######## design 1 ########
### Close-up of the layout, design 1

Region (28, 12) to (53, 37) um. Cells in grey, sequential cells in the stronger grey; small squares are vias.
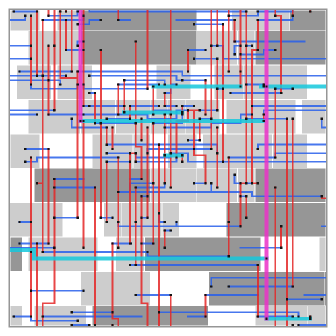

### src/rtl/pif_pwm_capture.sv
// -----------------------------------------------------------------------------
// pif_pwm_capture
//   Measures the high time and the rising-edge-to-rising-edge period of an
//   asynchronous PWM / LED-drive signal, in Clk cycles, and holds the last
//   result behind a valid/ack handshake.
//
//   Optional feature macro: PIF_PWM_CAPTURE_GLITCH_FILTER_EN
//     When defined, a 3-sample majority-free glitch filter follows the
//     synchronizer.  Pulses of 1 or 2 cycles are ignored and latency grows
//     by 2 cycles.  When undefined, the synchronized level is used directly.
//
// Ports
//   Clk         : system clock, all state updates on its rising edge
//   sys_rst     : asynchronous, active-low reset
//   pwm_in      : asynchronous signal under measurement
//   enable      : measurement runs while high
//   ack         : consumer acknowledge of the held result
//   high_cnt    : high time of the last completed period (CW bits)
//   period_cnt  : rise-to-rise period of the last completed period (CW bits)
//   valid       : held result not yet consumed
//   overrun     : sticky, a result was dropped while valid was high
//   stuck       : no edge within 2^CW-1 cycles
//   stuck_level : synchronized level of pwm_in when stuck was raised
// -----------------------------------------------------------------------------
module pif_pwm_capture #(
  parameter int CW = 16
) (
  input  logic          Clk,
  input  logic          sys_rst,
  input  logic          pwm_in,
  input  logic          enable,
  input  logic          ack,
  output logic [CW-1:0] high_cnt,
  output logic [CW-1:0] period_cnt,
  output logic          valid,
  output logic          overrun,
  output logic          stuck,
  output logic          stuck_level
);

  typedef enum logic [1:0] {
    IDLE = 2'd0,
    HIGH = 2'd1,
    LOW  = 2'd2
  } state_t;

  localparam logic [CW-1:0] CNT_MAX = {CW{1'b1}};
  localparam logic [CW-1:0] CNT_ONE = {{(CW-1){1'b0}}, 1'b1};

  state_t        state_r;
  state_t        state_s;
  logic          sync1_r;
  logic          sync2_r;
  logic          level_s;
  logic          level_prev_r;
  logic          rise_s;
  logic          fall_s;
  logic [CW-1:0] cnt_r;
  logic [CW-1:0] high_hold_r;
  logic          cnt_load_s;
  logic          cnt_inc_s;
  logic          high_cap_s;
  logic          publish_s;
  logic          stuck_set_s;
  logic          stuck_clr_s;

  // Two-flop synchronizer for the asynchronous input
  always_ff @(posedge Clk or negedge sys_rst) begin
    if (!sys_rst) begin
      sync1_r <= 1'b0;
      sync2_r <= 1'b0;
    end else begin
      sync1_r <= pwm_in;
      sync2_r <= sync1_r;
    end
  end

`ifdef PIF_PWM_CAPTURE_GLITCH_FILTER_EN
  logic filt_d1_r;
  logic filt_d2_r;
  logic filt_lvl_r;

  // Sample history of the synchronized level and the held filtered level
  always_ff @(posedge Clk or negedge sys_rst) begin
    if (!sys_rst) begin
      filt_d1_r  <= 1'b0;
      filt_d2_r  <= 1'b0;
      filt_lvl_r <= 1'b0;
    end else begin
      filt_d1_r  <= sync2_r;
      filt_d2_r  <= filt_d1_r;
      filt_lvl_r <= level_s;
    end
  end

  // Level follows the input only once three consecutive samples agree; the
  // decision is combinational from registers so latency grows by exactly 2
  always_comb begin
    level_s = filt_lvl_r;
    if ((sync2_r == filt_d1_r) && (filt_d1_r == filt_d2_r)) begin
      level_s = sync2_r;
    end else begin
      level_s = filt_lvl_r;
    end
  end
`else
  // Unfiltered: the measured level is the synchronized sample
  always_comb begin
    level_s = sync2_r;
  end
`endif

  // Edge history of the measured level
  always_ff @(posedge Clk or negedge sys_rst) begin
    if (!sys_rst) begin
      level_prev_r <= 1'b0;
    end else begin
      level_prev_r <= level_s;
    end
  end

  // Edge detection
  always_comb begin
    rise_s = level_s & ~level_prev_r;
    fall_s = ~level_s & level_prev_r;
  end

  // FSM state register
  always_ff @(posedge Clk or negedge sys_rst) begin
    if (!sys_rst) begin
      state_r <= IDLE;
    end else begin
      state_r <= state_s;
    end
  end

  // FSM next state and datapath controls; timeout wins over a coincident edge
  always_comb begin
    state_s     = state_r;
    cnt_load_s  = 1'b0;
    cnt_inc_s   = 1'b0;
    high_cap_s  = 1'b0;
    publish_s   = 1'b0;
    stuck_set_s = 1'b0;
    stuck_clr_s = enable & (rise_s | fall_s);
    if (!enable) begin
      state_s = IDLE;
    end else begin
      case (state_r)
        IDLE: begin
          if (rise_s) begin
            state_s    = HIGH;
            cnt_load_s = 1'b1;
          end else begin
            state_s = IDLE;
          end
        end
        HIGH: begin
          if (cnt_r == CNT_MAX) begin
            state_s     = IDLE;
            stuck_set_s = 1'b1;
          end else if (fall_s) begin
            state_s    = LOW;
            high_cap_s = 1'b1;
            cnt_inc_s  = 1'b1;
          end else begin
            cnt_inc_s = 1'b1;
          end
        end
        LOW: begin
          if (cnt_r == CNT_MAX) begin
            state_s     = IDLE;
            stuck_set_s = 1'b1;
          end else if (rise_s) begin
            state_s    = HIGH;
            publish_s  = 1'b1;
            cnt_load_s = 1'b1;
          end else begin
            cnt_inc_s = 1'b1;
          end
        end
        default: begin
          state_s = IDLE;
        end
      endcase
    end
  end

  // Period counter (restarts at 1 on each rise, saturates) and high-time hold
  always_ff @(posedge Clk or negedge sys_rst) begin
    if (!sys_rst) begin
      cnt_r       <= {CW{1'b0}};
      high_hold_r <= {CW{1'b0}};
    end else begin
      if (cnt_load_s) begin
        cnt_r <= CNT_ONE;
      end else if (cnt_inc_s && (cnt_r != CNT_MAX)) begin
        cnt_r <= cnt_r + CNT_ONE;
      end else begin
        cnt_r <= cnt_r;
      end
      if (high_cap_s) begin
        high_hold_r <= cnt_r;
      end else begin
        high_hold_r <= high_hold_r;
      end
    end
  end

  // Result registers and valid/ack/overrun handshake
  always_ff @(posedge Clk or negedge sys_rst) begin
    if (!sys_rst) begin
      high_cnt   <= {CW{1'b0}};
      period_cnt <= {CW{1'b0}};
      valid      <= 1'b0;
      overrun    <= 1'b0;
    end else begin
      if (publish_s) begin
        if (!valid || ack) begin
          high_cnt   <= high_hold_r;
          period_cnt <= cnt_r;
          valid      <= 1'b1;
        end else begin
          // Consumer has not taken the previous result: drop the new one
          overrun <= 1'b1;
        end
      end else if (ack && valid) begin
        valid   <= 1'b0;
        overrun <= 1'b0;
      end else begin
        valid   <= valid;
        overrun <= overrun;
      end
    end
  end

  // Stuck detection flag and the level it was raised at
  always_ff @(posedge Clk or negedge sys_rst) begin
    if (!sys_rst) begin
      stuck       <= 1'b0;
      stuck_level <= 1'b0;
    end else begin
      if (stuck_set_s) begin
        stuck       <= 1'b1;
        stuck_level <= level_s;
      end else if (stuck_clr_s) begin
        stuck <= 1'b0;
      end else begin
        stuck <= stuck;
      end
    end
  end

endmodule

### config.mk
export PLATFORM = sky130hd
export DESIGN_NAME = pif_pwm_capture
export DESIGN_NICKNAME = d
export VERILOG_FILES = /design/src/rtl/pif_pwm_capture.sv
export SDC_FILE = /design/constraint.sdc
export NUM_CORES = 1
export LEC_CHECK = 0
export CORE_UTILIZATION = 55
export DETAILED_ROUTE_END_ITERATION = 10
export GPL_TIMING_DRIVEN = 0
export PLACE_DENSITY = 0.79
export SLEW_MARGIN = 25
export SYNTH_ARGS = -nofsm -noshare
export SYNTH_HDL_FRONTEND = slang
export SYNTH_SLANG_ARGS = --single-unit
### constraint.sdc
create_clock -name Clk -period 5.5 [get_ports Clk]
set_clock_uncertainty 0.05 [all_clocks]
set_input_delay 0.55 -clock Clk [delete_from_list [all_inputs] [get_ports Clk]]
set_output_delay 0.55 -clock Clk [all_outputs]
set_load 0.02 [all_outputs]
######## design 2 ########
===== config.mk =====
export PLATFORM = sky130hd
export DESIGN_NAME = uart_rx_mem
export DESIGN_NICKNAME = d
export VERILOG_FILES = /design/src/rtl/uart_pkg.sv /design/src/rtl/uart_rx_mem_sync_fifo.sv /design/src/rtl/uart_rx_mem.sv
export SDC_FILE = /design/constraint.sdc
export NUM_CORES = 1
export LEC_CHECK = 0
export CAP_MARGIN = 20
export CORE_ASPECT_RATIO = 1.2
export CORE_MARGIN = 2
export CORE_UTILIZATION = 25
export DETAILED_ROUTE_END_ITERATION = 6
export PLACE_DENSITY_LB_ADDON = 0.1
export SLEW_MARGIN = 20
export SYNTH_ARGS = -nofsm -noshare
export SYNTH_HDL_FRONTEND = slang
export SYNTH_SLANG_ARGS = --single-unit

===== constraint.sdc =====
create_clock -name clk -period 2.7 [get_ports clk]
set_input_delay 0.54 -clock clk [delete_from_list [all_inputs] [get_ports clk]]
set_output_delay 0.54 -clock clk [all_outputs]
set_load 0.1 [all_outputs]

===== src/rtl/uart_pkg.sv =====
// Shared constants, FSM state type and register map for the UART peripherals.
package uart_pkg;

    localparam int UART_OVERSAMPLE = 16;
    localparam int UART_DATA_BITS  = 8;

    // Receiver deframer states.
    typedef enum logic [1:0] {
        RX_IDLE,
        RX_START,
        RX_DATA,
        RX_STOP
    } rx_state_e;

    // Word offsets within the peripheral window.
    localparam logic [7:0] UART_RX_DATA   = 8'd0;
    localparam logic [7:0] UART_RX_STATUS = 8'd1;

    // STATUS register bit positions.
    localparam int ST_NOT_EMPTY = 0;
    localparam int ST_FULL      = 1;
    localparam int ST_OVR       = 2;
    localparam int ST_FE        = 3;
    localparam int ST_COUNT_LSB = 8;

endpackage


===== src/rtl/uart_rx_mem_sync_fifo.sv =====
// Single-clock FIFO holding received bytes; head is visible combinationally.
module sync_fifo #(
    parameter int WIDTH = 8,
    parameter int AW    = 4
) (
    input  logic             clk,
    input  logic             rst,
    input  logic             push_i,
    input  logic [WIDTH-1:0] din_i,
    input  logic             pop_i,
    output logic [WIDTH-1:0] dout_o,
    output logic             full_o,
    output logic             empty_o,
    output logic [AW:0]      count_o
);

    localparam int DEPTH = 2 ** AW;

    logic [WIDTH-1:0] mem_q [DEPTH];
    logic [AW-1:0]    wr_ptr_q, rd_ptr_q;
    logic [AW:0]      count_q, count_d;
    logic             do_push, do_pop;

    assign full_o  = (count_q == (AW+1)'(DEPTH));
    assign empty_o = (count_q == '0);
    assign dout_o  = mem_q[rd_ptr_q];
    // A full FIFO drops the incoming byte; an empty one ignores pops.
    assign do_push = push_i && !full_o;
    assign do_pop  = pop_i && !empty_o;

    // Occupancy follows the accepted push/pop pair.
    always_comb begin
        count_d = count_q;
        case ({do_push, do_pop})
            2'b10:   count_d = count_q + 1'b1;
            2'b01:   count_d = count_q - 1'b1;
            default: count_d = count_q;
        endcase
    end

    // Pointers wrap naturally at the FIFO depth.
    always_ff @(posedge clk or posedge rst) begin
        if (rst) begin
            wr_ptr_q <= '0;
            rd_ptr_q <= '0;
            count_q  <= '0;
        end else begin
            if (do_push) wr_ptr_q <= wr_ptr_q + 1'b1;
            if (do_pop)  rd_ptr_q <= rd_ptr_q + 1'b1;
            count_q <= count_d;
        end
    end

    // NOTE: storage has no reset; slots are only read after being written, so resetting the pointers is enough.
    always_ff @(posedge clk) begin
        if (do_push) mem_q[wr_ptr_q] <= din_i;
    end

    assign count_o = count_q;

endmodule


===== src/rtl/uart_rx_mem.sv =====
// Memory-mapped 8N1 UART receiver: 16x oversampled deframer feeding a byte FIFO.
module uart_rx_mem
    import uart_pkg::*;
#(
    parameter int DIV     = 39,
    parameter int FIFO_AW = 4
) (
    input  logic        clk,
    input  logic        rst,
    input  logic        rx,
    input  logic [3:0]  writeb,
    input  logic        read,
    input  logic [7:0]  addr,
    input  logic [31:0] wdata,
    output logic [31:0] rdata,
    output logic        irq
);

    localparam int CW = $clog2(DIV);

    logic            rx_meta_q, rx_s_q, rx_s_d_q;
    rx_state_e       state_q, state_d;
    logic [CW-1:0]   tick_cnt_q, tick_cnt_d;
    logic [3:0]      sc_q, sc_d;
    logic [2:0]      bit_idx_q, bit_idx_d;
    logic [7:0]      shift_q, shift_d;
    logic            ovr_q, ovr_d, fe_q, fe_d;
    logic [31:0]     rdata_q, rdata_d;
    logic            irq_q;
    logic            tick, push_byte, frame_err, pop;
    logic [7:0]      fifo_head;
    logic            fifo_full, fifo_empty;
    logic [FIFO_AW:0] fifo_count;
    logic [31:0]     status;
    logic            status_wr;

    assign tick = (tick_cnt_q == CW'(DIV - 1));

    // Two-flop synchroniser plus a delayed copy for falling-edge detection.
    always_ff @(posedge clk or posedge rst) begin
        if (rst) begin
            rx_meta_q <= 1'b1;
            rx_s_q    <= 1'b1;
            rx_s_d_q  <= 1'b1;
        end else begin
            rx_meta_q <= rx;
            rx_s_q    <= rx_meta_q;
            rx_s_d_q  <= rx_s_q;
        end
    end

    // Deframer state and sampling counters.
    always_ff @(posedge clk or posedge rst) begin
        if (rst) begin
            state_q    <= RX_IDLE;
            tick_cnt_q <= '0;
            sc_q       <= '0;
            bit_idx_q  <= '0;
            shift_q    <= '0;
        end else begin
            // NOTE: sequential state uses non-blocking assignments so every flop sees pre-edge values.
            state_q    <= state_d;
            tick_cnt_q <= tick_cnt_d;
            sc_q       <= sc_d;
            bit_idx_q  <= bit_idx_d;
            shift_q    <= shift_d;
        end
    end

    // Deframer next state: mid-start check at sample 7, mid-bit samples at 15.
    always_comb begin
        // NOTE: defaults first so no path leaves a variable unassigned and infers a latch.
        state_d    = state_q;
        tick_cnt_d = tick ? '0 : tick_cnt_q + CW'(1);
        sc_d       = sc_q;
        bit_idx_d  = bit_idx_q;
        shift_d    = shift_q;
        push_byte  = 1'b0;
        frame_err  = 1'b0;
        case (state_q)
            RX_IDLE: begin
                tick_cnt_d = '0;
                sc_d       = '0;
                if (rx_s_d_q && !rx_s_q) state_d = RX_START;
            end
            RX_START: begin
                if (tick) begin
                    if (sc_q == 4'(UART_OVERSAMPLE / 2 - 1)) begin
                        // A line back high at mid start bit was a glitch.
                        if (!rx_s_q) begin
                            state_d   = RX_DATA;
                            sc_d      = '0;
                            bit_idx_d = '0;
                        end else begin
                            state_d = RX_IDLE;
                        end
                    end else begin
                        sc_d = sc_q + 4'd1;
                    end
                end
            end
            RX_DATA: begin
                if (tick) begin
                    sc_d = sc_q + 4'd1;
                    if (sc_q == 4'(UART_OVERSAMPLE - 1)) begin
                        shift_d   = {rx_s_q, shift_q[7:1]};
                        bit_idx_d = bit_idx_q + 3'd1;
                        if (bit_idx_q == 3'(UART_DATA_BITS - 1)) state_d = RX_STOP;
                    end
                end
            end
            RX_STOP: begin
                if (tick) begin
                    sc_d = sc_q + 4'd1;
                    if (sc_q == 4'(UART_OVERSAMPLE - 1)) begin
                        push_byte = rx_s_q;
                        frame_err = !rx_s_q;
                        state_d   = RX_IDLE;
                    end
                end
            end
            default: state_d = RX_IDLE;
        endcase
    end

    sync_fifo #(.WIDTH(8), .AW(FIFO_AW)) u_fifo (
        .clk     (clk),
        .rst     (rst),
        .push_i  (push_byte),
        .din_i   (shift_q),
        .pop_i   (pop),
        .dout_o  (fifo_head),
        .full_o  (fifo_full),
        .empty_o (fifo_empty),
        .count_o (fifo_count)
    );

    // Bus decode: read mux, pop strobe, sticky-flag set/clear (set wins).
    always_comb begin
        status                                = '0;
        status[ST_NOT_EMPTY]                  = !fifo_empty;
        status[ST_FULL]                       = fifo_full;
        status[ST_OVR]                        = ovr_q;
        status[ST_FE]                         = fe_q;
        status[ST_COUNT_LSB +: FIFO_AW + 1]   = fifo_count;

        pop     = read && (addr == UART_RX_DATA) && !fifo_empty;
        rdata_d = rdata_q;
        if (read) begin
            case (addr)
                UART_RX_DATA:   rdata_d = fifo_empty ? 32'd0 : {24'd0, fifo_head};
                UART_RX_STATUS: rdata_d = status;
                default:        rdata_d = 32'd0;
            endcase
        end

        status_wr = writeb[0] && (addr == UART_RX_STATUS);
        ovr_d = (push_byte && fifo_full) || (ovr_q && !(status_wr && wdata[ST_OVR]));
        fe_d  = frame_err || (fe_q && !(status_wr && wdata[ST_FE]));
    end

    // Registered bus outputs and sticky flags.
    always_ff @(posedge clk or posedge rst) begin
        if (rst) begin
            rdata_q <= '0;
            irq_q   <= 1'b0;
            ovr_q   <= 1'b0;
            fe_q    <= 1'b0;
        end else begin
            rdata_q <= rdata_d;
            irq_q   <= !fifo_empty;
            ovr_q   <= ovr_d;
            fe_q    <= fe_d;
        end
    end

    assign rdata = rdata_q;
    assign irq   = irq_q;

    // Write-data and byte-enable bits that no register uses.
    logic unused_bus;
    assign unused_bus = ^{writeb[3:1], wdata[31:4], wdata[1:0]};

endmodule


######## design 3 ########
## src/rtl/alu_exec_unit.sv

```systemverilog
// ALU execution unit: one op per valid/ready handshake, registered result and branch flag.
// Build option FAST_SHIFT_EN: single-cycle barrel shifts instead of the iterative SHIFT state.
module alu_exec_unit #(
    parameter int unsigned XLEN = 32
) (
    input  logic            clk_i,
    input  logic            rst_ni,
    input  logic            valid_i,
    output logic            ready_o,
    input  logic [3:0]      alu_op_i,
    input  logic [XLEN-1:0] a_i,
    input  logic [XLEN-1:0] b_i,
    output logic            valid_o,
    input  logic            ready_i,
    output logic [XLEN-1:0] result_o,
    output logic            branch_taken_o
);

    localparam logic [1:0] ST_IDLE  = 2'd0;
    localparam logic [1:0] ST_SHIFT = 2'd1;
    localparam logic [1:0] ST_DONE  = 2'd2;

    logic [1:0]      state;
    logic            accept;
    logic [XLEN-1:0] alu_res;
    logic            alu_taken;
    logic            lt_s;
    logic            lt_u;
    logic            eq;

    assign ready_o = rst_ni && (state == ST_IDLE);
    assign valid_o = (state == ST_DONE);
    assign accept  = valid_i && ready_o;

    always_comb begin
        alu_res   = '0;
        alu_taken = 1'b0;
        lt_s      = $signed(a_i) < $signed(b_i);
        lt_u      = a_i < b_i;
        eq        = (a_i == b_i);
        case (alu_op_i)
            4'h0: alu_res = a_i + b_i;
            4'h1: alu_res = a_i - b_i;
            4'h2: alu_res = a_i ^ b_i;
            4'h3: alu_res = a_i | b_i;
            4'h4: alu_res = a_i & b_i;
`ifdef FAST_SHIFT_EN
            4'h5: alu_res = a_i << b_i[4:0];
            4'h6: alu_res = a_i >> b_i[4:0];
            4'h7: alu_res = $unsigned($signed(a_i) >>> b_i[4:0]);
`else
            // Zero-amount shifts finish on accept with the unshifted operand.
            4'h5, 4'h6, 4'h7: alu_res = a_i;
`endif
            4'h8: alu_res = {{(XLEN-1){1'b0}}, lt_s};
            4'h9: alu_res = {{(XLEN-1){1'b0}}, lt_u};
            4'hA: alu_taken = eq;
            4'hB: alu_taken = !eq;
            4'hC: alu_taken = lt_s;
            4'hD: alu_taken = !lt_s;
            4'hE: alu_taken = lt_u;
            default: alu_taken = !lt_u;
        endcase
        if (alu_op_i >= 4'hA) begin
            alu_res = {{(XLEN-1){1'b0}}, alu_taken};
        end
    end

`ifndef FAST_SHIFT_EN
    logic [3:0]      op_q;
    logic [XLEN-1:0] sh_q;
    logic [XLEN-1:0] sh_next;
    logic [4:0]      cnt_q;
    logic            is_shift;

    assign is_shift = (alu_op_i == 4'h5) || (alu_op_i == 4'h6) || (alu_op_i == 4'h7);

    always_comb begin
        case (op_q)
            4'h5:    sh_next = {sh_q[XLEN-2:0], 1'b0};
            4'h6:    sh_next = {1'b0, sh_q[XLEN-1:1]};
            default: sh_next = {sh_q[XLEN-1], sh_q[XLEN-1:1]};
        endcase
    end
`endif

    always_ff @(posedge clk_i or negedge rst_ni) begin
        if (!rst_ni) begin
            state          <= ST_IDLE;
            result_o       <= '0;
            branch_taken_o <= 1'b0;
`ifndef FAST_SHIFT_EN
            op_q           <= '0;
            sh_q           <= '0;
            cnt_q          <= '0;
`endif
        end else begin
            case (state)
                ST_IDLE: begin
                    if (accept) begin
                        result_o       <= alu_res;
                        branch_taken_o <= alu_taken;
                        state          <= ST_DONE;
`ifndef FAST_SHIFT_EN
                        if (is_shift) begin
                            op_q  <= alu_op_i;
                            sh_q  <= a_i;
                            cnt_q <= b_i[4:0];
                            if (b_i[4:0] != 5'd0) begin
                                state <= ST_SHIFT;
                            end
                        end
`endif
                    end
                end
                ST_SHIFT: begin
`ifndef FAST_SHIFT_EN
                    sh_q  <= sh_next;
                    cnt_q <= cnt_q - 5'd1;
                    if (cnt_q == 5'd1) begin
                        result_o <= sh_next;
                        state    <= ST_DONE;
                    end
`else
                    state <= ST_IDLE;
`endif
                end
                ST_DONE: begin
                    if (ready_i) begin
                        state <= ST_IDLE;
                    end
                end
                default: state <= ST_IDLE;
            endcase
        end
    end

endmodule

```

## config.mk

```make
export PLATFORM = sky130hd
export DESIGN_NAME = alu_exec_unit
export DESIGN_NICKNAME = d
export VERILOG_FILES = /design/src/rtl/alu_exec_unit.sv
export SDC_FILE = /design/constraint.sdc
export NUM_CORES = 1
export LEC_CHECK = 0
export CAP_MARGIN = 0
export CORE_UTILIZATION = 45
export CTS_CLUSTER_SIZE = 16
export DETAILED_ROUTE_END_ITERATION = 10
export PLACE_DENSITY_LB_ADDON = 0.05
export SLEW_MARGIN = 0
export SYNTH_ARGS = -nofsm -noshare
export SYNTH_HDL_FRONTEND = slang
export SYNTH_SLANG_ARGS = --single-unit
export TNS_END_PERCENT = 50
```

## constraint.sdc

```tcl
create_clock -name clk_i -period 3.45 [get_ports clk_i]
set_clock_uncertainty 0.1 [all_clocks]
set_input_delay 0.69 -clock clk_i [delete_from_list [all_inputs] [get_ports clk_i]]
set_output_delay 0.69 -clock clk_i [all_outputs]
set_load 0.01 [all_outputs]
```

######## design 4 ########
<file path="src/rtl/mac_pipe.sv">
// mac_pipe: three-stage multiply-accumulate pipeline.
//   S1 captures the operands, S2 forms the product, S3 accumulates it.
//   The design has no FSM: stage valid bits are its only control state.
//
// Handshake: valid-only streaming with no back-pressure. A sample is accepted
// on every rising edge where valid_in=1, and a, b and clear_acc are sampled
// on that same edge. valid_out pulses for exactly one cycle, three cycles
// later, when f/count/overflow have just taken that sample into account.
// When valid_in=0 a bubble travels down the pipe and leaves the S3 state
// untouched.
module mac_pipe #(
  parameter int IN_W   = 8,
  parameter int ACC_W  = 20,
  parameter int CNT_W  = 8,
  parameter int SQUARE = 1,
  parameter int SAT    = 0
) (
  input  logic             clk,
  input  logic             reset,
  input  logic [IN_W-1:0]  a,
  input  logic [IN_W-1:0]  b,
  input  logic             valid_in,
  input  logic             clear_acc,
  output logic [ACC_W-1:0] f,
  output logic             valid_out,
  output logic [CNT_W-1:0] count,
  output logic             overflow
);

  localparam int PW = 2 * IN_W;
  localparam int SW = ACC_W + 1;
  localparam logic [CNT_W-1:0] CNT_MAX = '1;
  localparam logic [ACC_W-1:0] ACC_MAX = '1;

  // The full product must fit in the accumulator, otherwise a single sample
  // could be silently truncated.
  if (ACC_W < PW) begin : g_width_check
    $error("mac_pipe: ACC_W must be at least 2*IN_W");
  end

  // Stage 1 registers
  logic            s1_valid;
  logic            s1_clear;
  logic [IN_W-1:0] s1_a;
  logic [IN_W-1:0] s1_b;

  // Stage 2 registers
  logic            s2_valid;
  logic            s2_clear;
  logic [PW-1:0]   s2_prod;

  // Stage 3 valid bit (drives valid_out)
  logic            s3_valid;

  // Combinational datapath
  logic [PW-1:0]   product;
  logic [SW-1:0]   sum;

  // Product of the S1 operands; b is ignored in squaring mode.
  always_comb begin
    product = '0;
    if (SQUARE != 0) begin
      product = PW'(s1_a) * PW'(s1_a);
    end else begin
      product = PW'(s1_a) * PW'(s1_b);
    end
  end

  // One extra bit so the carry out of the accumulator is visible.
  always_comb begin
    sum = {1'b0, f} + SW'(s2_prod);
  end

  // S1: capture operands and tag the sample as valid / clearing.
  always_ff @(posedge clk) begin
    if (reset) begin
      s1_valid <= 1'b0;
      s1_clear <= 1'b0;
      s1_a     <= '0;
      s1_b     <= '0;
    end else begin
      s1_valid <= valid_in;
      s1_clear <= valid_in & clear_acc;
      s1_a     <= a;
      s1_b     <= b;
    end
  end

  // S2: register the product and carry the control bits forward.
  always_ff @(posedge clk) begin
    if (reset) begin
      s2_valid <= 1'b0;
      s2_clear <= 1'b0;
      s2_prod  <= '0;
    end else begin
      s2_valid <= s1_valid;
      s2_clear <= s1_clear;
      s2_prod  <= product;
    end
  end

  // S3: accumulate. A clearing sample restarts from its own product, so
  // samples ahead of it have already landed in the old sum.
  always_ff @(posedge clk) begin
    if (reset) begin
      s3_valid <= 1'b0;
      f        <= '0;
      count    <= '0;
      overflow <= 1'b0;
    end else begin
      s3_valid <= s2_valid;
      if (s2_valid) begin
        if (s2_clear) begin
          f        <= ACC_W'(s2_prod);
          count    <= CNT_W'(1);
          overflow <= 1'b0;
        end else begin
          if ((SAT != 0) && sum[ACC_W]) begin
            f <= ACC_MAX;
          end else begin
            f <= sum[ACC_W-1:0];
          end
          if (count != CNT_MAX) begin
            count <= count + CNT_W'(1);
          end
          overflow <= overflow | sum[ACC_W];
        end
      end
    end
  end

  assign valid_out = s3_valid;

endmodule

</file>
<file path="config.mk">
export PLATFORM = sky130hd
export DESIGN_NAME = mac_pipe
export DESIGN_NICKNAME = d
export VERILOG_FILES = /design/src/rtl/mac_pipe.sv
export SDC_FILE = /design/constraint.sdc
export NUM_CORES = 1
export LEC_CHECK = 0
export CAP_MARGIN = 15
export CORE_MARGIN = 2
export CORE_UTILIZATION = 40
export CTS_CLUSTER_SIZE = 20
export DETAILED_ROUTE_END_ITERATION = 7
export GPL_TIMING_DRIVEN = 0
export SLEW_MARGIN = 20
export SYNTH_ARGS = -nofsm -noshare
export SYNTH_HDL_FRONTEND = slang
export SYNTH_SLANG_ARGS = --single-unit
</file>
<file path="constraint.sdc">
create_clock -name clk -period 5.08 [get_ports clk]
set_input_delay 0.508 -clock clk [delete_from_list [all_inputs] [get_ports clk]]
set_output_delay 0.508 -clock clk [all_outputs]
set_load 0.05 [all_outputs]
</file>
### Close-up of the layout, design 4

Region (43, 21) to (68, 46) um. Cells in grey, sequential cells in the stronger grey; small squares are vias.
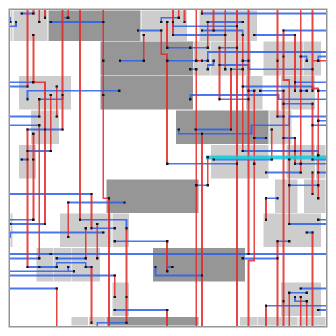
Key: metal 2 = red; metal 3 = cyan; metal 1 = blue
31 logic cells have their middle in the window. Netlist names of flops here include `s2_prod` (4), `f` (2). Most frequent: dfxtp_1 (6), nor2_1 (5), ha_1 (3). Sequential cells in the window: 6.

==> deck_impl_summary.md, design 4 <==
Physical Implementation Snapshot

Place
  – Port buffer count: just over 40
  – Area after DPL: 0.00509 mm2

Global route
  – GR Util met2: 0.311
  – Vias in the first global route: ~3.6k
  – Met1 Use GR: 0.206
  – Initial antenna violation count: 0

Run status
  – Status: complete, no violations

Cells and area
  – Final Non-Filler Cells: roughly 710
  – Biggest regs: f (20), s2_prod (15)
  – Share of cells above drive strength 1: 0.0741
  – Comb/total area: 0.572

Power and ir drop
  – NetSw: 0.398 mW
  – Comb. pwr: around 0.28 mW
  – Top pwr grp: the clock network

Worst hold path
  – Hold Path Sink: s2_clear

Clocking
  – Clock sink count: ~57
  – CTS-repair resized insts: 0
  – Longest Clk Path Bufs: 2

Setup path
  – WS Path Type: register to register
  – Worst path bufs/invs: 4

Logic synthesis
  – Cell count in the Yosys report: ~500
  – Register share after synthesis: 0.253
  – Post-synth EDFFs: 0
  – Asr flop ratio synth: 0
  – XOR Share, Synth: 0.0641
  – Yosys adder share: 0.242
  – Tally of unique sky130hd cells used after synthesis: 62
  – And-or/or-and share of the synthesized area: 0.172

Final timing
  – Cycle use final: 0.903
  – Post-layout minimum cycle time: between 4 and 5 ns

Routing
  – Routed WL per cell: about 14 um
## design 4: synth_stat cells (all sizes together), types with 6 or more instances
cell,number,area [um2]
a31oi,9,71.3
nor2,42,158
and2,21,131
and3,8,50.1
nor2b,20,125
ha,47,588
dfxtp,57,1140
xor2,15,131
a21oi,25,133
fa,25,500
buf,7,31.3
nand2,44,170
a211oi,6,57.6
o21ai,16,83.8
and4,7,63.8
a21o,11,82.6
a311oi,6,58.8
nand3,10,50.1
xnor2,18,158
inv,50,188
clkbuf,12,45.0
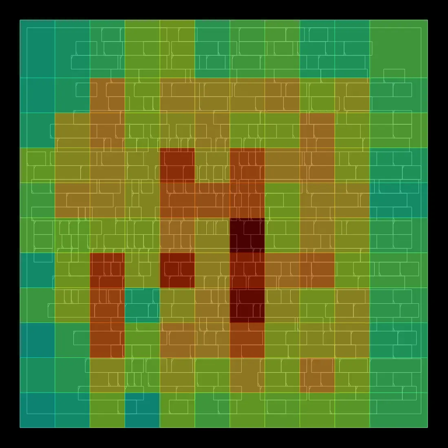
*Congestion heat map, design 1*
GR Util met2: 0.331
M3 GR Usage: 0.0716
final core utilization: 0.686
global route hottest layer: met2
met1 Use GR: 0.303

About 'Close-up of the layout' of design 1:
Key: metal 3 = cyan; metal 1 = blue; metal 2 = red; metal 4 = magenta
Netlist names of flops here include `cnt_r` (5), `high_hold_r` (2). Most frequent: dfrtp_1 (9). Sequential cells in the window: 9. 45 logic cells have their middle in the window.

==> deck_impl_summary.md, design 1 <==
Physical Implementation Snapshot

Logic synthesis
  – Dominant comb cell: multiplexers
  – Asr flop ratio synth: 1.00
  – Yosys adder share: 0.0259
  – Yosys warns: 0

Worst hold path
  – Worst Hold Class: primary input to async pin

Final timing
  – Cycle use final: 0.462
  – Final critical-path setup slack: approximately 3 ns
  – RSZ-0062 raised after global routing: false
  – Worst slew margin relative to its limit: 0.484
  – Final hold violations: 0

Clocking
  – Setup Buffers After CTS: 0
  – CTS-repair resized insts: 0
  – TritonCTS clock tree: done

Place
  – Placed insts: about 370
  – Port buffer count: ~40

Power and ir drop
  – LEAKAGE: 1.89 nW
  – Clk. pwr: roughly 0.35 mW

Setup path
  – Crit. Startpoint: state_r[0]
  – Worst path bufs/invs: 2
  – Crit end category: register
  – Top delay family on crit path: AND-OR/OR-AND gates
  – Reg2reg end: cnt_r[13]
  – FF-to-FF path depth: 8
  – WP data arrival: between 2 and 3 ns

Run status
  – Status: complete, no violations

Routing
  – Vias: between 2k and 2.5k
  – DR vias/cell: 5.58

Global route
  – Initial antenna violation count: 0
  – Vias in the first global route: between 2k and 2.5k

Run
  – OpenROAD warning count: 30

Cells and area
  – Final Non-Filler Cells: between 300 and 400
  – Most frequent logic cell in the layout: dfrtp_1

Floorplan
  – # rows: 28
  – Die W: about 80 um
-- design 1: layer usage --
layer / track usage / share of wire / vias up
li1: - / - / 1023
met1: 0.303 / 0.47 / 1065
met2: 0.331 / 0.47 / 58
met3: 0.0716 / 0.045 / 12
met4: 0.0839 / 0.019 / 0
met5: 0 / 0 / -
-- design 1: cell type report --
type,instances,area (um2),share of cell area
multi-input combinational,165,1420,0.349
clock buffer,12,145,0.0357
buffer,11,111,0.0274
clock inverter,3,17.5,0.00431
timing repair buffer,41,425,0.105
inverter,7,26.3,0.00647
sequential,73,1830,0.450
tap,75,93.8,0.0231
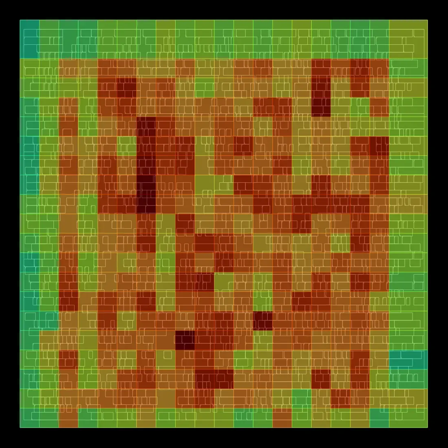
*Congestion heat map, design 3*
M3 GR Usage: 0.0675
GR Util met2: 0.585
Routed WL per cell: 20.5 um
Tot GR Track Use: 0.374
final core utilization: 0.691

==> deck_impl_summary.md, design 3 <==
Physical Implementation Snapshot

Logic synthesis
  – Post-Synthesis Cells: 1,240
  – Post-synth EDFFs: 0
  – Ys flops: 76
  – Mapped Area: slightly above 0.009 mm2

Power and ir drop
  – Sequential share of power: 0.296
  – Clk. pwr: between 1 and 1.5 mW

Final timing
  – Cycle use final: 1.00
  – Final critical-path setup slack: -0.0113 ns
  – Sum Neg Setup Slack: -0.0113 ns
  – Final setup viols: 1

Setup path
  – WS Path Type: primary input to register
  – R2R setup slack: ~0.43 ns
  – Reg2reg end: result_o[29]

Routing
  – Wire length on met1: about 17 mm

Global route
  – First-pass GRT wire length: between 50 and 60 mm

Run status
  – Status: complete, but fails checks
  – Failing checks: setup timing

Cells and area
  – Signal buffers share of area: 0.261
  – Top Layout Cells: buf_4 (310), nand2_1 (145), a21oi_1 (115), nor2_1 (103), o21ai_0 (93)

Clocking
  – CTS-repair resized insts: approximately 140

Place
  – Placed insts: ~1.8k
design 3: cell usage after synthesis, types with 14 or more instances:
master    number
nor2_1       110
nand2_1      145
nand3_1       29
dfrtp_1       76
nor2b_1       14
nor3_1        26
inv_1        102
o21bai_1      17
a21oi_1      119
ha_1         110
a221oi_1      22
a22oi_1       17
o21ai_0       99
clkbuf_1      59
buf_2         14
o211ai_1      18
a211oi_1      15
a31oi_1       18
design 3: flip-flops by register name, summed over array words and instances (netlist names):
| register | count |
|---|---|
| result_o | 32 |
| sh_q | 32 |
| cnt_q | 5 |
| op_q | 4 |
| state | 2 |
| branch_taken_o | 1 |
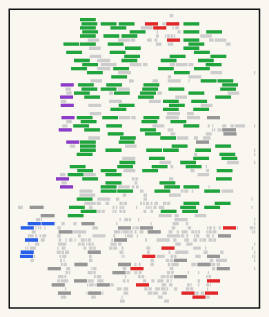
*Sequential cells coloured by netlist name, design 2*
Drawn at 1.5 px/um. Other sequential cells in the stronger grey, the rest of the logic in the fainter grey.
Key: `u_fifo.mem_q` = green [flops 128]; `rdata` = red [flops 13]; `shift_q` = purple [flops 8]; `tick_cnt_q` = blue [flops 6, where south-west]
Another 28 sequential cells are not coloured.
sequential share of cell area: 0.553
Sequential Power: 3.12 mW
final core utilization: 0.303
Reg area: 0.00523 mm2

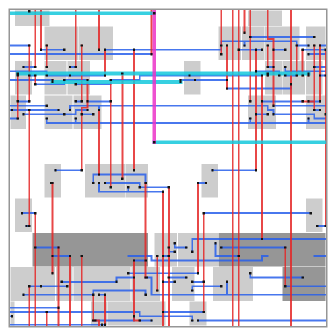
*Close-up of the layout, design 2*
Region (70, 47) to (95, 72) um. Cells in grey, sequential cells in the stronger grey; small squares are vias.
Key: metal 2 = red; metal 3 = cyan; metal 1 = blue; metal 4 = magenta
Sequential cells in the window: 2. 37 logic cells have their middle in the window. Netlist names of flops here include `u_fifo.wr_ptr_q` (2). Most frequent: inv_1 (7), nor3_1 (7), nor4_1 (4).

==> deck_impl_summary.md, design 2 <==
Physical Implementation Snapshot

Run status
  – Status: complete, no violations

Floorplan
  – Die area: 0.0329 mm2

Logic synthesis
  – Most frequent cell after synthesis: edfxtp_1
  – Dominant comb cell: multiplexers
  – Syn_area_per_cell: 15.8 um2
  – Tally of unique sky130hd cells used after synthesis: roughly 60
  – Post-synth EDFFs: between 100 and 150
  – Cell count in the Yosys report: 498
  – Post-Synthesis Cells: roughly 500

Final timing
  – Final setup viols: 0
  – Cycle use final: 0.946

Clocking
  – Setup Buffers After CTS: 0
  – Clock slew at reported path FFs: roughly 0.070 ns
  – Latency at later pin: 0.43 ns
  – Post-CTS Hold Buffers: 0
  – Max H-tree Level: 4

Power and ir drop
  – Sequential share of power: 0.494
  – Combinational power share: 0.080

Global route
  – Largest net degree at the start of global routing: 35

Setup path
  – Critical Path Max Stage Delay: roughly 0.41 ns
  – Crit. Startpoint: u_fifo.count_o[3]
  – Setup crit end: u_fifo.count_o[4]
  – WS Path Type: register to register
  – Top delay family on crit path: simple AND/OR/NAND/NOR gates
  – Crit path launch type: register

Place
  – Port buffer count: 28

Routing
  – Vias: 4,228

Cells and area
  – Fill count: a little over 3k
design 2: stage by stage:
step	utilization	instance area [um2]	worst slack, ns	hold WS (ns)	std cells
2_1_floorplan	-	7940	0.0337	0.345	516
4_1_cts	0.301	9380	0.0157	0.359	976
5_1_grt	0.303	9440	-0.0149	0.365	979
3_3_place_gp	0.280	8740	-0.266	0.351	944
3_5_place_dp	0.280	8740	-0.260	0.349	944
6_report	0.303	9440	0.145	0.358	979
design 2: routing by layer:
layer  wire [um]  track usage  vias up
li1            -            -     1972
met3         363       0.0210       10
met5           0            0        -
met1        7160        0.124     2193
met2        9560        0.210       53
met4         196       0.0386        0

==> screenshots <==
Gate-type map.
shot_01.png
Drawn at 2 px/um.
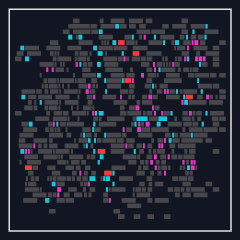
shot_02.png
Drawn at 2 px/um.
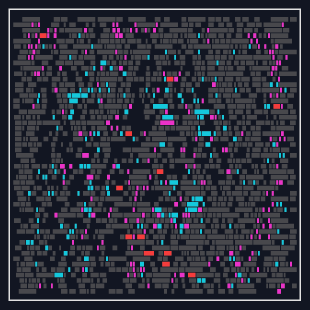
shot_03.png
Drawn at 3 px/um.
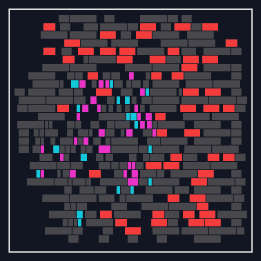
shot_04.png
Drawn at 1.5 px/um.
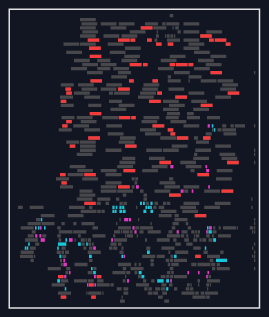
The one with the fewest cells is shot_03.png.
shot_03.png -> design 1
shot_02.png -> design 3
shot_04.png -> design 2
shot_01.png -> design 4

Key to shot_01.png:
Key: mux cells = red [cells 7, most used mux2i_1]; nor cells = cyan [cells 70, most used nor2_1, where all over the die]; nand cells = magenta [cells 59, most used nand2_1]


######## design 5 ########
## src/rtl/inst_fetch_ctrl_if.sv

```systemverilog
// Fetch-controller bus: instruction memory port, redirect/halt controls and the decode-facing queue head.
// The master modport is the fetch controller and the slave modport is its environment.
interface inst_fetch_ctrl_if;
  logic [31:0] imem_addr;
  logic [31:0] imem_rdata;
  logic        redirect_valid;
  logic [31:0] redirect_pc;
  logic        halt_req;
  logic        out_valid;
  logic        out_ready;
  logic [31:0] out_instr;
  logic [31:0] out_pc;
  logic        halted;

  modport master (
    output imem_addr,
    input  imem_rdata,
    input  redirect_valid,
    input  redirect_pc,
    input  halt_req,
    output out_valid,
    input  out_ready,
    output out_instr,
    output out_pc,
    output halted
  );

  modport slave (
    input  imem_addr,
    output imem_rdata,
    output redirect_valid,
    output redirect_pc,
    output halt_req,
    input  out_valid,
    output out_ready,
    input  out_instr,
    input  out_pc,
    input  halted
  );
endinterface

```

## src/rtl/inst_fetch_ctrl.sv

```systemverilog
// Instruction fetch controller: PC register, 2-entry {pc, instr} queue and a RUN/DRAIN/HALTED FSM.
// Optional FETCH_PERF_EN macro adds fetch and flush performance counters.
module inst_fetch_ctrl #(
  parameter logic [31:0] RESET_PC = 32'h0000_0000
) (
  input  logic                 clk,
  input  logic                 rst,
  inst_fetch_ctrl_if.master    bus
`ifdef FETCH_PERF_EN
  ,
  output logic [31:0]          perf_fetch_cnt,
  output logic [31:0]          perf_flush_cnt
`endif
);

  typedef enum logic [1:0] {
    RUN    = 2'd0,
    DRAIN  = 2'd1,
    HALTED = 2'd2
  } state_t;

  state_t      state;
  logic [31:0] pc;
  logic [1:0]  count;
  logic        halted_r;
  logic [31:0] q_pc    [2];
  logic [31:0] q_instr [2];

  logic pop;
  logic fetch;
  logic drain_empty;
  logic wr_hi;

  assign pop   = (count != 2'd0) && bus.out_ready;
  assign fetch = (state == RUN) && !bus.redirect_valid && !bus.halt_req &&
                 ((count != 2'd2) || pop);

  // Queue is empty after this edge: flushed, already empty, or last entry popped.
  assign drain_empty = bus.redirect_valid || (count == 2'd0) || ((count == 2'd1) && pop);

  // New entry lands in slot 1 only when slot 1 is the tail after any shift.
  assign wr_hi = pop ? (count == 2'd2) : (count == 2'd1);

  assign bus.imem_addr = pc;
  assign bus.out_valid = (count != 2'd0);
  assign bus.out_pc    = q_pc[0];
  assign bus.out_instr = q_instr[0];
  assign bus.halted    = halted_r;

  // NOTE: sequential state uses non-blocking assignments only, so every
  // right-hand side below sees the pre-edge values regardless of ordering.
  always_ff @(posedge clk) begin
    if (rst) begin
      pc       <= RESET_PC;
      count    <= 2'd0;
      state    <= RUN;
      halted_r <= 1'b0;
    end else begin
      if (bus.redirect_valid) begin
        count <= 2'd0;
        pc    <= bus.redirect_pc & 32'hFFFF_FFFC;
      end else begin
        if (fetch) pc <= pc + 32'd4;
        case ({fetch, pop})
          2'b10:   count <= count + 2'd1;
          2'b01:   count <= count - 2'd1;
          default: ;
        endcase
      end

      // Redirect freezes RUN and HALTED; DRAIN sees the flush as emptying the queue.
      unique case (state)
        RUN: begin
          if (bus.halt_req && !bus.redirect_valid) state <= DRAIN;
        end
        DRAIN: begin
          if (!bus.halt_req) begin
            state <= RUN;
          end else if (drain_empty) begin
            state    <= HALTED;
            halted_r <= 1'b1;
          end
        end
        HALTED: begin
          if (!bus.halt_req && !bus.redirect_valid) begin
            state    <= RUN;
            halted_r <= 1'b0;
          end
        end
        default: begin
          state    <= RUN;
          halted_r <= 1'b0;
        end
      endcase
    end
  end

  // NOTE: queue storage has no reset; count alone decides which slots are
  // meaningful, so stale data is never observed while out_valid is 0.
  always_ff @(posedge clk) begin
    if (pop) begin
      q_pc[0]    <= q_pc[1];
      q_instr[0] <= q_instr[1];
    end
    // A push into slot 0 follows the shift above so it overrides it.
    if (fetch) begin
      if (wr_hi) begin
        q_pc[1]    <= pc;
        q_instr[1] <= bus.imem_rdata;
      end else begin
        q_pc[0]    <= pc;
        q_instr[0] <= bus.imem_rdata;
      end
    end
  end

`ifdef FETCH_PERF_EN
  always_ff @(posedge clk) begin
    if (rst) begin
      perf_fetch_cnt <= 32'd0;
      perf_flush_cnt <= 32'd0;
    end else begin
      if (fetch) perf_fetch_cnt <= perf_fetch_cnt + 32'd1;
      if (bus.redirect_valid && (count != 2'd0)) perf_flush_cnt <= perf_flush_cnt + 32'd1;
    end
  end
`endif

endmodule
```

## src/flat_wrapper.sv

```systemverilog
// flat-port wrapper written by rule: the top's interface ports become plain ports
module inst_fetch_ctrl_flat 
#(
  parameter logic [31:0] RESET_PC = 32'h0000_0000
)
  (clk, rst, bus_imem_addr, bus_imem_rdata, bus_redirect_valid, bus_redirect_pc, bus_halt_req, bus_out_valid, bus_out_ready, bus_out_instr, bus_out_pc, bus_halted);
  inst_fetch_ctrl_if bus_i ();
  input  logic clk;
  input  logic rst;
  output wire logic [$bits(bus_i.imem_addr)-1:0] bus_imem_addr;
  input wire logic [$bits(bus_i.imem_rdata)-1:0] bus_imem_rdata;
  input wire logic [$bits(bus_i.redirect_valid)-1:0] bus_redirect_valid;
  input wire logic [$bits(bus_i.redirect_pc)-1:0] bus_redirect_pc;
  input wire logic [$bits(bus_i.halt_req)-1:0] bus_halt_req;
  output wire logic [$bits(bus_i.out_valid)-1:0] bus_out_valid;
  input wire logic [$bits(bus_i.out_ready)-1:0] bus_out_ready;
  output wire logic [$bits(bus_i.out_instr)-1:0] bus_out_instr;
  output wire logic [$bits(bus_i.out_pc)-1:0] bus_out_pc;
  output wire logic [$bits(bus_i.halted)-1:0] bus_halted;
  assign bus_imem_addr = bus_i.imem_addr;
  assign bus_i.imem_rdata = bus_imem_rdata;
  assign bus_i.redirect_valid = bus_redirect_valid;
  assign bus_i.redirect_pc = bus_redirect_pc;
  assign bus_i.halt_req = bus_halt_req;
  assign bus_out_valid = bus_i.out_valid;
  assign bus_i.out_ready = bus_out_ready;
  assign bus_out_instr = bus_i.out_instr;
  assign bus_out_pc = bus_i.out_pc;
  assign bus_halted = bus_i.halted;
  inst_fetch_ctrl #(.RESET_PC(RESET_PC)) u_core (.clk(clk), .rst(rst), .bus(bus_i));
endmodule
```

## config.mk

```make
export PLATFORM = sky130hd
export DESIGN_NAME = inst_fetch_ctrl_flat
export DESIGN_NICKNAME = d
export VERILOG_FILES = /design/src/rtl/inst_fetch_ctrl_if.sv /design/src/rtl/inst_fetch_ctrl.sv /design/src/flat_wrapper.sv
export SDC_FILE = /design/constraint.sdc
export NUM_CORES = 1
export LEC_CHECK = 0
export ABC_AREA = 1
export CAP_MARGIN = 5
export CELL_PAD_IN_SITES_DETAIL_PLACEMENT = 1
export CELL_PAD_IN_SITES_GLOBAL_PLACEMENT = 1
export CORE_UTILIZATION = 34
export CTS_BUF_LIST = sky130_fd_sc_hd__clkbuf_16
export CTS_CLUSTER_DIAMETER = 120
export DETAILED_ROUTE_END_ITERATION = 16
export MAX_ROUTING_LAYER = met4
export PLACE_DENSITY = 0.86
export RECOVER_POWER = 25
export SYNTH_ARGS = -nofsm -noshare
export SYNTH_HDL_FRONTEND = slang
export SYNTH_SLANG_ARGS = --single-unit
```

## constraint.sdc

```tcl
create_clock -name clk -period 5.1 [get_ports clk]
set_input_delay 1.53 -clock clk [delete_from_list [all_inputs] [get_ports clk]]
set_output_delay 1.53 -clock clk [all_outputs]
set_load 0.03 [all_outputs]
```

######## design 6 ########
### src/rtl/axi_lite_regfile.sv
// -----------------------------------------------------------------------------
// axi_lite_regfile
//   Parametrised AXI4-Lite slave register file. AW and W are accepted
//   independently, out-of-range indices answer DECERR without side effects,
//   and every register is exposed on a flat bus for fabric logic.
//
// Parameters
//   DATA_WIDTH  bus / register width (32 or 64)
//   ADDR_WIDTH  byte address width
//   NUM_REGS    number of registers
//   NUM_RO      number of read-only registers at the top of the map
//               (used only when AXIL_RO_REGS_EN is defined)
//
// Ports
//   ACLKn, ARESETn      clock (rising edge), synchronous active-low reset
//   AW*/W*/B*           write address, write data, write response channels
//   AR*/R*              read address and read data channels
//   reg_out             register i at [i*DATA_WIDTH +: DATA_WIDTH]
//   ro_in               read-only register values (AXIL_RO_REGS_EN only)
//
// Build option
//   AXIL_RO_REGS_EN: registers NUM_REGS-NUM_RO..NUM_REGS-1 return ro_in,
//   refuse writes with SLVERR and mirror ro_in on reg_out.
// -----------------------------------------------------------------------------
module axi_lite_regfile #(
  parameter int DATA_WIDTH = 32,
  parameter int ADDR_WIDTH = 8,
  parameter int NUM_REGS   = 16,
  parameter int NUM_RO     = 4
) (
  input  logic                           ACLKn,
  input  logic                           ARESETn,
  input  logic                           AWVALID,
  output logic                           AWREADY,
  input  logic [ADDR_WIDTH-1:0]          AWADDR,
  input  logic                           WVALID,
  output logic                           WREADY,
  input  logic [DATA_WIDTH-1:0]          WDATA,
  input  logic [DATA_WIDTH/8-1:0]        WSTRB,
  output logic                           BVALID,
  input  logic                           BREADY,
  output logic [1:0]                     BRESP,
  input  logic                           ARVALID,
  output logic                           ARREADY,
  input  logic [ADDR_WIDTH-1:0]          ARADDR,
  output logic                           RVALID,
  input  logic                           RREADY,
  output logic [DATA_WIDTH-1:0]          RDATA,
  output logic [1:0]                     RRESP,
  output logic [NUM_REGS*DATA_WIDTH-1:0] reg_out
`ifdef AXIL_RO_REGS_EN
  ,
  input  logic [NUM_RO*DATA_WIDTH-1:0]   ro_in
`endif
);

  localparam int STRB_W = DATA_WIDTH / 8;
  localparam int OFFS   = $clog2(STRB_W);
  localparam int IDX_W  = ADDR_WIDTH - OFFS;
`ifdef AXIL_RO_REGS_EN
  localparam int RO_BASE = NUM_REGS - NUM_RO;
`endif

  localparam logic [1:0] RESP_OKAY   = 2'b00;
  localparam logic [1:0] RESP_SLVERR = 2'b10;
  localparam logic [1:0] RESP_DECERR = 2'b11;

  typedef enum logic [1:0] {WR_IDLE, WR_HAVE_AW, WR_HAVE_W, WR_RESP} wr_state_t;
  typedef enum logic {RD_IDLE, RD_RESP} rd_state_t;

  wr_state_t wr_state, wr_next;
  rd_state_t rd_state, rd_next;

  logic [DATA_WIDTH-1:0] regs    [NUM_REGS];
  logic [DATA_WIDTH-1:0] cur_val [NUM_REGS];

  // Held halves of a split write transaction.
  logic [IDX_W-1:0]      aw_idx_q;
  logic [DATA_WIDTH-1:0] w_data_q;
  logic [STRB_W-1:0]     w_strb_q;

  // Effective write operands on the commit edge.
  logic [IDX_W-1:0]      wr_idx;
  logic [DATA_WIDTH-1:0] wr_data;
  logic [STRB_W-1:0]     wr_strb;
  logic [1:0]            wr_resp;
  logic                  wr_commit;

  logic [IDX_W-1:0]      ar_idx;
  logic [DATA_WIDTH-1:0] rd_val;
  logic [1:0]            rd_resp;
  logic                  ar_hs;

  // Byte-offset address bits carry no meaning for word-wide registers.
  logic unused_bits;
  assign unused_bits = ^{AWADDR[OFFS-1:0], ARADDR[OFFS-1:0], NUM_RO[0]};

  // Visible value of each register: storage, or ro_in for read-only slots.
  for (genvar g = 0; g < NUM_REGS; g++) begin : g_view
`ifdef AXIL_RO_REGS_EN
    if (g >= RO_BASE) begin : g_ro
      assign cur_val[g] = ro_in[(g-RO_BASE)*DATA_WIDTH +: DATA_WIDTH];
    end else begin : g_rw
      assign cur_val[g] = regs[g];
    end
`else
    assign cur_val[g] = regs[g];
`endif
    assign reg_out[g*DATA_WIDTH +: DATA_WIDTH] = cur_val[g];
  end

  // ---------------------------------------------------------------------------
  // State registers
  // ---------------------------------------------------------------------------
  // NOTE: reset is synchronous, so it is tested inside the clocked block and
  // not listed in the sensitivity list.
  always_ff @(posedge ACLKn) begin
    if (!ARESETn) begin
      wr_state <= WR_IDLE;
      rd_state <= RD_IDLE;
    end else begin
      wr_state <= wr_next;
      rd_state <= rd_next;
    end
  end

  // ---------------------------------------------------------------------------
  // Write FSM: next state and channel outputs
  // ---------------------------------------------------------------------------
  // Readies are gated with ARESETn so they read 0 while reset is held, even
  // before the first reset edge has settled the state register.
  // NOTE: every output of this block gets a default first so no path through
  // the case statement leaves a value unassigned (which would infer a latch).
  always_comb begin
    wr_next   = wr_state;
    AWREADY   = 1'b0;
    WREADY    = 1'b0;
    BVALID    = 1'b0;
    wr_commit = 1'b0;
    case (wr_state)
      WR_IDLE: begin
        AWREADY = ARESETn;
        WREADY  = ARESETn;
        if (AWVALID && AWREADY && WVALID && WREADY) begin
          wr_next   = WR_RESP;
          wr_commit = 1'b1;
        end else if (AWVALID && AWREADY) begin
          wr_next = WR_HAVE_AW;
        end else if (WVALID && WREADY) begin
          wr_next = WR_HAVE_W;
        end
      end
      WR_HAVE_AW: begin
        WREADY = ARESETn;
        if (WVALID && WREADY) begin
          wr_next   = WR_RESP;
          wr_commit = 1'b1;
        end
      end
      WR_HAVE_W: begin
        AWREADY = ARESETn;
        if (AWVALID && AWREADY) begin
          wr_next   = WR_RESP;
          wr_commit = 1'b1;
        end
      end
      WR_RESP: begin
        BVALID = 1'b1;
        if (BREADY) wr_next = WR_IDLE;
      end
      default: wr_next = WR_IDLE;
    endcase
  end

  // Operands come from the live channel unless that half was captured earlier.
  always_comb begin
    wr_idx  = (wr_state == WR_HAVE_AW) ? aw_idx_q : AWADDR[ADDR_WIDTH-1:OFFS];
    wr_data = (wr_state == WR_HAVE_W)  ? w_data_q : WDATA;
    wr_strb = (wr_state == WR_HAVE_W)  ? w_strb_q : WSTRB;
  end

  // Any index that matches no register falls through to DECERR.
  always_comb begin
    wr_resp = RESP_DECERR;
    for (int i = 0; i < NUM_REGS; i++) begin
      if (wr_idx == IDX_W'(i)) begin
`ifdef AXIL_RO_REGS_EN
        wr_resp = (i >= RO_BASE) ? RESP_SLVERR : RESP_OKAY;
`else
        wr_resp = RESP_OKAY;
`endif
      end
    end
  end

  always_ff @(posedge ACLKn) begin
    if (!ARESETn) begin
      aw_idx_q <= '0;
      w_data_q <= '0;
      w_strb_q <= '0;
      BRESP    <= RESP_OKAY;
    end else begin
      if (AWVALID && AWREADY) aw_idx_q <= AWADDR[ADDR_WIDTH-1:OFFS];
      if (WVALID && WREADY) begin
        w_data_q <= WDATA;
        w_strb_q <= WSTRB;
      end
      if (wr_commit) BRESP <= wr_resp;
    end
  end

  // NOTE: the register array is reset element by element because every
  // register must read 0 after reset; it is a flop array, not a RAM macro.
  always_ff @(posedge ACLKn) begin
    if (!ARESETn) begin
      for (int i = 0; i < NUM_REGS; i++) regs[i] <= '0;
    end else if (wr_commit && (wr_resp == RESP_OKAY)) begin
      for (int i = 0; i < NUM_REGS; i++) begin
        for (int k = 0; k < STRB_W; k++) begin
          if ((wr_idx == IDX_W'(i)) && wr_strb[k]) regs[i][8*k +: 8] <= wr_data[8*k +: 8];
        end
      end
    end
  end

  // ---------------------------------------------------------------------------
  // Read FSM
  // ---------------------------------------------------------------------------
  always_comb begin
    rd_next = rd_state;
    ARREADY = 1'b0;
    RVALID  = 1'b0;
    case (rd_state)
      RD_IDLE: begin
        ARREADY = ARESETn;
        if (ARVALID && ARREADY) rd_next = RD_RESP;
      end
      RD_RESP: begin
        RVALID = 1'b1;
        if (RREADY) rd_next = RD_IDLE;
      end
      default: rd_next = RD_IDLE;
    endcase
  end

  assign ar_idx = ARADDR[ADDR_WIDTH-1:OFFS];
  assign ar_hs  = ARVALID && ARREADY;

  always_comb begin
    rd_val  = '0;
    rd_resp = RESP_DECERR;
    for (int i = 0; i < NUM_REGS; i++) begin
      if (ar_idx == IDX_W'(i)) begin
        rd_val  = cur_val[i];
        rd_resp = RESP_OKAY;
      end
    end
  end

  // NOTE: non-blocking updates mean a read sampled on the same edge as a
  // write commit sees the pre-write register value.
  always_ff @(posedge ACLKn) begin
    if (!ARESETn) begin
      RDATA <= '0;
      RRESP <= RESP_OKAY;
    end else if (ar_hs) begin
      RDATA <= rd_val;
      RRESP <= rd_resp;
    end
  end

endmodule
### config.mk
export PLATFORM = sky130hd
export DESIGN_NAME = axi_lite_regfile
export DESIGN_NICKNAME = d
export VERILOG_FILES = /design/src/rtl/axi_lite_regfile.sv
export SDC_FILE = /design/constraint.sdc
export NUM_CORES = 1
export LEC_CHECK = 0
export CELL_PAD_IN_SITES_DETAIL_PLACEMENT = 1
export CELL_PAD_IN_SITES_GLOBAL_PLACEMENT = 2
export CORE_MARGIN = 2
export CORE_UTILIZATION = 35
export CTS_CLUSTER_DIAMETER = 60
export DETAILED_ROUTE_END_ITERATION = 8
export HOLD_SLACK_MARGIN = 0.06
export PLACE_DENSITY = 0.88
export SLEW_MARGIN = 10
export SYNTH_ARGS = -nofsm -noshare
export SYNTH_HDL_FRONTEND = slang
export SYNTH_SLANG_ARGS = --single-unit
### constraint.sdc
create_clock -name ACLKn -period 4.8 [get_ports ACLKn]
set_clock_uncertainty 0.15 [all_clocks]
set_input_delay 0.96 -clock ACLKn [delete_from_list [all_inputs] [get_ports ACLKn]]
set_output_delay 0.96 -clock ACLKn [all_outputs]
set_load 0.01 [all_outputs]

==> layout pictures side by side <==
Close-up of the layout.
panel A
Region (61, 31) to (86, 56) um. Cells in grey, sequential cells in the stronger grey; small squares are vias.
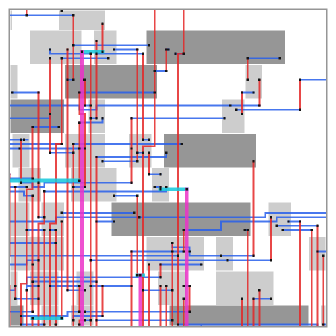
panel B
Region (126, 70) to (151, 95) um. Cells in grey, sequential cells in the stronger grey; small squares are vias.
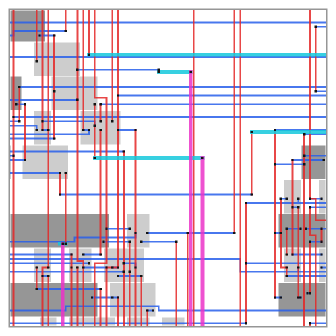
- panel B = design 6
- panel A = design 5

### Sequential cells coloured by netlist name, design 6

Drawn at 1 px/um. Other sequential cells in the stronger grey, the rest of the logic in the fainter grey.
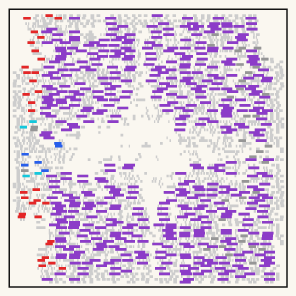
Key: `regs` = purple [flops 512, where all over the die]; `w_strb_q` = cyan [flops 4, where west]; `w_data_q` = red [flops 32, where a vertical strip on the left]; `aw_idx_q` = blue [flops 6, where west]
Another 37 sequential cells are not coloured.
final core utilization: 0.483
sequential share of cell area: 0.480
Sequential Power: 6.36 mW

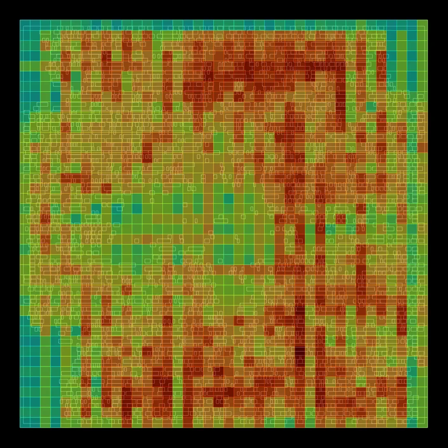
*Congestion heat map, design 6*
met1 Use GR: 0.395
Routed WL per cell: 31.1 um
global route hottest layer: met2
M3 GR Usage: 0.0633
GR Util met2: 0.496

==> deck_impl_summary.md, design 6 <==
Physical Implementation Snapshot

Final timing
  – Sum Neg Setup Slack: 0 ns
  – Worst slew margin relative to its limit: 0.351
  – Final hold violations: 0
  – Min Hold Slack: a little over 0.3 ns

Global route
  – First-pass GRT wire length: between 150 and 200 mm
  – Initial antenna violation count: 0

Clocking
  – Clock slew at reported path FFs: around 0.06 ns
  – TritonCTS clock tree: done

Floorplan
  – Tap Count: approximately 960
  – Die W: about 280 um
  – Die area: approximately 0.076 mm2
  – Height of the die: roughly 280 um

Cells and area
  – Fin nets: ~2.9k
  – Final Non-Filler Cells: 3,824
  – # diodes: 1
  – Top Layout Cells: clkdlybuf4s50_1 (603), edfxtp_1 (512), nor2_1 (388), nand2_1 (276), o21ai_0 (161)
  – Most frequent logic cell in the layout: clkdlybuf4s50_1
  – Biggest regs: regs (512), RDATA (32), w_data_q (32)
  – Logic Gate Count: around 1.4k
  – Fill count: roughly 7.7k

Logic synthesis
  – Net Count, Synth: ~2.3k
  – Yosys Chip Area: ~0.026 mm2
  – Asr flop ratio synth: 0
  – Tally of unique sky130hd cells used after synthesis: 71
  – Yosys warns: 0

Place
  – Worst slack, placed: 0.542 ns

Setup path
  – Crit. Startpoint: ARADDR[7]
  – Setup crit end: RDATA[18]
  – Critical path fanouts, max: 11

Routing
  – Met2 wire len: about 56 mm
  – Number of remaining DRC errors: 0

Power and ir drop
  – Cell internal pwr: 10.2 mW
  – LEAKAGE: 12.6 nW

Worst hold path
  – Hold path start: w_data_q[25]

Run status
  – Status: complete, no violations
-- design 6: critical path, stage by stage --
cell             delay (ns)
clkdlybuf4s50_1        0.68
nor4b_1                0.77
nand2_1                0.59
o21ai_0                0.34
o21ai_0                0.20
a222oi_1               0.42
o21ai_1                0.10
-- design 6: per-layer routing --
| metal | GRT usage | up-vias |
|---|---|---|
| met1 | 0.395 | 11200 |
| met3 | 0.0633 | 218 |
| met4 | 0.119 | 0 |
| met5 | 0 | - |
| li1 | - | 9280 |
| met2 | 0.496 | 1232 |
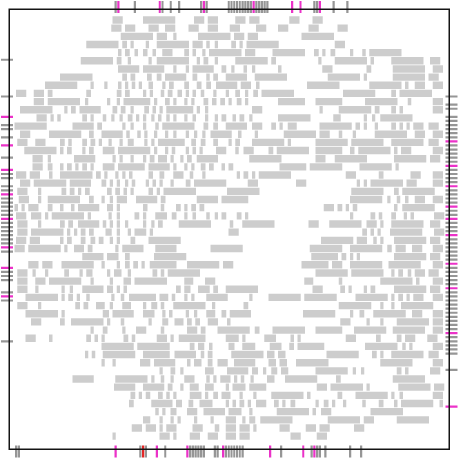
*Ports around the boundary, design 5*
Drawn at 3 px/um. Pins as bars across the die edge, other pins in grey.
Key: `bus_halted` = red [pins 1, direction output, edge south]; `bus_out_pc` = magenta [pins 32, direction output, edge 10 east, 8 west, 7 south, 7 north]
All pins by edge: 64 east, 36 west, 35 south, 32 north.

==> deck_impl_summary.md, design 5 <==
Physical Implementation Snapshot

Run status
  – Status: complete, but fails checks
  – Failing checks: capacitance limit, slew limit

Routing
  – Routed wire length: between 15 and 20 mm
  – ANT nets after route: 0
  – Top Layer Used: met4
  – Met3 WL post-DR: approximately 820 um
  – Vias: ~5.7k

Clocking
  – Root Driver: clkbuf_16
  – Total CTS buffers: 17
  – Latency at later pin: 0.42 ns
  – Clock slew at reported path FFs: 0.06 ns

Final timing
  – Worst Skew: between 0.01 and 0.015 ns
  – Final hold violations: 0
  – Slew Viols, Final: 31
  – Min Hold Slack: between 0.4 and 0.5 ns

Setup path
  – Data required, critical path: roughly 5.4 ns
  – Worst reg2reg startpoint: u_core.count[0]
  – Setup crit end: u_core.bus.imem_addr[10]
  – Critical path depth: 11
  – R2R setup slack: 2.45 ns
  – Worst path cell trace: dlygate4sd3_1 > inv_1 > nand2_2 > nor2_1 > nand2_4 > nand2_1 > inv_1 > nand2_1 > nand3_1 > nand2_1 > inv_1

Power and ir drop
  – VDD IR max: around 0.0002 V
  – Top pwr grp: registers
  – Clock power share: 0.417
  – Total design power: between 3 and 4 mW

Cells and area
  – Reg area: around 0.0044 mm2
  – Gate Area: 0.00218 mm2
  – # diodes: 0
  – Biggest register: u_core.q_instr

Global route
  – GR Util met2: 0.314
  – Initial antenna violation count: 0

Logic synthesis
  – Synth area leader: edfxtp_1
  – Commonest cells post-synth: nand2_1 (220), edfxtp_1 (124), inv_1 (72)
  – Synth mux share: 0

Place
  – Placed insts: about 1.1k

Run
  – Max cap viols: 1
design 5: tightest hold or removal path: stages, from the launching register on:
cell     delay, ns
dfxtp_1       0.31
o21ai_0       0.07
a21oi_1       0.06
design 5: cell type report:
class / count / share of cell area
clock buffers: 17 / 0.0445
flip-flops and latches: 159 / 0.463
repair buffers: 169 / 0.174
inverters: 75 / 0.0297
multi-input cells: 468 / 0.228
clock inverters: 15 / 0.0255
well taps: 270 / 0.0353

######## design 7 ########
`src/rtl/sync_ram_pkg.sv`:
```
// Shared types and helpers for the sync_ram_2p storage primitive.
package sync_ram_pkg;

  typedef enum logic {
    CLEAR = 1'b0,
    IDLE  = 1'b1
  } clear_state_t;

  // Widest word the parity helper covers; narrower words are zero-extended.
  localparam int PAR_MAX_WIDTH = 64;

  function automatic logic even_parity(input logic [PAR_MAX_WIDTH-1:0] data);
    return ^data;
  endfunction

endpackage

```
`src/rtl/ram_clear_seq.sv`:
```
// Clear sequencer: walks every RAM word once after reset or on a start request.
module ram_clear_seq
  import sync_ram_pkg::*;
#(
  parameter int DEPTH      = 16,
  parameter int ADDR_WIDTH = 4
) (
  input  logic                  clk,
  input  logic                  rst,
  input  logic                  start,
  output logic                  busy,
  output logic                  clr_we,
  output logic [ADDR_WIDTH-1:0] clr_addr
);

  localparam logic [ADDR_WIDTH-1:0] LAST = ADDR_WIDTH'(DEPTH - 1);

  clear_state_t          state;
  logic [ADDR_WIDTH-1:0] ptr;

  always_ff @(posedge clk) begin
    if (rst) begin
      state <= CLEAR;
      ptr   <= '0;
    end else begin
      case (state)
        CLEAR: begin
          if (ptr == LAST) begin
            state <= IDLE;
            ptr   <= '0;
          end else begin
            ptr <= ptr + 1'b1;
          end
        end
        IDLE: begin
          if (start) begin
            state <= CLEAR;
            ptr   <= '0;
          end
        end
        default: begin
          state <= CLEAR;
          ptr   <= '0;
        end
      endcase
    end
  end

  assign busy     = (state == CLEAR);
  assign clr_we   = busy;
  assign clr_addr = ptr;

endmodule

```
`src/rtl/sync_ram_2p.sv`:
```
// Synchronous 1W/1R RAM with write-first bypass, zero-fill sequencer and range checks.
// Optional per-word even parity with injection when RAM_PARITY_EN is defined.
module sync_ram_2p
  import sync_ram_pkg::*;
#(
  parameter  int DATA_WIDTH = 8,
  parameter  int DEPTH      = 16,
  localparam int ADDR_WIDTH = $clog2(DEPTH)
) (
  input  logic                  clk_in,
  input  logic                  rst_in,
  input  logic                  wr_en_in,
  input  logic [ADDR_WIDTH-1:0] wr_addr_in,
  input  logic [DATA_WIDTH-1:0] wr_data_in,
  input  logic                  rd_en_in,
  input  logic [ADDR_WIDTH-1:0] rd_addr_in,
  input  logic                  clr_in,
`ifdef RAM_PARITY_EN
  input  logic                  par_inj_in,
  output logic                  par_err_out,
`endif
  output logic [DATA_WIDTH-1:0] rd_data_out,
  output logic                  rd_valid_out,
  output logic                  addr_err_out,
  output logic                  busy_out
);

`ifdef RAM_PARITY_EN
  localparam int MEM_WIDTH = DATA_WIDTH + 1;
`else
  localparam int MEM_WIDTH = DATA_WIDTH;
`endif

  localparam logic [ADDR_WIDTH:0] DEPTH_LIM = (ADDR_WIDTH + 1)'(DEPTH);

  logic [MEM_WIDTH-1:0]  mem [DEPTH];
  logic                  busy;
  logic                  clr_we;
  logic [ADDR_WIDTH-1:0] clr_addr;
  logic                  wr_in_range;
  logic                  rd_in_range;
  logic                  accept;
  logic                  wr_do;
  logic                  rd_do;
  logic                  bypass;
  logic                  err_next;
  logic [MEM_WIDTH-1:0]  wr_word;
  logic [MEM_WIDTH-1:0]  rd_word;

  ram_clear_seq #(
    .DEPTH      (DEPTH),
    .ADDR_WIDTH (ADDR_WIDTH)
  ) u_clear_seq (
    .clk      (clk_in),
    .rst      (rst_in),
    .start    (clr_in),
    .busy     (busy),
    .clr_we   (clr_we),
    .clr_addr (clr_addr)
  );

  assign busy_out    = busy;
  assign wr_in_range = ({1'b0, wr_addr_in} < DEPTH_LIM);
  assign rd_in_range = ({1'b0, rd_addr_in} < DEPTH_LIM);
  // A clear request wins over any read or write presented alongside it.
  assign accept      = !busy && !clr_in;
  assign wr_do       = accept && wr_en_in && wr_in_range;
  assign rd_do       = accept && rd_en_in;
  assign bypass      = wr_do && rd_in_range && (wr_addr_in == rd_addr_in);
  assign err_next    = accept && ((wr_en_in && !wr_in_range) || (rd_en_in && !rd_in_range));
  assign rd_word     = mem[rd_addr_in];

`ifdef RAM_PARITY_EN
  assign wr_word = {even_parity(PAR_MAX_WIDTH'(wr_data_in)) ^ par_inj_in, wr_data_in};
`else
  assign wr_word = wr_data_in;
`endif

  // All-zero words carry even parity 0, so the clear value is simply zero.
  always_ff @(posedge clk_in) begin
    if (!rst_in) begin
      if (clr_we) begin
        mem[clr_addr] <= '0;
      end else if (wr_do) begin
        mem[wr_addr_in] <= wr_word;
      end
    end
  end

  always_ff @(posedge clk_in) begin
    if (rst_in) begin
      rd_data_out  <= '0;
      rd_valid_out <= 1'b0;
      addr_err_out <= 1'b0;
`ifdef RAM_PARITY_EN
      par_err_out  <= 1'b0;
`endif
    end else begin
      rd_valid_out <= rd_do;
      addr_err_out <= err_next;
`ifdef RAM_PARITY_EN
      par_err_out  <= 1'b0;
`endif
      if (rd_do) begin
        if (!rd_in_range) begin
          rd_data_out <= '0;
        end else if (bypass) begin
          rd_data_out <= wr_data_in;
        end else begin
          rd_data_out <= rd_word[DATA_WIDTH-1:0];
`ifdef RAM_PARITY_EN
          par_err_out <= rd_word[DATA_WIDTH] ^
                         even_parity(PAR_MAX_WIDTH'(rd_word[DATA_WIDTH-1:0]));
`endif
        end
      end
    end
  end

endmodule

```
`config.mk`:
```
export PLATFORM = sky130hd
export DESIGN_NAME = sync_ram_2p
export DESIGN_NICKNAME = d
export VERILOG_FILES = /design/src/rtl/sync_ram_pkg.sv /design/src/rtl/ram_clear_seq.sv /design/src/rtl/sync_ram_2p.sv
export SDC_FILE = /design/constraint.sdc
export NUM_CORES = 1
export LEC_CHECK = 0
export CORE_AREA = 5 5 128 130
export CTS_CLUSTER_DIAMETER = 60
export CTS_CLUSTER_SIZE = 12
export DETAILED_ROUTE_END_ITERATION = 16
export DIE_AREA = 0 0 133 135
export GPL_ROUTABILITY_DRIVEN = 0
export PLACE_DENSITY_LB_ADDON = 0.05
export REMOVE_ABC_BUFFERS = 1
export SYNTH_ARGS = -nofsm -noshare
export SYNTH_HDL_FRONTEND = slang
export SYNTH_SLANG_ARGS = --single-unit
export TNS_END_PERCENT = 20
```
`constraint.sdc`:
```
create_clock -name clk_in -period 3.4 [get_ports clk_in]
set_input_delay 0.51 -clock clk_in [delete_from_list [all_inputs] [get_ports clk_in]]
set_output_delay 0.51 -clock clk_in [all_outputs]
set_load 0.03 [all_outputs]
```
######## design 8 ########
--- src/rtl/neuron_acc.sv ---
// neuron_acc: sequential float accumulator for one neuron.
// Sums a stream of {sign, exponent, fraction} operands using one adder that
// is shared over four cycles per operand (IDLE -> ALIGN -> ADD -> NORM).
// The finished sum is presented to the activation stage through a
// valid/ready handshake.
// Optional feature macro: NEURON_BIAS_EN. When defined, the accumulator
// starts each vector from bias_in instead of +0.
// Ports:
//   clk        clock, rising edge
//   rst        asynchronous, active-high reset
//   in_valid   operand valid
//   in_ready   block can accept an operand
//   in_data    operand {s, e, f}
//   in_last    marks the final operand of the vector
//   bias_in    neuron bias (NEURON_BIAS_EN only)
//   out_valid  sum valid
//   out_ready  downstream accepts the sum
//   out_data   accumulated sum
module neuron_acc #(
  parameter int unsigned E_BIT = 5,
  parameter int unsigned F_BIT = 10,
  localparam int unsigned D_LEN = 1 + E_BIT + F_BIT
) (
  input  logic             clk,
  input  logic             rst,
  input  logic             in_valid,
  output logic             in_ready,
  input  logic [D_LEN-1:0] in_data,
  input  logic             in_last,
`ifdef NEURON_BIAS_EN
  input  logic [D_LEN-1:0] bias_in,
`endif
  output logic             out_valid,
  input  logic             out_ready,
  output logic [D_LEN-1:0] out_data
);

  // Mantissa width with hidden bit and carry bit
  localparam int unsigned M_W = F_BIT + 2;
  // Signed-safe exponent width for the normalisation arithmetic
  localparam int unsigned X_W = E_BIT + 2;
  localparam int unsigned L_W = $clog2(M_W);
  localparam logic [E_BIT-1:0] E_SAT = E_BIT'((1 << E_BIT) - 2);
  localparam logic [X_W-1:0]   E_OVF = X_W'((1 << E_BIT) - 1);

  typedef enum logic [2:0] {
    S_IDLE,
    S_ALIGN,
    S_ADD,
    S_NORM,
    S_OUT
  } state_t;

  state_t           state_q, state_d;
  logic [D_LEN-1:0] op_q, op_d;
  logic             last_q, last_d;
  logic [D_LEN-1:0] acc_q, acc_d;
  logic [M_W-1:0]   ma_q, ma_d;
  logic [M_W-1:0]   mb_q, mb_d;
  logic             sa_q, sa_d;
  logic             sb_q, sb_d;
  logic [E_BIT-1:0] exp_q, exp_d;
  logic [M_W-1:0]   sum_q, sum_d;
  logic             rs_q, rs_d;
  logic             in_ready_q, in_ready_d;
  logic             out_valid_q, out_valid_d;
  logic [D_LEN-1:0] out_data_q, out_data_d;
`ifdef NEURON_BIAS_EN
  // Bias still has to be loaded after reset release
  logic             bias_pend_q, bias_pend_d;
`endif

  assign in_ready  = in_ready_q;
  assign out_valid = out_valid_q;
  assign out_data  = out_data_q;

  // Leading-zero count of the mantissa below the carry bit
  function automatic logic [L_W-1:0] lzc(input logic [M_W-2:0] m);
    lzc = L_W'(M_W - 1);
    for (int i = 0; i < int'(M_W - 1); i++) begin
      if (m[i]) lzc = L_W'(int'(M_W) - 2 - i);
    end
  endfunction

  // Alignment: exponent 0 means zero; smaller operand shifted right
  logic [E_BIT-1:0] a_e, b_e, big_e, diff;
  logic [M_W-1:0]   a_m, b_m, al_a, al_b;

  always_comb begin
    a_e   = acc_q[F_BIT +: E_BIT];
    b_e   = op_q[F_BIT +: E_BIT];
    a_m   = (a_e == '0) ? '0 : {2'b01, acc_q[F_BIT-1:0]};
    b_m   = (b_e == '0) ? '0 : {2'b01, op_q[F_BIT-1:0]};
    big_e = a_e;
    diff  = '0;
    al_a  = a_m;
    al_b  = b_m;
    if (a_e >= b_e) begin
      big_e = a_e;
      diff  = a_e - b_e;
      al_b  = (32'(diff) >= M_W) ? '0 : (b_m >> diff);
    end else begin
      big_e = b_e;
      diff  = b_e - a_e;
      al_a  = (32'(diff) >= M_W) ? '0 : (a_m >> diff);
    end
  end

  // Signed-magnitude add; result sign follows the larger magnitude
  logic [M_W-1:0] add_sum;
  logic           add_sign;

  always_comb begin
    add_sum  = '0;
    add_sign = sa_q;
    if (sa_q == sb_q) begin
      add_sum  = ma_q + mb_q;
      add_sign = sa_q;
    end else if (ma_q >= mb_q) begin
      add_sum  = ma_q - mb_q;
      add_sign = sa_q;
    end else begin
      add_sum  = mb_q - ma_q;
      add_sign = sb_q;
    end
  end

  // Normalise, truncate, saturate on overflow, flush to +0 on underflow
  logic [L_W-1:0]   lz;
  logic [X_W-1:0]   ne;
  logic [F_BIT-1:0] nf;
  logic             unf, ovf;
  logic [D_LEN-1:0] norm_res;

  always_comb begin
    lz = lzc(sum_q[M_W-2:0]);
    if (sum_q[M_W-1]) begin
      nf = sum_q[F_BIT:1];
      ne = X_W'(exp_q) + X_W'(1);
    end else begin
      nf = F_BIT'(sum_q << lz);
      ne = X_W'(exp_q) - X_W'(lz);
    end
    unf = ne[X_W-1] || (ne == '0);
    ovf = !ne[X_W-1] && (ne >= E_OVF);
    if (sum_q == '0)  norm_res = '0;
    else if (ovf)     norm_res = {rs_q, E_SAT, {F_BIT{1'b1}}};
    else if (unf)     norm_res = '0;
    else              norm_res = {rs_q, ne[E_BIT-1:0], nf};
  end

  // Next-state and datapath control
  always_comb begin
    state_d     = state_q;
    op_d        = op_q;
    last_d      = last_q;
    acc_d       = acc_q;
    ma_d        = ma_q;
    mb_d        = mb_q;
    sa_d        = sa_q;
    sb_d        = sb_q;
    exp_d       = exp_q;
    sum_d       = sum_q;
    rs_d        = rs_q;
    out_valid_d = out_valid_q;
    out_data_d  = out_data_q;
`ifdef NEURON_BIAS_EN
    bias_pend_d = bias_pend_q;
`endif
    case (state_q)
      S_IDLE: begin
        if (in_valid && in_ready_q) begin
          op_d    = in_data;
          last_d  = in_last;
          state_d = S_ALIGN;
`ifdef NEURON_BIAS_EN
          if (bias_pend_q) begin
            acc_d       = bias_in;
            bias_pend_d = 1'b0;
          end
`endif
        end
      end
      S_ALIGN: begin
        ma_d    = al_a;
        mb_d    = al_b;
        sa_d    = acc_q[D_LEN-1];
        sb_d    = op_q[D_LEN-1];
        exp_d   = big_e;
        state_d = S_ADD;
      end
      S_ADD: begin
        sum_d   = add_sum;
        rs_d    = add_sign;
        state_d = S_NORM;
      end
      S_NORM: begin
        acc_d = norm_res;
        if (last_q) begin
          out_data_d  = norm_res;
          out_valid_d = 1'b1;
          state_d     = S_OUT;
        end else begin
          state_d = S_IDLE;
        end
      end
      S_OUT: begin
        if (out_ready) begin
          out_valid_d = 1'b0;
`ifdef NEURON_BIAS_EN
          acc_d       = bias_in;
`else
          acc_d       = '0;
`endif
          state_d     = S_IDLE;
        end
      end
      default: state_d = S_IDLE;
    endcase
    in_ready_d = (state_d == S_IDLE);
  end

  // State and datapath registers
  always_ff @(posedge clk or posedge rst) begin
    if (rst) begin
      state_q     <= S_IDLE;
      op_q        <= '0;
      last_q      <= 1'b0;
      acc_q       <= '0;
      ma_q        <= '0;
      mb_q        <= '0;
      sa_q        <= 1'b0;
      sb_q        <= 1'b0;
      exp_q       <= '0;
      sum_q       <= '0;
      rs_q        <= 1'b0;
      in_ready_q  <= 1'b1;
      out_valid_q <= 1'b0;
      out_data_q  <= '0;
`ifdef NEURON_BIAS_EN
      bias_pend_q <= 1'b1;
`endif
    end else begin
      state_q     <= state_d;
      op_q        <= op_d;
      last_q      <= last_d;
      acc_q       <= acc_d;
      ma_q        <= ma_d;
      mb_q        <= mb_d;
      sa_q        <= sa_d;
      sb_q        <= sb_d;
      exp_q       <= exp_d;
      sum_q       <= sum_d;
      rs_q        <= rs_d;
      in_ready_q  <= in_ready_d;
      out_valid_q <= out_valid_d;
      out_data_q  <= out_data_d;
`ifdef NEURON_BIAS_EN
      bias_pend_q <= bias_pend_d;
`endif
    end
  end

endmodule

--- config.mk ---
export PLATFORM = sky130hd
export DESIGN_NAME = neuron_acc
export DESIGN_NICKNAME = d
export VERILOG_FILES = /design/src/rtl/neuron_acc.sv
export SDC_FILE = /design/constraint.sdc
export NUM_CORES = 1
export LEC_CHECK = 0
export ABC_AREA = 1
export CAP_MARGIN = 20
export CORE_ASPECT_RATIO = 0.75
export CORE_MARGIN = 1
export CORE_UTILIZATION = 60
export DETAILED_ROUTE_END_ITERATION = 8
export HOLD_SLACK_MARGIN = 0.03
export PLACE_DENSITY = 0.77
export SKIP_LAST_GASP = 1
export SYNTH_ARGS = -nofsm -noshare
export SYNTH_HDL_FRONTEND = slang
export SYNTH_SLANG_ARGS = --single-unit
--- constraint.sdc ---
create_clock -name clk -period 4.2 [get_ports clk]
set_input_delay 0.84 -clock clk [delete_from_list [all_inputs] [get_ports clk]]
set_output_delay 0.84 -clock clk [all_outputs]
set_load 0.01 [all_outputs]
### Congestion heat map, design 8

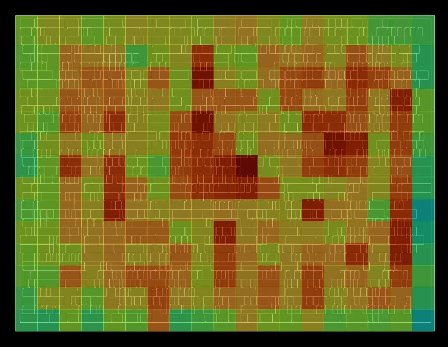
met1 Use GR: 0.514
global route hottest layer: met1
final core utilization: 0.675
M3 GR Usage: 0.0556

==> deck_impl_summary.md, design 8 <==
Physical Implementation Snapshot

Run status
  – Status: complete, no violations

Final timing
  – Worst slew margin relative to its limit: 0.376
  – RSZ-0062 raised after global routing: false
  – Worst Skew: 0.00734 ns

Logic synthesis
  – Syn_area_per_cell: a little over 7 um2
  – Post-Synth Simple-Gate Area: 0.249
  – Net Count, Synth: around 1.1k
  – Area contributors post-synth: dfrtp_1 (32%), nand2_1 (14%), ha_1 (7.8%)
  – Cell count in the Yosys report: 1,047
  – Ys flops: 96

Setup path
  – Worst reg2reg startpoint: sum_q[1]
  – Worst path cell trace: nor2_1 > o31ai_1 > a31oi_2 > inv_2 > fa_1 > nand2_1 > inv_1 > o21ai_0 > nand3_1 > nand2_1 > xor2_1 > o21ai_1 > nand3_1 > o221ai_1 > nand3_1 > nand2_1
  – FF-to-FF path depth: 16
  – WP data arrival: 3.85 ns
  – Critical path fanouts, max: 12
  – Crit. Startpoint: sum_q[1]

Routing
  – Routed wire length: 21.0 mm
  – DR vias/cell: 5.86
  – DRT Pass-1 Iters: 6
  – ANT nets after route: 0
  – Drt initial violations: roughly 660
  – Number of remaining DRC errors: 0

Place
  – Post-DP HPWL: roughly 16 mm

Run
  – OpenROAD warning count: between 50 and 60

Cells and area
  – Reg area: 0.00240 mm2
  – Clk tree area frac: 0.0347
  – # diodes: 0

Floorplan
  – Fp util: 0.613
  – Height of the die: ~99 um
  – # rows: 35
  – Core area: between 0.01 and 0.015 mm2

Global route
  – Gr ovfl total: 0

Clocking
  – TritonCTS clock tree: done
  – Max H-tree Level: 3
  – Total CTS buffers: 9
design 8: metrics by stage:
step / utilization / instances
finish: 0.675 / 1239
floorplan: - / 1047
detailed placement: 0.652 / 1223
global route: 0.675 / 1239
global placement: 0.652 / 1223
CTS: 0.675 / 1239
design 8: routing by layer:
metal  share of wire  wire [um]  track usage
met2            0.42       8720        0.477
met4           0.015        305       0.0778
met5               0          0            0
met3           0.087       1820       0.0556
met1            0.48      10100        0.514
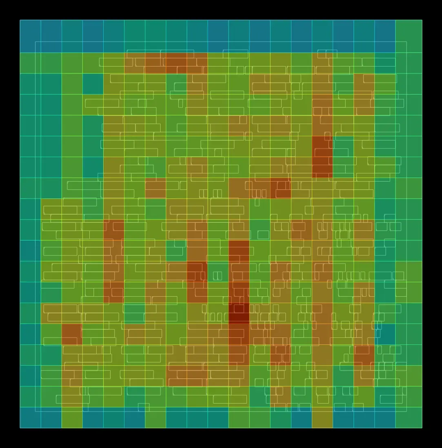
*Congestion heat map, design 7*
final core utilization: 0.470
Routed WL per cell: 22.4 um
Tot GR Track Use: 0.158
M3 GR Usage: 0.0350

==> deck_impl_summary.md, design 7 <==
Physical Implementation Snapshot

Run status
  – Status: complete, no violations

Logic synthesis
  – Commonest flop: edfxtp_1
  – Area contributors post-synth: edfxtp_1 (65%), mux4_2 (12%), dfxtp_1 (4.7%)
  – XOR Share, Synth: 0.00739
  – Most frequent cell after synthesis: edfxtp_1
  – Post-synth EDFFs: between 100 and 150
  – Yosys adder share: 0.00211
  – Register share after synthesis: 0.696
  – Mapped Area: roughly 0.0059 mm2

Clocking
  – Post-CTS Hold Buffers: 0
  – Longest Clk Path Bufs: 2
  – Total CTS buffers: 17
  – Setup Buffers After CTS: 0
  – Clock sink count: 142

Run
  – OpenROAD warning count: 25

Setup path
  – Worst reg2reg startpoint: u_clear_seq.state
  – Worst path bufs/invs: 1
  – Crit end category: register
  – Top delay family on crit path: simple AND/OR/NAND/NOR gates
  – Worst path cell trace: clkdlybuf4s50_1 > and4bb_4 > a31oi_1 > nor2_1
  – Reg2reg end: mem[15][6]
  – Setup crit end: mem[15][6]

Global route
  – Largest net degree at the start of global routing: 27
  – Vias in the first global route: between 3k and 4k
  – Initial antenna violation count: 0

Final timing
  – Final setup viols: 0
  – Post-layout minimum cycle time: between 2 and 2.5 ns
  – Final hold violations: 0
  – Fmax: between 400 and 500 MHz

Floorplan
  – Die area: around 0.018 mm2

Cells and area
  – Final Non-Filler Cells: 589
  – Share of cells above drive strength 1: 0.209
  – Reg area: just over 0.004 mm2
  – Fin nets: approximately 410
  – # diodes: 0

Routing
  – DRT Pass-1 Iters: 4
  – Routed wire length: between 10 and 15 mm

Worst hold path
  – Hold Crit Depth: 2
  – Hold Path Sink: rd_data_out[2]

Place
  – Placed insts: 557
-- design 7: layout make-up --
cell class / instances / area share
clock buffer: 17 / 0.0602
clock inverter: 15 / 0.0243
inverter: 8 / 0.00425
multi-input combinational: 173 / 0.234
sequential: 142 / 0.584
tap: 188 / 0.0333
timing repair buffer: 46 / 0.0599
-- design 7: flip-flops by register name, indices dropped and copies added (netlist names) --
signal,flops
rd_data_out,8
mem,128
u_clear_seq.state,1
u_clear_seq.clr_addr,4
rd_valid_out,1

==> gallery <==
Ports around the boundary.
Drawn at 4 px/um. Pins as bars across the die edge, other pins in grey.
(a)
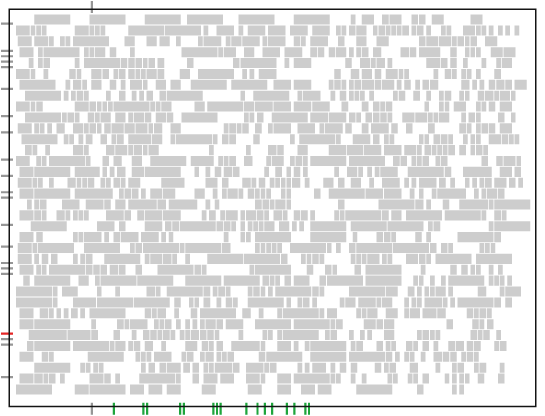
(b)
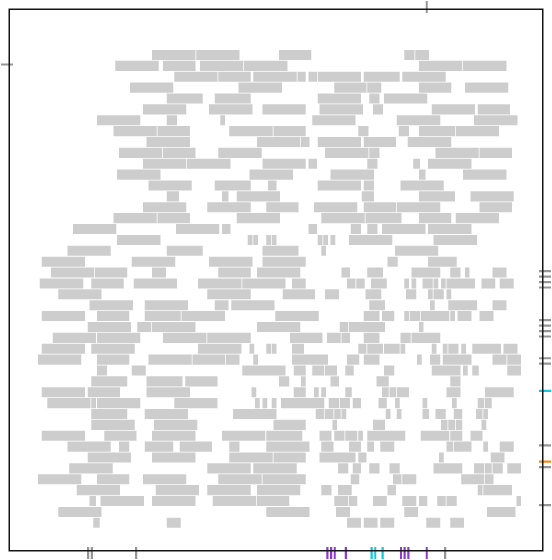
- largest die: (b)
- most pins: (a)
(b) -> design 7
(a) -> design 8

Key to (b):
Key: `wr_data_in` = purple [pins 8, direction input, edge south]; `clr_in` = orange [pins 1, direction input, edge east]; `wr_addr_in` = cyan [pins 4, direction input, edge 3 south, 1 east]
All pins by edge: 15 east, 15 south, 1 west, 1 north.


######## design 9 ########
[config.mk]
export PLATFORM = sky130hd
export DESIGN_NAME = tag_mem_port_ctrl
export DESIGN_NICKNAME = d
export VERILOG_FILES = /design/src/rtl/tag_mem_port_ctrl.sv
export SDC_FILE = /design/constraint.sdc
export NUM_CORES = 1
export LEC_CHECK = 0
export ABC_AREA = 1
export CELL_PAD_IN_SITES_DETAIL_PLACEMENT = 0
export CELL_PAD_IN_SITES_GLOBAL_PLACEMENT = 1
export CORE_ASPECT_RATIO = 0.9
export CORE_UTILIZATION = 35
export DETAILED_ROUTE_END_ITERATION = 8
export MAX_ROUTING_LAYER = met4
export PLACE_DENSITY_LB_ADDON = 0.1
export SLEW_MARGIN = 20
export SYNTH_ARGS = -nofsm -noshare
export SYNTH_HDL_FRONTEND = slang
export SYNTH_SLANG_ARGS = --single-unit
[constraint.sdc]
create_clock -name clk -period 3.45 [get_ports clk]
set_input_delay 0.8625 -clock clk [delete_from_list [all_inputs] [get_ports clk]]
set_output_delay 0.8625 -clock clk [all_outputs]
set_load 0.01 [all_outputs]
[src/rtl/tag_mem_port_ctrl.sv]
`default_nettype none
// ============================================================================
// Module      : tag_mem_port_ctrl
// Description : Core-side tag access port and range-clear engine for a
//               byte-granular tag RAM (one tag bit per byte).
// Revision    : 1.0
// ============================================================================
module tag_mem_port_ctrl #(
   parameter int ADDR_WIDTH = 16,
   parameter int DATA_WIDTH = 32,
   parameter int CNT_WIDTH  = 15
) (
   input  logic                    clk,
   input  logic                    rst_i,
   input  logic                    req_i,
   output logic                    gnt_o,
   input  logic [ADDR_WIDTH-1:0]   addr_i,
   input  logic                    we_i,
   input  logic [DATA_WIDTH/8-1:0] be_i,
   input  logic                    wdata_i,
   output logic                    rvalid_o,
   output logic                    rdata_o,
   output logic [DATA_WIDTH/8-1:0] rdata_be_o,
   input  logic                    clr_start_i,
   input  logic [ADDR_WIDTH-1:0]   clr_base_i,
   input  logic [CNT_WIDTH-1:0]    clr_words_i,
   output logic                    clr_busy_o,
   output logic                    clr_done_o,
   output logic                    ram_en_o,
   output logic                    ram_we_o,
   output logic [ADDR_WIDTH-1:0]   ram_addr_o,
   output logic [DATA_WIDTH/8-1:0] ram_be_o,
   output logic                    ram_wdata_o,
   input  logic [DATA_WIDTH/8-1:0] ram_rdata_i
);

   localparam int BE_W  = DATA_WIDTH / 8;
   localparam int OFF_W = $clog2(BE_W);
   localparam int WA_W  = ADDR_WIDTH - OFF_W;

   typedef enum logic [1:0] {
      IDLE  = 2'd0,
      CLEAR = 2'd1,
      DONE  = 2'd2
   } state_t;

   state_t                state_q, state_d;
   logic [CNT_WIDTH-1:0]  cnt_q, cnt_d;
   logic [CNT_WIDTH-1:0]  words_q, words_d;
   logic [WA_W-1:0]       base_q, base_d;
   logic                  pend_q, pend_d;
   logic                  we_q, we_d;
   logic [BE_W-1:0]       be_q, be_d;
   logic [BE_W-1:0]       hold_be_q, hold_be_d;
   logic                  hold_bit_q, hold_bit_d;

   logic                  gnt;
   logic [BE_W-1:0]       resp_be;
   logic [WA_W-1:0]       cnt_word;
   logic [WA_W-1:0]       clr_word;
   logic                  unused_base_bits;

   // Byte offset bits of the clear base are meaningless for a word-wise clear.
   assign unused_base_bits = ^clr_base_i[OFF_W-1:0];

   generate
      if (CNT_WIDTH >= WA_W) begin : g_cnt_trunc
         assign cnt_word = cnt_q[WA_W-1:0];
      end else begin : g_cnt_ext
         assign cnt_word = {{(WA_W-CNT_WIDTH){1'b0}}, cnt_q};
      end
   endgenerate

   // Word address arithmetic is WA_W bits wide, so it wraps at the top of memory.
   assign clr_word = base_q + cnt_word;

   assign gnt     = (state_q == IDLE) && req_i && !clr_start_i;
   assign resp_be = we_q ? '0 : (ram_rdata_i & be_q);

   always_comb begin
      state_d    = state_q;
      cnt_d      = cnt_q;
      words_d    = words_q;
      base_d     = base_q;
      pend_d     = gnt;
      we_d       = we_q;
      be_d       = be_q;
      hold_be_d  = hold_be_q;
      hold_bit_d = hold_bit_q;

      case (state_q)
         IDLE: begin
            if (clr_start_i) begin
               base_d  = clr_base_i[ADDR_WIDTH-1:OFF_W];
               words_d = clr_words_i;
               cnt_d   = '0;
               state_d = (clr_words_i != '0) ? CLEAR : DONE;
            end
         end
         CLEAR: begin
            if (cnt_q == words_q - CNT_WIDTH'(1)) begin
               state_d = DONE;
            end else begin
               cnt_d = cnt_q + CNT_WIDTH'(1);
            end
         end
         DONE:    state_d = IDLE;
         default: state_d = IDLE;
      endcase

      if (gnt) begin
         we_d = we_i;
         be_d = be_i;
      end
      if (pend_q) begin
         hold_be_d  = resp_be;
         hold_bit_d = |resp_be;
      end
   end

   always_ff @(posedge clk or posedge rst_i) begin
      if (rst_i) begin
         state_q    <= IDLE;
         cnt_q      <= '0;
         words_q    <= '0;
         base_q     <= '0;
         pend_q     <= 1'b0;
         we_q       <= 1'b0;
         be_q       <= '0;
         hold_be_q  <= '0;
         hold_bit_q <= 1'b0;
      end else begin
         state_q    <= state_d;
         cnt_q      <= cnt_d;
         words_q    <= words_d;
         base_q     <= base_d;
         pend_q     <= pend_d;
         we_q       <= we_d;
         be_q       <= be_d;
         hold_be_q  <= hold_be_d;
         hold_bit_q <= hold_bit_d;
      end
   end

   // Read data from the RAM arrives exactly in the response cycle; otherwise hold.
   assign gnt_o      = gnt;
   assign rvalid_o   = pend_q;
   assign rdata_be_o = pend_q ? resp_be : hold_be_q;
   assign rdata_o    = pend_q ? |resp_be : hold_bit_q;
   assign clr_busy_o = (state_q == CLEAR) || (state_q == DONE);
   assign clr_done_o = (state_q == DONE);

   always_comb begin
      ram_en_o    = 1'b0;
      ram_we_o    = 1'b0;
      ram_addr_o  = '0;
      ram_be_o    = '0;
      ram_wdata_o = 1'b0;
      if (state_q == CLEAR) begin
         ram_en_o   = 1'b1;
         ram_we_o   = 1'b1;
         ram_addr_o = {clr_word, {OFF_W{1'b0}}};
         ram_be_o   = '1;
      end else if (gnt) begin
         ram_en_o    = 1'b1;
         ram_we_o    = we_i;
         ram_addr_o  = addr_i;
         ram_be_o    = be_i;
         ram_wdata_o = wdata_i;
      end
   end

endmodule
`default_nettype wire

######## design 10 ########
### src/rtl/uio_arb_pkg.sv
// Shared types, defaults and width helpers for the uio pin-bank arbiter.
package uio_arb_pkg;

    typedef enum logic [1:0] {
        IDLE  = 2'd0,
        GRANT = 2'd1,
        TURN  = 2'd2
    } state_t;

    localparam int DEF_NUM_REQ     = 4;
    localparam int DEF_MAX_HOLD    = 8;
    localparam int DEF_TURN_CYCLES = 1;

    // Index width for n requesters; never narrower than one bit.
    function automatic int idx_w(input int n);
        return (n <= 2) ? 1 : $clog2(n);
    endfunction

    // Counter width able to hold n-1.
    function automatic int cnt_w(input int n);
        return (n <= 2) ? 1 : $clog2(n);
    endfunction

    // Explicit modulo add so non-power-of-two requester counts wrap correctly.
    function automatic int wrap_add(input int a, input int b, input int n);
        return (a + b) % n;
    endfunction

endpackage

### src/rtl/uio_bank_arbiter_if.sv
// Requester-side and pin-side signal bundle of the uio pin-bank arbiter.
interface uio_bank_arbiter_if #(
    parameter int NUM_REQ = 4
);
    localparam int IW = uio_arb_pkg::idx_w(NUM_REQ);

    logic [NUM_REQ-1:0]   req;
    logic [NUM_REQ*8-1:0] req_dout;
    logic [NUM_REQ*8-1:0] req_oe;
    logic [NUM_REQ-1:0]   grant;
    logic [7:0]           uio_out;
    logic [7:0]           uio_oe;
    logic [7:0]           uio_in;
    logic [7:0]           rd_data;
    logic                 rd_valid;
    logic [IW-1:0]        rd_id;

    // Engines and pins: drive requests, pin data in; observe grant and pins.
    modport master (
        output req, req_dout, req_oe, uio_in,
        input  grant, uio_out, uio_oe, rd_data, rd_valid, rd_id
    );

    // Arbiter side.
    modport slave (
        input  req, req_dout, req_oe, uio_in,
        output grant, uio_out, uio_oe, rd_data, rd_valid, rd_id
    );

endinterface

### src/rtl/rr_pick.sv
// Round-robin picker: rotate the request vector so rr_ptr sits at bit 0,
// priority-encode the lowest set bit, then rotate the index back.
module rr_pick
    import uio_arb_pkg::*;
#(
    parameter int NUM_REQ = DEF_NUM_REQ,
    parameter int IW      = 2
) (
    input  logic [NUM_REQ-1:0] req,
    input  logic [IW-1:0]      rr_ptr,
    output logic               found,
    output logic [IW-1:0]      idx
);

    logic [NUM_REQ-1:0] rot;
    int                 enc;

    // Rotate so the current round-robin start position is bit 0.
    always_comb begin
        rot = '0;
        for (int i = 0; i < NUM_REQ; i++) begin
            rot[i] = req[wrap_add(int'(rr_ptr), i, NUM_REQ)];
        end
    end

    // Lowest set bit of the rotated vector, mapped back to a requester index.
    always_comb begin
        enc = 0;
        for (int i = NUM_REQ - 1; i >= 0; i--) begin
            if (rot[i]) enc = i;
        end
        found = |rot;
        idx   = IW'(wrap_add(int'(rr_ptr), enc, NUM_REQ));
    end

endmodule

### src/rtl/uio_bank_arbiter.sv
// Round-robin owner arbitration for the shared 8-bit uio pin bank, with a
// bounded tenure while others wait and tri-stated turnaround between owners.
module uio_bank_arbiter
    import uio_arb_pkg::*;
#(
    parameter int NUM_REQ     = DEF_NUM_REQ,
    parameter int MAX_HOLD    = DEF_MAX_HOLD,
    parameter int TURN_CYCLES = DEF_TURN_CYCLES
) (
    input logic               clk,
    input logic               rst,
    uio_bank_arbiter_if.slave bus
);

    localparam int IW = idx_w(NUM_REQ);
    localparam int HW = cnt_w(MAX_HOLD);
    localparam int TW = cnt_w(TURN_CYCLES);

    localparam logic [NUM_REQ-1:0] ONE       = NUM_REQ'(1);
    localparam logic [HW-1:0]      HOLD_LAST = HW'(MAX_HOLD - 1);
    localparam logic [TW-1:0]      TURN_LAST = TW'(TURN_CYCLES - 1);
    localparam logic [IW-1:0]      IDX_LAST  = IW'(NUM_REQ - 1);

    state_t             state, state_n;
    logic [IW-1:0]      owner, owner_n;
    logic [IW-1:0]      rr_ptr, rr_ptr_n;
    logic [HW-1:0]      hold_cnt, hold_cnt_n;
    logic [TW-1:0]      turn_cnt, turn_cnt_n;
    logic [NUM_REQ-1:0] grant, grant_n;

    logic               pick_found;
    logic [IW-1:0]      pick_idx;
    logic [NUM_REQ-1:0] owner_oh;
    logic               others_waiting;
    logic               release_now;

    rr_pick #(
        .NUM_REQ (NUM_REQ),
        .IW      (IW)
    ) u_pick (
        .req    (bus.req),
        .rr_ptr (rr_ptr),
        .found  (pick_found),
        .idx    (pick_idx)
    );

    assign owner_oh       = ONE << owner;
    assign others_waiting = |(bus.req & ~owner_oh);
    // Owner dropped its request, or its tenure is used up and someone is queued.
    assign release_now    = !bus.req[owner] || ((hold_cnt == HOLD_LAST) && others_waiting);

    // State and bookkeeping registers.
    always_ff @(posedge clk) begin
        if (rst) begin
            state    <= IDLE;
            owner    <= '0;
            rr_ptr   <= '0;
            hold_cnt <= '0;
            turn_cnt <= '0;
            grant    <= '0;
        end else begin
            state    <= state_n;
            owner    <= owner_n;
            rr_ptr   <= rr_ptr_n;
            hold_cnt <= hold_cnt_n;
            turn_cnt <= turn_cnt_n;
            grant    <= grant_n;
        end
    end

    // Next-state, grant and counter decisions.
    always_comb begin
        state_n    = state;
        owner_n    = owner;
        rr_ptr_n   = rr_ptr;
        hold_cnt_n = hold_cnt;
        turn_cnt_n = turn_cnt;
        grant_n    = grant;
        case (state)
            IDLE: begin
                grant_n = '0;
                if (pick_found) begin
                    grant_n    = ONE << pick_idx;
                    owner_n    = pick_idx;
                    hold_cnt_n = '0;
                    state_n    = GRANT;
                end
            end
            GRANT: begin
                if (release_now) begin
                    grant_n    = '0;
                    rr_ptr_n   = (owner == IDX_LAST) ? '0 : owner + 1'b1;
                    turn_cnt_n = '0;
                    state_n    = TURN;
                end else if (hold_cnt != HOLD_LAST) begin
                    hold_cnt_n = hold_cnt + 1'b1;
                end
            end
            TURN: begin
                grant_n = '0;
                if (turn_cnt == TURN_LAST) begin
                    state_n = IDLE;
                end else begin
                    turn_cnt_n = turn_cnt + 1'b1;
                end
            end
            default: begin
                grant_n = '0;
                state_n = IDLE;
            end
        endcase
    end

    assign bus.grant = grant;

    // Pin mux: only the registered owner drives, and only while in GRANT.
    always_comb begin
        bus.uio_out = '0;
        bus.uio_oe  = '0;
        if (state == GRANT) begin
            bus.uio_out = bus.req_dout[int'(owner)*8 +: 8];
            bus.uio_oe  = bus.req_oe[int'(owner)*8 +: 8];
        end
    end

    // Pin sample, tagged with whether an owner held the bus and which one.
    always_ff @(posedge clk) begin
        if (rst) begin
            bus.rd_data  <= '0;
            bus.rd_valid <= 1'b0;
            bus.rd_id    <= '0;
        end else begin
            bus.rd_data  <= bus.uio_in;
            bus.rd_valid <= (state == GRANT);
            bus.rd_id    <= owner;
        end
    end

endmodule

### src/flat_wrapper.sv
// flat-port wrapper written by rule: the top's interface ports become plain ports
module uio_bank_arbiter_flat import uio_arb_pkg::*;
#(
    parameter int NUM_REQ     = DEF_NUM_REQ,
    parameter int MAX_HOLD    = DEF_MAX_HOLD,
    parameter int TURN_CYCLES = DEF_TURN_CYCLES
)
  (clk, rst, bus_req, bus_req_dout, bus_req_oe, bus_uio_in, bus_grant, bus_uio_out, bus_uio_oe, bus_rd_data, bus_rd_valid, bus_rd_id);
  uio_bank_arbiter_if #(.NUM_REQ(NUM_REQ)) bus_i ();
  input logic clk;
  input logic rst;
  input wire logic [$bits(bus_i.req)-1:0] bus_req;
  input wire logic [$bits(bus_i.req_dout)-1:0] bus_req_dout;
  input wire logic [$bits(bus_i.req_oe)-1:0] bus_req_oe;
  input wire logic [$bits(bus_i.uio_in)-1:0] bus_uio_in;
  output wire logic [$bits(bus_i.grant)-1:0] bus_grant;
  output wire logic [$bits(bus_i.uio_out)-1:0] bus_uio_out;
  output wire logic [$bits(bus_i.uio_oe)-1:0] bus_uio_oe;
  output wire logic [$bits(bus_i.rd_data)-1:0] bus_rd_data;
  output wire logic [$bits(bus_i.rd_valid)-1:0] bus_rd_valid;
  output wire logic [$bits(bus_i.rd_id)-1:0] bus_rd_id;
  assign bus_i.req = bus_req;
  assign bus_i.req_dout = bus_req_dout;
  assign bus_i.req_oe = bus_req_oe;
  assign bus_i.uio_in = bus_uio_in;
  assign bus_grant = bus_i.grant;
  assign bus_uio_out = bus_i.uio_out;
  assign bus_uio_oe = bus_i.uio_oe;
  assign bus_rd_data = bus_i.rd_data;
  assign bus_rd_valid = bus_i.rd_valid;
  assign bus_rd_id = bus_i.rd_id;
  uio_bank_arbiter #(.NUM_REQ(NUM_REQ), .MAX_HOLD(MAX_HOLD), .TURN_CYCLES(TURN_CYCLES)) u_core (.clk(clk), .rst(rst), .bus(bus_i));
endmodule
### config.mk
export PLATFORM = sky130hd
export DESIGN_NAME = uio_bank_arbiter_flat
export DESIGN_NICKNAME = d
export VERILOG_FILES = /design/src/rtl/uio_arb_pkg.sv /design/src/rtl/uio_bank_arbiter_if.sv /design/src/rtl/rr_pick.sv /design/src/rtl/uio_bank_arbiter.sv /design/src/flat_wrapper.sv
export SDC_FILE = /design/constraint.sdc
export NUM_CORES = 1
export LEC_CHECK = 0
export CAP_MARGIN = 20
export CORE_MARGIN = 2
export CORE_UTILIZATION = 39
export DETAILED_ROUTE_END_ITERATION = 10
export PLACE_DENSITY = 0.94
export SKIP_LAST_GASP = 1
export SLEW_MARGIN = 20
export SYNTH_ARGS = -nofsm -noshare
export SYNTH_HDL_FRONTEND = slang
export SYNTH_HIERARCHICAL = 1
export SYNTH_SLANG_ARGS = --single-unit
### constraint.sdc
create_clock -name clk -period 3.5 [get_ports clk]
set_input_delay 0.525 -clock clk [delete_from_list [all_inputs] [get_ports clk]]
set_output_delay 0.525 -clock clk [all_outputs]
set_load 0.005 [all_outputs]
### Gate-type map, design 10

Drawn at 4 px/um.
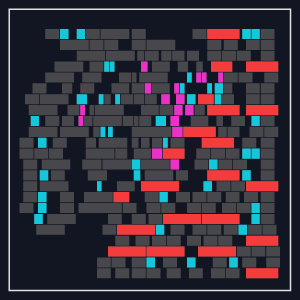
Key: nor cells = cyan [cells 42, most used nor2b_1]; mux cells = red [cells 21, most used mux4_2]; nand cells = magenta [cells 16, most used nand2_1]
most frequent logic cell in the layout: clkdlybuf4s50_1
Comb/total area: 0.401
Final Non-Filler Cells: 311

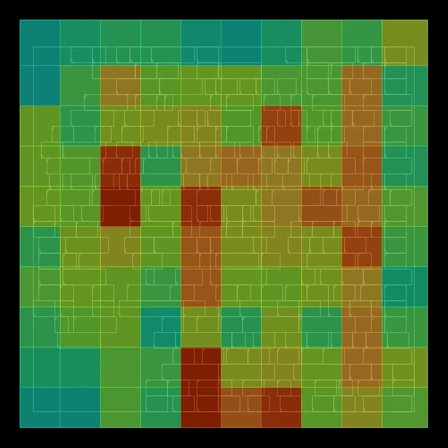
*Congestion heat map, design 10*
GR Util met2: 0.359
global route hottest layer: met2

==> deck_impl_summary.md, design 10 <==
Physical Implementation Snapshot

Run status
  – Status: complete, no violations

Logic synthesis
  – Commonest flop: dfxtp_1
  – And-or/or-and share of the synthesized area: 0.138
  – Yosys adder share: 0.0517
  – Register share after synthesis: 0.284
  – Ys flops: 24

Clocking
  – Root Driver: clkbuf_8
  – Clock slew at reported path FFs: around 0.08 ns

Cells and area
  – Registers: 24
  – Invs w/o clock: 3
  – Biggest register: u_core/bus.rd_data
  – Logic Gate Count: between 100 and 150
  – Clk_buf instances: 3
  – Max FFs per register: 8
  – Gate Area: roughly 0.0012 mm2

Floorplan
  – Tap Count: 50
  – Fp util: 0.415

Power and ir drop
  – Power per Cell Area: roughly 340 mW/mm2
  – Comb. pwr: between 0.4 and 0.5 mW

Setup path
  – Worst path bufs/invs: 1
  – WP data arrival: between 2 and 2.5 ns
  – Reg2reg end: u_core/hold_cnt[0]
  – FF-to-FF path depth: 6
  – Worst path cell trace: mux4_1 > nor2b_1 > clkdlybuf4s50_1
  – Crit. Startpoint: u_core/owner[1]

Routing
  – Drt initial violations: about 88
  – Routed WL per cell: approximately 15 um
  – DR vias/cell: ~5.3
  – ANT nets after route: 0

Global route
  – First-pass GRT wire length: around 8.0 mm
  – Initial antenna violation count: 0

Place
  – Post-DP HPWL: between 3 and 4 mm

Final timing
  – Cycle use final: 0.775
  – RSZ-0062 raised after global routing: false
  – Final hold violations: 0

Worst hold path
  – Hold Path Sink: u_core/bus.grant[0]
design 10: layer usage:
metal / track usage / routed length (um)
met2: 0.359 / 2370
met4: 0.0427 / 36
met5: 0 / 0
met1: 0.249 / 2040
met3: 0.0317 / 350
design 10: through the flow:
step                      instances  hold slack [ns]  instance area (um2)
after floorplan                 156            0.440                 1690
after global placement          307            0.452                 2800
after detailed placement        307            0.441                 2800
after CTS                       311            0.473                 2870
after global routing            311            0.493                 2870
final                           311            0.463                 2870
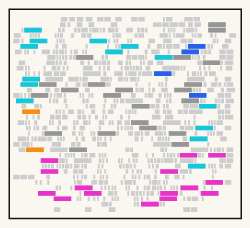
*Sequential cells coloured by netlist name, design 9*
Drawn at 2 px/um. Other sequential cells in the stronger grey, the rest of the logic in the fainter grey.
Key: `base_q` = cyan [flops 14]; `words_q` = magenta [flops 15]; `be_q` = blue [flops 4, where north-east]; `state_q` = orange [flops 2]
Another 22 sequential cells are not coloured.

==> deck_impl_summary.md, design 9 <==
Physical Implementation Snapshot

Run status
  – Status: complete, no violations

Logic synthesis
  – Net Count, Synth: a little under 700
  – Area contributors post-synth: dfrtp_1 (35%), nand2_1 (20%), nand3_1 (5.9%)
  – Register share after synthesis: 0.353

Power and ir drop
  – Sequential Power: between 1 and 1.5 mW
  – VDD IR max: approximately 0.00035 V

Floorplan
  – Die W: between 100 and 150 um
  – Core area: ~0.011 mm2
  – # rows: 36
  – Tap Count: between 150 and 200

Cells and area
  – Most frequent logic cell in the layout: nand2_1
  – Largest class: combinational gates

Clocking
  – Root Driver: clkbuf_16
  – TritonCTS clock tree: done

Final timing
  – Final setup viols: 0
  – Slew Viols, Final: 0

Global route
  – Global route hottest layer: met2
  – Gr ovfl total: 0
==> design 9: worst paths after layout <==
path / start / end / slack (ns) / cells after the start
worst min register to register: be_q[3] / be_q[3] / 0.49 / 2
max in group asynchronous: rst_i / cnt_q[13] / 1.85 / 3
min in group asynchronous: rst_i / words_q[11] / 1.08 / 3
worst max register to register: words_q[0] / cnt_q[8] / 1.07 / 15
worst max-delay path: cnt_q[1] / ram_addr_o[13] / 0.02 / 11
worst min-delay path: be_q[3] / be_q[3] / 0.49 / 2

######## design 11 ########
### Gate-type map, design 11

Drawn at 1.5 px/um.
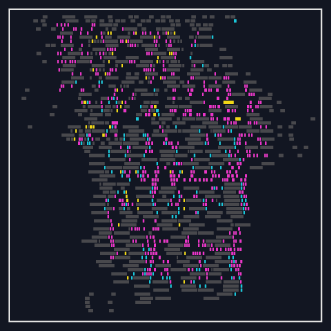

[src/rtl/uart_buffer_pkg.sv]
// rtl/uart_buffer_pkg.sv - shared constants, state encoding and byte helper for uart_buffer
package uart_buffer_pkg;

    localparam int LEN_WORD = 32;

    localparam logic [1:0] UART_SIZE_1B = 2'd0;
    localparam logic [1:0] UART_SIZE_2B = 2'd1;
    localparam logic [1:0] UART_SIZE_3B = 2'd2;
    localparam logic [1:0] UART_SIZE_4B = 2'd3;

    typedef enum logic [1:0] {
        ST_IDLE = 2'd0,
        ST_TX   = 2'd1,
        ST_RX   = 2'd2
    } state_e;

    // Little-endian byte lane extraction: idx 0 is bits [7:0].
    function automatic logic [7:0] word_byte(input logic [LEN_WORD-1:0] w, input logic [1:0] idx);
        return w[{idx, 3'b000} +: 8];
    endfunction

endpackage

[src/rtl/uart_buffer_byte_fifo.sv]
// rtl/uart_buffer_byte_fifo.sv - byte-wide FIFO with registered storage, no fall-through
module byte_fifo #(
    parameter int DEPTH = 16
) (
    input  logic                   clk,
    input  logic                   rst,
    input  logic                   push,
    input  logic [7:0]             din,
    input  logic                   pop,
    output logic [7:0]             dout,
    output logic                   empty,
    output logic                   full,
    output logic [$clog2(DEPTH):0] count
);

    localparam int AW = $clog2(DEPTH);

    logic [7:0]    mem_q [DEPTH];
    logic [AW-1:0] wr_ptr_q, wr_ptr_d;
    logic [AW-1:0] rd_ptr_q, rd_ptr_d;
    logic [AW:0]   count_q, count_d;
    logic          do_push, do_pop;

    assign empty = (count_q == '0);
    assign full  = (count_q == (AW+1)'(DEPTH));
    assign count = count_q;
    assign dout  = mem_q[rd_ptr_q];

    // A push into a full FIFO is only legal when the same cycle frees a slot.
    assign do_pop  = pop && !empty;
    assign do_push = push && (!full || do_pop);

    always_comb begin
        wr_ptr_d = wr_ptr_q;
        rd_ptr_d = rd_ptr_q;
        count_d  = count_q;
        if (do_push) begin
            wr_ptr_d = wr_ptr_q + 1'b1;
        end
        if (do_pop) begin
            rd_ptr_d = rd_ptr_q + 1'b1;
        end
        case ({do_push, do_pop})
            2'b10:   count_d = count_q + 1'b1;
            2'b01:   count_d = count_q - 1'b1;
            default: count_d = count_q;
        endcase
    end

    always_ff @(posedge clk or posedge rst) begin
        if (rst) begin
            wr_ptr_q <= '0;
            rd_ptr_q <= '0;
            count_q  <= '0;
        end else begin
            wr_ptr_q <= wr_ptr_d;
            rd_ptr_q <= rd_ptr_d;
            count_q  <= count_d;
        end
    end

    always_ff @(posedge clk) begin
        if (do_push) begin
            mem_q[wr_ptr_q] <= din;
        end
    end

endmodule

[src/rtl/uart_buffer.sv]
// rtl/uart_buffer.sv - io_core UART responder: word-to-byte TX serialiser and FIFO-backed RX assembler
module uart_buffer
    import uart_buffer_pkg::*;
#(
    parameter int RX_DEPTH = 16
) (
    input  logic                clk,
    input  logic                rst,
    input  logic                uart_order,
    input  logic                uart_write_flag,
    input  logic [1:0]          uart_size,
    input  logic [LEN_WORD-1:0] uart_o_data,
    output logic [LEN_WORD-1:0] uart_i_data,
    output logic                uart_accepted,
    output logic                uart_done,
    output logic [7:0]          tx_data,
    output logic                tx_valid,
    input  logic                tx_ready,
    input  logic [7:0]          rx_data,
    input  logic                rx_valid,
    output logic                rx_overrun
);

    localparam int CNT_W = $clog2(RX_DEPTH) + 1;

    state_e              state_q, state_d;
    logic [1:0]          size_q, size_d;
    logic [1:0]          cnt_q, cnt_d;
    logic [LEN_WORD-1:0] o_data_q, o_data_d;
    logic [LEN_WORD-1:0] i_data_q, i_data_d;
    logic [7:0]          tx_data_q, tx_data_d;
    logic                tx_valid_q, tx_valid_d;
    logic                accepted_q, accepted_d;
    logic                done_q, done_d;
    logic                overrun_q, overrun_d;

    logic                rx_push, rx_pop, rx_drop;
    logic                rx_empty, rx_full;
    logic [7:0]          rx_dout;
    logic [CNT_W-1:0]    rx_count;
    logic                tx_fire, last_byte;

    assign tx_fire   = (state_q == ST_TX) && tx_valid_q && tx_ready;
    assign rx_pop    = (state_q == ST_RX) && !rx_empty;
    assign last_byte = (cnt_q == size_q);
    assign rx_push   = rx_valid && ((rx_count < CNT_W'(RX_DEPTH)) || rx_pop);
    assign rx_drop   = rx_valid && rx_full && !rx_pop;

    byte_fifo #(
        .DEPTH (RX_DEPTH)
    ) u_rx_fifo (
        .clk   (clk),
        .rst   (rst),
        .push  (rx_push),
        .din   (rx_data),
        .pop   (rx_pop),
        .dout  (rx_dout),
        .empty (rx_empty),
        .full  (rx_full),
        .count (rx_count)
    );

    always_ff @(posedge clk or posedge rst) begin
        if (rst) begin
            state_q <= ST_IDLE;
        end else begin
            state_q <= state_d;
        end
    end

    always_comb begin
        state_d = state_q;
        case (state_q)
            ST_IDLE: begin
                if (uart_order) begin
                    state_d = uart_write_flag ? ST_TX : ST_RX;
                end
            end
            ST_TX: begin
                if (tx_fire && last_byte) begin
                    state_d = ST_IDLE;
                end
            end
            ST_RX: begin
                if (rx_pop && last_byte) begin
                    state_d = ST_IDLE;
                end
            end
            default: state_d = ST_IDLE;
        endcase
    end

    always_comb begin
        size_d     = size_q;
        cnt_d      = cnt_q;
        o_data_d   = o_data_q;
        i_data_d   = i_data_q;
        tx_data_d  = tx_data_q;
        tx_valid_d = tx_valid_q;
        accepted_d = 1'b0;
        done_d     = 1'b0;
        overrun_d  = overrun_q | rx_drop;
        case (state_q)
            ST_IDLE: begin
                if (uart_order) begin
                    size_d     = uart_size;
                    o_data_d   = uart_o_data;
                    cnt_d      = 2'd0;
                    accepted_d = 1'b1;
                    if (uart_write_flag) begin
                        tx_valid_d = 1'b1;
                        tx_data_d  = uart_o_data[7:0];
                    end else begin
                        i_data_d = '0;
                    end
                end
            end
            ST_TX: begin
                if (tx_fire) begin
                    cnt_d = cnt_q + 2'd1;
                    if (last_byte) begin
                        tx_valid_d = 1'b0;
                        done_d     = 1'b1;
                    end else begin
                        tx_data_d = word_byte(o_data_q, cnt_q + 2'd1);
                    end
                end
            end
            ST_RX: begin
                if (rx_pop) begin
                    i_data_d[{cnt_q, 3'b000} +: 8] = rx_dout;
                    cnt_d = cnt_q + 2'd1;
                    if (last_byte) begin
                        done_d = 1'b1;
                    end
                end
            end
            default: ;
        endcase
    end

    always_ff @(posedge clk or posedge rst) begin
        if (rst) begin
            size_q     <= UART_SIZE_1B;
            cnt_q      <= 2'd0;
            o_data_q   <= '0;
            i_data_q   <= '0;
            tx_data_q  <= 8'h00;
            tx_valid_q <= 1'b0;
            accepted_q <= 1'b0;
            done_q     <= 1'b0;
            overrun_q  <= 1'b0;
        end else begin
            size_q     <= size_d;
            cnt_q      <= cnt_d;
            o_data_q   <= o_data_d;
            i_data_q   <= i_data_d;
            tx_data_q  <= tx_data_d;
            tx_valid_q <= tx_valid_d;
            accepted_q <= accepted_d;
            done_q     <= done_d;
            overrun_q  <= overrun_d;
        end
    end

    assign uart_i_data   = i_data_q;
    assign uart_accepted = accepted_q;
    assign uart_done     = done_q;
    assign tx_data       = tx_data_q;
    assign tx_valid      = tx_valid_q;
    assign rx_overrun    = overrun_q;

endmodule

[config.mk]
export PLATFORM = sky130hd
export DESIGN_NAME = uart_buffer
export DESIGN_NICKNAME = d
export VERILOG_FILES = /design/src/rtl/uart_buffer_pkg.sv /design/src/rtl/uart_buffer_byte_fifo.sv /design/src/rtl/uart_buffer.sv
export SDC_FILE = /design/constraint.sdc
export NUM_CORES = 1
export LEC_CHECK = 0
export ABC_AREA = 1
export CORE_MARGIN = 3
export CORE_UTILIZATION = 25
export DETAILED_ROUTE_END_ITERATION = 8
export PLACE_DENSITY = 0.52
export SLEW_MARGIN = 20
export SYNTH_ARGS = -nofsm -noshare
export SYNTH_HDL_FRONTEND = slang
export SYNTH_SLANG_ARGS = --single-unit
[constraint.sdc]
create_clock -name clk -period 3.7 [get_ports clk]
set_input_delay 0.555 -clock clk [delete_from_list [all_inputs] [get_ports clk]]
set_output_delay 0.555 -clock clk [all_outputs]
set_load 0.005 [all_outputs]
######## design 12 ########
**src/rtl/serial_add_ctrl.sv**
```systemverilog
// serial_add_ctrl
//   Bit-serial add/subtract sequencer. A single full-adder cell is reused
//   for WIDTH clocks, one bit per clock, LSB first. On start the operands
//   are latched (B inverted for subtract) and the carry flip-flop is seeded
//   with cin, or with 1 for subtract. The result is published on the last
//   RUN edge, and then done pulses for one cycle.
//
// Ports
//   clk       rising-edge clock
//   reset     asynchronous, active-high reset
//   start     request a new operation (sampled only in IDLE)
//   sub       0: a + b + cin, 1: a - b (sampled with start)
//   a, b      WIDTH-bit operands (sampled with start)
//   cin       carry-in for add, ignored for subtract
//   busy      high in RUN and DONE
//   done      one-cycle completion pulse
//   sum       registered result, held until the next completion
//   cout      carry out of the MSB (subtract: 1 = no borrow)
//   overflow  two's-complement overflow of the last operation
module serial_add_ctrl #(
  parameter int WIDTH = 8
) (
  input  logic             clk,
  input  logic             reset,
  input  logic             start,
  input  logic             sub,
  input  logic [WIDTH-1:0] a,
  input  logic [WIDTH-1:0] b,
  input  logic             cin,
  output logic             busy,
  output logic             done,
  output logic [WIDTH-1:0] sum,
  output logic             cout,
  output logic             overflow
);

  localparam int              CNT_W = $clog2(WIDTH);
  localparam logic [CNT_W-1:0] LAST = CNT_W'(WIDTH - 1);

  typedef enum logic [1:0] {IDLE, RUN, DONE} state_t;

  state_t           state, state_nxt;
  // opa doubles as the result shift register: each consumed LSB frees the
  // MSB slot that receives the new sum bit.
  logic [WIDTH-1:0] opa;
  logic [WIDTH-1:0] opb;
  logic             cy;
  logic [CNT_W-1:0] cnt;
  logic             fa_s;
  logic             fa_co;
  logic             last;

  function automatic logic [1:0] full_adder(input logic x, input logic y,
                                            input logic ci);
    return {(x & y) | (x & ci) | (y & ci), x ^ y ^ ci};
  endfunction

  assign {fa_co, fa_s} = full_adder(opa[0], opb[0], cy);
  assign last          = (state == RUN) && (cnt == LAST);

  // State register
  always_ff @(posedge clk or posedge reset) begin
    if (reset) state <= IDLE;
    else       state <= state_nxt;
  end

  // Next-state logic
  always_comb begin
    state_nxt = state;
    case (state)
      IDLE:    if (start) state_nxt = RUN;
      RUN:     if (last)  state_nxt = DONE;
      DONE:    state_nxt = IDLE;
      default: state_nxt = IDLE;
    endcase
  end

  // Output logic
  always_comb begin
    busy = (state == RUN) || (state == DONE);
    done = (state == DONE);
  end

  // Serial datapath: operand/result shifting, carry, bit counter, results
  always_ff @(posedge clk or posedge reset) begin
    if (reset) begin
      opa      <= '0;
      opb      <= '0;
      cy       <= 1'b0;
      cnt      <= '0;
      sum      <= '0;
      cout     <= 1'b0;
      overflow <= 1'b0;
    end else begin
      case (state)
        IDLE: begin
          if (start) begin
            opa <= a;
            opb <= sub ? ~b : b;
            cy  <= sub ? 1'b1 : cin;
            cnt <= '0;
          end
        end
        RUN: begin
          opa <= {fa_s, opa[WIDTH-1:1]};
          opb <= {1'b0, opb[WIDTH-1:1]};
          cy  <= fa_co;
          cnt <= cnt + CNT_W'(1);
          if (last) begin
            sum      <= {fa_s, opa[WIDTH-1:1]};
            cout     <= fa_co;
            // carry into the MSB (cy) differs from carry out of it
            overflow <= cy ^ fa_co;
          end
        end
        default: ;
      endcase
    end
  end

endmodule

```
**config.mk**
```make
export PLATFORM = sky130hd
export DESIGN_NAME = serial_add_ctrl
export DESIGN_NICKNAME = d
export VERILOG_FILES = /design/src/rtl/serial_add_ctrl.sv
export SDC_FILE = /design/constraint.sdc
export NUM_CORES = 1
export LEC_CHECK = 0
export CAP_MARGIN = 40
export CORE_ASPECT_RATIO = 0.7
export CORE_MARGIN = 5
export CORE_UTILIZATION = 50
export DETAILED_ROUTE_END_ITERATION = 16
export PLACE_DENSITY_LB_ADDON = 0.25
export SETUP_SLACK_MARGIN = 0.4
export SLEW_MARGIN = 5
export SYNTH_ARGS = -nofsm -noshare
export SYNTH_HDL_FRONTEND = slang
export SYNTH_SLANG_ARGS = --single-unit
export TNS_END_PERCENT = 50
```
**constraint.sdc**
```tcl
create_clock -name clk -period 2.3 [get_ports clk]
set_clock_uncertainty 0.15 [all_clocks]
set_input_delay 0.345 -clock clk [delete_from_list [all_inputs] [get_ports clk]]
set_output_delay 0.345 -clock clk [all_outputs]
set_load 0.1 [all_outputs]
```
######## design 13 ########
===== src/rtl/led_pkg.sv =====
// -----------------------------------------------------------------------------
// led_pkg
// Shared definitions for the LED pattern generator:
//   - mode encodings for the 2-bit mode select
//   - bounce direction enum
//   - init_pattern(): LED value loaded when a new mode takes effect
// -----------------------------------------------------------------------------
package led_pkg;

    localparam logic [1:0] MODE_BLINK  = 2'd0;
    localparam logic [1:0] MODE_COUNT  = 2'd1;
    localparam logic [1:0] MODE_CHASE  = 2'd2;
    localparam logic [1:0] MODE_BOUNCE = 2'd3;

    typedef enum logic {
        DIR_UP   = 1'b0,
        DIR_DOWN = 1'b1
    } dir_t;

    // Chase and bounce need a single lit LED to move around; the other modes
    // start dark. Callers size-cast the result to the bank width.
    function automatic logic [31:0] init_pattern(input logic [1:0] mode);
        if ((mode == MODE_CHASE) || (mode == MODE_BOUNCE)) begin
            return 32'd1;
        end
        return 32'd0;
    endfunction

endpackage


===== src/rtl/tick_prescaler.sv =====
// -----------------------------------------------------------------------------
// tick_prescaler
// Divides clk down to a step indication every TICK_PERIOD = CLK_FREQ/TICK_HZ
// enabled cycles.
//   clk    in   system clock
//   rst_n  in   synchronous active-low reset
//   enable in   counter advances when high, holds when low
//   clear  in   synchronous restart of the period (counter back to 0)
//   step   out  high in the cycle whose closing edge ends a period; the
//               consumer acts on that same edge
// -----------------------------------------------------------------------------
module tick_prescaler #(
    parameter int CLK_FREQ = 25_000_000,
    parameter int TICK_HZ  = 8
) (
    input  logic clk,
    input  logic rst_n,
    input  logic enable,
    input  logic clear,
    output logic step
);

    localparam int TICK_PERIOD = CLK_FREQ / TICK_HZ;
    localparam int CW          = $clog2(TICK_PERIOD);
    localparam logic [CW-1:0] LAST = CW'(TICK_PERIOD - 1);

    logic [CW-1:0] count;
    logic          at_last;

    assign at_last = (count == LAST);
    // A clear on the wrap edge discards the step, so it is masked here too.
    assign step    = enable && at_last && !clear;

    // NOTE: sequential state uses non-blocking (<=) so every register samples
    // pre-edge values; blocking here would create order-dependent races.
    always_ff @(posedge clk) begin
        if (!rst_n) begin
            count <= '0;
        end else if (clear) begin
            count <= '0;
        end else if (enable) begin
            count <= at_last ? '0 : count + CW'(1);
        end
    end

endmodule


===== src/rtl/led_pattern_gen.sv =====
// -----------------------------------------------------------------------------
// led_pattern_gen
// Steps an N-bit LED pattern at TICK_HZ in one of four modes: blink-all,
// binary count, one-hot chase, or bounce.
//   clk    in   system clock
//   rst_n  in   synchronous active-low reset
//   enable in   high = run, low = freeze pattern and prescaler
//   mode   in   0 BLINK, 1 COUNT, 2 CHASE, 3 BOUNCE
//   leds   out  registered LED pattern
//   tick   out  registered one-cycle pulse coincident with each step
// A change of mode restarts the period and reloads the pattern; that reload
// wins over a step landing on the same edge.
// -----------------------------------------------------------------------------
module led_pattern_gen
    import led_pkg::*;
#(
    parameter int CLK_FREQ = 25_000_000,
    parameter int TICK_HZ  = 8,
    parameter int NUM_LEDS = 8
) (
    input  logic                clk,
    input  logic                rst_n,
    input  logic                enable,
    input  logic [1:0]          mode,
    output logic [NUM_LEDS-1:0] leds,
    output logic                tick
);

    logic [1:0]          mode_q;
    dir_t                dir;
    dir_t                dir_next;
    logic [NUM_LEDS-1:0] leds_next;
    logic                tick_next;
    logic                mode_change;
    logic                step;

    assign mode_change = (mode != mode_q);

    tick_prescaler #(
        .CLK_FREQ (CLK_FREQ),
        .TICK_HZ  (TICK_HZ)
    ) u_prescaler (
        .clk    (clk),
        .rst_n  (rst_n),
        .enable (enable),
        .clear  (mode_change),
        .step   (step)
    );

    always_ff @(posedge clk) begin
        if (!rst_n) begin
            mode_q <= MODE_BLINK;
            leds   <= '0;
            tick   <= 1'b0;
            dir    <= DIR_UP;
        end else begin
            mode_q <= mode;
            leds   <= leds_next;
            tick   <= tick_next;
            dir    <= dir_next;
        end
    end

    // NOTE: every output of this block gets a default first, so no path can
    // leave one unassigned and infer a latch.
    always_comb begin
        leds_next = leds;
        dir_next  = dir;
        tick_next = 1'b0;

        if (mode_change) begin
            leds_next = NUM_LEDS'(init_pattern(mode));
            dir_next  = DIR_UP;
        end else if (step) begin
            tick_next = 1'b1;
            case (mode_q)
                MODE_BLINK: leds_next = ~leds;
                MODE_COUNT: leds_next = leds + NUM_LEDS'(1);
                MODE_CHASE: leds_next = {leds[NUM_LEDS-2:0], leds[NUM_LEDS-1]};
                default: begin
                    // Bounce: turn around as soon as the lit LED reaches an end.
                    if (dir == DIR_UP) begin
                        leds_next = {leds[NUM_LEDS-2:0], 1'b0};
                        if (leds[NUM_LEDS-2]) dir_next = DIR_DOWN;
                    end else begin
                        leds_next = {1'b0, leds[NUM_LEDS-1:1]};
                        if (leds[1]) dir_next = DIR_UP;
                    end
                end
            endcase
        end
    end

endmodule


===== config.mk =====
export PLATFORM = sky130hd
export DESIGN_NAME = led_pattern_gen
export DESIGN_NICKNAME = d
export VERILOG_FILES = /design/src/rtl/led_pkg.sv /design/src/rtl/tick_prescaler.sv /design/src/rtl/led_pattern_gen.sv
export SDC_FILE = /design/constraint.sdc
export NUM_CORES = 1
export LEC_CHECK = 0
export CORE_AREA = 2 2 63 65
export CTS_CLUSTER_SIZE = 16
export DETAILED_ROUTE_END_ITERATION = 7
export DIE_AREA = 0 0 65 67
export PLACE_DENSITY = 0.78
export RECOVER_POWER = 50
export SLEW_MARGIN = 20
export SYNTH_ARGS = -nofsm -noshare
export SYNTH_HDL_FRONTEND = slang
export SYNTH_HIERARCHICAL = 1
export SYNTH_SLANG_ARGS = --single-unit

===== constraint.sdc =====
create_clock -name clk -period 5.28 [get_ports clk]
set_clock_uncertainty 0.1 [all_clocks]
set_input_delay 0.528 -clock clk [delete_from_list [all_inputs] [get_ports clk]]
set_output_delay 0.528 -clock clk [all_outputs]
set_load 0.005 [all_outputs]

######## design 14 ########
**src/rtl/simmem_row_delay_estimator.sv**
```systemverilog
// Open-row DRAM latency estimator: walks every beat of an AXI burst and turns it into a release delay.
// Optional idle auto-precharge is enabled by defining SIMMEM_ROW_IDLE_CLOSE_EN.
module simmem_row_delay_estimator #(
   parameter int unsigned IidWidth        = 5,
   parameter int unsigned AddrWidth       = 16,
   parameter int unsigned RowOffsetWidth  = 8,
   parameter int unsigned DelayWidth      = 6,
   parameter int unsigned RowHitCost      = 2,
   parameter int unsigned PrechargeCost   = 5,
   parameter int unsigned ActivationCost  = 4,
   parameter int unsigned IdleCloseCycles = 16,
   parameter int unsigned AxLenWidth      = 8,
   parameter int unsigned AxSizeWidth     = 3,
   parameter int unsigned AxBurstWidth    = 2
) (
   input  logic                    clk_i,
   input  logic                    rst_i,
   input  logic                    in_valid_i,
   output logic                    in_ready_o,
   input  logic [AddrWidth-1:0]    in_addr_i,
   input  logic [AxLenWidth-1:0]   in_burst_len_i,
   input  logic [AxSizeWidth-1:0]  in_burst_size_i,
   input  logic [AxBurstWidth-1:0] in_burst_type_i,
   input  logic [IidWidth-1:0]     in_iid_i,
   output logic                    out_valid_o,
   input  logic                    out_ready_i,
   output logic [IidWidth-1:0]     out_iid_o,
   output logic [DelayWidth-1:0]   out_delay_o
);

   localparam int unsigned AccWidth = 10;
   localparam int unsigned RowWidth = AddrWidth - RowOffsetWidth;
   localparam logic [AccWidth-1:0]   AccMax   = '1;
   localparam logic [DelayWidth-1:0] DelayMax = '1;

   typedef enum logic [1:0] {
      BURST_FIXED    = 2'd0,
      BURST_INCR     = 2'd1,
      BURST_WRAP     = 2'd2,
      BURST_RESERVED = 2'd3
   } burst_type_e;

   typedef enum logic [1:0] {
      ST_IDLE,
      ST_WALK,
      ST_OUT
   } state_e;

   // The idle-close timeout only matters with the optional feature, but must never be zero.
   if (IdleCloseCycles == 0) begin : g_idle_close_cycles_invalid
   end

   state_e                  r_state;
   state_e                  w_state_next;
   logic [AddrWidth-1:0]    r_addr;
   logic [AxLenWidth-1:0]   r_len;
   logic [1:0]              r_size;
   burst_type_e             r_type;
   logic [IidWidth-1:0]     r_iid;
   logic [AxLenWidth-1:0]   r_k;
   logic [AccWidth-1:0]     r_acc;
   logic                    r_row_open;
   logic [RowWidth-1:0]     r_open_row;
   logic [IidWidth-1:0]     r_out_iid;
   logic [DelayWidth-1:0]   r_out_delay;

   logic                    w_accept;
   logic                    w_last_beat;
   logic [1:0]              w_size_eff;
   logic [AddrWidth-1:0]    w_step;
   logic [AddrWidth-1:0]    w_incr_addr;
   logic [AddrWidth-1:0]    w_wrap_win;
   logic [AddrWidth-1:0]    w_wrap_mask;
   logic [AddrWidth-1:0]    w_beat_addr;
   logic [RowWidth-1:0]     w_beat_row;
   logic [AccWidth-1:0]     w_cost;
   logic [AccWidth:0]       w_acc_sum;
   logic [AccWidth-1:0]     w_acc_next;
   logic [DelayWidth-1:0]   w_delay_sat;

   assign w_accept    = in_valid_i && in_ready_o;
   assign w_last_beat = (r_k == r_len);
   // Beats never exceed 4 bytes in the simulated memory.
   assign w_size_eff  = (in_burst_size_i > AxSizeWidth'(2)) ? 2'd2 : in_burst_size_i[1:0];

   // Beat address generation, all arithmetic modulo 2^AddrWidth.
   assign w_step      = AddrWidth'(r_k) << r_size;
   assign w_incr_addr = r_addr + w_step;
   assign w_wrap_win  = (AddrWidth'(r_len) + AddrWidth'(1)) << r_size;
   assign w_wrap_mask = w_wrap_win - AddrWidth'(1);

   always_comb begin
      // NOTE: every combinational output gets a default before the case so no latch is inferred.
      w_beat_addr = r_addr;
      case (r_type)
         BURST_INCR: w_beat_addr = w_incr_addr;
         BURST_WRAP: w_beat_addr = (r_addr & ~w_wrap_mask) | (w_incr_addr & w_wrap_mask);
         default:    w_beat_addr = r_addr;
      endcase
   end

   assign w_beat_row = w_beat_addr[AddrWidth-1:RowOffsetWidth];

   always_comb begin
      w_cost = AccWidth'(ActivationCost + RowHitCost);
      if (r_row_open) begin
         if (w_beat_row == r_open_row) begin
            w_cost = AccWidth'(RowHitCost);
         end else begin
            w_cost = AccWidth'(PrechargeCost + ActivationCost + RowHitCost);
         end
      end
   end

   // The accumulator itself saturates, so the reported delay can never wrap back down.
   assign w_acc_sum   = {1'b0, r_acc} + {1'b0, w_cost};
   assign w_acc_next  = w_acc_sum[AccWidth] ? AccMax : w_acc_sum[AccWidth-1:0];
   assign w_delay_sat = (w_acc_next > AccWidth'(DelayMax)) ? DelayMax : w_acc_next[DelayWidth-1:0];

   always_ff @(posedge clk_i or posedge rst_i) begin
      if (rst_i) begin
         r_state <= ST_IDLE;
      end else begin
         // NOTE: sequential state uses non-blocking assignments so every register samples pre-edge values.
         r_state <= w_state_next;
      end
   end

   always_comb begin
      w_state_next = r_state;
      in_ready_o   = 1'b0;
      out_valid_o  = 1'b0;
      case (r_state)
         ST_IDLE: begin
            in_ready_o = 1'b1;
            if (w_accept) w_state_next = ST_WALK;
         end
         ST_WALK: begin
            if (w_last_beat) w_state_next = ST_OUT;
         end
         ST_OUT: begin
            out_valid_o = 1'b1;
            if (out_ready_i) w_state_next = ST_IDLE;
         end
         default: w_state_next = ST_IDLE;
      endcase
   end

`ifdef SIMMEM_ROW_IDLE_CLOSE_EN
   localparam int unsigned IdleCntWidth = $clog2(IdleCloseCycles + 1);
   logic [IdleCntWidth-1:0] r_idle_cnt;
`endif

   always_ff @(posedge clk_i or posedge rst_i) begin
      if (rst_i) begin
         r_addr      <= '0;
         r_len       <= '0;
         r_size      <= '0;
         r_type      <= BURST_FIXED;
         r_iid       <= '0;
         r_k         <= '0;
         r_acc       <= '0;
         r_row_open  <= 1'b0;
         r_open_row  <= '0;
         r_out_iid   <= '0;
         r_out_delay <= '0;
`ifdef SIMMEM_ROW_IDLE_CLOSE_EN
         r_idle_cnt  <= '0;
`endif
      end else begin
         case (r_state)
            ST_IDLE: begin
               if (w_accept) begin
                  r_addr <= in_addr_i;
                  r_len  <= in_burst_len_i;
                  r_size <= w_size_eff;
                  r_type <= burst_type_e'(in_burst_type_i);
                  r_iid  <= in_iid_i;
                  r_acc  <= '0;
                  r_k    <= '0;
               end
`ifdef SIMMEM_ROW_IDLE_CLOSE_EN
               // Auto-precharge after a run of idle cycles with the row left open.
               if (w_accept) begin
                  r_idle_cnt <= '0;
               end else if (r_row_open) begin
                  if (r_idle_cnt == IdleCntWidth'(IdleCloseCycles - 1)) begin
                     r_row_open <= 1'b0;
                     r_idle_cnt <= '0;
                  end else begin
                     r_idle_cnt <= r_idle_cnt + IdleCntWidth'(1);
                  end
               end
`endif
            end
            ST_WALK: begin
               r_acc      <= w_acc_next;
               r_k        <= r_k + AxLenWidth'(1);
               r_open_row <= w_beat_row;
               r_row_open <= 1'b1;
               if (w_last_beat) begin
                  r_out_iid   <= r_iid;
                  r_out_delay <= w_delay_sat;
               end
            end
            default: ;
         endcase
      end
   end

   assign out_iid_o   = r_out_iid;
   assign out_delay_o = r_out_delay;

endmodule
```
**config.mk**
```make
export PLATFORM = sky130hd
export DESIGN_NAME = simmem_row_delay_estimator
export DESIGN_NICKNAME = d
export VERILOG_FILES = /design/src/rtl/simmem_row_delay_estimator.sv
export SDC_FILE = /design/constraint.sdc
export NUM_CORES = 1
export LEC_CHECK = 0
export ABC_AREA = 1
export CORE_MARGIN = 10
export CORE_UTILIZATION = 60
export CTS_CLUSTER_DIAMETER = 200
export DETAILED_ROUTE_END_ITERATION = 10
export GPL_TIMING_DRIVEN = 0
export HOLD_SLACK_MARGIN = 0.1
export PLACE_DENSITY = 0.83
export SKIP_LAST_GASP = 1
export SLEW_MARGIN = 5
export SYNTH_ARGS = -nofsm -noshare
export SYNTH_HDL_FRONTEND = slang
export SYNTH_SLANG_ARGS = --single-unit
export TNS_END_PERCENT = 20
```
**constraint.sdc**
```tcl
create_clock -name clk_i -period 10.7 [get_ports clk_i]
set_input_delay 1.605 -clock clk_i [delete_from_list [all_inputs] [get_ports clk_i]]
set_output_delay 1.605 -clock clk_i [all_outputs]
set_load 0.02 [all_outputs]
```
######## design 15 ########
===== src/rtl/updown_mod_counter.sv =====
// Up/down modulo counter (0..MAX) with parallel load, wrap/saturate mode,
// sticky overflow, zero flag and a cascadable terminal-count output Rc.
module updown_mod_counter #(
  parameter int unsigned      WIDTH = 16,
  parameter logic [WIDTH-1:0] MAX   = {WIDTH{1'b1}}
) (
  input  logic             clk,
  input  logic             rst,
  input  logic             en,
  input  logic             s,
  input  logic             ld,
  input  logic [WIDTH-1:0] din,
  input  logic             sat,
  input  logic             clr_ovf,
  output logic [WIDTH-1:0] cnt,
  output logic             Rc,
  output logic             ovf,
  output logic             zero
);

  localparam logic [WIDTH-1:0] ONE = WIDTH'(1);

  logic             at_top;
  logic             at_bot;
  logic             boundary;
  logic [WIDTH-1:0] cnt_next;

  // Cascade contract: Rc is high for exactly the cycle in which this stage
  // takes its boundary step, so a following stage with en=Rc steps on the
  // same clock edge.
  always_comb begin
    at_top   = (cnt == MAX);
    at_bot   = (cnt == '0);
    boundary = s ? at_top : at_bot;
    cnt_next = cnt;
    if (ld) begin
      cnt_next = (din > MAX) ? MAX : din;
    end else if (en) begin
      if (s) begin
        cnt_next = at_top ? (sat ? MAX : '0) : cnt + ONE;
      end else begin
        cnt_next = at_bot ? (sat ? '0 : MAX) : cnt - ONE;
      end
    end
  end

  assign Rc   = en & ~ld & ~rst & boundary;
  assign zero = (cnt == '0);

  // A boundary event on the same edge as clr_ovf keeps the flag set.
  always_ff @(posedge clk) begin
    if (rst) begin
      cnt <= '0;
      ovf <= 1'b0;
    end else begin
      cnt <= cnt_next;
      if (Rc) begin
        ovf <= 1'b1;
      end else if (clr_ovf) begin
        ovf <= 1'b0;
      end
    end
  end

endmodule


===== config.mk =====
export PLATFORM = sky130hd
export DESIGN_NAME = updown_mod_counter
export DESIGN_NICKNAME = d
export VERILOG_FILES = /design/src/rtl/updown_mod_counter.sv
export SDC_FILE = /design/constraint.sdc
export NUM_CORES = 1
export LEC_CHECK = 0
export CORE_UTILIZATION = 24
export DETAILED_ROUTE_END_ITERATION = 8
export GPL_TIMING_DRIVEN = 0
export REMOVE_ABC_BUFFERS = 1
export SLEW_MARGIN = 25
export SYNTH_ARGS = -nofsm -noshare
export SYNTH_HDL_FRONTEND = slang
export SYNTH_SLANG_ARGS = --single-unit
export TNS_END_PERCENT = 5

===== constraint.sdc =====
create_clock -name clk -period 7.4 [get_ports clk]
set_input_delay 0.74 -clock clk [delete_from_list [all_inputs] [get_ports clk]]
set_output_delay 0.74 -clock clk [all_outputs]
set_load 0.1 [all_outputs]

### Cells coloured by class, design 15

Drawn at 4 px/um.
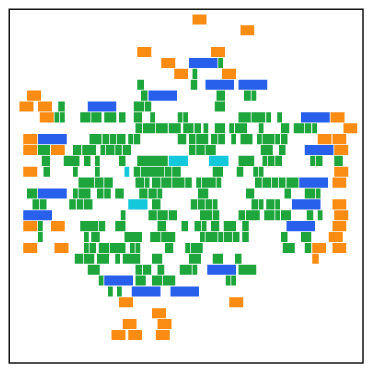
Key: sequential cells = blue [cells 17]; clock drivers and dummy loads = cyan [cells 4]; combinational and other logic = green [cells 212]; remaining buffers and delay cells = orange [cells 41]

==> deck_impl_summary.md, design 15 <==
Physical Implementation Snapshot

Place
  – Worst slack, placed: about 2.6 ns
  – Placed insts: approximately 370
  – Final RePlAce weighted congestion: between 0.9 and 1
  – Port buffer count: around 41

Logic synthesis
  – Commonest flop: dfxtp_1
  – Synth area leader: dfxtp_1
  – Area contributors post-synth: dfxtp_1 (19%), a21oi_1 (5.1%), nor2_1 (4.9%)
  – Mapped Area: 0.00178 mm2
  – Post-Synthesis Cells: around 260
  – Register share after synthesis: 0.192

Floorplan
  – Ports: 42
  – Die W: just under 90 um
  – Fp util: 0.246

Setup path
  – Slowest cell on crit path: clkdlybuf4s50_1
  – Critical path fanouts, max: 11
  – Worst path cell trace: ha_1 > nand3_1 > or4_1 > o21ai_1 > nand3_1 > nor2_1 > clkdlybuf4s50_1
  – Top cell by count, worst path: nand3_1
  – Crit. Startpoint: cnt[1]
  – Worst reg2reg startpoint: cnt[1]
  – Critical path depth: 7

Cells and area
  – Most frequent logic cell in the layout: clkdlybuf4s50_1
  – # diodes: 0
  – Invs w/o clock: 14
  – Final Non-Filler Cells: around 370
  – Signal buffers share of area: 0.183
  – Registers: 17
  – Fill count: slightly below 800
  – Clk tree area frac: 0.0204
  – Top Layout Cells: clkdlybuf4s50_1 (40), nor2_1 (23), nand2_1 (18), a21oi_1 (18)
  – Gate Area: 0.00124 mm2
  – P&R area growth vs syn: 24.5%

Run status
  – Status: complete, no violations

Power and ir drop
  – Total design power: 0.361 mW
  – Switching portion of total power: 0.467
  – Clock power share: 0.212

Routing
  – DR vias/cell: between 5 and 6

Run
  – OpenROAD warning count: 27

Clocking
  – CTS-repair resized insts: 0
  – Total CTS buffers: 3

Final timing
  – Fmax: slightly above 200 MHz

Global route
  – First-pass GRT wire length: around 9.6 mm
  – Met1 Use GR: 0.224

Worst hold path
  – Worst Hold Class: register to register
-- design 15: registers in the layout, indices dropped and copies added (netlist names) --
register / count
cnt: 16
ovf: 1
-- design 15: how the worst min path moves through the flow --
stage	from	endpoint	slack, ns	cells after the start
finish	ovf	ovf	0.47	2
global route	ovf	ovf	0.50	2
CTS	ovf	ovf	0.48	2
detailed placement	ovf	ovf	0.47	2
global placement	ovf	ovf	0.46	2
floorplan	rst	cnt[4]	0.81	1
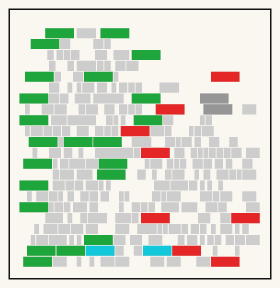
*Sequential cells coloured by netlist name, design 13*
Drawn at 4 px/um. Other sequential cells in the stronger grey, the rest of the logic in the fainter grey.
Key: `leds` = red [flops 8]; `mode_q` = cyan [flops 2]; `u_prescaler/count` = green [flops 22]
Another 2 sequential cells are not coloured.

==> deck_impl_summary.md, design 13 <==
Physical Implementation Snapshot

Run status
  – Status: complete, no violations

Routing
  – Number of remaining DRC errors: 0
  – Routed wire length: between 4 and 5 mm
  – DRT Pass-1 Iters: 4

Cells and area
  – Logic Gate Count: 180
  – Bufs w/o clock: 14
  – Comb/total area: 0.547
  – Sequential share of cell area: 0.307
  – Clk_buf instances: 7
  – Fill count: slightly above 300
  – Gate Area: 0.00121 mm2
  – Invs w/o clock: 10
  – Final core utilization: 0.615

Floorplan
  – Height of the die: about 67 um
  – Ports: 14
  – Die W: 65 um
  – Die area: about 0.0044 mm2
  – Tap Count: between 40 and 50
  – Core area: ~0.0036 mm2

Power and ir drop
  – Switching portion of total power: 0.228
  – Total design power: 0.486 mW
  – Clk. pwr: roughly 0.20 mW

Setup path
  – Reg2reg end: leds[7]
  – WS Path Type: primary input to register
  – Top delay family on crit path: buffers and inverters
  – Critical path depth: 9

Clocking
  – Total CTS buffers: 5
  – Post-CTS Hold Buffers: 0

Final timing
  – Slew Viols, Final: 0
  – Final critical-path setup slack: about 1.9 ns

Logic synthesis
  – Net Count, Synth: between 200 and 250
  – Post-synth EDFFs: 0
  – Asr flop ratio synth: 0
  – Synth mux share: 0.0205
  – Mapped Area: between 0.002 and 0.0025 mm2

Place
  – Post-DP HPWL: 2.87 mm

Worst hold path
  – Hold path start: u_prescaler/count[21]

Run
  – OpenROAD warning count: 27
-- design 13: synth_stat cells, types with 3 or more instances --
cell / number
and2_1: 6
inv_1: 8
nor3_1: 4
xor2_1: 9
nand3_1: 13
and4_1: 3
or4_1: 3
nand2_1: 17
buf_6: 5
o21ai_0: 12
nor2b_1: 3
nor2_1: 19
buf_4: 3
nand4_1: 6
or3_1: 4
a21oi_1: 14
nor4_1: 6
dfxtp_1: 34
ha_1: 3
o31ai_1: 6
xnor2_1: 5
-- design 13: registers in the layout, indices dropped and copies added, names as in the netlist --
signal and count:
u_prescaler/count 22, dir 1, mode_q 2, leds 8, tick 1
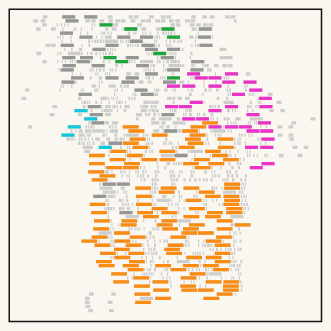
*Sequential cells coloured by netlist name, design 11*
Drawn at 1.5 px/um. Other sequential cells in the stronger grey, the rest of the logic in the fainter grey.
Key: `u_rx_fifo.count` = cyan [flops 5]; `uart_i_data` = magenta [flops 32]; `tx_data` = green [flops 8, where north]; `u_rx_fifo.mem_q` = orange [flops 128]
Another 50 sequential cells are not coloured.
Reg area: 0.00622 mm2
sequential share of cell area: 0.510
Sequential Power: 3.38 mW

Notes on 'Gate-type map' of design 11 above:
Key: nand cells = magenta [cells 511, most used nand2_1]; nor cells = yellow [cells 53, most used nor2_1]; inv cells = cyan [cells 133, most used inv_1]
Comb/total area: 0.256
most frequent logic cell in the layout: nand2_1
Final Non-Filler Cells: 1,686

==> deck_impl_summary.md, design 11 <==
Physical Implementation Snapshot

Place
  – Port buffer count: 91

Power and ir drop
  – Top pwr grp: combinational cells
  – NetSw: 3.55 mW
  – Clk. pwr: ~2.1 mW

Cells and area
  – Logic Gate Count: 661
  – Fill count: approximately 4.2k

Final timing
  – RSZ-0062 raised after global routing: false
  – Fmax: roughly 380 MHz

Worst hold path
  – Hold path start: o_data_q[26]

Global route
  – Initial antenna violation count: 1

Floorplan
  – Tap Count: about 530
  – Fp util: 0.254
  – Die area: 0.0429 mm2

Logic synthesis
  – Synth area leader: edfxtp_1
  – Max-area cell share: 0.380
  – Commonest flop: edfxtp_1
  – Syn_area_per_cell: ~9.5 um2
  – Commonest cells post-synth: nand2_1 (370), edfxtp_1 (128), inv_1 (125)
  – Post-Synth Simple-Gate Area: 0.237
  – XOR Share, Synth: 0.0104

Run status
  – Status: complete, no violations

Setup path
  – FF-to-FF path depth: 6
[design 11: state kept, by name (all words and copies together), names as in the netlist, 2 cells and up]
| signal | flops |
|---|---|
| state_q | 2 |
| u_rx_fifo.mem_q | 128 |
| o_data_q | 32 |
| u_rx_fifo.rd_ptr_q | 4 |
| cnt_q | 2 |
| u_rx_fifo.count | 5 |
| u_rx_fifo.wr_ptr_q | 4 |
| uart_i_data | 32 |
| size_q | 2 |
| tx_data | 8 |
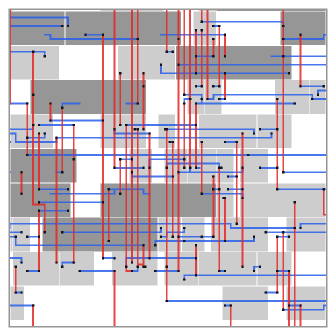
*Close-up of the layout, design 12*
Region (26, 5) to (51, 30) um. Cells in grey, sequential cells in the stronger grey; small squares are vias.
Key: metal 1 = blue; metal 2 = red
Sequential cells in the window: 7. Netlist names of flops here include `cnt` (3), `state` (2). Most frequent: dfrtp_1 (7). 39 logic cells have their middle in the window.

==> deck_impl_summary.md, design 12 <==
Physical Implementation Snapshot

Logic synthesis
  – XOR Share, Synth: 0.0506
  – Area contributors post-synth: dfrtp_1 (51%), mux2i_1 (9.6%), mux2_2 (6.5%)
  – Post-synth EDFFs: 0
  – Ys flops: 32
  – Dominant comb cell: multiplexers

Floorplan
  – # rows: 17
  – Die area: 0.00435 mm2
  – Die W: ~77 um
  – Ports: 33

Power and ir drop
  – NetSw: about 1.2 mW
  – Switching portion of total power: 0.439
  – Total design power: about 2.7 mW
  – Power per Cell Area: approximately 1400 mW/mm2

Routing
  – Drt initial violations: approximately 80
  – Vias: approximately 1.0k
  – Routed WL per cell: roughly 15 um
  – DRT Pass-1 Iters: 4
  – Number of remaining DRC errors: 0

Cells and area
  – Share of cells above drive strength 1: 0.199
  – Largest class: flip-flops and latches
  – Final core utilization: 0.643
  – P&R area growth vs syn: 26.3%

Worst hold path
  – Worst Hold Class: primary input to async pin

Clocking
  – TritonCTS clock tree: done
  – Clock slew at reported path FFs: around 0.070 ns
  – Total CTS buffers: 5
  – CTS-repair resized insts: 0

Place
  – Placed insts: roughly 200
  – Final RePlAce weighted congestion: 0.699
  – Post-DP HPWL: between 2 and 2.5 mm
  – Port buffer count: 32

Setup path
  – WS Path Type: register to register
  – FF-to-FF path depth: 6
  – Setup crit end: opb[6]
  – Worst path cell trace: inv_1 > ha_1 > buf_4 > inv_2 > mux2i_1 > o21ai_0
  – WP data arrival: approximately 1.8 ns

Final timing
  – Slew Viols, Final: 0
  – Min Hold Slack: 0.295 ns
  – Final critical-path setup slack: roughly 0.46 ns
  – Post-layout minimum cycle time: around 1.8 ns

Run
  – OpenROAD warning count: 29

Run status
  – Status: complete, no violations
design 12: cells in the final DEF, fill, tap and decap left out, drive strengths merged:
cell           count
dfrtp             32
nand2             21
clkdlybuf4s50     20
o21ai             19
mux2i             16
buf               16
mux2               9
clkbuf             8
xor2               7
ha                 5
inv                5
a21oi              4
a32o               2
xnor2              2
or2b               1
or3                1
o31ai              1
nand2b             1
fa                 1
design 12: layer usage:
metal / track usage / vias up / share of wire
met2: 0.220 / 24 / 0.44
met1: 0.216 / 485 / 0.49
met4: 0.0449 / 0 / 0.0066
met3: 0.0577 / 4 / 0.063
li1: - / 532 / -
met5: 0 / - / 0
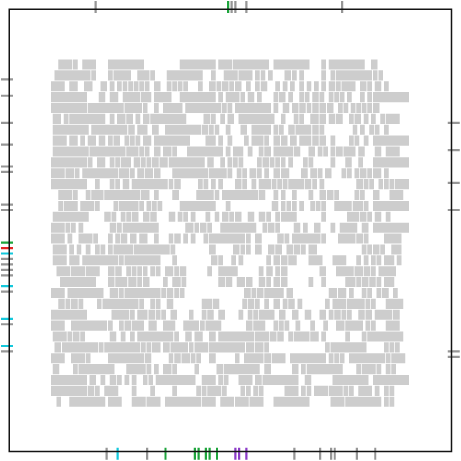
*Ports around the boundary, design 14*
Drawn at 4 px/um. Pins as bars across the die edge, other pins in grey.
Key: `out_valid_o` = red [pins 1, direction output, edge west]; `in_burst_len_i` = green [pins 8, direction input, edge 6 south, 1 west, 1 north]; `out_iid_o` = cyan [pins 5, direction output, edge 4 west, 1 south]; `in_burst_size_i` = purple [pins 3, direction input, edge south]
All pins by edge: 21 west, 18 south, 6 north, 6 east.

==> deck_impl_summary.md, design 14 <==
Physical Implementation Snapshot

Run status
  – Status: complete, no violations

Power and ir drop
  – Switching portion of total power: 0.520
  – Comb. pwr: roughly 1.1 mW
  – LEAKAGE: 2.93 nW
  – NetSw: 0.948 mW
  – Clk. pwr: ~0.22 mW
  – Combinational power share: 0.606
  – Top pwr grp: combinational cells

Logic synthesis
  – Mapped Area: between 0.004 and 0.005 mm2
  – Asr flop ratio synth: 1.00
  – Area contributors post-synth: dfrtp_1 (37%), nand2_1 (18%), o21ai_0 (7.5%)
  – Post-Synthesis Cells: around 700
  – Syn_area_per_cell: approximately 6.8 um2

Clocking
  – Total CTS buffers: 9
  – Root Driver: clkbuf_8
  – Clock sink count: around 73

Cells and area
  – Share of cells above drive strength 1: 0.0563
  – Invs w/o clock: between 90 and 100
  – Max FFs per register: 16
  – P&R area growth vs syn: 17.3%
  – # diodes: 0
  – Final Non-Filler Cells: between 800 and 900

Setup path
  – Top cell by count, worst path: nand2_1
  – FF-to-FF path depth: 38
  – Critical path fanouts, max: 10
  – WP data arrival: 6.46 ns
  – Setup crit end: out_delay_o[4]

Routing
  – Drt initial violations: 282
  – ANT nets after route: 0

Floorplan
  – # rows: 32
  – Core area: 0.00781 mm2

Final timing
  – Final critical-path setup slack: between 4 and 5 ns
  – Measured slew at the worst slew-check pin: about 0.71 ns
  – Worst Skew: roughly 0.013 ns

Place
  – Port buffer count: about 50

Global route
  – Tot GR Track Use: 0.229
==> design 14: routing by layer <==
| layer | GRT usage | up-vias | wire, um |
|---|---|---|---|
| li1 | - | 2436 | - |
| met4 | 0.111 | 0 | 341 |
| met5 | 0 | - | 0 |
| met3 | 0.0563 | 28 | 780 |
| met2 | 0.359 | 162 | 6180 |
| met1 | 0.292 | 2335 | 5990 |

==> notes/layouts.md <==
Pictures saved along the way, in no particular order.

Gate-type map.
image #1
Drawn at 4 px/um.
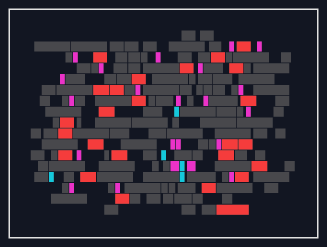
image #2
Drawn at 3 px/um.
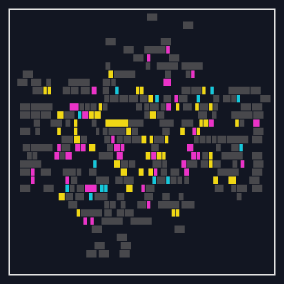
image #3
Drawn at 4 px/um.
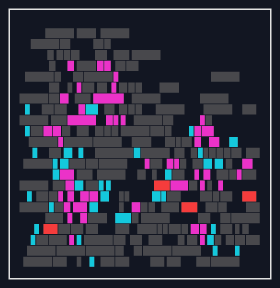
image #4
Drawn at 2 px/um.
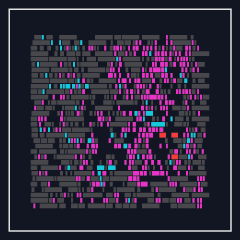
The one with the fewest cells is image #1.
The one with the largest die is image #4.
Image #4 is design 14.
Image #2 is design 15.
Image #1 is design 12.
Image #3 is design 13.

Key to image #1:
Key: inv cells = cyan [cells 5, most used inv_1]; nand cells = magenta [cells 22, most used nand2_1]; mux cells = red [cells 25, most used mux2i_1]


######## design 16 ########
### Sequential cells coloured by netlist name, design 16

Drawn at 2 px/um. Other sequential cells in the stronger grey, the rest of the logic in the fainter grey.
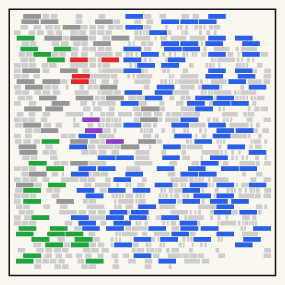

[config.mk]
export PLATFORM = sky130hd
export DESIGN_NAME = fpu_issue
export DESIGN_NICKNAME = d
export VERILOG_FILES = /design/src/rtl/fpu_pkg.sv /design/src/rtl/fp_issue_fifo.sv /design/src/rtl/fpu_issue.sv
export SDC_FILE = /design/constraint.sdc
export NUM_CORES = 1
export LEC_CHECK = 0
export CORE_MARGIN = 1.5
export CORE_UTILIZATION = 46
export CTS_BUF_LIST = sky130_fd_sc_hd__clkbuf_16
export CTS_CLUSTER_SIZE = 14
export DETAILED_ROUTE_END_ITERATION = 7
export PLACE_DENSITY_LB_ADDON = 0.1
export SYNTH_ARGS = -nofsm -noshare
export SYNTH_HDL_FRONTEND = slang
export SYNTH_SLANG_ARGS = --single-unit
[constraint.sdc]
create_clock -name clk_i -period 2.2 [get_ports clk_i]
set_input_delay 0.44 -clock clk_i [delete_from_list [all_inputs] [get_ports clk_i]]
set_output_delay 0.44 -clock clk_i [all_outputs]
set_load 0.01 [all_outputs]
[src/rtl/fpu_pkg.sv]
// Shared FPU opcode definitions and the opcode legality check.
// Pure definitions: no latency, no backpressure.
// Backpressure: not applicable.
package fpu_pkg;

    localparam int FPU_OP_W = 4;

    typedef enum logic [FPU_OP_W-1:0] {
        FP_ADD   = 4'b0000,
        FP_SUB   = 4'b0001,
        FP_MAX   = 4'b0010,
        FP_MUL   = 4'b0011,
        FP_MIN   = 4'b0100,
        FP_ABS   = 4'b0101,
        FP_NEG   = 4'b0110,
        FP_FLOOR = 4'b1000,
        FP_CEIL  = 4'b1001,
        FP_SIGN  = 4'b1010
    } fpu_op_e;

    function automatic logic fp_op_legal(input logic [FPU_OP_W-1:0] op);
        logic legal;
        case (op)
            FP_ADD, FP_SUB, FP_MAX, FP_MUL, FP_MIN,
            FP_ABS, FP_NEG, FP_FLOOR, FP_CEIL, FP_SIGN: legal = 1'b1;
            default:                                    legal = 1'b0;
        endcase
        return legal;
    endfunction

endpackage

[src/rtl/fp_issue_fifo.sv]
// Register-based synchronous FIFO exposing head data and occupancy.
// Latency: a push is visible at the head on the cycle after the push edge.
// Backpressure: none internally; the caller guarantees no push when full, pops on empty are ignored.
module fp_issue_fifo #(
    parameter int DAT_W = 8,
    parameter int DEPTH = 4
) (
    input  logic                     clk_i,
    input  logic                     rst_ni,
    input  logic                     push_i,
    input  logic [DAT_W-1:0]         push_dat_i,
    input  logic                     pop_i,
    output logic [DAT_W-1:0]         head_dat_o,
    output logic [$clog2(DEPTH):0]   count_o
);

    localparam int PTR_W = $clog2(DEPTH);
    localparam int CNT_W = PTR_W + 1;

    logic [DAT_W-1:0] mem_q [DEPTH];
    logic [DAT_W-1:0] mem_d [DEPTH];
    logic [PTR_W-1:0] wr_ptr_q, wr_ptr_d;
    logic [PTR_W-1:0] rd_ptr_q, rd_ptr_d;
    logic [CNT_W-1:0] count_q, count_d;
    logic             pop_ok;

    assign pop_ok = pop_i && (count_q != '0);

    // Power-of-two depth lets the pointers wrap by plain overflow.
    always_comb begin
        mem_d    = mem_q;
        wr_ptr_d = wr_ptr_q;
        rd_ptr_d = rd_ptr_q;
        if (push_i) begin
            mem_d[wr_ptr_q] = push_dat_i;
            wr_ptr_d        = wr_ptr_q + PTR_W'(1);
        end
        if (pop_ok) begin
            rd_ptr_d = rd_ptr_q + PTR_W'(1);
        end
        count_d = count_q + CNT_W'(push_i) - CNT_W'(pop_ok);
    end

    always_ff @(posedge clk_i or negedge rst_ni) begin
        if (!rst_ni) begin
            mem_q    <= '{default: '0};
            wr_ptr_q <= '0;
            rd_ptr_q <= '0;
            count_q  <= '0;
        end else begin
            mem_q    <= mem_d;
            wr_ptr_q <= wr_ptr_d;
            rd_ptr_q <= rd_ptr_d;
            count_q  <= count_d;
        end
    end

    assign head_dat_o = mem_q[rd_ptr_q];
    assign count_o    = count_q;

endmodule

[src/rtl/fpu_issue.sv]
// Issue front end for the combinational fpu: register request, capture result, return tagged responses in order.
// Latency: accepted at edge N, response valid after edge N+1; one op per cycle. Optional FP_ISSUE_STATS_EN adds counters.
// Backpressure: req_ready_o is credit-based on FIFO occupancy plus the in-flight op; no path from rsp_ready_i.
module fpu_issue
    import fpu_pkg::*;
#(
    parameter int WIDTH = 24,
    parameter int TAG_W = 4,
    parameter int DEPTH = 4
) (
    input  logic                 clk_i,
    input  logic                 rst_ni,
    input  logic                 req_valid_i,
    output logic                 req_ready_o,
    input  logic [FPU_OP_W-1:0]  req_op_i,
    input  logic [WIDTH-1:0]     req_a_i,
    input  logic [WIDTH-1:0]     req_b_i,
    input  logic [TAG_W-1:0]     req_tag_i,
    output logic [WIDTH-1:0]     fpu_a_o,
    output logic [WIDTH-1:0]     fpu_b_o,
    output logic [FPU_OP_W-1:0]  fpu_ctrl_o,
    input  logic [WIDTH-1:0]     fpu_result_i,
    output logic                 rsp_valid_o,
    input  logic                 rsp_ready_i,
    output logic [WIDTH-1:0]     rsp_result_o,
    output logic [TAG_W-1:0]     rsp_tag_o,
    output logic                 rsp_illegal_o,
    output logic                 busy_o
`ifdef FP_ISSUE_STATS_EN
    ,
    output logic [15:0]          ops_issued_o,
    output logic [15:0]          illegal_ops_o
`endif
);

    localparam int CNT_W = $clog2(DEPTH) + 1;

    typedef struct packed {
        logic [WIDTH-1:0] result;
        logic [TAG_W-1:0] tag;
        logic             illegal;
    } rsp_ent_t;

    logic                iss_v_q,   iss_v_d;
    logic [WIDTH-1:0]    iss_a_q,   iss_a_d;
    logic [WIDTH-1:0]    iss_b_q,   iss_b_d;
    logic [FPU_OP_W-1:0] iss_op_q,  iss_op_d;
    logic [TAG_W-1:0]    iss_tag_q, iss_tag_d;
    logic                iss_ill_q, iss_ill_d;

    logic [CNT_W-1:0]    rsp_count;
    logic [CNT_W:0]      credit_used;
    logic                accept;
    logic                pop;
    rsp_ent_t            push_ent;
    rsp_ent_t            head_ent;

    // Counting the in-flight op against the FIFO guarantees its push always finds room.
    assign credit_used = {1'b0, rsp_count} + (CNT_W+1)'(iss_v_q);
    assign req_ready_o = credit_used < (CNT_W+1)'(DEPTH);
    assign accept      = req_valid_i && req_ready_o;

    always_comb begin
        iss_a_d   = iss_a_q;
        iss_b_d   = iss_b_q;
        iss_op_d  = iss_op_q;
        iss_tag_d = iss_tag_q;
        iss_ill_d = iss_ill_q;
        iss_v_d   = accept;
        if (accept) begin
            iss_a_d   = req_a_i;
            iss_b_d   = req_b_i;
            iss_op_d  = req_op_i;
            iss_tag_d = req_tag_i;
            iss_ill_d = !fp_op_legal(req_op_i);
        end
    end

    always_ff @(posedge clk_i or negedge rst_ni) begin
        if (!rst_ni) begin
            iss_v_q   <= 1'b0;
            iss_a_q   <= '0;
            iss_b_q   <= '0;
            iss_op_q  <= '0;
            iss_tag_q <= '0;
            iss_ill_q <= 1'b0;
        end else begin
            iss_v_q   <= iss_v_d;
            iss_a_q   <= iss_a_d;
            iss_b_q   <= iss_b_d;
            iss_op_q  <= iss_op_d;
            iss_tag_q <= iss_tag_d;
            iss_ill_q <= iss_ill_d;
        end
    end

    assign fpu_a_o    = iss_a_q;
    assign fpu_b_o    = iss_b_q;
    assign fpu_ctrl_o = iss_op_q;

    assign push_ent.result  = iss_ill_q ? '0 : fpu_result_i;
    assign push_ent.tag     = iss_tag_q;
    assign push_ent.illegal = iss_ill_q;

    fp_issue_fifo #(
        .DAT_W ($bits(rsp_ent_t)),
        .DEPTH (DEPTH)
    ) u_rsp_fifo (
        .clk_i      (clk_i),
        .rst_ni     (rst_ni),
        .push_i     (iss_v_q),
        .push_dat_i (push_ent),
        .pop_i      (pop),
        .head_dat_o (head_ent),
        .count_o    (rsp_count)
    );

    assign rsp_valid_o   = (rsp_count != '0);
    assign pop           = rsp_valid_o && rsp_ready_i;
    assign rsp_result_o  = rsp_valid_o ? head_ent.result  : '0;
    assign rsp_tag_o     = rsp_valid_o ? head_ent.tag     : '0;
    assign rsp_illegal_o = rsp_valid_o ? head_ent.illegal : 1'b0;
    assign busy_o        = iss_v_q || rsp_valid_o;

`ifdef FP_ISSUE_STATS_EN
    logic [15:0] ops_q, ops_d;
    logic [15:0] ill_q, ill_d;

    always_comb begin
        ops_d = ops_q;
        ill_d = ill_q;
        if (accept && ops_q != 16'hFFFF) begin
            ops_d = ops_q + 16'd1;
        end
        if (accept && !fp_op_legal(req_op_i) && ill_q != 16'hFFFF) begin
            ill_d = ill_q + 16'd1;
        end
    end

    always_ff @(posedge clk_i or negedge rst_ni) begin
        if (!rst_ni) begin
            ops_q <= '0;
            ill_q <= '0;
        end else begin
            ops_q <= ops_d;
            ill_q <= ill_d;
        end
    end

    assign ops_issued_o  = ops_q;
    assign illegal_ops_o = ill_q;
`endif

endmodule
######## design 17 ########
--- src/rtl/sram22_arb2_if.sv ---
// Client request/response bundle for the sram22 two-port arbiter.
// One instance per client; the controller uses the slave side.
interface sram22_arb2_if #(
  parameter int AW = 11,
  parameter int DW = 8,
  parameter int MW = 8
);
  logic          valid;
  logic          ready;
  logic          we;
  logic [MW-1:0] wmask;
  logic [AW-1:0] addr;
  logic [DW-1:0] wdata;
  logic          rvalid;
  logic [DW-1:0] rdata;

  modport master (
    output valid, we, wmask, addr, wdata,
    input  ready, rvalid, rdata
  );

  modport slave (
    input  valid, we, wmask, addr, wdata,
    output ready, rvalid, rdata
  );
endinterface

--- src/rtl/sram22_arb2_ctrl.sv ---
// Round-robin two-client controller for one single-port sram22 macro.
// Registered macro command, 2-deep read tag pipe, optional zero sweep.
module sram22_arb2_ctrl #(
  parameter int ADDR_WIDTH  = 11,
  parameter int DATA_WIDTH  = 8,
  parameter int WMASK_WIDTH = 8,
  parameter bit INIT_EN     = 1'b1
) (
  input  logic                   clk,
  input  logic                   rst,
  sram22_arb2_if.slave           a,
  sram22_arb2_if.slave           b,
  output logic                   init_done,
  output logic                   sram_rstb,
  output logic                   sram_ce,
  output logic                   sram_we,
  output logic [WMASK_WIDTH-1:0] sram_wmask,
  output logic [ADDR_WIDTH-1:0]  sram_addr,
  output logic [DATA_WIDTH-1:0]  sram_din,
  input  logic [DATA_WIDTH-1:0]  sram_dout
);

  localparam logic [0:0] S_INIT = 1'b0;
  localparam logic [0:0] S_RUN  = 1'b1;
  localparam logic [ADDR_WIDTH-1:0] LAST = '1;

  logic [0:0]            r_state;
  logic [ADDR_WIDTH-1:0] r_cnt;
  logic                  r_done;
  logic                  r_last_b;
  logic                  r_ce;
  logic                  r_we;
  logic [WMASK_WIDTH-1:0] r_wmask;
  logic [ADDR_WIDTH-1:0] r_addr;
  logic [DATA_WIDTH-1:0] r_din;
  logic                  r_t1_v;
  logic                  r_t1_b;
  logic                  r_t2_v;
  logic                  r_t2_b;

  logic w_run;
  logic w_init;
  logic w_a_rdy;
  logic w_b_rdy;

  // Arbitration: lone requester wins, contention goes to the port not served last.
  always_comb begin
    w_run   = (r_state == S_RUN) && !rst;
    w_init  = (r_state == S_INIT);
    w_a_rdy = w_run && a.valid && (!b.valid || r_last_b);
    w_b_rdy = w_run && b.valid && (!a.valid || !r_last_b);
  end

  assign a.ready    = w_a_rdy;
  assign b.ready    = w_b_rdy;
  assign a.rvalid   = r_t2_v && !r_t2_b;
  assign b.rvalid   = r_t2_v && r_t2_b;
  assign a.rdata    = sram_dout;
  assign b.rdata    = sram_dout;
  assign init_done  = r_done;
  assign sram_rstb  = !rst;
  assign sram_ce    = r_ce;
  assign sram_we    = r_we;
  assign sram_wmask = r_wmask;
  assign sram_addr  = r_addr;
  assign sram_din   = r_din;

  // Sweep sequencing: count through every word, then stay in RUN until reset.
  always_ff @(posedge clk) begin
    if (rst) begin
      r_state <= INIT_EN ? S_INIT : S_RUN;
      r_cnt   <= '0;
      r_done  <= !INIT_EN;
    end else begin
      if (w_init) begin
        r_cnt <= r_cnt + 1'b1;
        if (r_cnt == LAST) r_state <= S_RUN;
      end
      r_done <= r_done || (r_state == S_RUN);
    end
  end

  // Remember the last served port on every accept.
  always_ff @(posedge clk) begin
    if (rst) r_last_b <= 1'b1;
    else if (w_a_rdy) r_last_b <= 1'b0;
    else if (w_b_rdy) r_last_b <= 1'b1;
  end

  // Macro command register: sweep write, granted request, or idle.
  always_ff @(posedge clk) begin
    if (rst) begin
      r_ce    <= 1'b0;
      r_we    <= 1'b0;
      r_wmask <= '0;
      r_addr  <= '0;
      r_din   <= '0;
    end else begin
      unique case (1'b1)
        w_init: begin
          r_ce    <= 1'b1;
          r_we    <= 1'b1;
          r_wmask <= '1;
          r_addr  <= r_cnt;
          r_din   <= '0;
        end
        w_a_rdy: begin
          r_ce    <= 1'b1;
          r_we    <= a.we;
          r_wmask <= a.wmask;
          r_addr  <= a.addr;
          r_din   <= a.wdata;
        end
        w_b_rdy: begin
          r_ce    <= 1'b1;
          r_we    <= b.we;
          r_wmask <= b.wmask;
          r_addr  <= b.addr;
          r_din   <= b.wdata;
        end
        default: r_ce <= 1'b0;
      endcase
    end
  end

  // Read tag pipe: tracks which port owns the data two cycles after accept.
  always_ff @(posedge clk) begin
    if (rst) begin
      r_t1_v <= 1'b0;
      r_t1_b <= 1'b0;
      r_t2_v <= 1'b0;
      r_t2_b <= 1'b0;
    end else begin
      r_t1_v <= (w_a_rdy && !a.we) || (w_b_rdy && !b.we);
      r_t1_b <= w_b_rdy;
      r_t2_v <= r_t1_v;
      r_t2_b <= r_t1_b;
    end
  end

endmodule

--- src/flat_wrapper.sv ---
// flat-port wrapper written by rule: the top's interface ports become plain ports
module sram22_arb2_ctrl_flat 
#(
  parameter int ADDR_WIDTH  = 11,
  parameter int DATA_WIDTH  = 8,
  parameter int WMASK_WIDTH = 8,
  parameter bit INIT_EN     = 1'b1
)
  (clk, rst, init_done, sram_rstb, sram_ce, sram_we, sram_wmask, sram_addr, sram_din, sram_dout, a_valid, a_we, a_wmask, a_addr, a_wdata, a_ready, a_rvalid, a_rdata, b_valid, b_we, b_wmask, b_addr, b_wdata, b_ready, b_rvalid, b_rdata);
  sram22_arb2_if #(.AW(11), .DW(8), .MW(8)) a_i ();
  sram22_arb2_if #(.AW(11), .DW(8), .MW(8)) b_i ();
  input  logic clk;
  input  logic rst;
  output logic init_done;
  output logic sram_rstb;
  output logic sram_ce;
  output logic sram_we;
  output logic [WMASK_WIDTH-1:0] sram_wmask;
  output logic [ADDR_WIDTH-1:0] sram_addr;
  output logic [DATA_WIDTH-1:0] sram_din;
  input  logic [DATA_WIDTH-1:0] sram_dout;
  input wire logic [$bits(a_i.valid)-1:0] a_valid;
  input wire logic [$bits(a_i.we)-1:0] a_we;
  input wire logic [$bits(a_i.wmask)-1:0] a_wmask;
  input wire logic [$bits(a_i.addr)-1:0] a_addr;
  input wire logic [$bits(a_i.wdata)-1:0] a_wdata;
  output wire logic [$bits(a_i.ready)-1:0] a_ready;
  output wire logic [$bits(a_i.rvalid)-1:0] a_rvalid;
  output wire logic [$bits(a_i.rdata)-1:0] a_rdata;
  input wire logic [$bits(b_i.valid)-1:0] b_valid;
  input wire logic [$bits(b_i.we)-1:0] b_we;
  input wire logic [$bits(b_i.wmask)-1:0] b_wmask;
  input wire logic [$bits(b_i.addr)-1:0] b_addr;
  input wire logic [$bits(b_i.wdata)-1:0] b_wdata;
  output wire logic [$bits(b_i.ready)-1:0] b_ready;
  output wire logic [$bits(b_i.rvalid)-1:0] b_rvalid;
  output wire logic [$bits(b_i.rdata)-1:0] b_rdata;
  assign a_i.valid = a_valid;
  assign a_i.we = a_we;
  assign a_i.wmask = a_wmask;
  assign a_i.addr = a_addr;
  assign a_i.wdata = a_wdata;
  assign a_ready = a_i.ready;
  assign a_rvalid = a_i.rvalid;
  assign a_rdata = a_i.rdata;
  assign b_i.valid = b_valid;
  assign b_i.we = b_we;
  assign b_i.wmask = b_wmask;
  assign b_i.addr = b_addr;
  assign b_i.wdata = b_wdata;
  assign b_ready = b_i.ready;
  assign b_rvalid = b_i.rvalid;
  assign b_rdata = b_i.rdata;
  sram22_arb2_ctrl #(.ADDR_WIDTH(ADDR_WIDTH), .DATA_WIDTH(DATA_WIDTH), .WMASK_WIDTH(WMASK_WIDTH), .INIT_EN(INIT_EN)) u_core (.clk(clk), .rst(rst), .a(a_i), .b(b_i), .init_done(init_done), .sram_rstb(sram_rstb), .sram_ce(sram_ce), .sram_we(sram_we), .sram_wmask(sram_wmask), .sram_addr(sram_addr), .sram_din(sram_din), .sram_dout(sram_dout));
endmodule
--- config.mk ---
export PLATFORM = sky130hd
export DESIGN_NAME = sram22_arb2_ctrl_flat
export DESIGN_NICKNAME = d
export VERILOG_FILES = /design/src/rtl/sram22_arb2_if.sv /design/src/rtl/sram22_arb2_ctrl.sv /design/src/flat_wrapper.sv
export SDC_FILE = /design/constraint.sdc
export NUM_CORES = 1
export LEC_CHECK = 0
export CORE_MARGIN = 5
export CORE_UTILIZATION = 44
export CTS_BUF_LIST = sky130_fd_sc_hd__clkbuf_4
export CTS_CLUSTER_SIZE = 40
export DETAILED_ROUTE_END_ITERATION = 16
export PLACE_DENSITY_LB_ADDON = 0.05
export SYNTH_ARGS = -nofsm -noshare
export SYNTH_HDL_FRONTEND = slang
export SYNTH_SLANG_ARGS = --single-unit
--- constraint.sdc ---
create_clock -name clk -period 3.15 [get_ports clk]
set_clock_uncertainty 0.2 [all_clocks]
set_input_delay 0.63 -clock clk [delete_from_list [all_inputs] [get_ports clk]]
set_output_delay 0.63 -clock clk [all_outputs]
set_load 0.01 [all_outputs]
######## design 18 ########
$ cat src/rtl/sp_ram_pkg.sv
// sp_ram_pkg
//   Shared definitions for the single-port RAM burst controller:
//   RAM geometry constants and the controller state encoding.
package sp_ram_pkg;

    localparam int RAM_DW = 8;
    localparam int RAM_AW = 6;

    typedef enum logic [2:0] {
        IDLE,
        WRITE,
        RD_ADDR,
        RD_CAP,
        RD_WAIT,
        DONE
    } sp_ram_ctrl_state_t;

endpackage

$ cat src/rtl/sp_ram_burst_ctrl.sv
// sp_ram_burst_ctrl
//   Burst access controller for a 64x8 asynchronous single-port RAM.
//   Accepts a write or read command (start address, beats-1), then moves
//   one beat per address between valid/ready streams and the RAM.
//
// Ports:
//   clk, rst_n                     clock, asynchronous active-low reset
//   cmd_valid/cmd_ready            command handshake
//   cmd_write, cmd_addr, cmd_len   1=write burst; start address; beats-1
//   wr_valid/wr_ready, wr_data     write-data stream (into RAM)
//   rd_valid/rd_ready, rd_data     read-data stream (out of RAM)
//   rd_last                        marks final read beat
//   busy                           high in any state other than IDLE
//   done                           one-cycle pulse at burst completion
//   ram_data, ram_addr, ram_we     registered RAM control/data pins
//   ram_q                          combinational RAM read data
module sp_ram_burst_ctrl
    import sp_ram_pkg::*;
#(
    parameter int DW = RAM_DW,
    parameter int AW = RAM_AW
) (
    input  logic          clk,
    input  logic          rst_n,
    input  logic          cmd_valid,
    output logic          cmd_ready,
    input  logic          cmd_write,
    input  logic [AW-1:0] cmd_addr,
    input  logic [AW-1:0] cmd_len,
    input  logic          wr_valid,
    output logic          wr_ready,
    input  logic [DW-1:0] wr_data,
    output logic          rd_valid,
    input  logic          rd_ready,
    output logic [DW-1:0] rd_data,
    output logic          rd_last,
    output logic          busy,
    output logic          done,
    output logic [DW-1:0] ram_data,
    output logic [AW-1:0] ram_addr,
    output logic          ram_we,
    input  logic [DW-1:0] ram_q
);

    sp_ram_ctrl_state_t r_state;
    sp_ram_ctrl_state_t w_state_next;

    logic [AW-1:0] r_cur_addr;
    logic [AW-1:0] r_remaining;
    logic [AW-1:0] r_ram_addr;
    logic [DW-1:0] r_ram_data;
    logic          r_ram_we;
    logic [DW-1:0] r_rd_data;
    logic          r_rd_valid;
    logic          r_rd_last;
    logic          r_done;

    logic w_cmd_hs;
    logic w_wr_hs;
    logic w_rd_hs;
    logic w_last_beat;

    assign w_cmd_hs    = cmd_valid & cmd_ready;
    assign w_wr_hs     = wr_valid & wr_ready;
    // rd_ready only counts while a beat is actually on offer
    assign w_rd_hs     = r_rd_valid & rd_ready;
    assign w_last_beat = (r_remaining == '0);

    // State register
    always_ff @(posedge clk or negedge rst_n) begin
        if (!rst_n) begin
            r_state <= IDLE;
        end else begin
            r_state <= w_state_next;
        end
    end

    // Next-state logic
    always_comb begin
        w_state_next = r_state;
        unique case (r_state)
            IDLE: begin
                if (w_cmd_hs) begin
                    w_state_next = cmd_write ? WRITE : RD_ADDR;
                end
            end
            WRITE: begin
                if (w_wr_hs && w_last_beat) begin
                    w_state_next = DONE;
                end
            end
            RD_ADDR: w_state_next = RD_CAP;
            RD_CAP:  w_state_next = RD_WAIT;
            RD_WAIT: begin
                if (w_rd_hs) begin
                    w_state_next = w_last_beat ? DONE : RD_ADDR;
                end
            end
            DONE:    w_state_next = IDLE;
            default: w_state_next = IDLE;
        endcase
    end

    // State-decoded outputs
    always_comb begin
        cmd_ready = (r_state == IDLE);
        wr_ready  = (r_state == WRITE);
        busy      = (r_state != IDLE);
    end

    // Counters and registered outputs
    always_ff @(posedge clk or negedge rst_n) begin
        if (!rst_n) begin
            r_cur_addr  <= '0;
            r_remaining <= '0;
            r_ram_addr  <= '0;
            r_ram_data  <= '0;
            r_ram_we    <= 1'b0;
            r_rd_data   <= '0;
            r_rd_valid  <= 1'b0;
            r_rd_last   <= 1'b0;
            r_done      <= 1'b0;
        end else begin
            // A write strobe lives for exactly one cycle per accepted beat.
            r_ram_we <= 1'b0;
            // DONE lasts one cycle, so entering it is the whole pulse.
            r_done   <= (w_state_next == DONE);
            unique case (r_state)
                IDLE: begin
                    if (w_cmd_hs) begin
                        r_cur_addr  <= cmd_addr;
                        r_remaining <= cmd_len;
                    end
                end
                WRITE: begin
                    if (w_wr_hs) begin
                        r_ram_addr  <= r_cur_addr;
                        r_ram_data  <= wr_data;
                        r_ram_we    <= 1'b1;
                        r_cur_addr  <= r_cur_addr + AW'(1);
                        r_remaining <= r_remaining - AW'(1);
                    end
                end
                RD_ADDR: begin
                    r_ram_addr <= r_cur_addr;
                end
                RD_CAP: begin
                    r_rd_data  <= ram_q;
                    r_rd_valid <= 1'b1;
                    r_rd_last  <= w_last_beat;
                end
                RD_WAIT: begin
                    if (w_rd_hs) begin
                        r_rd_valid <= 1'b0;
                        r_rd_last  <= 1'b0;
                        if (!w_last_beat) begin
                            r_cur_addr  <= r_cur_addr + AW'(1);
                            r_remaining <= r_remaining - AW'(1);
                        end
                    end
                end
                default: ;
            endcase
        end
    end

    assign ram_addr = r_ram_addr;
    assign ram_data = r_ram_data;
    assign ram_we   = r_ram_we;
    assign rd_data  = r_rd_data;
    assign rd_valid = r_rd_valid;
    assign rd_last  = r_rd_last;
    assign done     = r_done;

endmodule

$ cat config.mk
export PLATFORM = sky130hd
export DESIGN_NAME = sp_ram_burst_ctrl
export DESIGN_NICKNAME = d
export VERILOG_FILES = /design/src/rtl/sp_ram_pkg.sv /design/src/rtl/sp_ram_burst_ctrl.sv
export SDC_FILE = /design/constraint.sdc
export NUM_CORES = 1
export LEC_CHECK = 0
export CAP_MARGIN = 20
export CORE_MARGIN = 8
export CORE_UTILIZATION = 44
export CTS_BUF_LIST = sky130_fd_sc_hd__clkbuf_4 sky130_fd_sc_hd__clkbuf_8
export CTS_CLUSTER_SIZE = 16
export DETAILED_ROUTE_END_ITERATION = 10
export HOLD_SLACK_MARGIN = 0.05
export PLACE_DENSITY = 0.78
export RECOVER_POWER = 25
export SLEW_MARGIN = 5
export SYNTH_ARGS = -nofsm -noshare
export SYNTH_HDL_FRONTEND = slang
export SYNTH_SLANG_ARGS = --single-unit
$ cat constraint.sdc
create_clock -name clk -period 1.6 [get_ports clk]
set_input_delay 0.32 -clock clk [delete_from_list [all_inputs] [get_ports clk]]
set_output_delay 0.32 -clock clk [all_outputs]
set_load 0.05 [all_outputs]
######## design 19 ########
### config.mk
export PLATFORM = sky130hd
export DESIGN_NAME = shift_add_mac
export DESIGN_NICKNAME = d
export VERILOG_FILES = /design/src/rtl/mac_pkg.sv /design/src/rtl/rca_adder.sv /design/src/rtl/shift_add_mac.sv
export SDC_FILE = /design/constraint.sdc
export NUM_CORES = 1
export LEC_CHECK = 0
export CAP_MARGIN = 5
export CORE_MARGIN = 1.5
export CORE_UTILIZATION = 38
export DETAILED_ROUTE_END_ITERATION = 16
export PLACE_DENSITY = 0.64
export RECOVER_POWER = 100
export SYNTH_ARGS = -nofsm -noshare
export SYNTH_HDL_FRONTEND = slang
export SYNTH_SLANG_ARGS = --single-unit
### constraint.sdc
create_clock -name clk -period 7.35 [get_ports clk]
set_input_delay 1.47 -clock clk [delete_from_list [all_inputs] [get_ports clk]]
set_output_delay 1.47 -clock clk [all_outputs]
set_load 0.005 [all_outputs]
### src/rtl/mac_pkg.sv
// rtl/mac_pkg.sv - shared state encoding and default sizes for the shift-add MAC
package mac_pkg;

    typedef enum logic [1:0] {IDLE, MULT, ACCUM, DONE} mac_state_t;

    localparam int DEF_WIDTH = 8;
    localparam int DEF_ACC_W = 20;

endpackage

### src/rtl/rca_adder.sv
// rtl/rca_adder.sv - full-adder cell and N-bit ripple-carry adder chained from it
module fa (
    input  logic a,
    input  logic b,
    input  logic cin,
    output logic sum,
    output logic cout
);
    assign sum  = a ^ b ^ cin;
    assign cout = (a & b) | (cin & (a ^ b));
endmodule

module rca_adder #(
    parameter int N = 8
) (
    input  logic [N-1:0] A,
    input  logic [N-1:0] B,
    input  logic         Cin,
    output logic [N-1:0] Sum,
    output logic         Cout
);
    logic [N:0] carry;

    assign carry[0] = Cin;
    assign Cout     = carry[N];

    for (genvar i = 0; i < N; i++) begin : g_bit
        fa u_fa (
            .a   (A[i]),
            .b   (B[i]),
            .cin (carry[i]),
            .sum (Sum[i]),
            .cout(carry[i+1])
        );
    end
endmodule

### src/rtl/shift_add_mac.sv
// rtl/shift_add_mac.sv - sequential unsigned shift-and-add multiply-accumulate
// One operand pair per WIDTH+2 cycles; a result is held in DONE after an in_last pair.
module shift_add_mac
    import mac_pkg::*;
#(
    parameter int WIDTH = DEF_WIDTH,
    parameter int ACC_W = DEF_ACC_W
) (
    input  logic             clk,
    input  logic             rst_n,
    input  logic             in_valid,
    output logic             in_ready,
    input  logic [WIDTH-1:0] A,
    input  logic [WIDTH-1:0] B,
    input  logic             in_last,
    output logic             out_valid,
    input  logic             out_ready,
    output logic [ACC_W-1:0] Acc,
    output logic             overflow
);
    localparam int CNT_W = (WIDTH > 1) ? $clog2(WIDTH) : 1;
    localparam int PW    = 2 * WIDTH;

    mac_state_t state, next_state;

    logic [WIDTH-1:0] a_reg, b_reg;
    logic             last_reg;
    logic [CNT_W-1:0] count;
    logic [PW-1:0]    product;
    logic [ACC_W-1:0] accumulator;
    logic             overflow_reg;

    logic [PW-1:0]    a_ext, addend, prod_sum;
    logic             prod_cout;
    logic [ACC_W-1:0] acc_sum;
    logic             acc_cout;

    assign a_ext  = {{WIDTH{1'b0}}, a_reg};
    assign addend = b_reg[0] ? (a_ext << count) : '0;

    rca_adder #(.N(PW)) u_prod_add (
        .A   (product),
        .B   (addend),
        .Cin (1'b0),
        .Sum (prod_sum),
        .Cout(prod_cout)
    );

    rca_adder #(.N(ACC_W)) u_acc_add (
        .A   (accumulator),
        .B   (ACC_W'(product)),
        .Cin (1'b0),
        .Sum (acc_sum),
        .Cout(acc_cout)
    );

    always_comb begin
        next_state = state;
        case (state)
            IDLE:    if (in_valid) next_state = MULT;
            MULT:    if (count == CNT_W'(WIDTH - 1)) next_state = ACCUM;
            ACCUM:   next_state = last_reg ? DONE : IDLE;
            DONE:    if (out_ready) next_state = IDLE;
            default: next_state = IDLE;
        endcase
    end

    always_ff @(posedge clk) begin
        if (!rst_n) begin
            state <= IDLE;
        end else begin
            state <= next_state;
        end
    end

    always_ff @(posedge clk) begin
        if (!rst_n) begin
            a_reg        <= '0;
            b_reg        <= '0;
            last_reg     <= 1'b0;
            count        <= '0;
            product      <= '0;
            accumulator  <= '0;
            overflow_reg <= 1'b0;
        end else begin
            case (state)
                IDLE: begin
                    if (in_valid) begin
                        a_reg    <= A;
                        b_reg    <= B;
                        last_reg <= in_last;
                        product  <= '0;
                        count    <= '0;
                    end
                end
                MULT: begin
                    // the product can never exceed 2*WIDTH bits, so a carry here flags a broken datapath
                    product <= prod_sum;
                    b_reg   <= b_reg >> 1;
                    count   <= count + 1'b1;
                    if (prod_cout) overflow_reg <= 1'b1;
                end
                ACCUM: begin
                    accumulator <= acc_sum;
                    if (acc_cout) overflow_reg <= 1'b1;
                end
                DONE: begin
                    if (out_ready) begin
                        accumulator  <= '0;
                        overflow_reg <= 1'b0;
                    end
                end
                default: ;
            endcase
        end
    end

    assign in_ready  = (state == IDLE);
    assign out_valid = (state == DONE);
    assign Acc       = accumulator;
    assign overflow  = overflow_reg;

endmodule

==> notes/layouts.md <==
Pictures saved along the way, in no particular order.

Close-up of the layout.
picture 1
Region (30, 13) to (55, 38) um. Cells in grey, sequential cells in the stronger grey; small squares are vias.
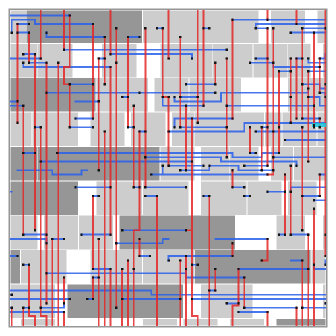
picture 2
Region (38, 18) to (63, 43) um. Cells in grey, sequential cells in the stronger grey; small squares are vias.
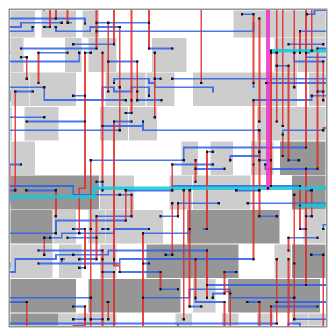
picture 3
Region (54, 27) to (79, 52) um. Cells in grey, sequential cells in the stronger grey; small squares are vias.
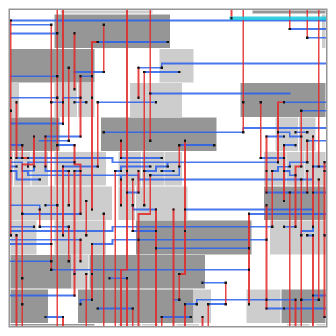
picture 4
Region (29, 12) to (54, 37) um. Cells in grey, sequential cells in the stronger grey; small squares are vias.
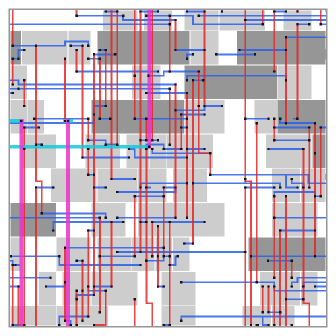
- design 18 = picture 1
- design 16 = picture 3
- design 17 = picture 4
- design 19 = picture 2

### Congestion heat map, design 17

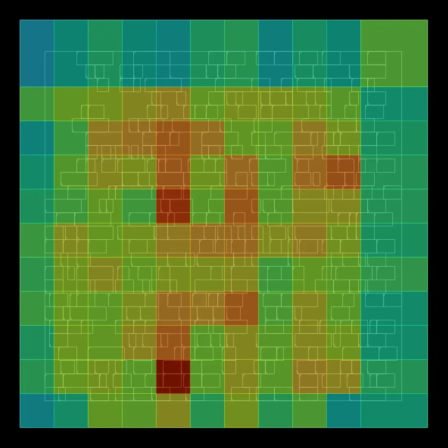
M3 GR Usage: 0.0597
final core utilization: 0.632

==> deck_impl_summary.md, design 17 <==
Physical Implementation Snapshot

Run status
  – Status: complete, no violations

Logic synthesis
  – Mapped Area: approximately 0.0023 mm2
  – Commonest flop: dfxtp_1
  – Ys flops: around 47

Clocking
  – Post-CTS Hold Buffers: 0
  – Setup Buffers After CTS: 0
  – CTS-repair resized insts: 0
  – TritonCTS clock tree: done

Final timing
  – Slew Viols, Final: 0
  – Worst slew margin relative to its limit: 0.589
  – Sum Neg Setup Slack: 0 ns
  – Post-layout minimum cycle time: 2.96 ns

Setup path
  – Crit end category: output pin
  – Crit. Startpoint: b_valid
  – Critical path fanouts, max: 6

Power and ir drop
  – Combinational power share: 0.148
  – NetSw: around 0.24 mW
  – LEAKAGE: 1.20 nW
  – Sequential share of power: 0.592

Cells and area
  – Registers: approximately 47
  – Fill count: about 450
  – # diodes: 0

Floorplan
  – Core area: approximately 0.005 mm2
  – Die W: ~83 um

Global route
  – Initial antenna violation count: 0
  – Gr ovfl total: 0

Run
  – Max cap viols: 0

Routing
  – Routed WL per cell: 16.2 um
  – Vias: 2,289
==> design 17: per-layer routing <==
layer,GRT usage,part of all wire,vias up
met3,0.0597,0.086,10
li1,-,-,1128
met2,0.314,0.46,73
met4,0.0539,0.016,0
met1,0.261,0.44,1078
met5,0,0,-
==> design 17: power groups by stage <==
stage / clock, mW / sequential (mW) / combinational (mW)
5_1_grt: 0.300 / 0.617 / 0.165
3_3_place_gp: 0 / 0.629 / 0.153
3_5_place_dp: 0 / 0.629 / 0.154
6_report: 0.270 / 0.616 / 0.154
4_1_cts: 0.280 / 0.616 / 0.155
2_1_floorplan: 0 / 0.633 / 0.0638
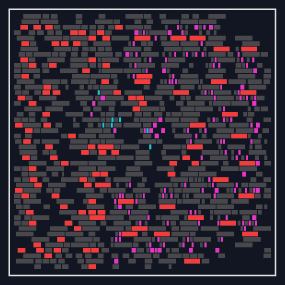
*Gate-type map, design 16*
Drawn at 2 px/um.
Key: mux cells = red [cells 106, most used mux2_2, where all over the die]; nand cells = magenta [cells 129, most used nand2_1]; inv cells = cyan [cells 7, most used inv_1, where centre]

## Picture notes: 'Sequential cells coloured by netlist name' of design 16
Key: `u_rsp_fifo.mem_q` = blue [flops 116]; `fpu_ctrl_o` = red [flops 4, where north-west]; `u_rsp_fifo.count_o` = purple [flops 3]; `fpu_a_o` = green [flops 24]
Another 34 sequential cells are not coloured.
final core utilization: 0.645
sequential share of cell area: 0.426
Reg area: 0.00453 mm2
Sequential Power: 5.81 mW

==> deck_impl_summary.md, design 16 <==
Physical Implementation Snapshot

Setup path
  – Data required, critical path: ~1.8 ns
  – Crit end category: output pin
  – Top delay family on crit path: multiplexers
  – R2R setup slack: between 0.1 and 0.15 ns
  – Top cell by count, worst path: buf_6
  – Slowest cell on crit path: mux4_2

Cells and area
  – Final Non-Filler Cells: ~1.0k
  – P&R area growth vs syn: 38.0%

Run status
  – Status: complete, but fails checks
  – Failing checks: setup timing

Final timing
  – Final critical-path setup slack: -0.183 ns
  – Post-layout minimum cycle time: 2.38 ns
  – Final setup viols: 29

Power and ir drop
  – Clock power share: 0.168

Routing
  – DR vias/cell: between 5 and 6
  – Met2 wire len: ~9 mm
  – Routed WL per cell: between 15 and 20 um
  – ANT nets after route: 0
  – Number of remaining DRC errors: 0

Run
  – Max cap viols: 0
  – OpenROAD warning count: 31

Floorplan
  – Ports: about 170

Logic synthesis
  – Synth area leader: dfrtp_1

Worst hold path
  – Hold Crit Depth: 2

Clocking
  – Total CTS buffers: 17
  – Post-CTS Hold Buffers: 1

Place
  – Port buffer count: 167
[design 16: kinds of logic after synthesis]
kind of cell | share of synthesized area
DFF | 0.588
and+or+nand+nor | 0.0980
muxes | 0.197
AOI/OAI and AO/OA | 0.0702
buffers and inverters | 0.0276
adders and majority gates | 0.0140
xor gates and xnor gates | 0.00455
[design 16: worst register-to-register path, stage by stage (launching register included)]
cell and delay [ns]:
dfrtp_1 0.39, or3_4 0.40, and2_1 0.19, ha_1 0.27, inv_1 0.04, ha_1 0.19, fa_2 0.54
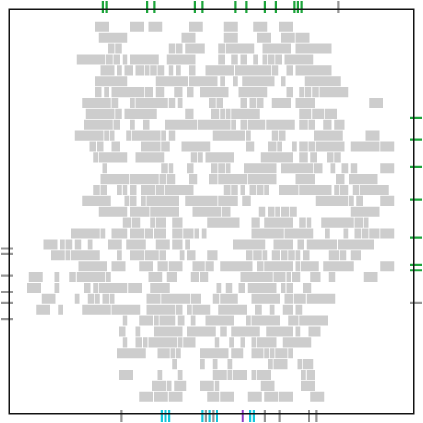
*Ports around the boundary, design 19*
Drawn at 4 px/um. Pins as bars across the die edge, other pins in grey.
Key: `B` = cyan [pins 8, direction input, edge south]; `rst_n` = purple [pins 1, direction input, edge south]; `Acc` = green [pins 20, direction output, edge 13 north, 7 east]
Die W: 101 um
port buffer count: 43

==> deck_impl_summary.md, design 19 <==
Physical Implementation Snapshot

Run status
  – Status: complete, no violations

Setup path
  – Critical Path Max Stage Delay: 0.41 ns
  – Top cell by count, worst path: fa_2
  – Data required, critical path: about 7.6 ns
  – Slowest cell on crit path: fa_2
  – WP data arrival: approximately 7.3 ns

Logic synthesis
  – Cell count in the Yosys report: around 420
  – Max-area cell share: 0.325

Power and ir drop
  – Cell internal pwr: approximately 0.51 mW

Cells and area
  – Logic Gate Count: between 200 and 300
  – # diodes: 0
  – Largest class: combinational gates

Worst hold path
  – Hold path start: last_reg
  – Hold Path Sink: last_reg

Place
  – Final RePlAce weighted congestion: a little under 0.8

Final timing
  – Cycle use final: 0.954
  – Final critical-path setup slack: approximately 0.34 ns

Global route
  – First-pass GRT wire length: between 10 and 15 mm

Clocking
  – Max H-tree Level: 3
-- design 19: cells by family (layout without fill, tap and decap cells) --
| group | after synthesis | after routing | share of synthesized area |
|---|---|---|---|
| and+or+nand+nor | 125 | 125 | 0.171 |
| AOI/OAI and AO/OA | 93 | 93 | 0.147 |
| adders and majority gates | 38 | 38 | 0.191 |
| muxes | 15 | 15 | 0.0420 |
| buffers and inverters | 86 | 105 | 0.124 |
| DFF | 59 | 59 | 0.325 |
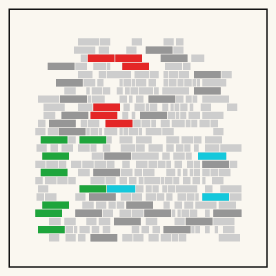
*Sequential cells coloured by netlist name, design 18*
Drawn at 3 px/um. Other sequential cells in the stronger grey, the rest of the logic in the fainter grey.
Key: `r_cur_addr` = red [flops 6]; `rd_data` = green [flops 8]; `r_state` = cyan [flops 3]
Another 24 sequential cells are not coloured.

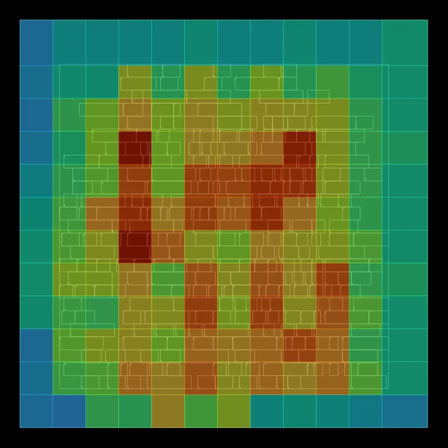
*Congestion heat map, design 18*
final core utilization: 0.714
met1 Use GR: 0.198
GR Util met2: 0.280
global route hottest layer: met2
Tot GR Track Use: 0.166

==> deck_impl_summary.md, design 18 <==
Physical Implementation Snapshot

Final timing
  – Final setup viols: 3
  – Fmax: 607 MHz
  – Final critical-path setup slack: -0.0480 ns

Run status
  – Failing checks: setup timing
  – Status: complete, but fails checks

Cells and area
  – Design Area, Final: ~0.0034 mm2
  – Signal buffers share of area: 0.301
  – Invs w/o clock: 8

Clocking
  – Root Driver: clkbuf_8
  – Latency at later pin: around 0.30 ns
  – Longest Clk Path Bufs: 2

Floorplan
  – Core area: between 0.004 and 0.005 mm2

Setup path
  – R2R setup slack: -0.05 ns
  – Top delay family on crit path: flip-flops

Place
  – Post-DP HPWL: ~4.3 mm

Worst hold path
  – Hold Path Sink: rd_data[0]

Logic synthesis
  – Post-Synthesis Cells: 189
  – Area contributors post-synth: dfrtp_1 (48%), mux2_2 (10%), mux2i_1 (3.3%)
  – Post-synth EDFFs: 0

Power and ir drop
  – Top pwr grp: combinational cells
  – Sequential Power: 1.99 mW
  – VDD IR max: ~0.0015 V
==> design 18: cells by family (layout without fill, tap and decap cells) <==
logic type | count (synthesis) | in the layout | synth area share
xor+xnor | 1 | 1 | 0.00767
flops | 41 | 41 | 0.483
compound gates | 45 | 45 | 0.148
buf+inv | 19 | 117 | 0.0466
fa+ha+maj | 3 | 3 | 0.0177
mux | 30 | 30 | 0.157
simple gates | 50 | 50 | 0.140
==> design 18: metal layers <==
layer	vias up	track usage
met5	-	0
met4	0	0.0589
met3	6	0.0434
met2	48	0.280
met1	914	0.198
li1	879	-

######## design 20 ########
===== src/rtl/multicycle_ctrl_fsm_pkg.sv =====
// Shared types and encodings for the multi-cycle MIPS main control FSM.
// Covers the state enum, the opcodes it decodes and the datapath select encodings.
package mc_ctrl_pkg;

    localparam int OPW = 6;
    localparam int STW = 4;

    typedef enum logic [STW-1:0] {
        S_IDLE    = 4'd0,
        S_FETCH   = 4'd1,
        S_DECODE  = 4'd2,
        S_MEMADDR = 4'd3,
        S_MEMRD   = 4'd4,
        S_MEMWR   = 4'd5,
        S_MEMWB   = 4'd6,
        S_EXEC    = 4'd7,
        S_RWB     = 4'd8,
        S_BRANCH  = 4'd9,
        S_JUMP    = 4'd10,
        S_ADDIEX  = 4'd11,
        S_ADDIWB  = 4'd12,
        S_ILLEGAL = 4'd13
    } state_t;

    localparam logic [OPW-1:0] OP_RTYPE = 6'b000000;
    localparam logic [OPW-1:0] OP_J     = 6'b000010;
    localparam logic [OPW-1:0] OP_BEQ   = 6'b000100;
    localparam logic [OPW-1:0] OP_ADDI  = 6'b001000;
    localparam logic [OPW-1:0] OP_LW    = 6'b100011;
    localparam logic [OPW-1:0] OP_SW    = 6'b101011;

    localparam logic [1:0] SRCB_B       = 2'b00;
    localparam logic [1:0] SRCB_FOUR    = 2'b01;
    localparam logic [1:0] SRCB_IMM     = 2'b10;
    localparam logic [1:0] SRCB_IMM_SH2 = 2'b11;

    localparam logic [1:0] ALUOP_ADD   = 2'b00;
    localparam logic [1:0] ALUOP_SUB   = 2'b01;
    localparam logic [1:0] ALUOP_FUNCT = 2'b10;

    localparam logic [1:0] PCSRC_ALU    = 2'b00;
    localparam logic [1:0] PCSRC_ALUOUT = 2'b01;
    localparam logic [1:0] PCSRC_JUMP   = 2'b10;

    typedef struct packed {
        logic       pc_write;
        logic       pc_write_cond;
        logic       iord;
        logic       mem_read;
        logic       mem_write;
        logic       ir_write;
        logic       mem_to_reg;
        logic       reg_dst;
        logic       reg_write;
        logic       alu_src_a;
        logic [1:0] alu_src_b;
        logic [1:0] alu_op;
        logic [1:0] pc_source;
        logic       illegal_op;
    } ctrl_word_t;

endpackage


===== src/rtl/multicycle_ctrl_fsm_ctrl_word_decode.sv =====
// Combinational control-word decode: state (plus mem_ready in FETCH) to datapath controls.
// Everything defaults to zero so a state only lists the controls it asserts.
module ctrl_word_decode
    import mc_ctrl_pkg::*;
(
    input  state_t     i_state,
    input  logic       i_mem_ready,
    output ctrl_word_t o_ctrl
);

    always_comb begin
        o_ctrl = '0;
        case (i_state)
            S_FETCH: begin
                // IR and PC only capture once the instruction word is actually valid
                o_ctrl.mem_read  = 1'b1;
                o_ctrl.alu_src_b = SRCB_FOUR;
                o_ctrl.ir_write  = i_mem_ready;
                o_ctrl.pc_write  = i_mem_ready;
            end
            S_DECODE: begin
                o_ctrl.alu_src_b = SRCB_IMM_SH2;
            end
            S_MEMADDR: begin
                o_ctrl.alu_src_a = 1'b1;
                o_ctrl.alu_src_b = SRCB_IMM;
            end
            S_MEMRD: begin
                o_ctrl.mem_read = 1'b1;
                o_ctrl.iord     = 1'b1;
            end
            S_MEMWR: begin
                o_ctrl.mem_write = 1'b1;
                o_ctrl.iord      = 1'b1;
            end
            S_MEMWB: begin
                o_ctrl.reg_write  = 1'b1;
                o_ctrl.mem_to_reg = 1'b1;
            end
            S_EXEC: begin
                o_ctrl.alu_src_a = 1'b1;
                o_ctrl.alu_src_b = SRCB_B;
                o_ctrl.alu_op    = ALUOP_FUNCT;
            end
            S_RWB: begin
                o_ctrl.reg_write = 1'b1;
                o_ctrl.reg_dst   = 1'b1;
            end
            S_BRANCH: begin
                o_ctrl.alu_src_a     = 1'b1;
                o_ctrl.alu_src_b     = SRCB_B;
                o_ctrl.alu_op        = ALUOP_SUB;
                o_ctrl.pc_write_cond = 1'b1;
                o_ctrl.pc_source     = PCSRC_ALUOUT;
            end
            S_JUMP: begin
                o_ctrl.pc_write  = 1'b1;
                o_ctrl.pc_source = PCSRC_JUMP;
            end
            S_ADDIEX: begin
                o_ctrl.alu_src_a = 1'b1;
                o_ctrl.alu_src_b = SRCB_IMM;
            end
            S_ADDIWB: begin
                o_ctrl.reg_write = 1'b1;
            end
            S_ILLEGAL: begin
                o_ctrl.illegal_op = 1'b1;
            end
            default: o_ctrl = '0;
        endcase
    end

endmodule


===== src/rtl/multicycle_ctrl_fsm.sv =====
// Main control FSM of the multi-cycle MIPS CPU: state register and next-state logic.
// Control outputs come from ctrl_word_decode so they follow the state register directly.
module multicycle_ctrl_fsm
    import mc_ctrl_pkg::*;
#(
    parameter int OPW = 6,
    parameter int STW = 4
) (
    input  logic           clk,
    input  logic           rst_n,
    input  logic [OPW-1:0] opcode,
    input  logic           mem_ready,
    output logic           PCWrite,
    output logic           PCWriteCond,
    output logic           IorD,
    output logic           MemRead,
    output logic           MemWrite,
    output logic           IRWrite,
    output logic           MemtoReg,
    output logic           RegDst,
    output logic           RegWrite,
    output logic           ALUSrcA,
    output logic [1:0]     ALUSrcB,
    output logic [1:0]     ALUOp,
    output logic [1:0]     PCSource,
    output logic           illegal_op,
    output logic [STW-1:0] state_dbg
);

    state_t     r_state;
    state_t     w_next;
    logic       r_is_load;
    ctrl_word_t w_ctrl;

    always_ff @(posedge clk or negedge rst_n) begin
        if (!rst_n) begin
            r_state   <= S_IDLE;
            r_is_load <= 1'b0;
        end else begin
            r_state <= w_next;
            // Remember lw vs sw so MEMADDR never has to look at the opcode again
            if (r_state == S_DECODE) begin
                r_is_load <= (opcode == OP_LW);
            end
        end
    end

    always_comb begin
        w_next = r_state;
        case (r_state)
            S_IDLE:    w_next = S_FETCH;
            S_FETCH:   if (mem_ready) w_next = S_DECODE;
            S_DECODE: begin
                case (opcode)
                    OP_LW, OP_SW: w_next = S_MEMADDR;
                    OP_RTYPE:     w_next = S_EXEC;
                    OP_BEQ:       w_next = S_BRANCH;
                    OP_J:         w_next = S_JUMP;
                    OP_ADDI:      w_next = S_ADDIEX;
                    default:      w_next = S_ILLEGAL;
                endcase
            end
            S_MEMADDR: w_next = r_is_load ? S_MEMRD : S_MEMWR;
            S_MEMRD:   if (mem_ready) w_next = S_MEMWB;
            S_MEMWR:   if (mem_ready) w_next = S_FETCH;
            S_EXEC:    w_next = S_RWB;
            S_ADDIEX:  w_next = S_ADDIWB;
            S_MEMWB, S_RWB, S_BRANCH, S_JUMP, S_ADDIWB, S_ILLEGAL:
                       w_next = S_FETCH;
            default:   w_next = S_IDLE;
        endcase
    end

    ctrl_word_decode u_decode (
        .i_state     (r_state),
        .i_mem_ready (mem_ready),
        .o_ctrl      (w_ctrl)
    );

    assign PCWrite     = w_ctrl.pc_write;
    assign PCWriteCond = w_ctrl.pc_write_cond;
    assign IorD        = w_ctrl.iord;
    assign MemRead     = w_ctrl.mem_read;
    assign MemWrite    = w_ctrl.mem_write;
    assign IRWrite     = w_ctrl.ir_write;
    assign MemtoReg    = w_ctrl.mem_to_reg;
    assign RegDst      = w_ctrl.reg_dst;
    assign RegWrite    = w_ctrl.reg_write;
    assign ALUSrcA     = w_ctrl.alu_src_a;
    assign ALUSrcB     = w_ctrl.alu_src_b;
    assign ALUOp       = w_ctrl.alu_op;
    assign PCSource    = w_ctrl.pc_source;
    assign illegal_op  = w_ctrl.illegal_op;
    assign state_dbg   = STW'(r_state);

endmodule


===== config.mk =====
export PLATFORM = sky130hd
export DESIGN_NAME = multicycle_ctrl_fsm
export DESIGN_NICKNAME = d
export VERILOG_FILES = /design/src/rtl/multicycle_ctrl_fsm_pkg.sv /design/src/rtl/multicycle_ctrl_fsm_ctrl_word_decode.sv /design/src/rtl/multicycle_ctrl_fsm.sv
export SDC_FILE = /design/constraint.sdc
export NUM_CORES = 1
export LEC_CHECK = 0
export CAP_MARGIN = 5
export CORE_MARGIN = 4
export CORE_UTILIZATION = 45
export CTS_CLUSTER_SIZE = 25
export DETAILED_ROUTE_END_ITERATION = 10
export DONT_BUFFER_PORTS = 1
export GPL_TIMING_DRIVEN = 0
export PLACE_DENSITY = 0.63
export SYNTH_ARGS = -nofsm -noshare
export SYNTH_HDL_FRONTEND = slang
export SYNTH_HIERARCHICAL = 1
export SYNTH_SLANG_ARGS = --single-unit

===== constraint.sdc =====
create_clock -name clk -period 2.1 [get_ports clk]
set_clock_uncertainty 0.05 [all_clocks]
set_input_delay 0.21 -clock clk [delete_from_list [all_inputs] [get_ports clk]]
set_output_delay 0.21 -clock clk [all_outputs]
set_load 0.02 [all_outputs]

######## design 21 ########
--- config.mk ---
export PLATFORM = sky130hd
export DESIGN_NAME = frame_sequencer
export DESIGN_NICKNAME = d
export VERILOG_FILES = /design/src/rtl/frame_sequencer.sv
export SDC_FILE = /design/constraint.sdc
export NUM_CORES = 1
export LEC_CHECK = 0
export ABC_AREA = 1
export CAP_MARGIN = 10
export CORE_MARGIN = 5
export CORE_UTILIZATION = 40
export DETAILED_ROUTE_END_ITERATION = 8
export GPL_TIMING_DRIVEN = 0
export SYNTH_ARGS = -nofsm -noshare
export SYNTH_HDL_FRONTEND = slang
export SYNTH_SLANG_ARGS = --single-unit
--- constraint.sdc ---
create_clock -name i_clk -period 5.7 [get_ports i_clk]
set_clock_uncertainty 0.1 [all_clocks]
set_input_delay 0.855 -clock i_clk [delete_from_list [all_inputs] [get_ports i_clk]]
set_output_delay 0.855 -clock i_clk [all_outputs]
set_load 0.01 [all_outputs]
--- src/rtl/frame_sequencer.sv ---
// Inbound image byte-stream sequencer: parses a 4-byte little-endian header (height, width),
// packs RGB bytes into tagged 24-bit pixels and handshakes frames back to back.
module frame_sequencer #(
    parameter int unsigned MAX_W = 640,
    parameter int unsigned MAX_H = 480
) (
    input  logic        i_clk,
    input  logic        i_reset,
    input  logic        i_in_valid,
    input  logic [7:0]  i_in_data,
    output logic        o_in_ready,
    output logic        o_pix_valid,
    input  logic        i_pix_ready,
    output logic [23:0] o_pix_rgb,
    output logic [15:0] o_pix_x,
    output logic [15:0] o_pix_y,
    output logic        o_pix_eol,
    output logic        o_pix_eof,
    output logic [15:0] o_height,
    output logic [15:0] o_width,
    output logic        o_hdr_valid,
    output logic        o_err
);

    localparam logic [15:0] LP_MAX_W = 16'(MAX_W);
    localparam logic [15:0] LP_MAX_H = 16'(MAX_H);

    typedef enum logic [2:0] {
        StHdr0,
        StHdr1,
        StHdr2,
        StHdr3,
        StPix,
        StDrain,
        StErr
    } state_e;

    state_e      r_state;
    logic [15:0] r_height;
    logic [15:0] r_width;
    logic        r_hdr_valid;
    logic        r_err;
    logic [1:0]  r_idx;
    logic [15:0] r_x;
    logic [15:0] r_y;
    logic [7:0]  r_red;
    logic [7:0]  r_grn;
    logic        r_pix_valid;
    logic [23:0] r_pix_rgb;
    logic [15:0] r_pix_x;
    logic [15:0] r_pix_y;
    logic        r_pix_eol;
    logic        r_pix_eof;

    logic        w_in_ready;
    logic        w_accept;
    logic        w_pix_hs;
    logic [15:0] w_width_full;
    logic        w_hdr_bad;
    logic        w_eol;
    logic        w_eof;

    assign w_width_full = {i_in_data, r_width[7:0]};
    assign w_hdr_bad    = (w_width_full == 16'd0) || (r_height == 16'd0) ||
                          (w_width_full > LP_MAX_W) || (r_height > LP_MAX_H);
    assign w_eol        = (r_x == r_width - 16'd1);
    assign w_eof        = w_eol && (r_y == r_height - 16'd1);
    assign w_pix_hs     = r_pix_valid && i_pix_ready;
    assign w_accept     = i_in_valid && w_in_ready;

    // Hold off the B byte only while the output register is occupied and not draining.
    always_comb begin
        w_in_ready = 1'b0;
        if (!i_reset) begin
            case (r_state)
                StHdr0, StHdr1, StHdr2, StHdr3, StErr: w_in_ready = 1'b1;
                StPix:   w_in_ready = !((r_idx == 2'd2) && r_pix_valid && !i_pix_ready);
                default: w_in_ready = 1'b0;
            endcase
        end
    end

    always_ff @(posedge i_clk or posedge i_reset) begin
        if (i_reset) begin
            r_state     <= StHdr0;
            r_height    <= '0;
            r_width     <= '0;
            r_hdr_valid <= 1'b0;
            r_err       <= 1'b0;
            r_idx       <= '0;
            r_x         <= '0;
            r_y         <= '0;
            r_red       <= '0;
            r_grn       <= '0;
            r_pix_valid <= 1'b0;
            r_pix_rgb   <= '0;
            r_pix_x     <= '0;
            r_pix_y     <= '0;
            r_pix_eol   <= 1'b0;
            r_pix_eof   <= 1'b0;
        end else begin
            if (w_pix_hs) r_pix_valid <= 1'b0;
            case (r_state)
                StHdr0: if (w_accept) begin
                    r_height[7:0] <= i_in_data;
                    r_state       <= StHdr1;
                end
                StHdr1: if (w_accept) begin
                    r_height[15:8] <= i_in_data;
                    r_state        <= StHdr2;
                end
                StHdr2: if (w_accept) begin
                    r_width[7:0] <= i_in_data;
                    r_state      <= StHdr3;
                end
                StHdr3: if (w_accept) begin
                    r_width[15:8] <= i_in_data;
                    if (w_hdr_bad) begin
                        r_err   <= 1'b1;
                        r_state <= StErr;
                    end else begin
                        r_hdr_valid <= 1'b1;
                        r_idx       <= '0;
                        r_x         <= '0;
                        r_y         <= '0;
                        r_state     <= StPix;
                    end
                end
                StPix: if (w_accept) begin
                    case (r_idx)
                        2'd0: begin
                            r_red <= i_in_data;
                            r_idx <= 2'd1;
                        end
                        2'd1: begin
                            r_grn <= i_in_data;
                            r_idx <= 2'd2;
                        end
                        default: begin
                            r_idx       <= 2'd0;
                            r_pix_valid <= 1'b1;
                            r_pix_rgb   <= {r_red, r_grn, i_in_data};
                            r_pix_x     <= r_x;
                            r_pix_y     <= r_y;
                            r_pix_eol   <= w_eol;
                            r_pix_eof   <= w_eof;
                            if (w_eol) begin
                                r_x <= '0;
                                r_y <= r_y + 16'd1;
                            end else begin
                                r_x <= r_x + 16'd1;
                            end
                            if (w_eof) r_state <= StDrain;
                        end
                    endcase
                end
                // Only the eof pixel can be pending here.
                StDrain: if (w_pix_hs) begin
                    r_hdr_valid <= 1'b0;
                    r_state     <= StHdr0;
                end
                default: r_state <= StErr;
            endcase
        end
    end

    assign o_in_ready  = w_in_ready;
    assign o_pix_valid = r_pix_valid;
    assign o_pix_rgb   = r_pix_rgb;
    assign o_pix_x     = r_pix_x;
    assign o_pix_y     = r_pix_y;
    assign o_pix_eol   = r_pix_eol;
    assign o_pix_eof   = r_pix_eof;
    assign o_height    = r_height;
    assign o_width     = r_width;
    assign o_hdr_valid = r_hdr_valid;
    assign o_err       = r_err;

endmodule

######## design 22 ########
===== src/rtl/calc_pkg.sv =====
// Shared calculator definitions: operator codes, ASCII constants and character classes.
package calc_pkg;

  localparam logic [2:0] OP_ADD = 3'd0;
  localparam logic [2:0] OP_SUB = 3'd1;
  localparam logic [2:0] OP_MUL = 3'd2;
  localparam logic [2:0] OP_DIV = 3'd3;
  localparam logic [2:0] OP_EQ  = 3'd4;

  localparam logic [7:0] ASC_0     = 8'h30;
  localparam logic [7:0] ASC_9     = 8'h39;
  localparam logic [7:0] ASC_CR    = 8'h0D;
  localparam logic [7:0] ASC_BS    = 8'h08;
  localparam logic [7:0] ASC_PLUS  = 8'h2B;
  localparam logic [7:0] ASC_MINUS = 8'h2D;
  localparam logic [7:0] ASC_STAR  = 8'h2A;
  localparam logic [7:0] ASC_SLASH = 8'h2F;
  localparam logic [7:0] ASC_EQUAL = 8'h3D;

  typedef enum logic [2:0] {
    DIGIT,
    OPER,
    TERM,
    BS,
    BAD
  } char_class_e;

  typedef enum logic [1:0] {
    ST_EMPTY,
    ST_ACCUM,
    ST_HOLD
  } parser_state_e;

endpackage


===== src/rtl/ascii_classifier.sv =====
// Combinational decode of one ASCII character into class, digit value and operator code.
module ascii_classifier
  import calc_pkg::*;
(
  input  logic [7:0]  in_ascii,
  output char_class_e cls_c,
  output logic [3:0]  digit_c,
  output logic [2:0]  op_c
);

  always_comb begin
    cls_c   = BAD;
    digit_c = 4'd0;
    op_c    = OP_EQ;
    if (in_ascii >= ASC_0 && in_ascii <= ASC_9) begin
      cls_c   = DIGIT;
      digit_c = 4'(in_ascii - ASC_0);
    end else begin
      case (in_ascii)
        ASC_PLUS:  begin cls_c = OPER; op_c = OP_ADD; end
        ASC_MINUS: begin cls_c = OPER; op_c = OP_SUB; end
        ASC_STAR:  begin cls_c = OPER; op_c = OP_MUL; end
        ASC_SLASH: begin cls_c = OPER; op_c = OP_DIV; end
        ASC_EQUAL,
        ASC_CR:    begin cls_c = TERM; op_c = OP_EQ;  end
        ASC_BS:    cls_c = BS;
        default:   cls_c = BAD;
      endcase
    end
  end

endmodule


===== src/rtl/operand_parser.sv =====
// Accumulates multi-digit decimal operands from an ASCII stream and emits operand/operator tokens.
// Optional backspace editing is enabled by defining OPERAND_PARSER_BACKSPACE_EN.
module operand_parser
  import calc_pkg::*;
#(
  parameter int unsigned MAX_DIGITS = 3,
  parameter int unsigned NUM_W      = 10
) (
  input  logic             clk,
  input  logic             rst_n,
  input  logic             in_valid,
  input  logic [7:0]       in_ascii,
  output logic             in_ready,
  output logic             out_valid,
  input  logic             out_ready,
  output logic [NUM_W-1:0] out_number,
  output logic [2:0]       out_op,
  output logic             out_ovf,
  output logic             err
);

  localparam int unsigned CNT_W = $clog2(MAX_DIGITS + 1);
  localparam int unsigned ACC_W = NUM_W + 4;

  parser_state_e    state_q, state_d;
  logic [NUM_W-1:0] acc_q, acc_d;
  logic [CNT_W-1:0] cnt_q, cnt_d;
  logic             ovf_q, ovf_d;
  logic             out_valid_q, out_valid_d;
  logic [NUM_W-1:0] out_number_q, out_number_d;
  logic [2:0]       out_op_q, out_op_d;
  logic             out_ovf_q, out_ovf_d;
  logic             err_q, err_d;

  char_class_e      cls_c;
  logic [3:0]       digit_c;
  logic [2:0]       op_c;
  logic             accept_c;
  logic [ACC_W-1:0] acc_ext_c;

  ascii_classifier u_classifier (
    .in_ascii (in_ascii),
    .cls_c    (cls_c),
    .digit_c  (digit_c),
    .op_c     (op_c)
  );

  assign in_ready  = !out_valid_q;
  assign accept_c  = in_valid && !out_valid_q;
  assign acc_ext_c = ACC_W'(acc_q) * ACC_W'(10) + ACC_W'(digit_c);

`ifdef OPERAND_PARSER_BACKSPACE_EN
  logic [NUM_W-1:0] acc_div10_c;
  assign acc_div10_c = acc_q / NUM_W'(10);
`endif

  // Next-state, accumulator and token register logic
  always_comb begin
    state_d      = state_q;
    acc_d        = acc_q;
    cnt_d        = cnt_q;
    ovf_d        = ovf_q;
    out_valid_d  = out_valid_q;
    out_number_d = out_number_q;
    out_op_d     = out_op_q;
    out_ovf_d    = out_ovf_q;
    err_d        = 1'b0;

    case (state_q)
      ST_EMPTY, ST_ACCUM: begin
        if (accept_c) begin
          case (cls_c)
            DIGIT: begin
              // Digits past the limit are silently dropped but remembered via ovf
              if (cnt_q < CNT_W'(MAX_DIGITS)) begin
                acc_d   = NUM_W'(acc_ext_c);
                cnt_d   = cnt_q + CNT_W'(1);
                state_d = ST_ACCUM;
              end else begin
                ovf_d = 1'b1;
              end
            end
            OPER, TERM: begin
              if (state_q == ST_ACCUM) begin
                out_number_d = acc_q;
                out_op_d     = op_c;
                out_ovf_d    = ovf_q;
                out_valid_d  = 1'b1;
                state_d      = ST_HOLD;
              end else begin
                err_d = 1'b1;
              end
            end
`ifdef OPERAND_PARSER_BACKSPACE_EN
            BS: begin
              if (state_q == ST_ACCUM) begin
                acc_d = acc_div10_c;
                cnt_d = cnt_q - CNT_W'(1);
                ovf_d = 1'b0;
                if (cnt_q == CNT_W'(1)) begin
                  state_d = ST_EMPTY;
                end
              end else begin
                err_d = 1'b1;
              end
            end
`endif
            default: err_d = 1'b1;
          endcase
        end
      end
      ST_HOLD: begin
        if (out_ready) begin
          out_valid_d = 1'b0;
          acc_d       = '0;
          cnt_d       = '0;
          ovf_d       = 1'b0;
          state_d     = ST_EMPTY;
        end
      end
      default: state_d = ST_EMPTY;
    endcase
  end

  always_ff @(posedge clk or negedge rst_n) begin
    if (!rst_n) begin
      state_q      <= ST_EMPTY;
      acc_q        <= '0;
      cnt_q        <= '0;
      ovf_q        <= 1'b0;
      out_valid_q  <= 1'b0;
      out_number_q <= '0;
      out_op_q     <= OP_ADD;
      out_ovf_q    <= 1'b0;
      err_q        <= 1'b0;
    end else begin
      state_q      <= state_d;
      acc_q        <= acc_d;
      cnt_q        <= cnt_d;
      ovf_q        <= ovf_d;
      out_valid_q  <= out_valid_d;
      out_number_q <= out_number_d;
      out_op_q     <= out_op_d;
      out_ovf_q    <= out_ovf_d;
      err_q        <= err_d;
    end
  end

  assign out_valid  = out_valid_q;
  assign out_number = out_number_q;
  assign out_op     = out_op_q;
  assign out_ovf    = out_ovf_q;
  assign err        = err_q;

endmodule


===== config.mk =====
export PLATFORM = sky130hd
export DESIGN_NAME = operand_parser
export DESIGN_NICKNAME = d
export VERILOG_FILES = /design/src/rtl/calc_pkg.sv /design/src/rtl/ascii_classifier.sv /design/src/rtl/operand_parser.sv
export SDC_FILE = /design/constraint.sdc
export NUM_CORES = 1
export LEC_CHECK = 0
export CAP_MARGIN = 20
export CORE_MARGIN = 2
export CORE_UTILIZATION = 57
export CTS_CLUSTER_SIZE = 24
export DETAILED_ROUTE_END_ITERATION = 16
export GPL_TIMING_DRIVEN = 0
export PLACE_DENSITY = 0.87
export SLEW_MARGIN = 30
export SYNTH_ARGS = -nofsm -noshare
export SYNTH_HDL_FRONTEND = slang
export SYNTH_SLANG_ARGS = --single-unit

===== constraint.sdc =====
create_clock -name clk -period 5.7 [get_ports clk]
set_input_delay 1.14 -clock clk [delete_from_list [all_inputs] [get_ports clk]]
set_output_delay 1.14 -clock clk [all_outputs]
set_load 0.005 [all_outputs]

######## design 23 ########
**src/rtl/map_llr_unit.sv**
```systemverilog
// map_llr_unit: 3-stage max-log-MAP LLR stage for the 8-state LTE turbo trellis (g0=13, g1=15).
// Define LLR_EXTRINSIC_EN to emit llr = sat(d - lc_sys - la); the default build emits llr = sat(d).

module map_llr_path #(
  parameter int N = 12
) (
  input  logic [N-1:0] a,
  input  logic [N-1:0] g,
  input  logic [N-1:0] b,
  output logic [N+1:0] m
);
  assign m = {2'b00, a} + {2'b00, g} + {2'b00, b};
endmodule

module map_llr_unit #(
  parameter int N  = 12,
  parameter int LW = 8,
  parameter int K  = 8
) (
  input  logic            clk,
  input  logic            rst,
  input  logic            in_valid,
  output logic            in_ready,
  input  logic            in_last,
  input  logic [8*N-1:0]  alpha_bus,
  input  logic [8*N-1:0]  beta_bus,
  input  logic [N-1:0]    gam_00,
  input  logic [N-1:0]    gam_01,
  input  logic [N-1:0]    gam_10,
  input  logic [N-1:0]    gam_11,
  input  logic [LW-1:0]   lc_sys,
  input  logic [LW-1:0]   la,
  output logic            out_valid,
  input  logic            out_ready,
  output logic [LW-1:0]   llr,
  output logic            hard,
  output logic            out_last,
  output logic            frame_done,
  output logic            frame_err
);
  localparam int STAGES = 3;
  localparam int KW = (K > 1) ? $clog2(K) : 1;
  localparam logic [1:0] IDLE = 2'd0, RUN = 2'd1, DRAIN = 2'd2, DONE = 2'd3;
  localparam logic signed [N+3:0] LMAX = (N+4)'((1 << (LW-1)) - 1);
  localparam logic signed [N+3:0] LMIN = ~LMAX;

  logic [1:0]              state;
  logic [KW-1:0]           k;
  logic [STAGES:1]         vld_pipe, lst_pipe;
  logic                    stall, accept, err;
  logic [3:0][N-1:0]       gam;
  logic [1:0][7:0][N+1:0]  m_c, m1;
  logic [1:0][1:0][N+1:0]  m2_c, m2;
  logic [1:0][N+1:0]       mx;
  logic signed [N+2:0]     d;
  logic signed [N+3:0]     x;
  logic [LW-1:0]           llr_c;

  assign stall    = vld_pipe[STAGES] & ~out_ready;
  assign in_ready = rst & ~stall & (state != DRAIN);
  assign accept   = in_valid & in_ready;
  assign gam      = {gam_11, gam_10, gam_01, gam_00};

  // Trellis wiring is fixed at elaboration: parity and next state per (s,u).
  genvar u, s, i;
  generate
    for (u = 0; u < 2; u++) begin : g_u
      for (s = 0; s < 8; s++) begin : g_s
        localparam int F  = (u ^ (s >> 1) ^ s) & 1;
        localparam int P  = (F ^ (s >> 2) ^ s) & 1;
        localparam int NS = F * 4 + (s >> 1);
        map_llr_path #(.N(N)) u_path (
          .a(alpha_bus[s*N +: N]),
          .g(gam[u*2+P]),
          .b(beta_bus[NS*N +: N]),
          .m(m_c[u][s])
        );
      end
      logic [3:0][N+1:0] l1;
      for (i = 0; i < 4; i++) begin : g_l1
        assign l1[i] = (m1[u][2*i] > m1[u][2*i+1]) ? m1[u][2*i] : m1[u][2*i+1];
      end
      for (i = 0; i < 2; i++) begin : g_l2
        assign m2_c[u][i] = (l1[2*i] > l1[2*i+1]) ? l1[2*i] : l1[2*i+1];
      end
      assign mx[u] = (m2[u][0] > m2[u][1]) ? m2[u][0] : m2[u][1];
    end
  endgenerate

  assign d = $signed({1'b0, mx[1]}) - $signed({1'b0, mx[0]});

`ifdef LLR_EXTRINSIC_EN
  logic [LW-1:0] lc1, la1, lc2, la2;
  always_ff @(posedge clk)
    if (!stall) begin
      lc1 <= lc_sys;
      la1 <= la;
      lc2 <= lc1;
      la2 <= la1;
    end
  assign x = {d[N+2], d} - {{(N+4-LW){lc2[LW-1]}}, lc2} - {{(N+4-LW){la2[LW-1]}}, la2};
`else
  logic unused_side;
  assign unused_side = ^{lc_sys, la};
  assign x = {d[N+2], d};
`endif

  assign llr_c = (x > LMAX) ? LMAX[LW-1:0] : (x < LMIN) ? LMIN[LW-1:0] : x[LW-1:0];

  always_ff @(posedge clk)
    if (!stall) begin
      m1 <= m_c;
      m2 <= m2_c;
    end

  always_ff @(posedge clk)
    if (!rst) begin
      vld_pipe <= '0;
      lst_pipe <= '0;
      llr      <= '0;
      hard     <= 1'b0;
    end else if (!stall) begin
      vld_pipe <= {vld_pipe[STAGES-1:1], accept};
      lst_pipe <= {lst_pipe[STAGES-1:1], accept & in_last};
      llr      <= llr_c;
      hard     <= (d > 0);
    end

  // A frame must end exactly on step K-1; anything else latches an error.
  always_ff @(posedge clk)
    if (!rst) begin
      k   <= '0;
      err <= 1'b0;
    end else if (accept) begin
      k <= (in_last || k == KW'(K-1)) ? '0 : k + 1'b1;
      if (in_last != (k == KW'(K-1))) err <= 1'b1;
    end

  always_ff @(posedge clk)
    if (!rst) state <= IDLE;
    else begin
      case (state)
        IDLE:    if (accept) state <= in_last ? DRAIN : RUN;
        RUN:     if (accept && in_last) state <= DRAIN;
        DRAIN:   if (vld_pipe[STAGES] && out_ready && lst_pipe[STAGES]) state <= DONE;
        DONE:    state <= accept ? (in_last ? DRAIN : RUN) : IDLE;
        default: state <= IDLE;
      endcase
    end

  assign out_valid  = vld_pipe[STAGES];
  assign out_last   = lst_pipe[STAGES];
  assign frame_done = (state == DONE);
  assign frame_err  = err;
endmodule

```
**config.mk**
```make
export PLATFORM = sky130hd
export DESIGN_NAME = map_llr_unit
export DESIGN_NICKNAME = d
export VERILOG_FILES = /design/src/rtl/map_llr_unit.sv
export SDC_FILE = /design/constraint.sdc
export NUM_CORES = 2
export LEC_CHECK = 0
export ABC_AREA = 1
export CAP_MARGIN = 10
export CORE_AREA = 8 8 279 281
export DETAILED_ROUTE_END_ITERATION = 8
export DIE_AREA = 0 0 287 289
export HOLD_SLACK_MARGIN = 0.12
export SLEW_MARGIN = 25
export SYNTH_ARGS = -nofsm -noshare
export SYNTH_HDL_FRONTEND = slang
export SYNTH_SLANG_ARGS = --single-unit
```
**constraint.sdc**
```tcl
create_clock -name clk -period 12.42 [get_ports clk]
set_clock_uncertainty 0.2 [all_clocks]
set_input_delay 2.484 -clock clk [delete_from_list [all_inputs] [get_ports clk]]
set_output_delay 2.484 -clock clk [all_outputs]
set_load 0.03 [all_outputs]
```
### Close-up of the layout, design 23

Region (131, 74) to (156, 99) um. Cells in grey, sequential cells in the stronger grey; small squares are vias.
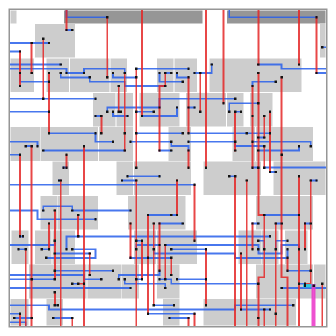
Key: metal 1 = blue; metal 3 = cyan; metal 2 = red; metal 4 = magenta
Sequential cells in the window: 0. 45 logic cells have their middle in the window. Most frequent: ha_1 (10), inv_1 (7), a21oi_1 (7).

==> deck_impl_summary.md, design 23 <==
Physical Implementation Snapshot

Run status
  – Status: complete, no violations

Final timing
  – Worst slew margin relative to its limit: 0.349
  – Fmax: approximately 140 MHz
  – Slew Viols, Final: 0
  – Min Hold Slack: 0.257 ns
  – Sum Neg Setup Slack: 0 ns

Logic synthesis
  – Tally of unique sky130hd cells used after synthesis: roughly 49
  – Commonest cells post-synth: nand2_1 (854), ha_1 (597), a21oi_1 (532)
  – Max-area cell share: 0.257
  – Net Count, Synth: ~5.0k
  – Asr flop ratio synth: 0
  – And-or/or-and share of the synthesized area: 0.146
  – XOR Share, Synth: 0.0914

Routing
  – Met3 WL post-DR: approximately 3.4 mm
  – ANT nets after route: 0
  – Routed WL per cell: around 19 um

Global route
  – Largest net degree at the start of global routing: between 80 and 90

Cells and area
  – Invs w/o clock: roughly 450
  – Biggest register: m1
  – Final Non-Filler Cells: 5,324
  – Largest class: combinational gates

Setup path
  – Worst reg2reg startpoint: m2[25]
  – Data required, critical path: between 9 and 10 ns
  – WS Path Type: primary input to output pin

Power and ir drop
  – Cell internal pwr: a little under 5 mW
  – Power per Cell Area: 274 mW/mm2
  – Sequential Power: approximately 2.1 mW

Floorplan
  – Ports: between 200 and 300

Clocking
  – Max H-tree Level: 2
design 23: worst min path at each step:
| stage | start | end | cells past startpoint |
|---|---|---|---|
| 3_5_place_dp | vld_pipe[2] | vld_pipe[2] | 2 |
| 6_report | vld_pipe[2] | vld_pipe[2] | 2 |
| 3_3_place_gp | frame_err | frame_err | 2 |
| 5_1_grt | vld_pipe[2] | vld_pipe[2] | 2 |
| 2_1_floorplan | vld_pipe[2] | vld_pipe[2] | 2 |
| 4_1_cts | vld_pipe[2] | vld_pipe[2] | 2 |
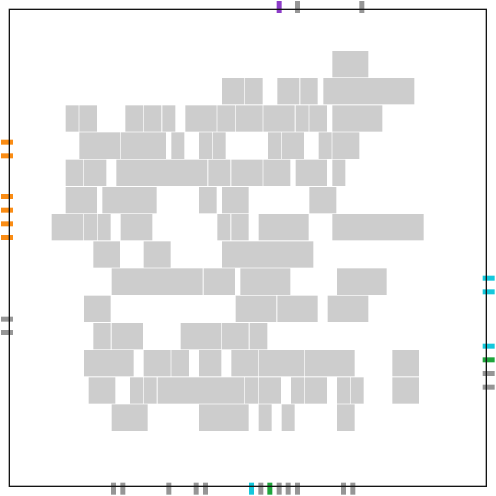
*Ports around the boundary, design 20*
Drawn at 10 px/um. Pins as bars across the die edge, other pins in grey.
Key: `mem_ready` = purple [pins 1, direction input, edge north]; `ALUOp` = green [pins 2, direction output, edge 1 east, 1 south]; `state_dbg` = cyan [pins 4, direction output, edge 3 east, 1 south]; `opcode` = orange [pins 6, direction input, edge west]
All pins by edge: 13 south, 8 west, 6 east, 3 north.

==> deck_impl_summary.md, design 20 <==
Physical Implementation Snapshot

Floorplan
  – Core area: ~0.0015 mm2
  – Ports: 30
  – Die area: 0.00226 mm2
  – Height of the die: around 48 um

Setup path
  – Crit end category: output pin
  – WP data arrival: roughly 1.7 ns
  – Worst path bufs/invs: 2
  – Critical path depth: 4
  – Data required, critical path: between 1.5 and 2 ns
  – FF-to-FF path depth: 5
  – Worst reg2reg startpoint: state_dbg[1]

Logic synthesis
  – Net Count, Synth: a little over 90
  – Area contributors post-synth: dfrtp_1 (18%), clkbuf_8 (7.8%), nor2_1 (5.3%)
  – Syn_area_per_cell: about 8.5 um2
  – Yosys warns: 6
  – Register share after synthesis: 0.178
  – Cell count in the Yosys report: roughly 83
  – And-or/or-and share of the synthesized area: 0.213

Worst hold path
  – Worst Hold Class: primary input to register
  – Hold path start: opcode[2]
  – Hold Path Sink: state_dbg[1]

Power and ir drop
  – Clk. pwr: around 0.11 mW
  – Clock power share: 0.096
  – VDD IR max: between 0.0006 and 0.0007 V
  – Power per Cell Area: 1530 mW/mm2

Cells and area
  – P&R area growth vs syn: 7.99%
  – Most frequent logic cell in the layout: nor2_1
  – Top Layout Cells: nor2_1 (10), nand2_1 (8), a21oi_1 (5), dfrtp_1 (5)
  – Final core utilization: 0.511
  – # diodes: 0

Run status
  – Status: complete, no violations

Routing
  – Vias: a little under 600

Clocking
  – Latency at later pin: 0.24 ns
  – TritonCTS clock tree: done
  – Setup Buffers After CTS: 0
  – Max H-tree Level: 1
  – Clock slew at reported path FFs: 0.04 ns

Final timing
  – Worst slew margin relative to its limit: 0.548
  – Min Hold Slack: 0.0106 ns
  – Final hold violations: 0
  – Final setup viols: 0

Place
  – Placed insts: approximately 99
  – Worst slack, placed: 0.373 ns
  – Port buffer count: 0

Global route
  – Gr ovfl total: 0
design 20: sequential cells by signal, summed over array words and instances (netlist names):
register	count
r_is_load	1
state_dbg	4
design 20: cell type report:
type | count | area (um2)
multi-input cells | 67 | 464
well taps | 16 | 20.0
inverters | 1 | 3.75
flip-flops and latches | 5 | 125
clock buffers | 4 | 26.3
plain buffers | 10 | 111
fillers | 148 | 728
repair buffers | 1 | 10.0
design 20: metal layers:
metal / global-route usage / wire length, um / vias to the layer above
met5: 0 / 0 / -
met2: 0.222 / 674 / 23
met1: 0.209 / 703 / 267
met3: 0.0451 / 129 / 0
li1: - / - / 307
met4: 0.0323 / 0 / 0
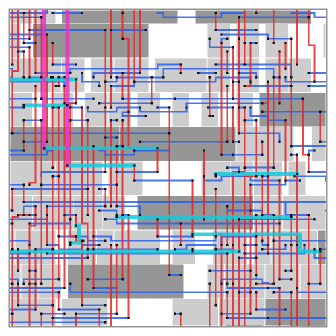
*Close-up of the layout, design 22*
Region (18, 6) to (43, 31) um. Cells in grey, sequential cells in the stronger grey; small squares are vias.
Key: metal 1 = blue; metal 2 = red; metal 4 = magenta; metal 3 = cyan
Netlist names of flops here include `acc_q` (4), `state_q` (2). 60 logic cells have their middle in the window. Most frequent: nand3_1 (9), dfrtp_1 (7), clkdlybuf4s50_1 (6). Sequential cells in the window: 7.

==> deck_impl_summary.md, design 22 <==
Physical Implementation Snapshot

Run status
  – Status: complete, no violations

Routing
  – Top Layer Used: met4
  – DRT Pass-1 Iters: 4
  – DR vias/cell: roughly 5.6
  – ANT nets after route: 0
  – Routed wire length: 3.79 mm

Final timing
  – Final setup viols: 0
  – Fmax: approximately 280 MHz
  – RSZ-0062 raised after global routing: false

Setup path
  – Reg2reg end: acc_q[9]
  – Worst path cell trace: clkdlybuf4s50_1 > nor2_1 > nand3_1 > nor2_1 > and2_1 > ha_1 > fa_1 > a21o_1 > nand2_1 > nor3b_1 > nand3_1 > xnor3_1 > o21ai_1

Worst hold path
  – Hold Path Sink: out_op[1]

Floorplan
  – Die W: 60.6 um
  – Core area: 0.00305 mm2
  – Die area: around 0.0037 mm2

Logic synthesis
  – XOR Share, Synth: 0.0652

Global route
  – GR Util met2: 0.438
  – M3 GR Usage: 0.0704
  – Tot GR Track Use: 0.246

Power and ir drop
  – Top pwr grp: registers

Cells and area
  – Reg area: 776 um2
  – Final core utilization: 0.730
  – Fill count: between 200 and 250
  – Final Non-Filler Cells: about 250
  – Fin nets: between 200 and 250
  – Signal buffers share of area: 0.141
  – Top Layout Cells: dfrtp_1 (31), clkdlybuf4s50_1 (26), nand3_1 (18), ha_1 (15)
-- design 22: worst reg2reg max path, delay by kind of cell, from the launching register on --
kind	cells	cell delay (ns)
simple gates	2	0.53
fa+ha+maj	3	0.87
buf+inv	1	0.05
flops	1	0.47
compound gates	1	0.14
xor+xnor	2	0.64
-- design 22: cells by family (layout without fill, tap and decap cells) --
family          Yosys count  in the layout
fa+ha+maj                17             17
xor+xnor                 12             12
buf+inv                  14             49
compound gates           29             29
flops                    31             31
simple gates             52             52
mux                      13             13
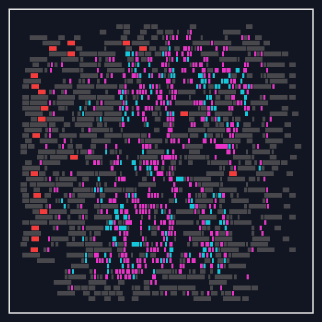
*Gate-type map, design 21*
Drawn at 2 px/um.
Key: nor cells = cyan [cells 144, most used nor2_1]; mux cells = red [cells 20, most used mux2_2]; nand cells = magenta [cells 415, most used nand2_1]

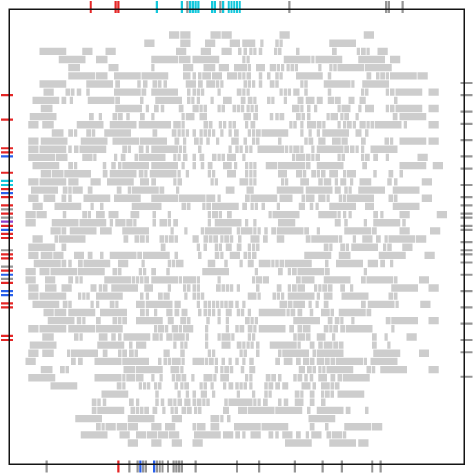
*Ports around the boundary, design 21*
Drawn at 3 px/um. Pins as bars across the die edge, other pins in grey.
Key: `o_pix_rgb` = red [pins 24, direction output, edge 20 west, 3 north, 1 south]; `o_height` = cyan [pins 16, direction output, edge 14 north, 2 west]; `i_reset` = purple [pins 1, direction input, edge west]; `i_in_data` = blue [pins 8, direction input, edge 6 west, 2 south]
All pins by edge: 34 west, 25 east, 24 south, 23 north.

==> deck_impl_summary.md, design 21 <==
Physical Implementation Snapshot

Run status
  – Status: complete, no violations

Global route
  – First-pass GRT wire length: between 30 and 40 mm
  – Tot GR Track Use: 0.213

Routing
  – Drt initial violations: about 570
  – Number of remaining DRC errors: 0
  – ANT nets after route: 0
  – DR vias/cell: around 5.0

Power and ir drop
  – Clk. pwr: about 1.1 mW
  – VDD IR max: approximately 0.00026 V
  – Power per Cell Area: approximately 500 mW/mm2

Setup path
  – Reg2reg end: r_x[7]
  – Critical path depth: 6
  – Top delay family on crit path: buffers and inverters
  – WP data arrival: roughly 2.6 ns

Clocking
  – Clock sink count: about 150
  – Post-CTS Hold Buffers: 0
  – Setup Buffers After CTS: 0
  – TritonCTS clock tree: done
  – CTS-repair resized insts: 0

Worst hold path
  – Hold path start: o_pix_x[11]

Logic synthesis
  – Yosys adder share: 0.00785
  – Register share after synthesis: 0.458
  – Most frequent cell after synthesis: nand2_1
  – Post-Synth Simple-Gate Area: 0.304

Place
  – Post-DP HPWL: between 15 and 20 mm

Final timing
  – RSZ-0062 raised after global routing: false
  – Min Hold Slack: about 0.38 ns
  – Final critical-path setup slack: around 2.2 ns

Cells and area
  – Fill count: 1,956
## design 21: layout make-up
class                           count  area [um2]  share of cell area
Tap cell                          265         332              0.0333
Buffer                             29         143              0.0143
Clock inverter                     15         146              0.0147
Sequential cell                   146        3650               0.367
Inverter                          102         388              0.0390
Multi-Input combinational cell    762        3790               0.381
Clock buffer                       17         425              0.0427
Timing Repair Buffer              106        1080               0.108
## design 21: tightest hold or removal path, stage by stage, from the launching register on
cell and delay [ns]:
dfrtp_1 0.34, nand2_1 0.05, o21ai_0 0.06

==> notes/layouts.md <==
Pictures saved along the way, in no particular order.

Congestion heat map.
Plate I
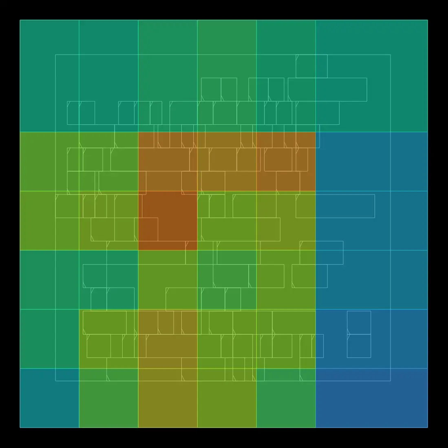
Plate II
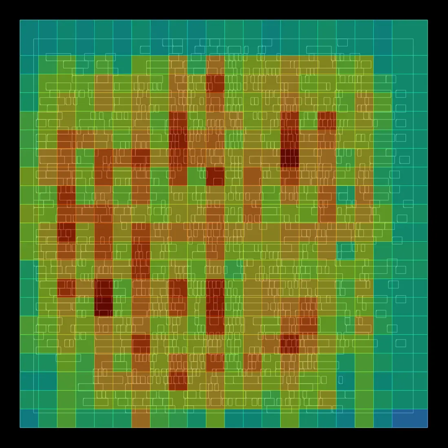
Plate III
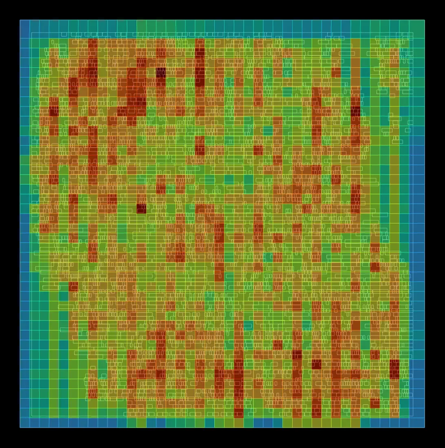
Plate IV
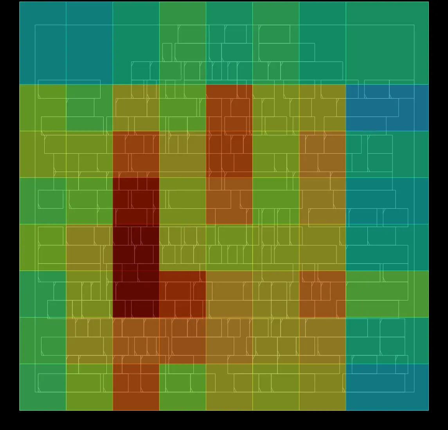
design 22 -> Plate IV
design 23 -> Plate III
design 21 -> Plate II
design 20 -> Plate I



==> layout pictures side by side <==
Close-up of the layout.
(a)
Region (60, 31) to (85, 56) um. Cells in grey, sequential cells in the stronger grey; small squares are vias.
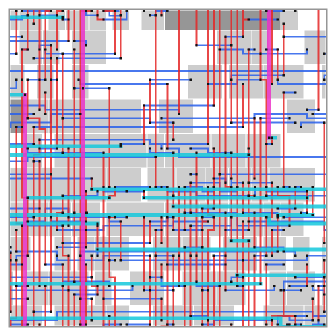
(b)
Region (63, 33) to (88, 58) um. Cells in grey, sequential cells in the stronger grey; small squares are vias.
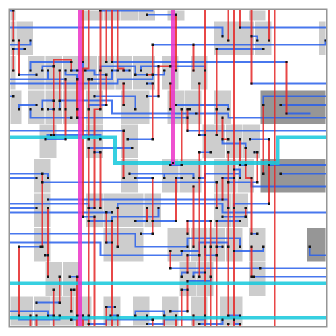
(c)
Region (43, 21) to (68, 46) um. Cells in grey, sequential cells in the stronger grey; small squares are vias.
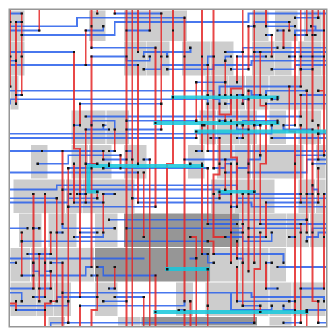
(d)
Region (53, 17) to (78, 42) um. Cells in grey, sequential cells in the stronger grey; small squares are vias.
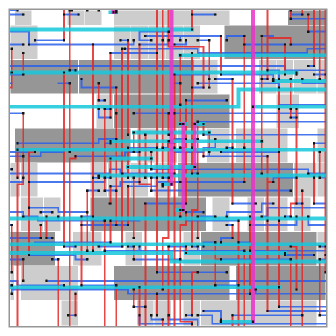
(e)
Region (54, 28) to (79, 53) um. Cells in grey, sequential cells in the stronger grey; small squares are vias.
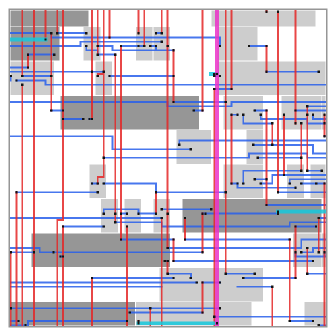
(f)
Region (32, 14) to (57, 39) um. Cells in grey, sequential cells in the stronger grey; small squares are vias.
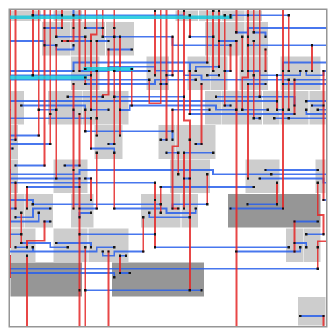
For design 3, see (a).
For design 8, see (d).
For design 14, see (c).
For design 21, see (b).
For design 7, see (e).
For design 15, see (f).


==> layout pictures side by side <==
Sequential cells coloured by netlist name.
image #1
Drawn at 3 px/um. Other sequential cells in the stronger grey, the rest of the logic in the fainter grey.
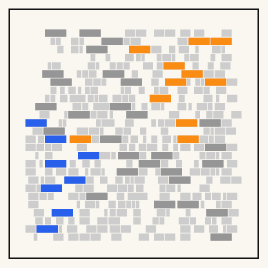
image #2
Drawn at 4 px/um. Other sequential cells in the stronger grey, the rest of the logic in the fainter grey.
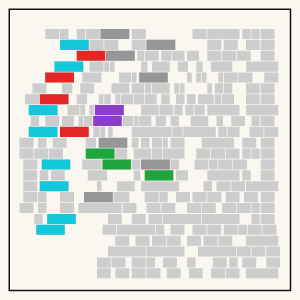
image #3
Drawn at 2 px/um. Other sequential cells in the stronger grey, the rest of the logic in the fainter grey.
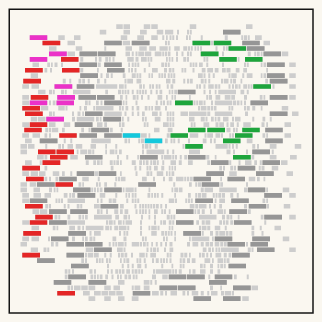
image #4
Drawn at 4 px/um. Other sequential cells in the stronger grey, the rest of the logic in the fainter grey.
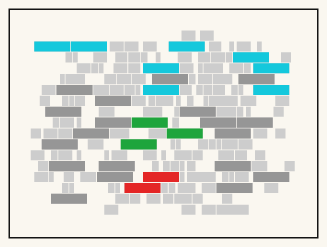
image #5
Drawn at 3 px/um. Other sequential cells in the stronger grey, the rest of the logic in the fainter grey.
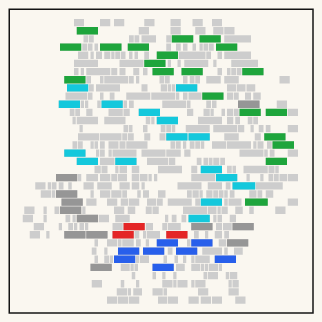
image #6
Drawn at 2 px/um. Other sequential cells in the stronger grey, the rest of the logic in the fainter grey.
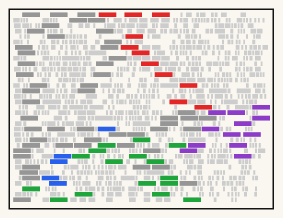
image #3: design 21
image #1: design 17
image #4: design 12
image #6: design 8
image #2: design 10
image #5: design 19
Of these, most sequential cells: image #3

Key to image #3:
Key: `r_red` = magenta [flops 8, where north-west]; `o_pix_rgb` = red [flops 24]; `r_state` = cyan [flops 2]; `r_y` = green [flops 16]

Power is estimated from default activity; no workload was simulated.
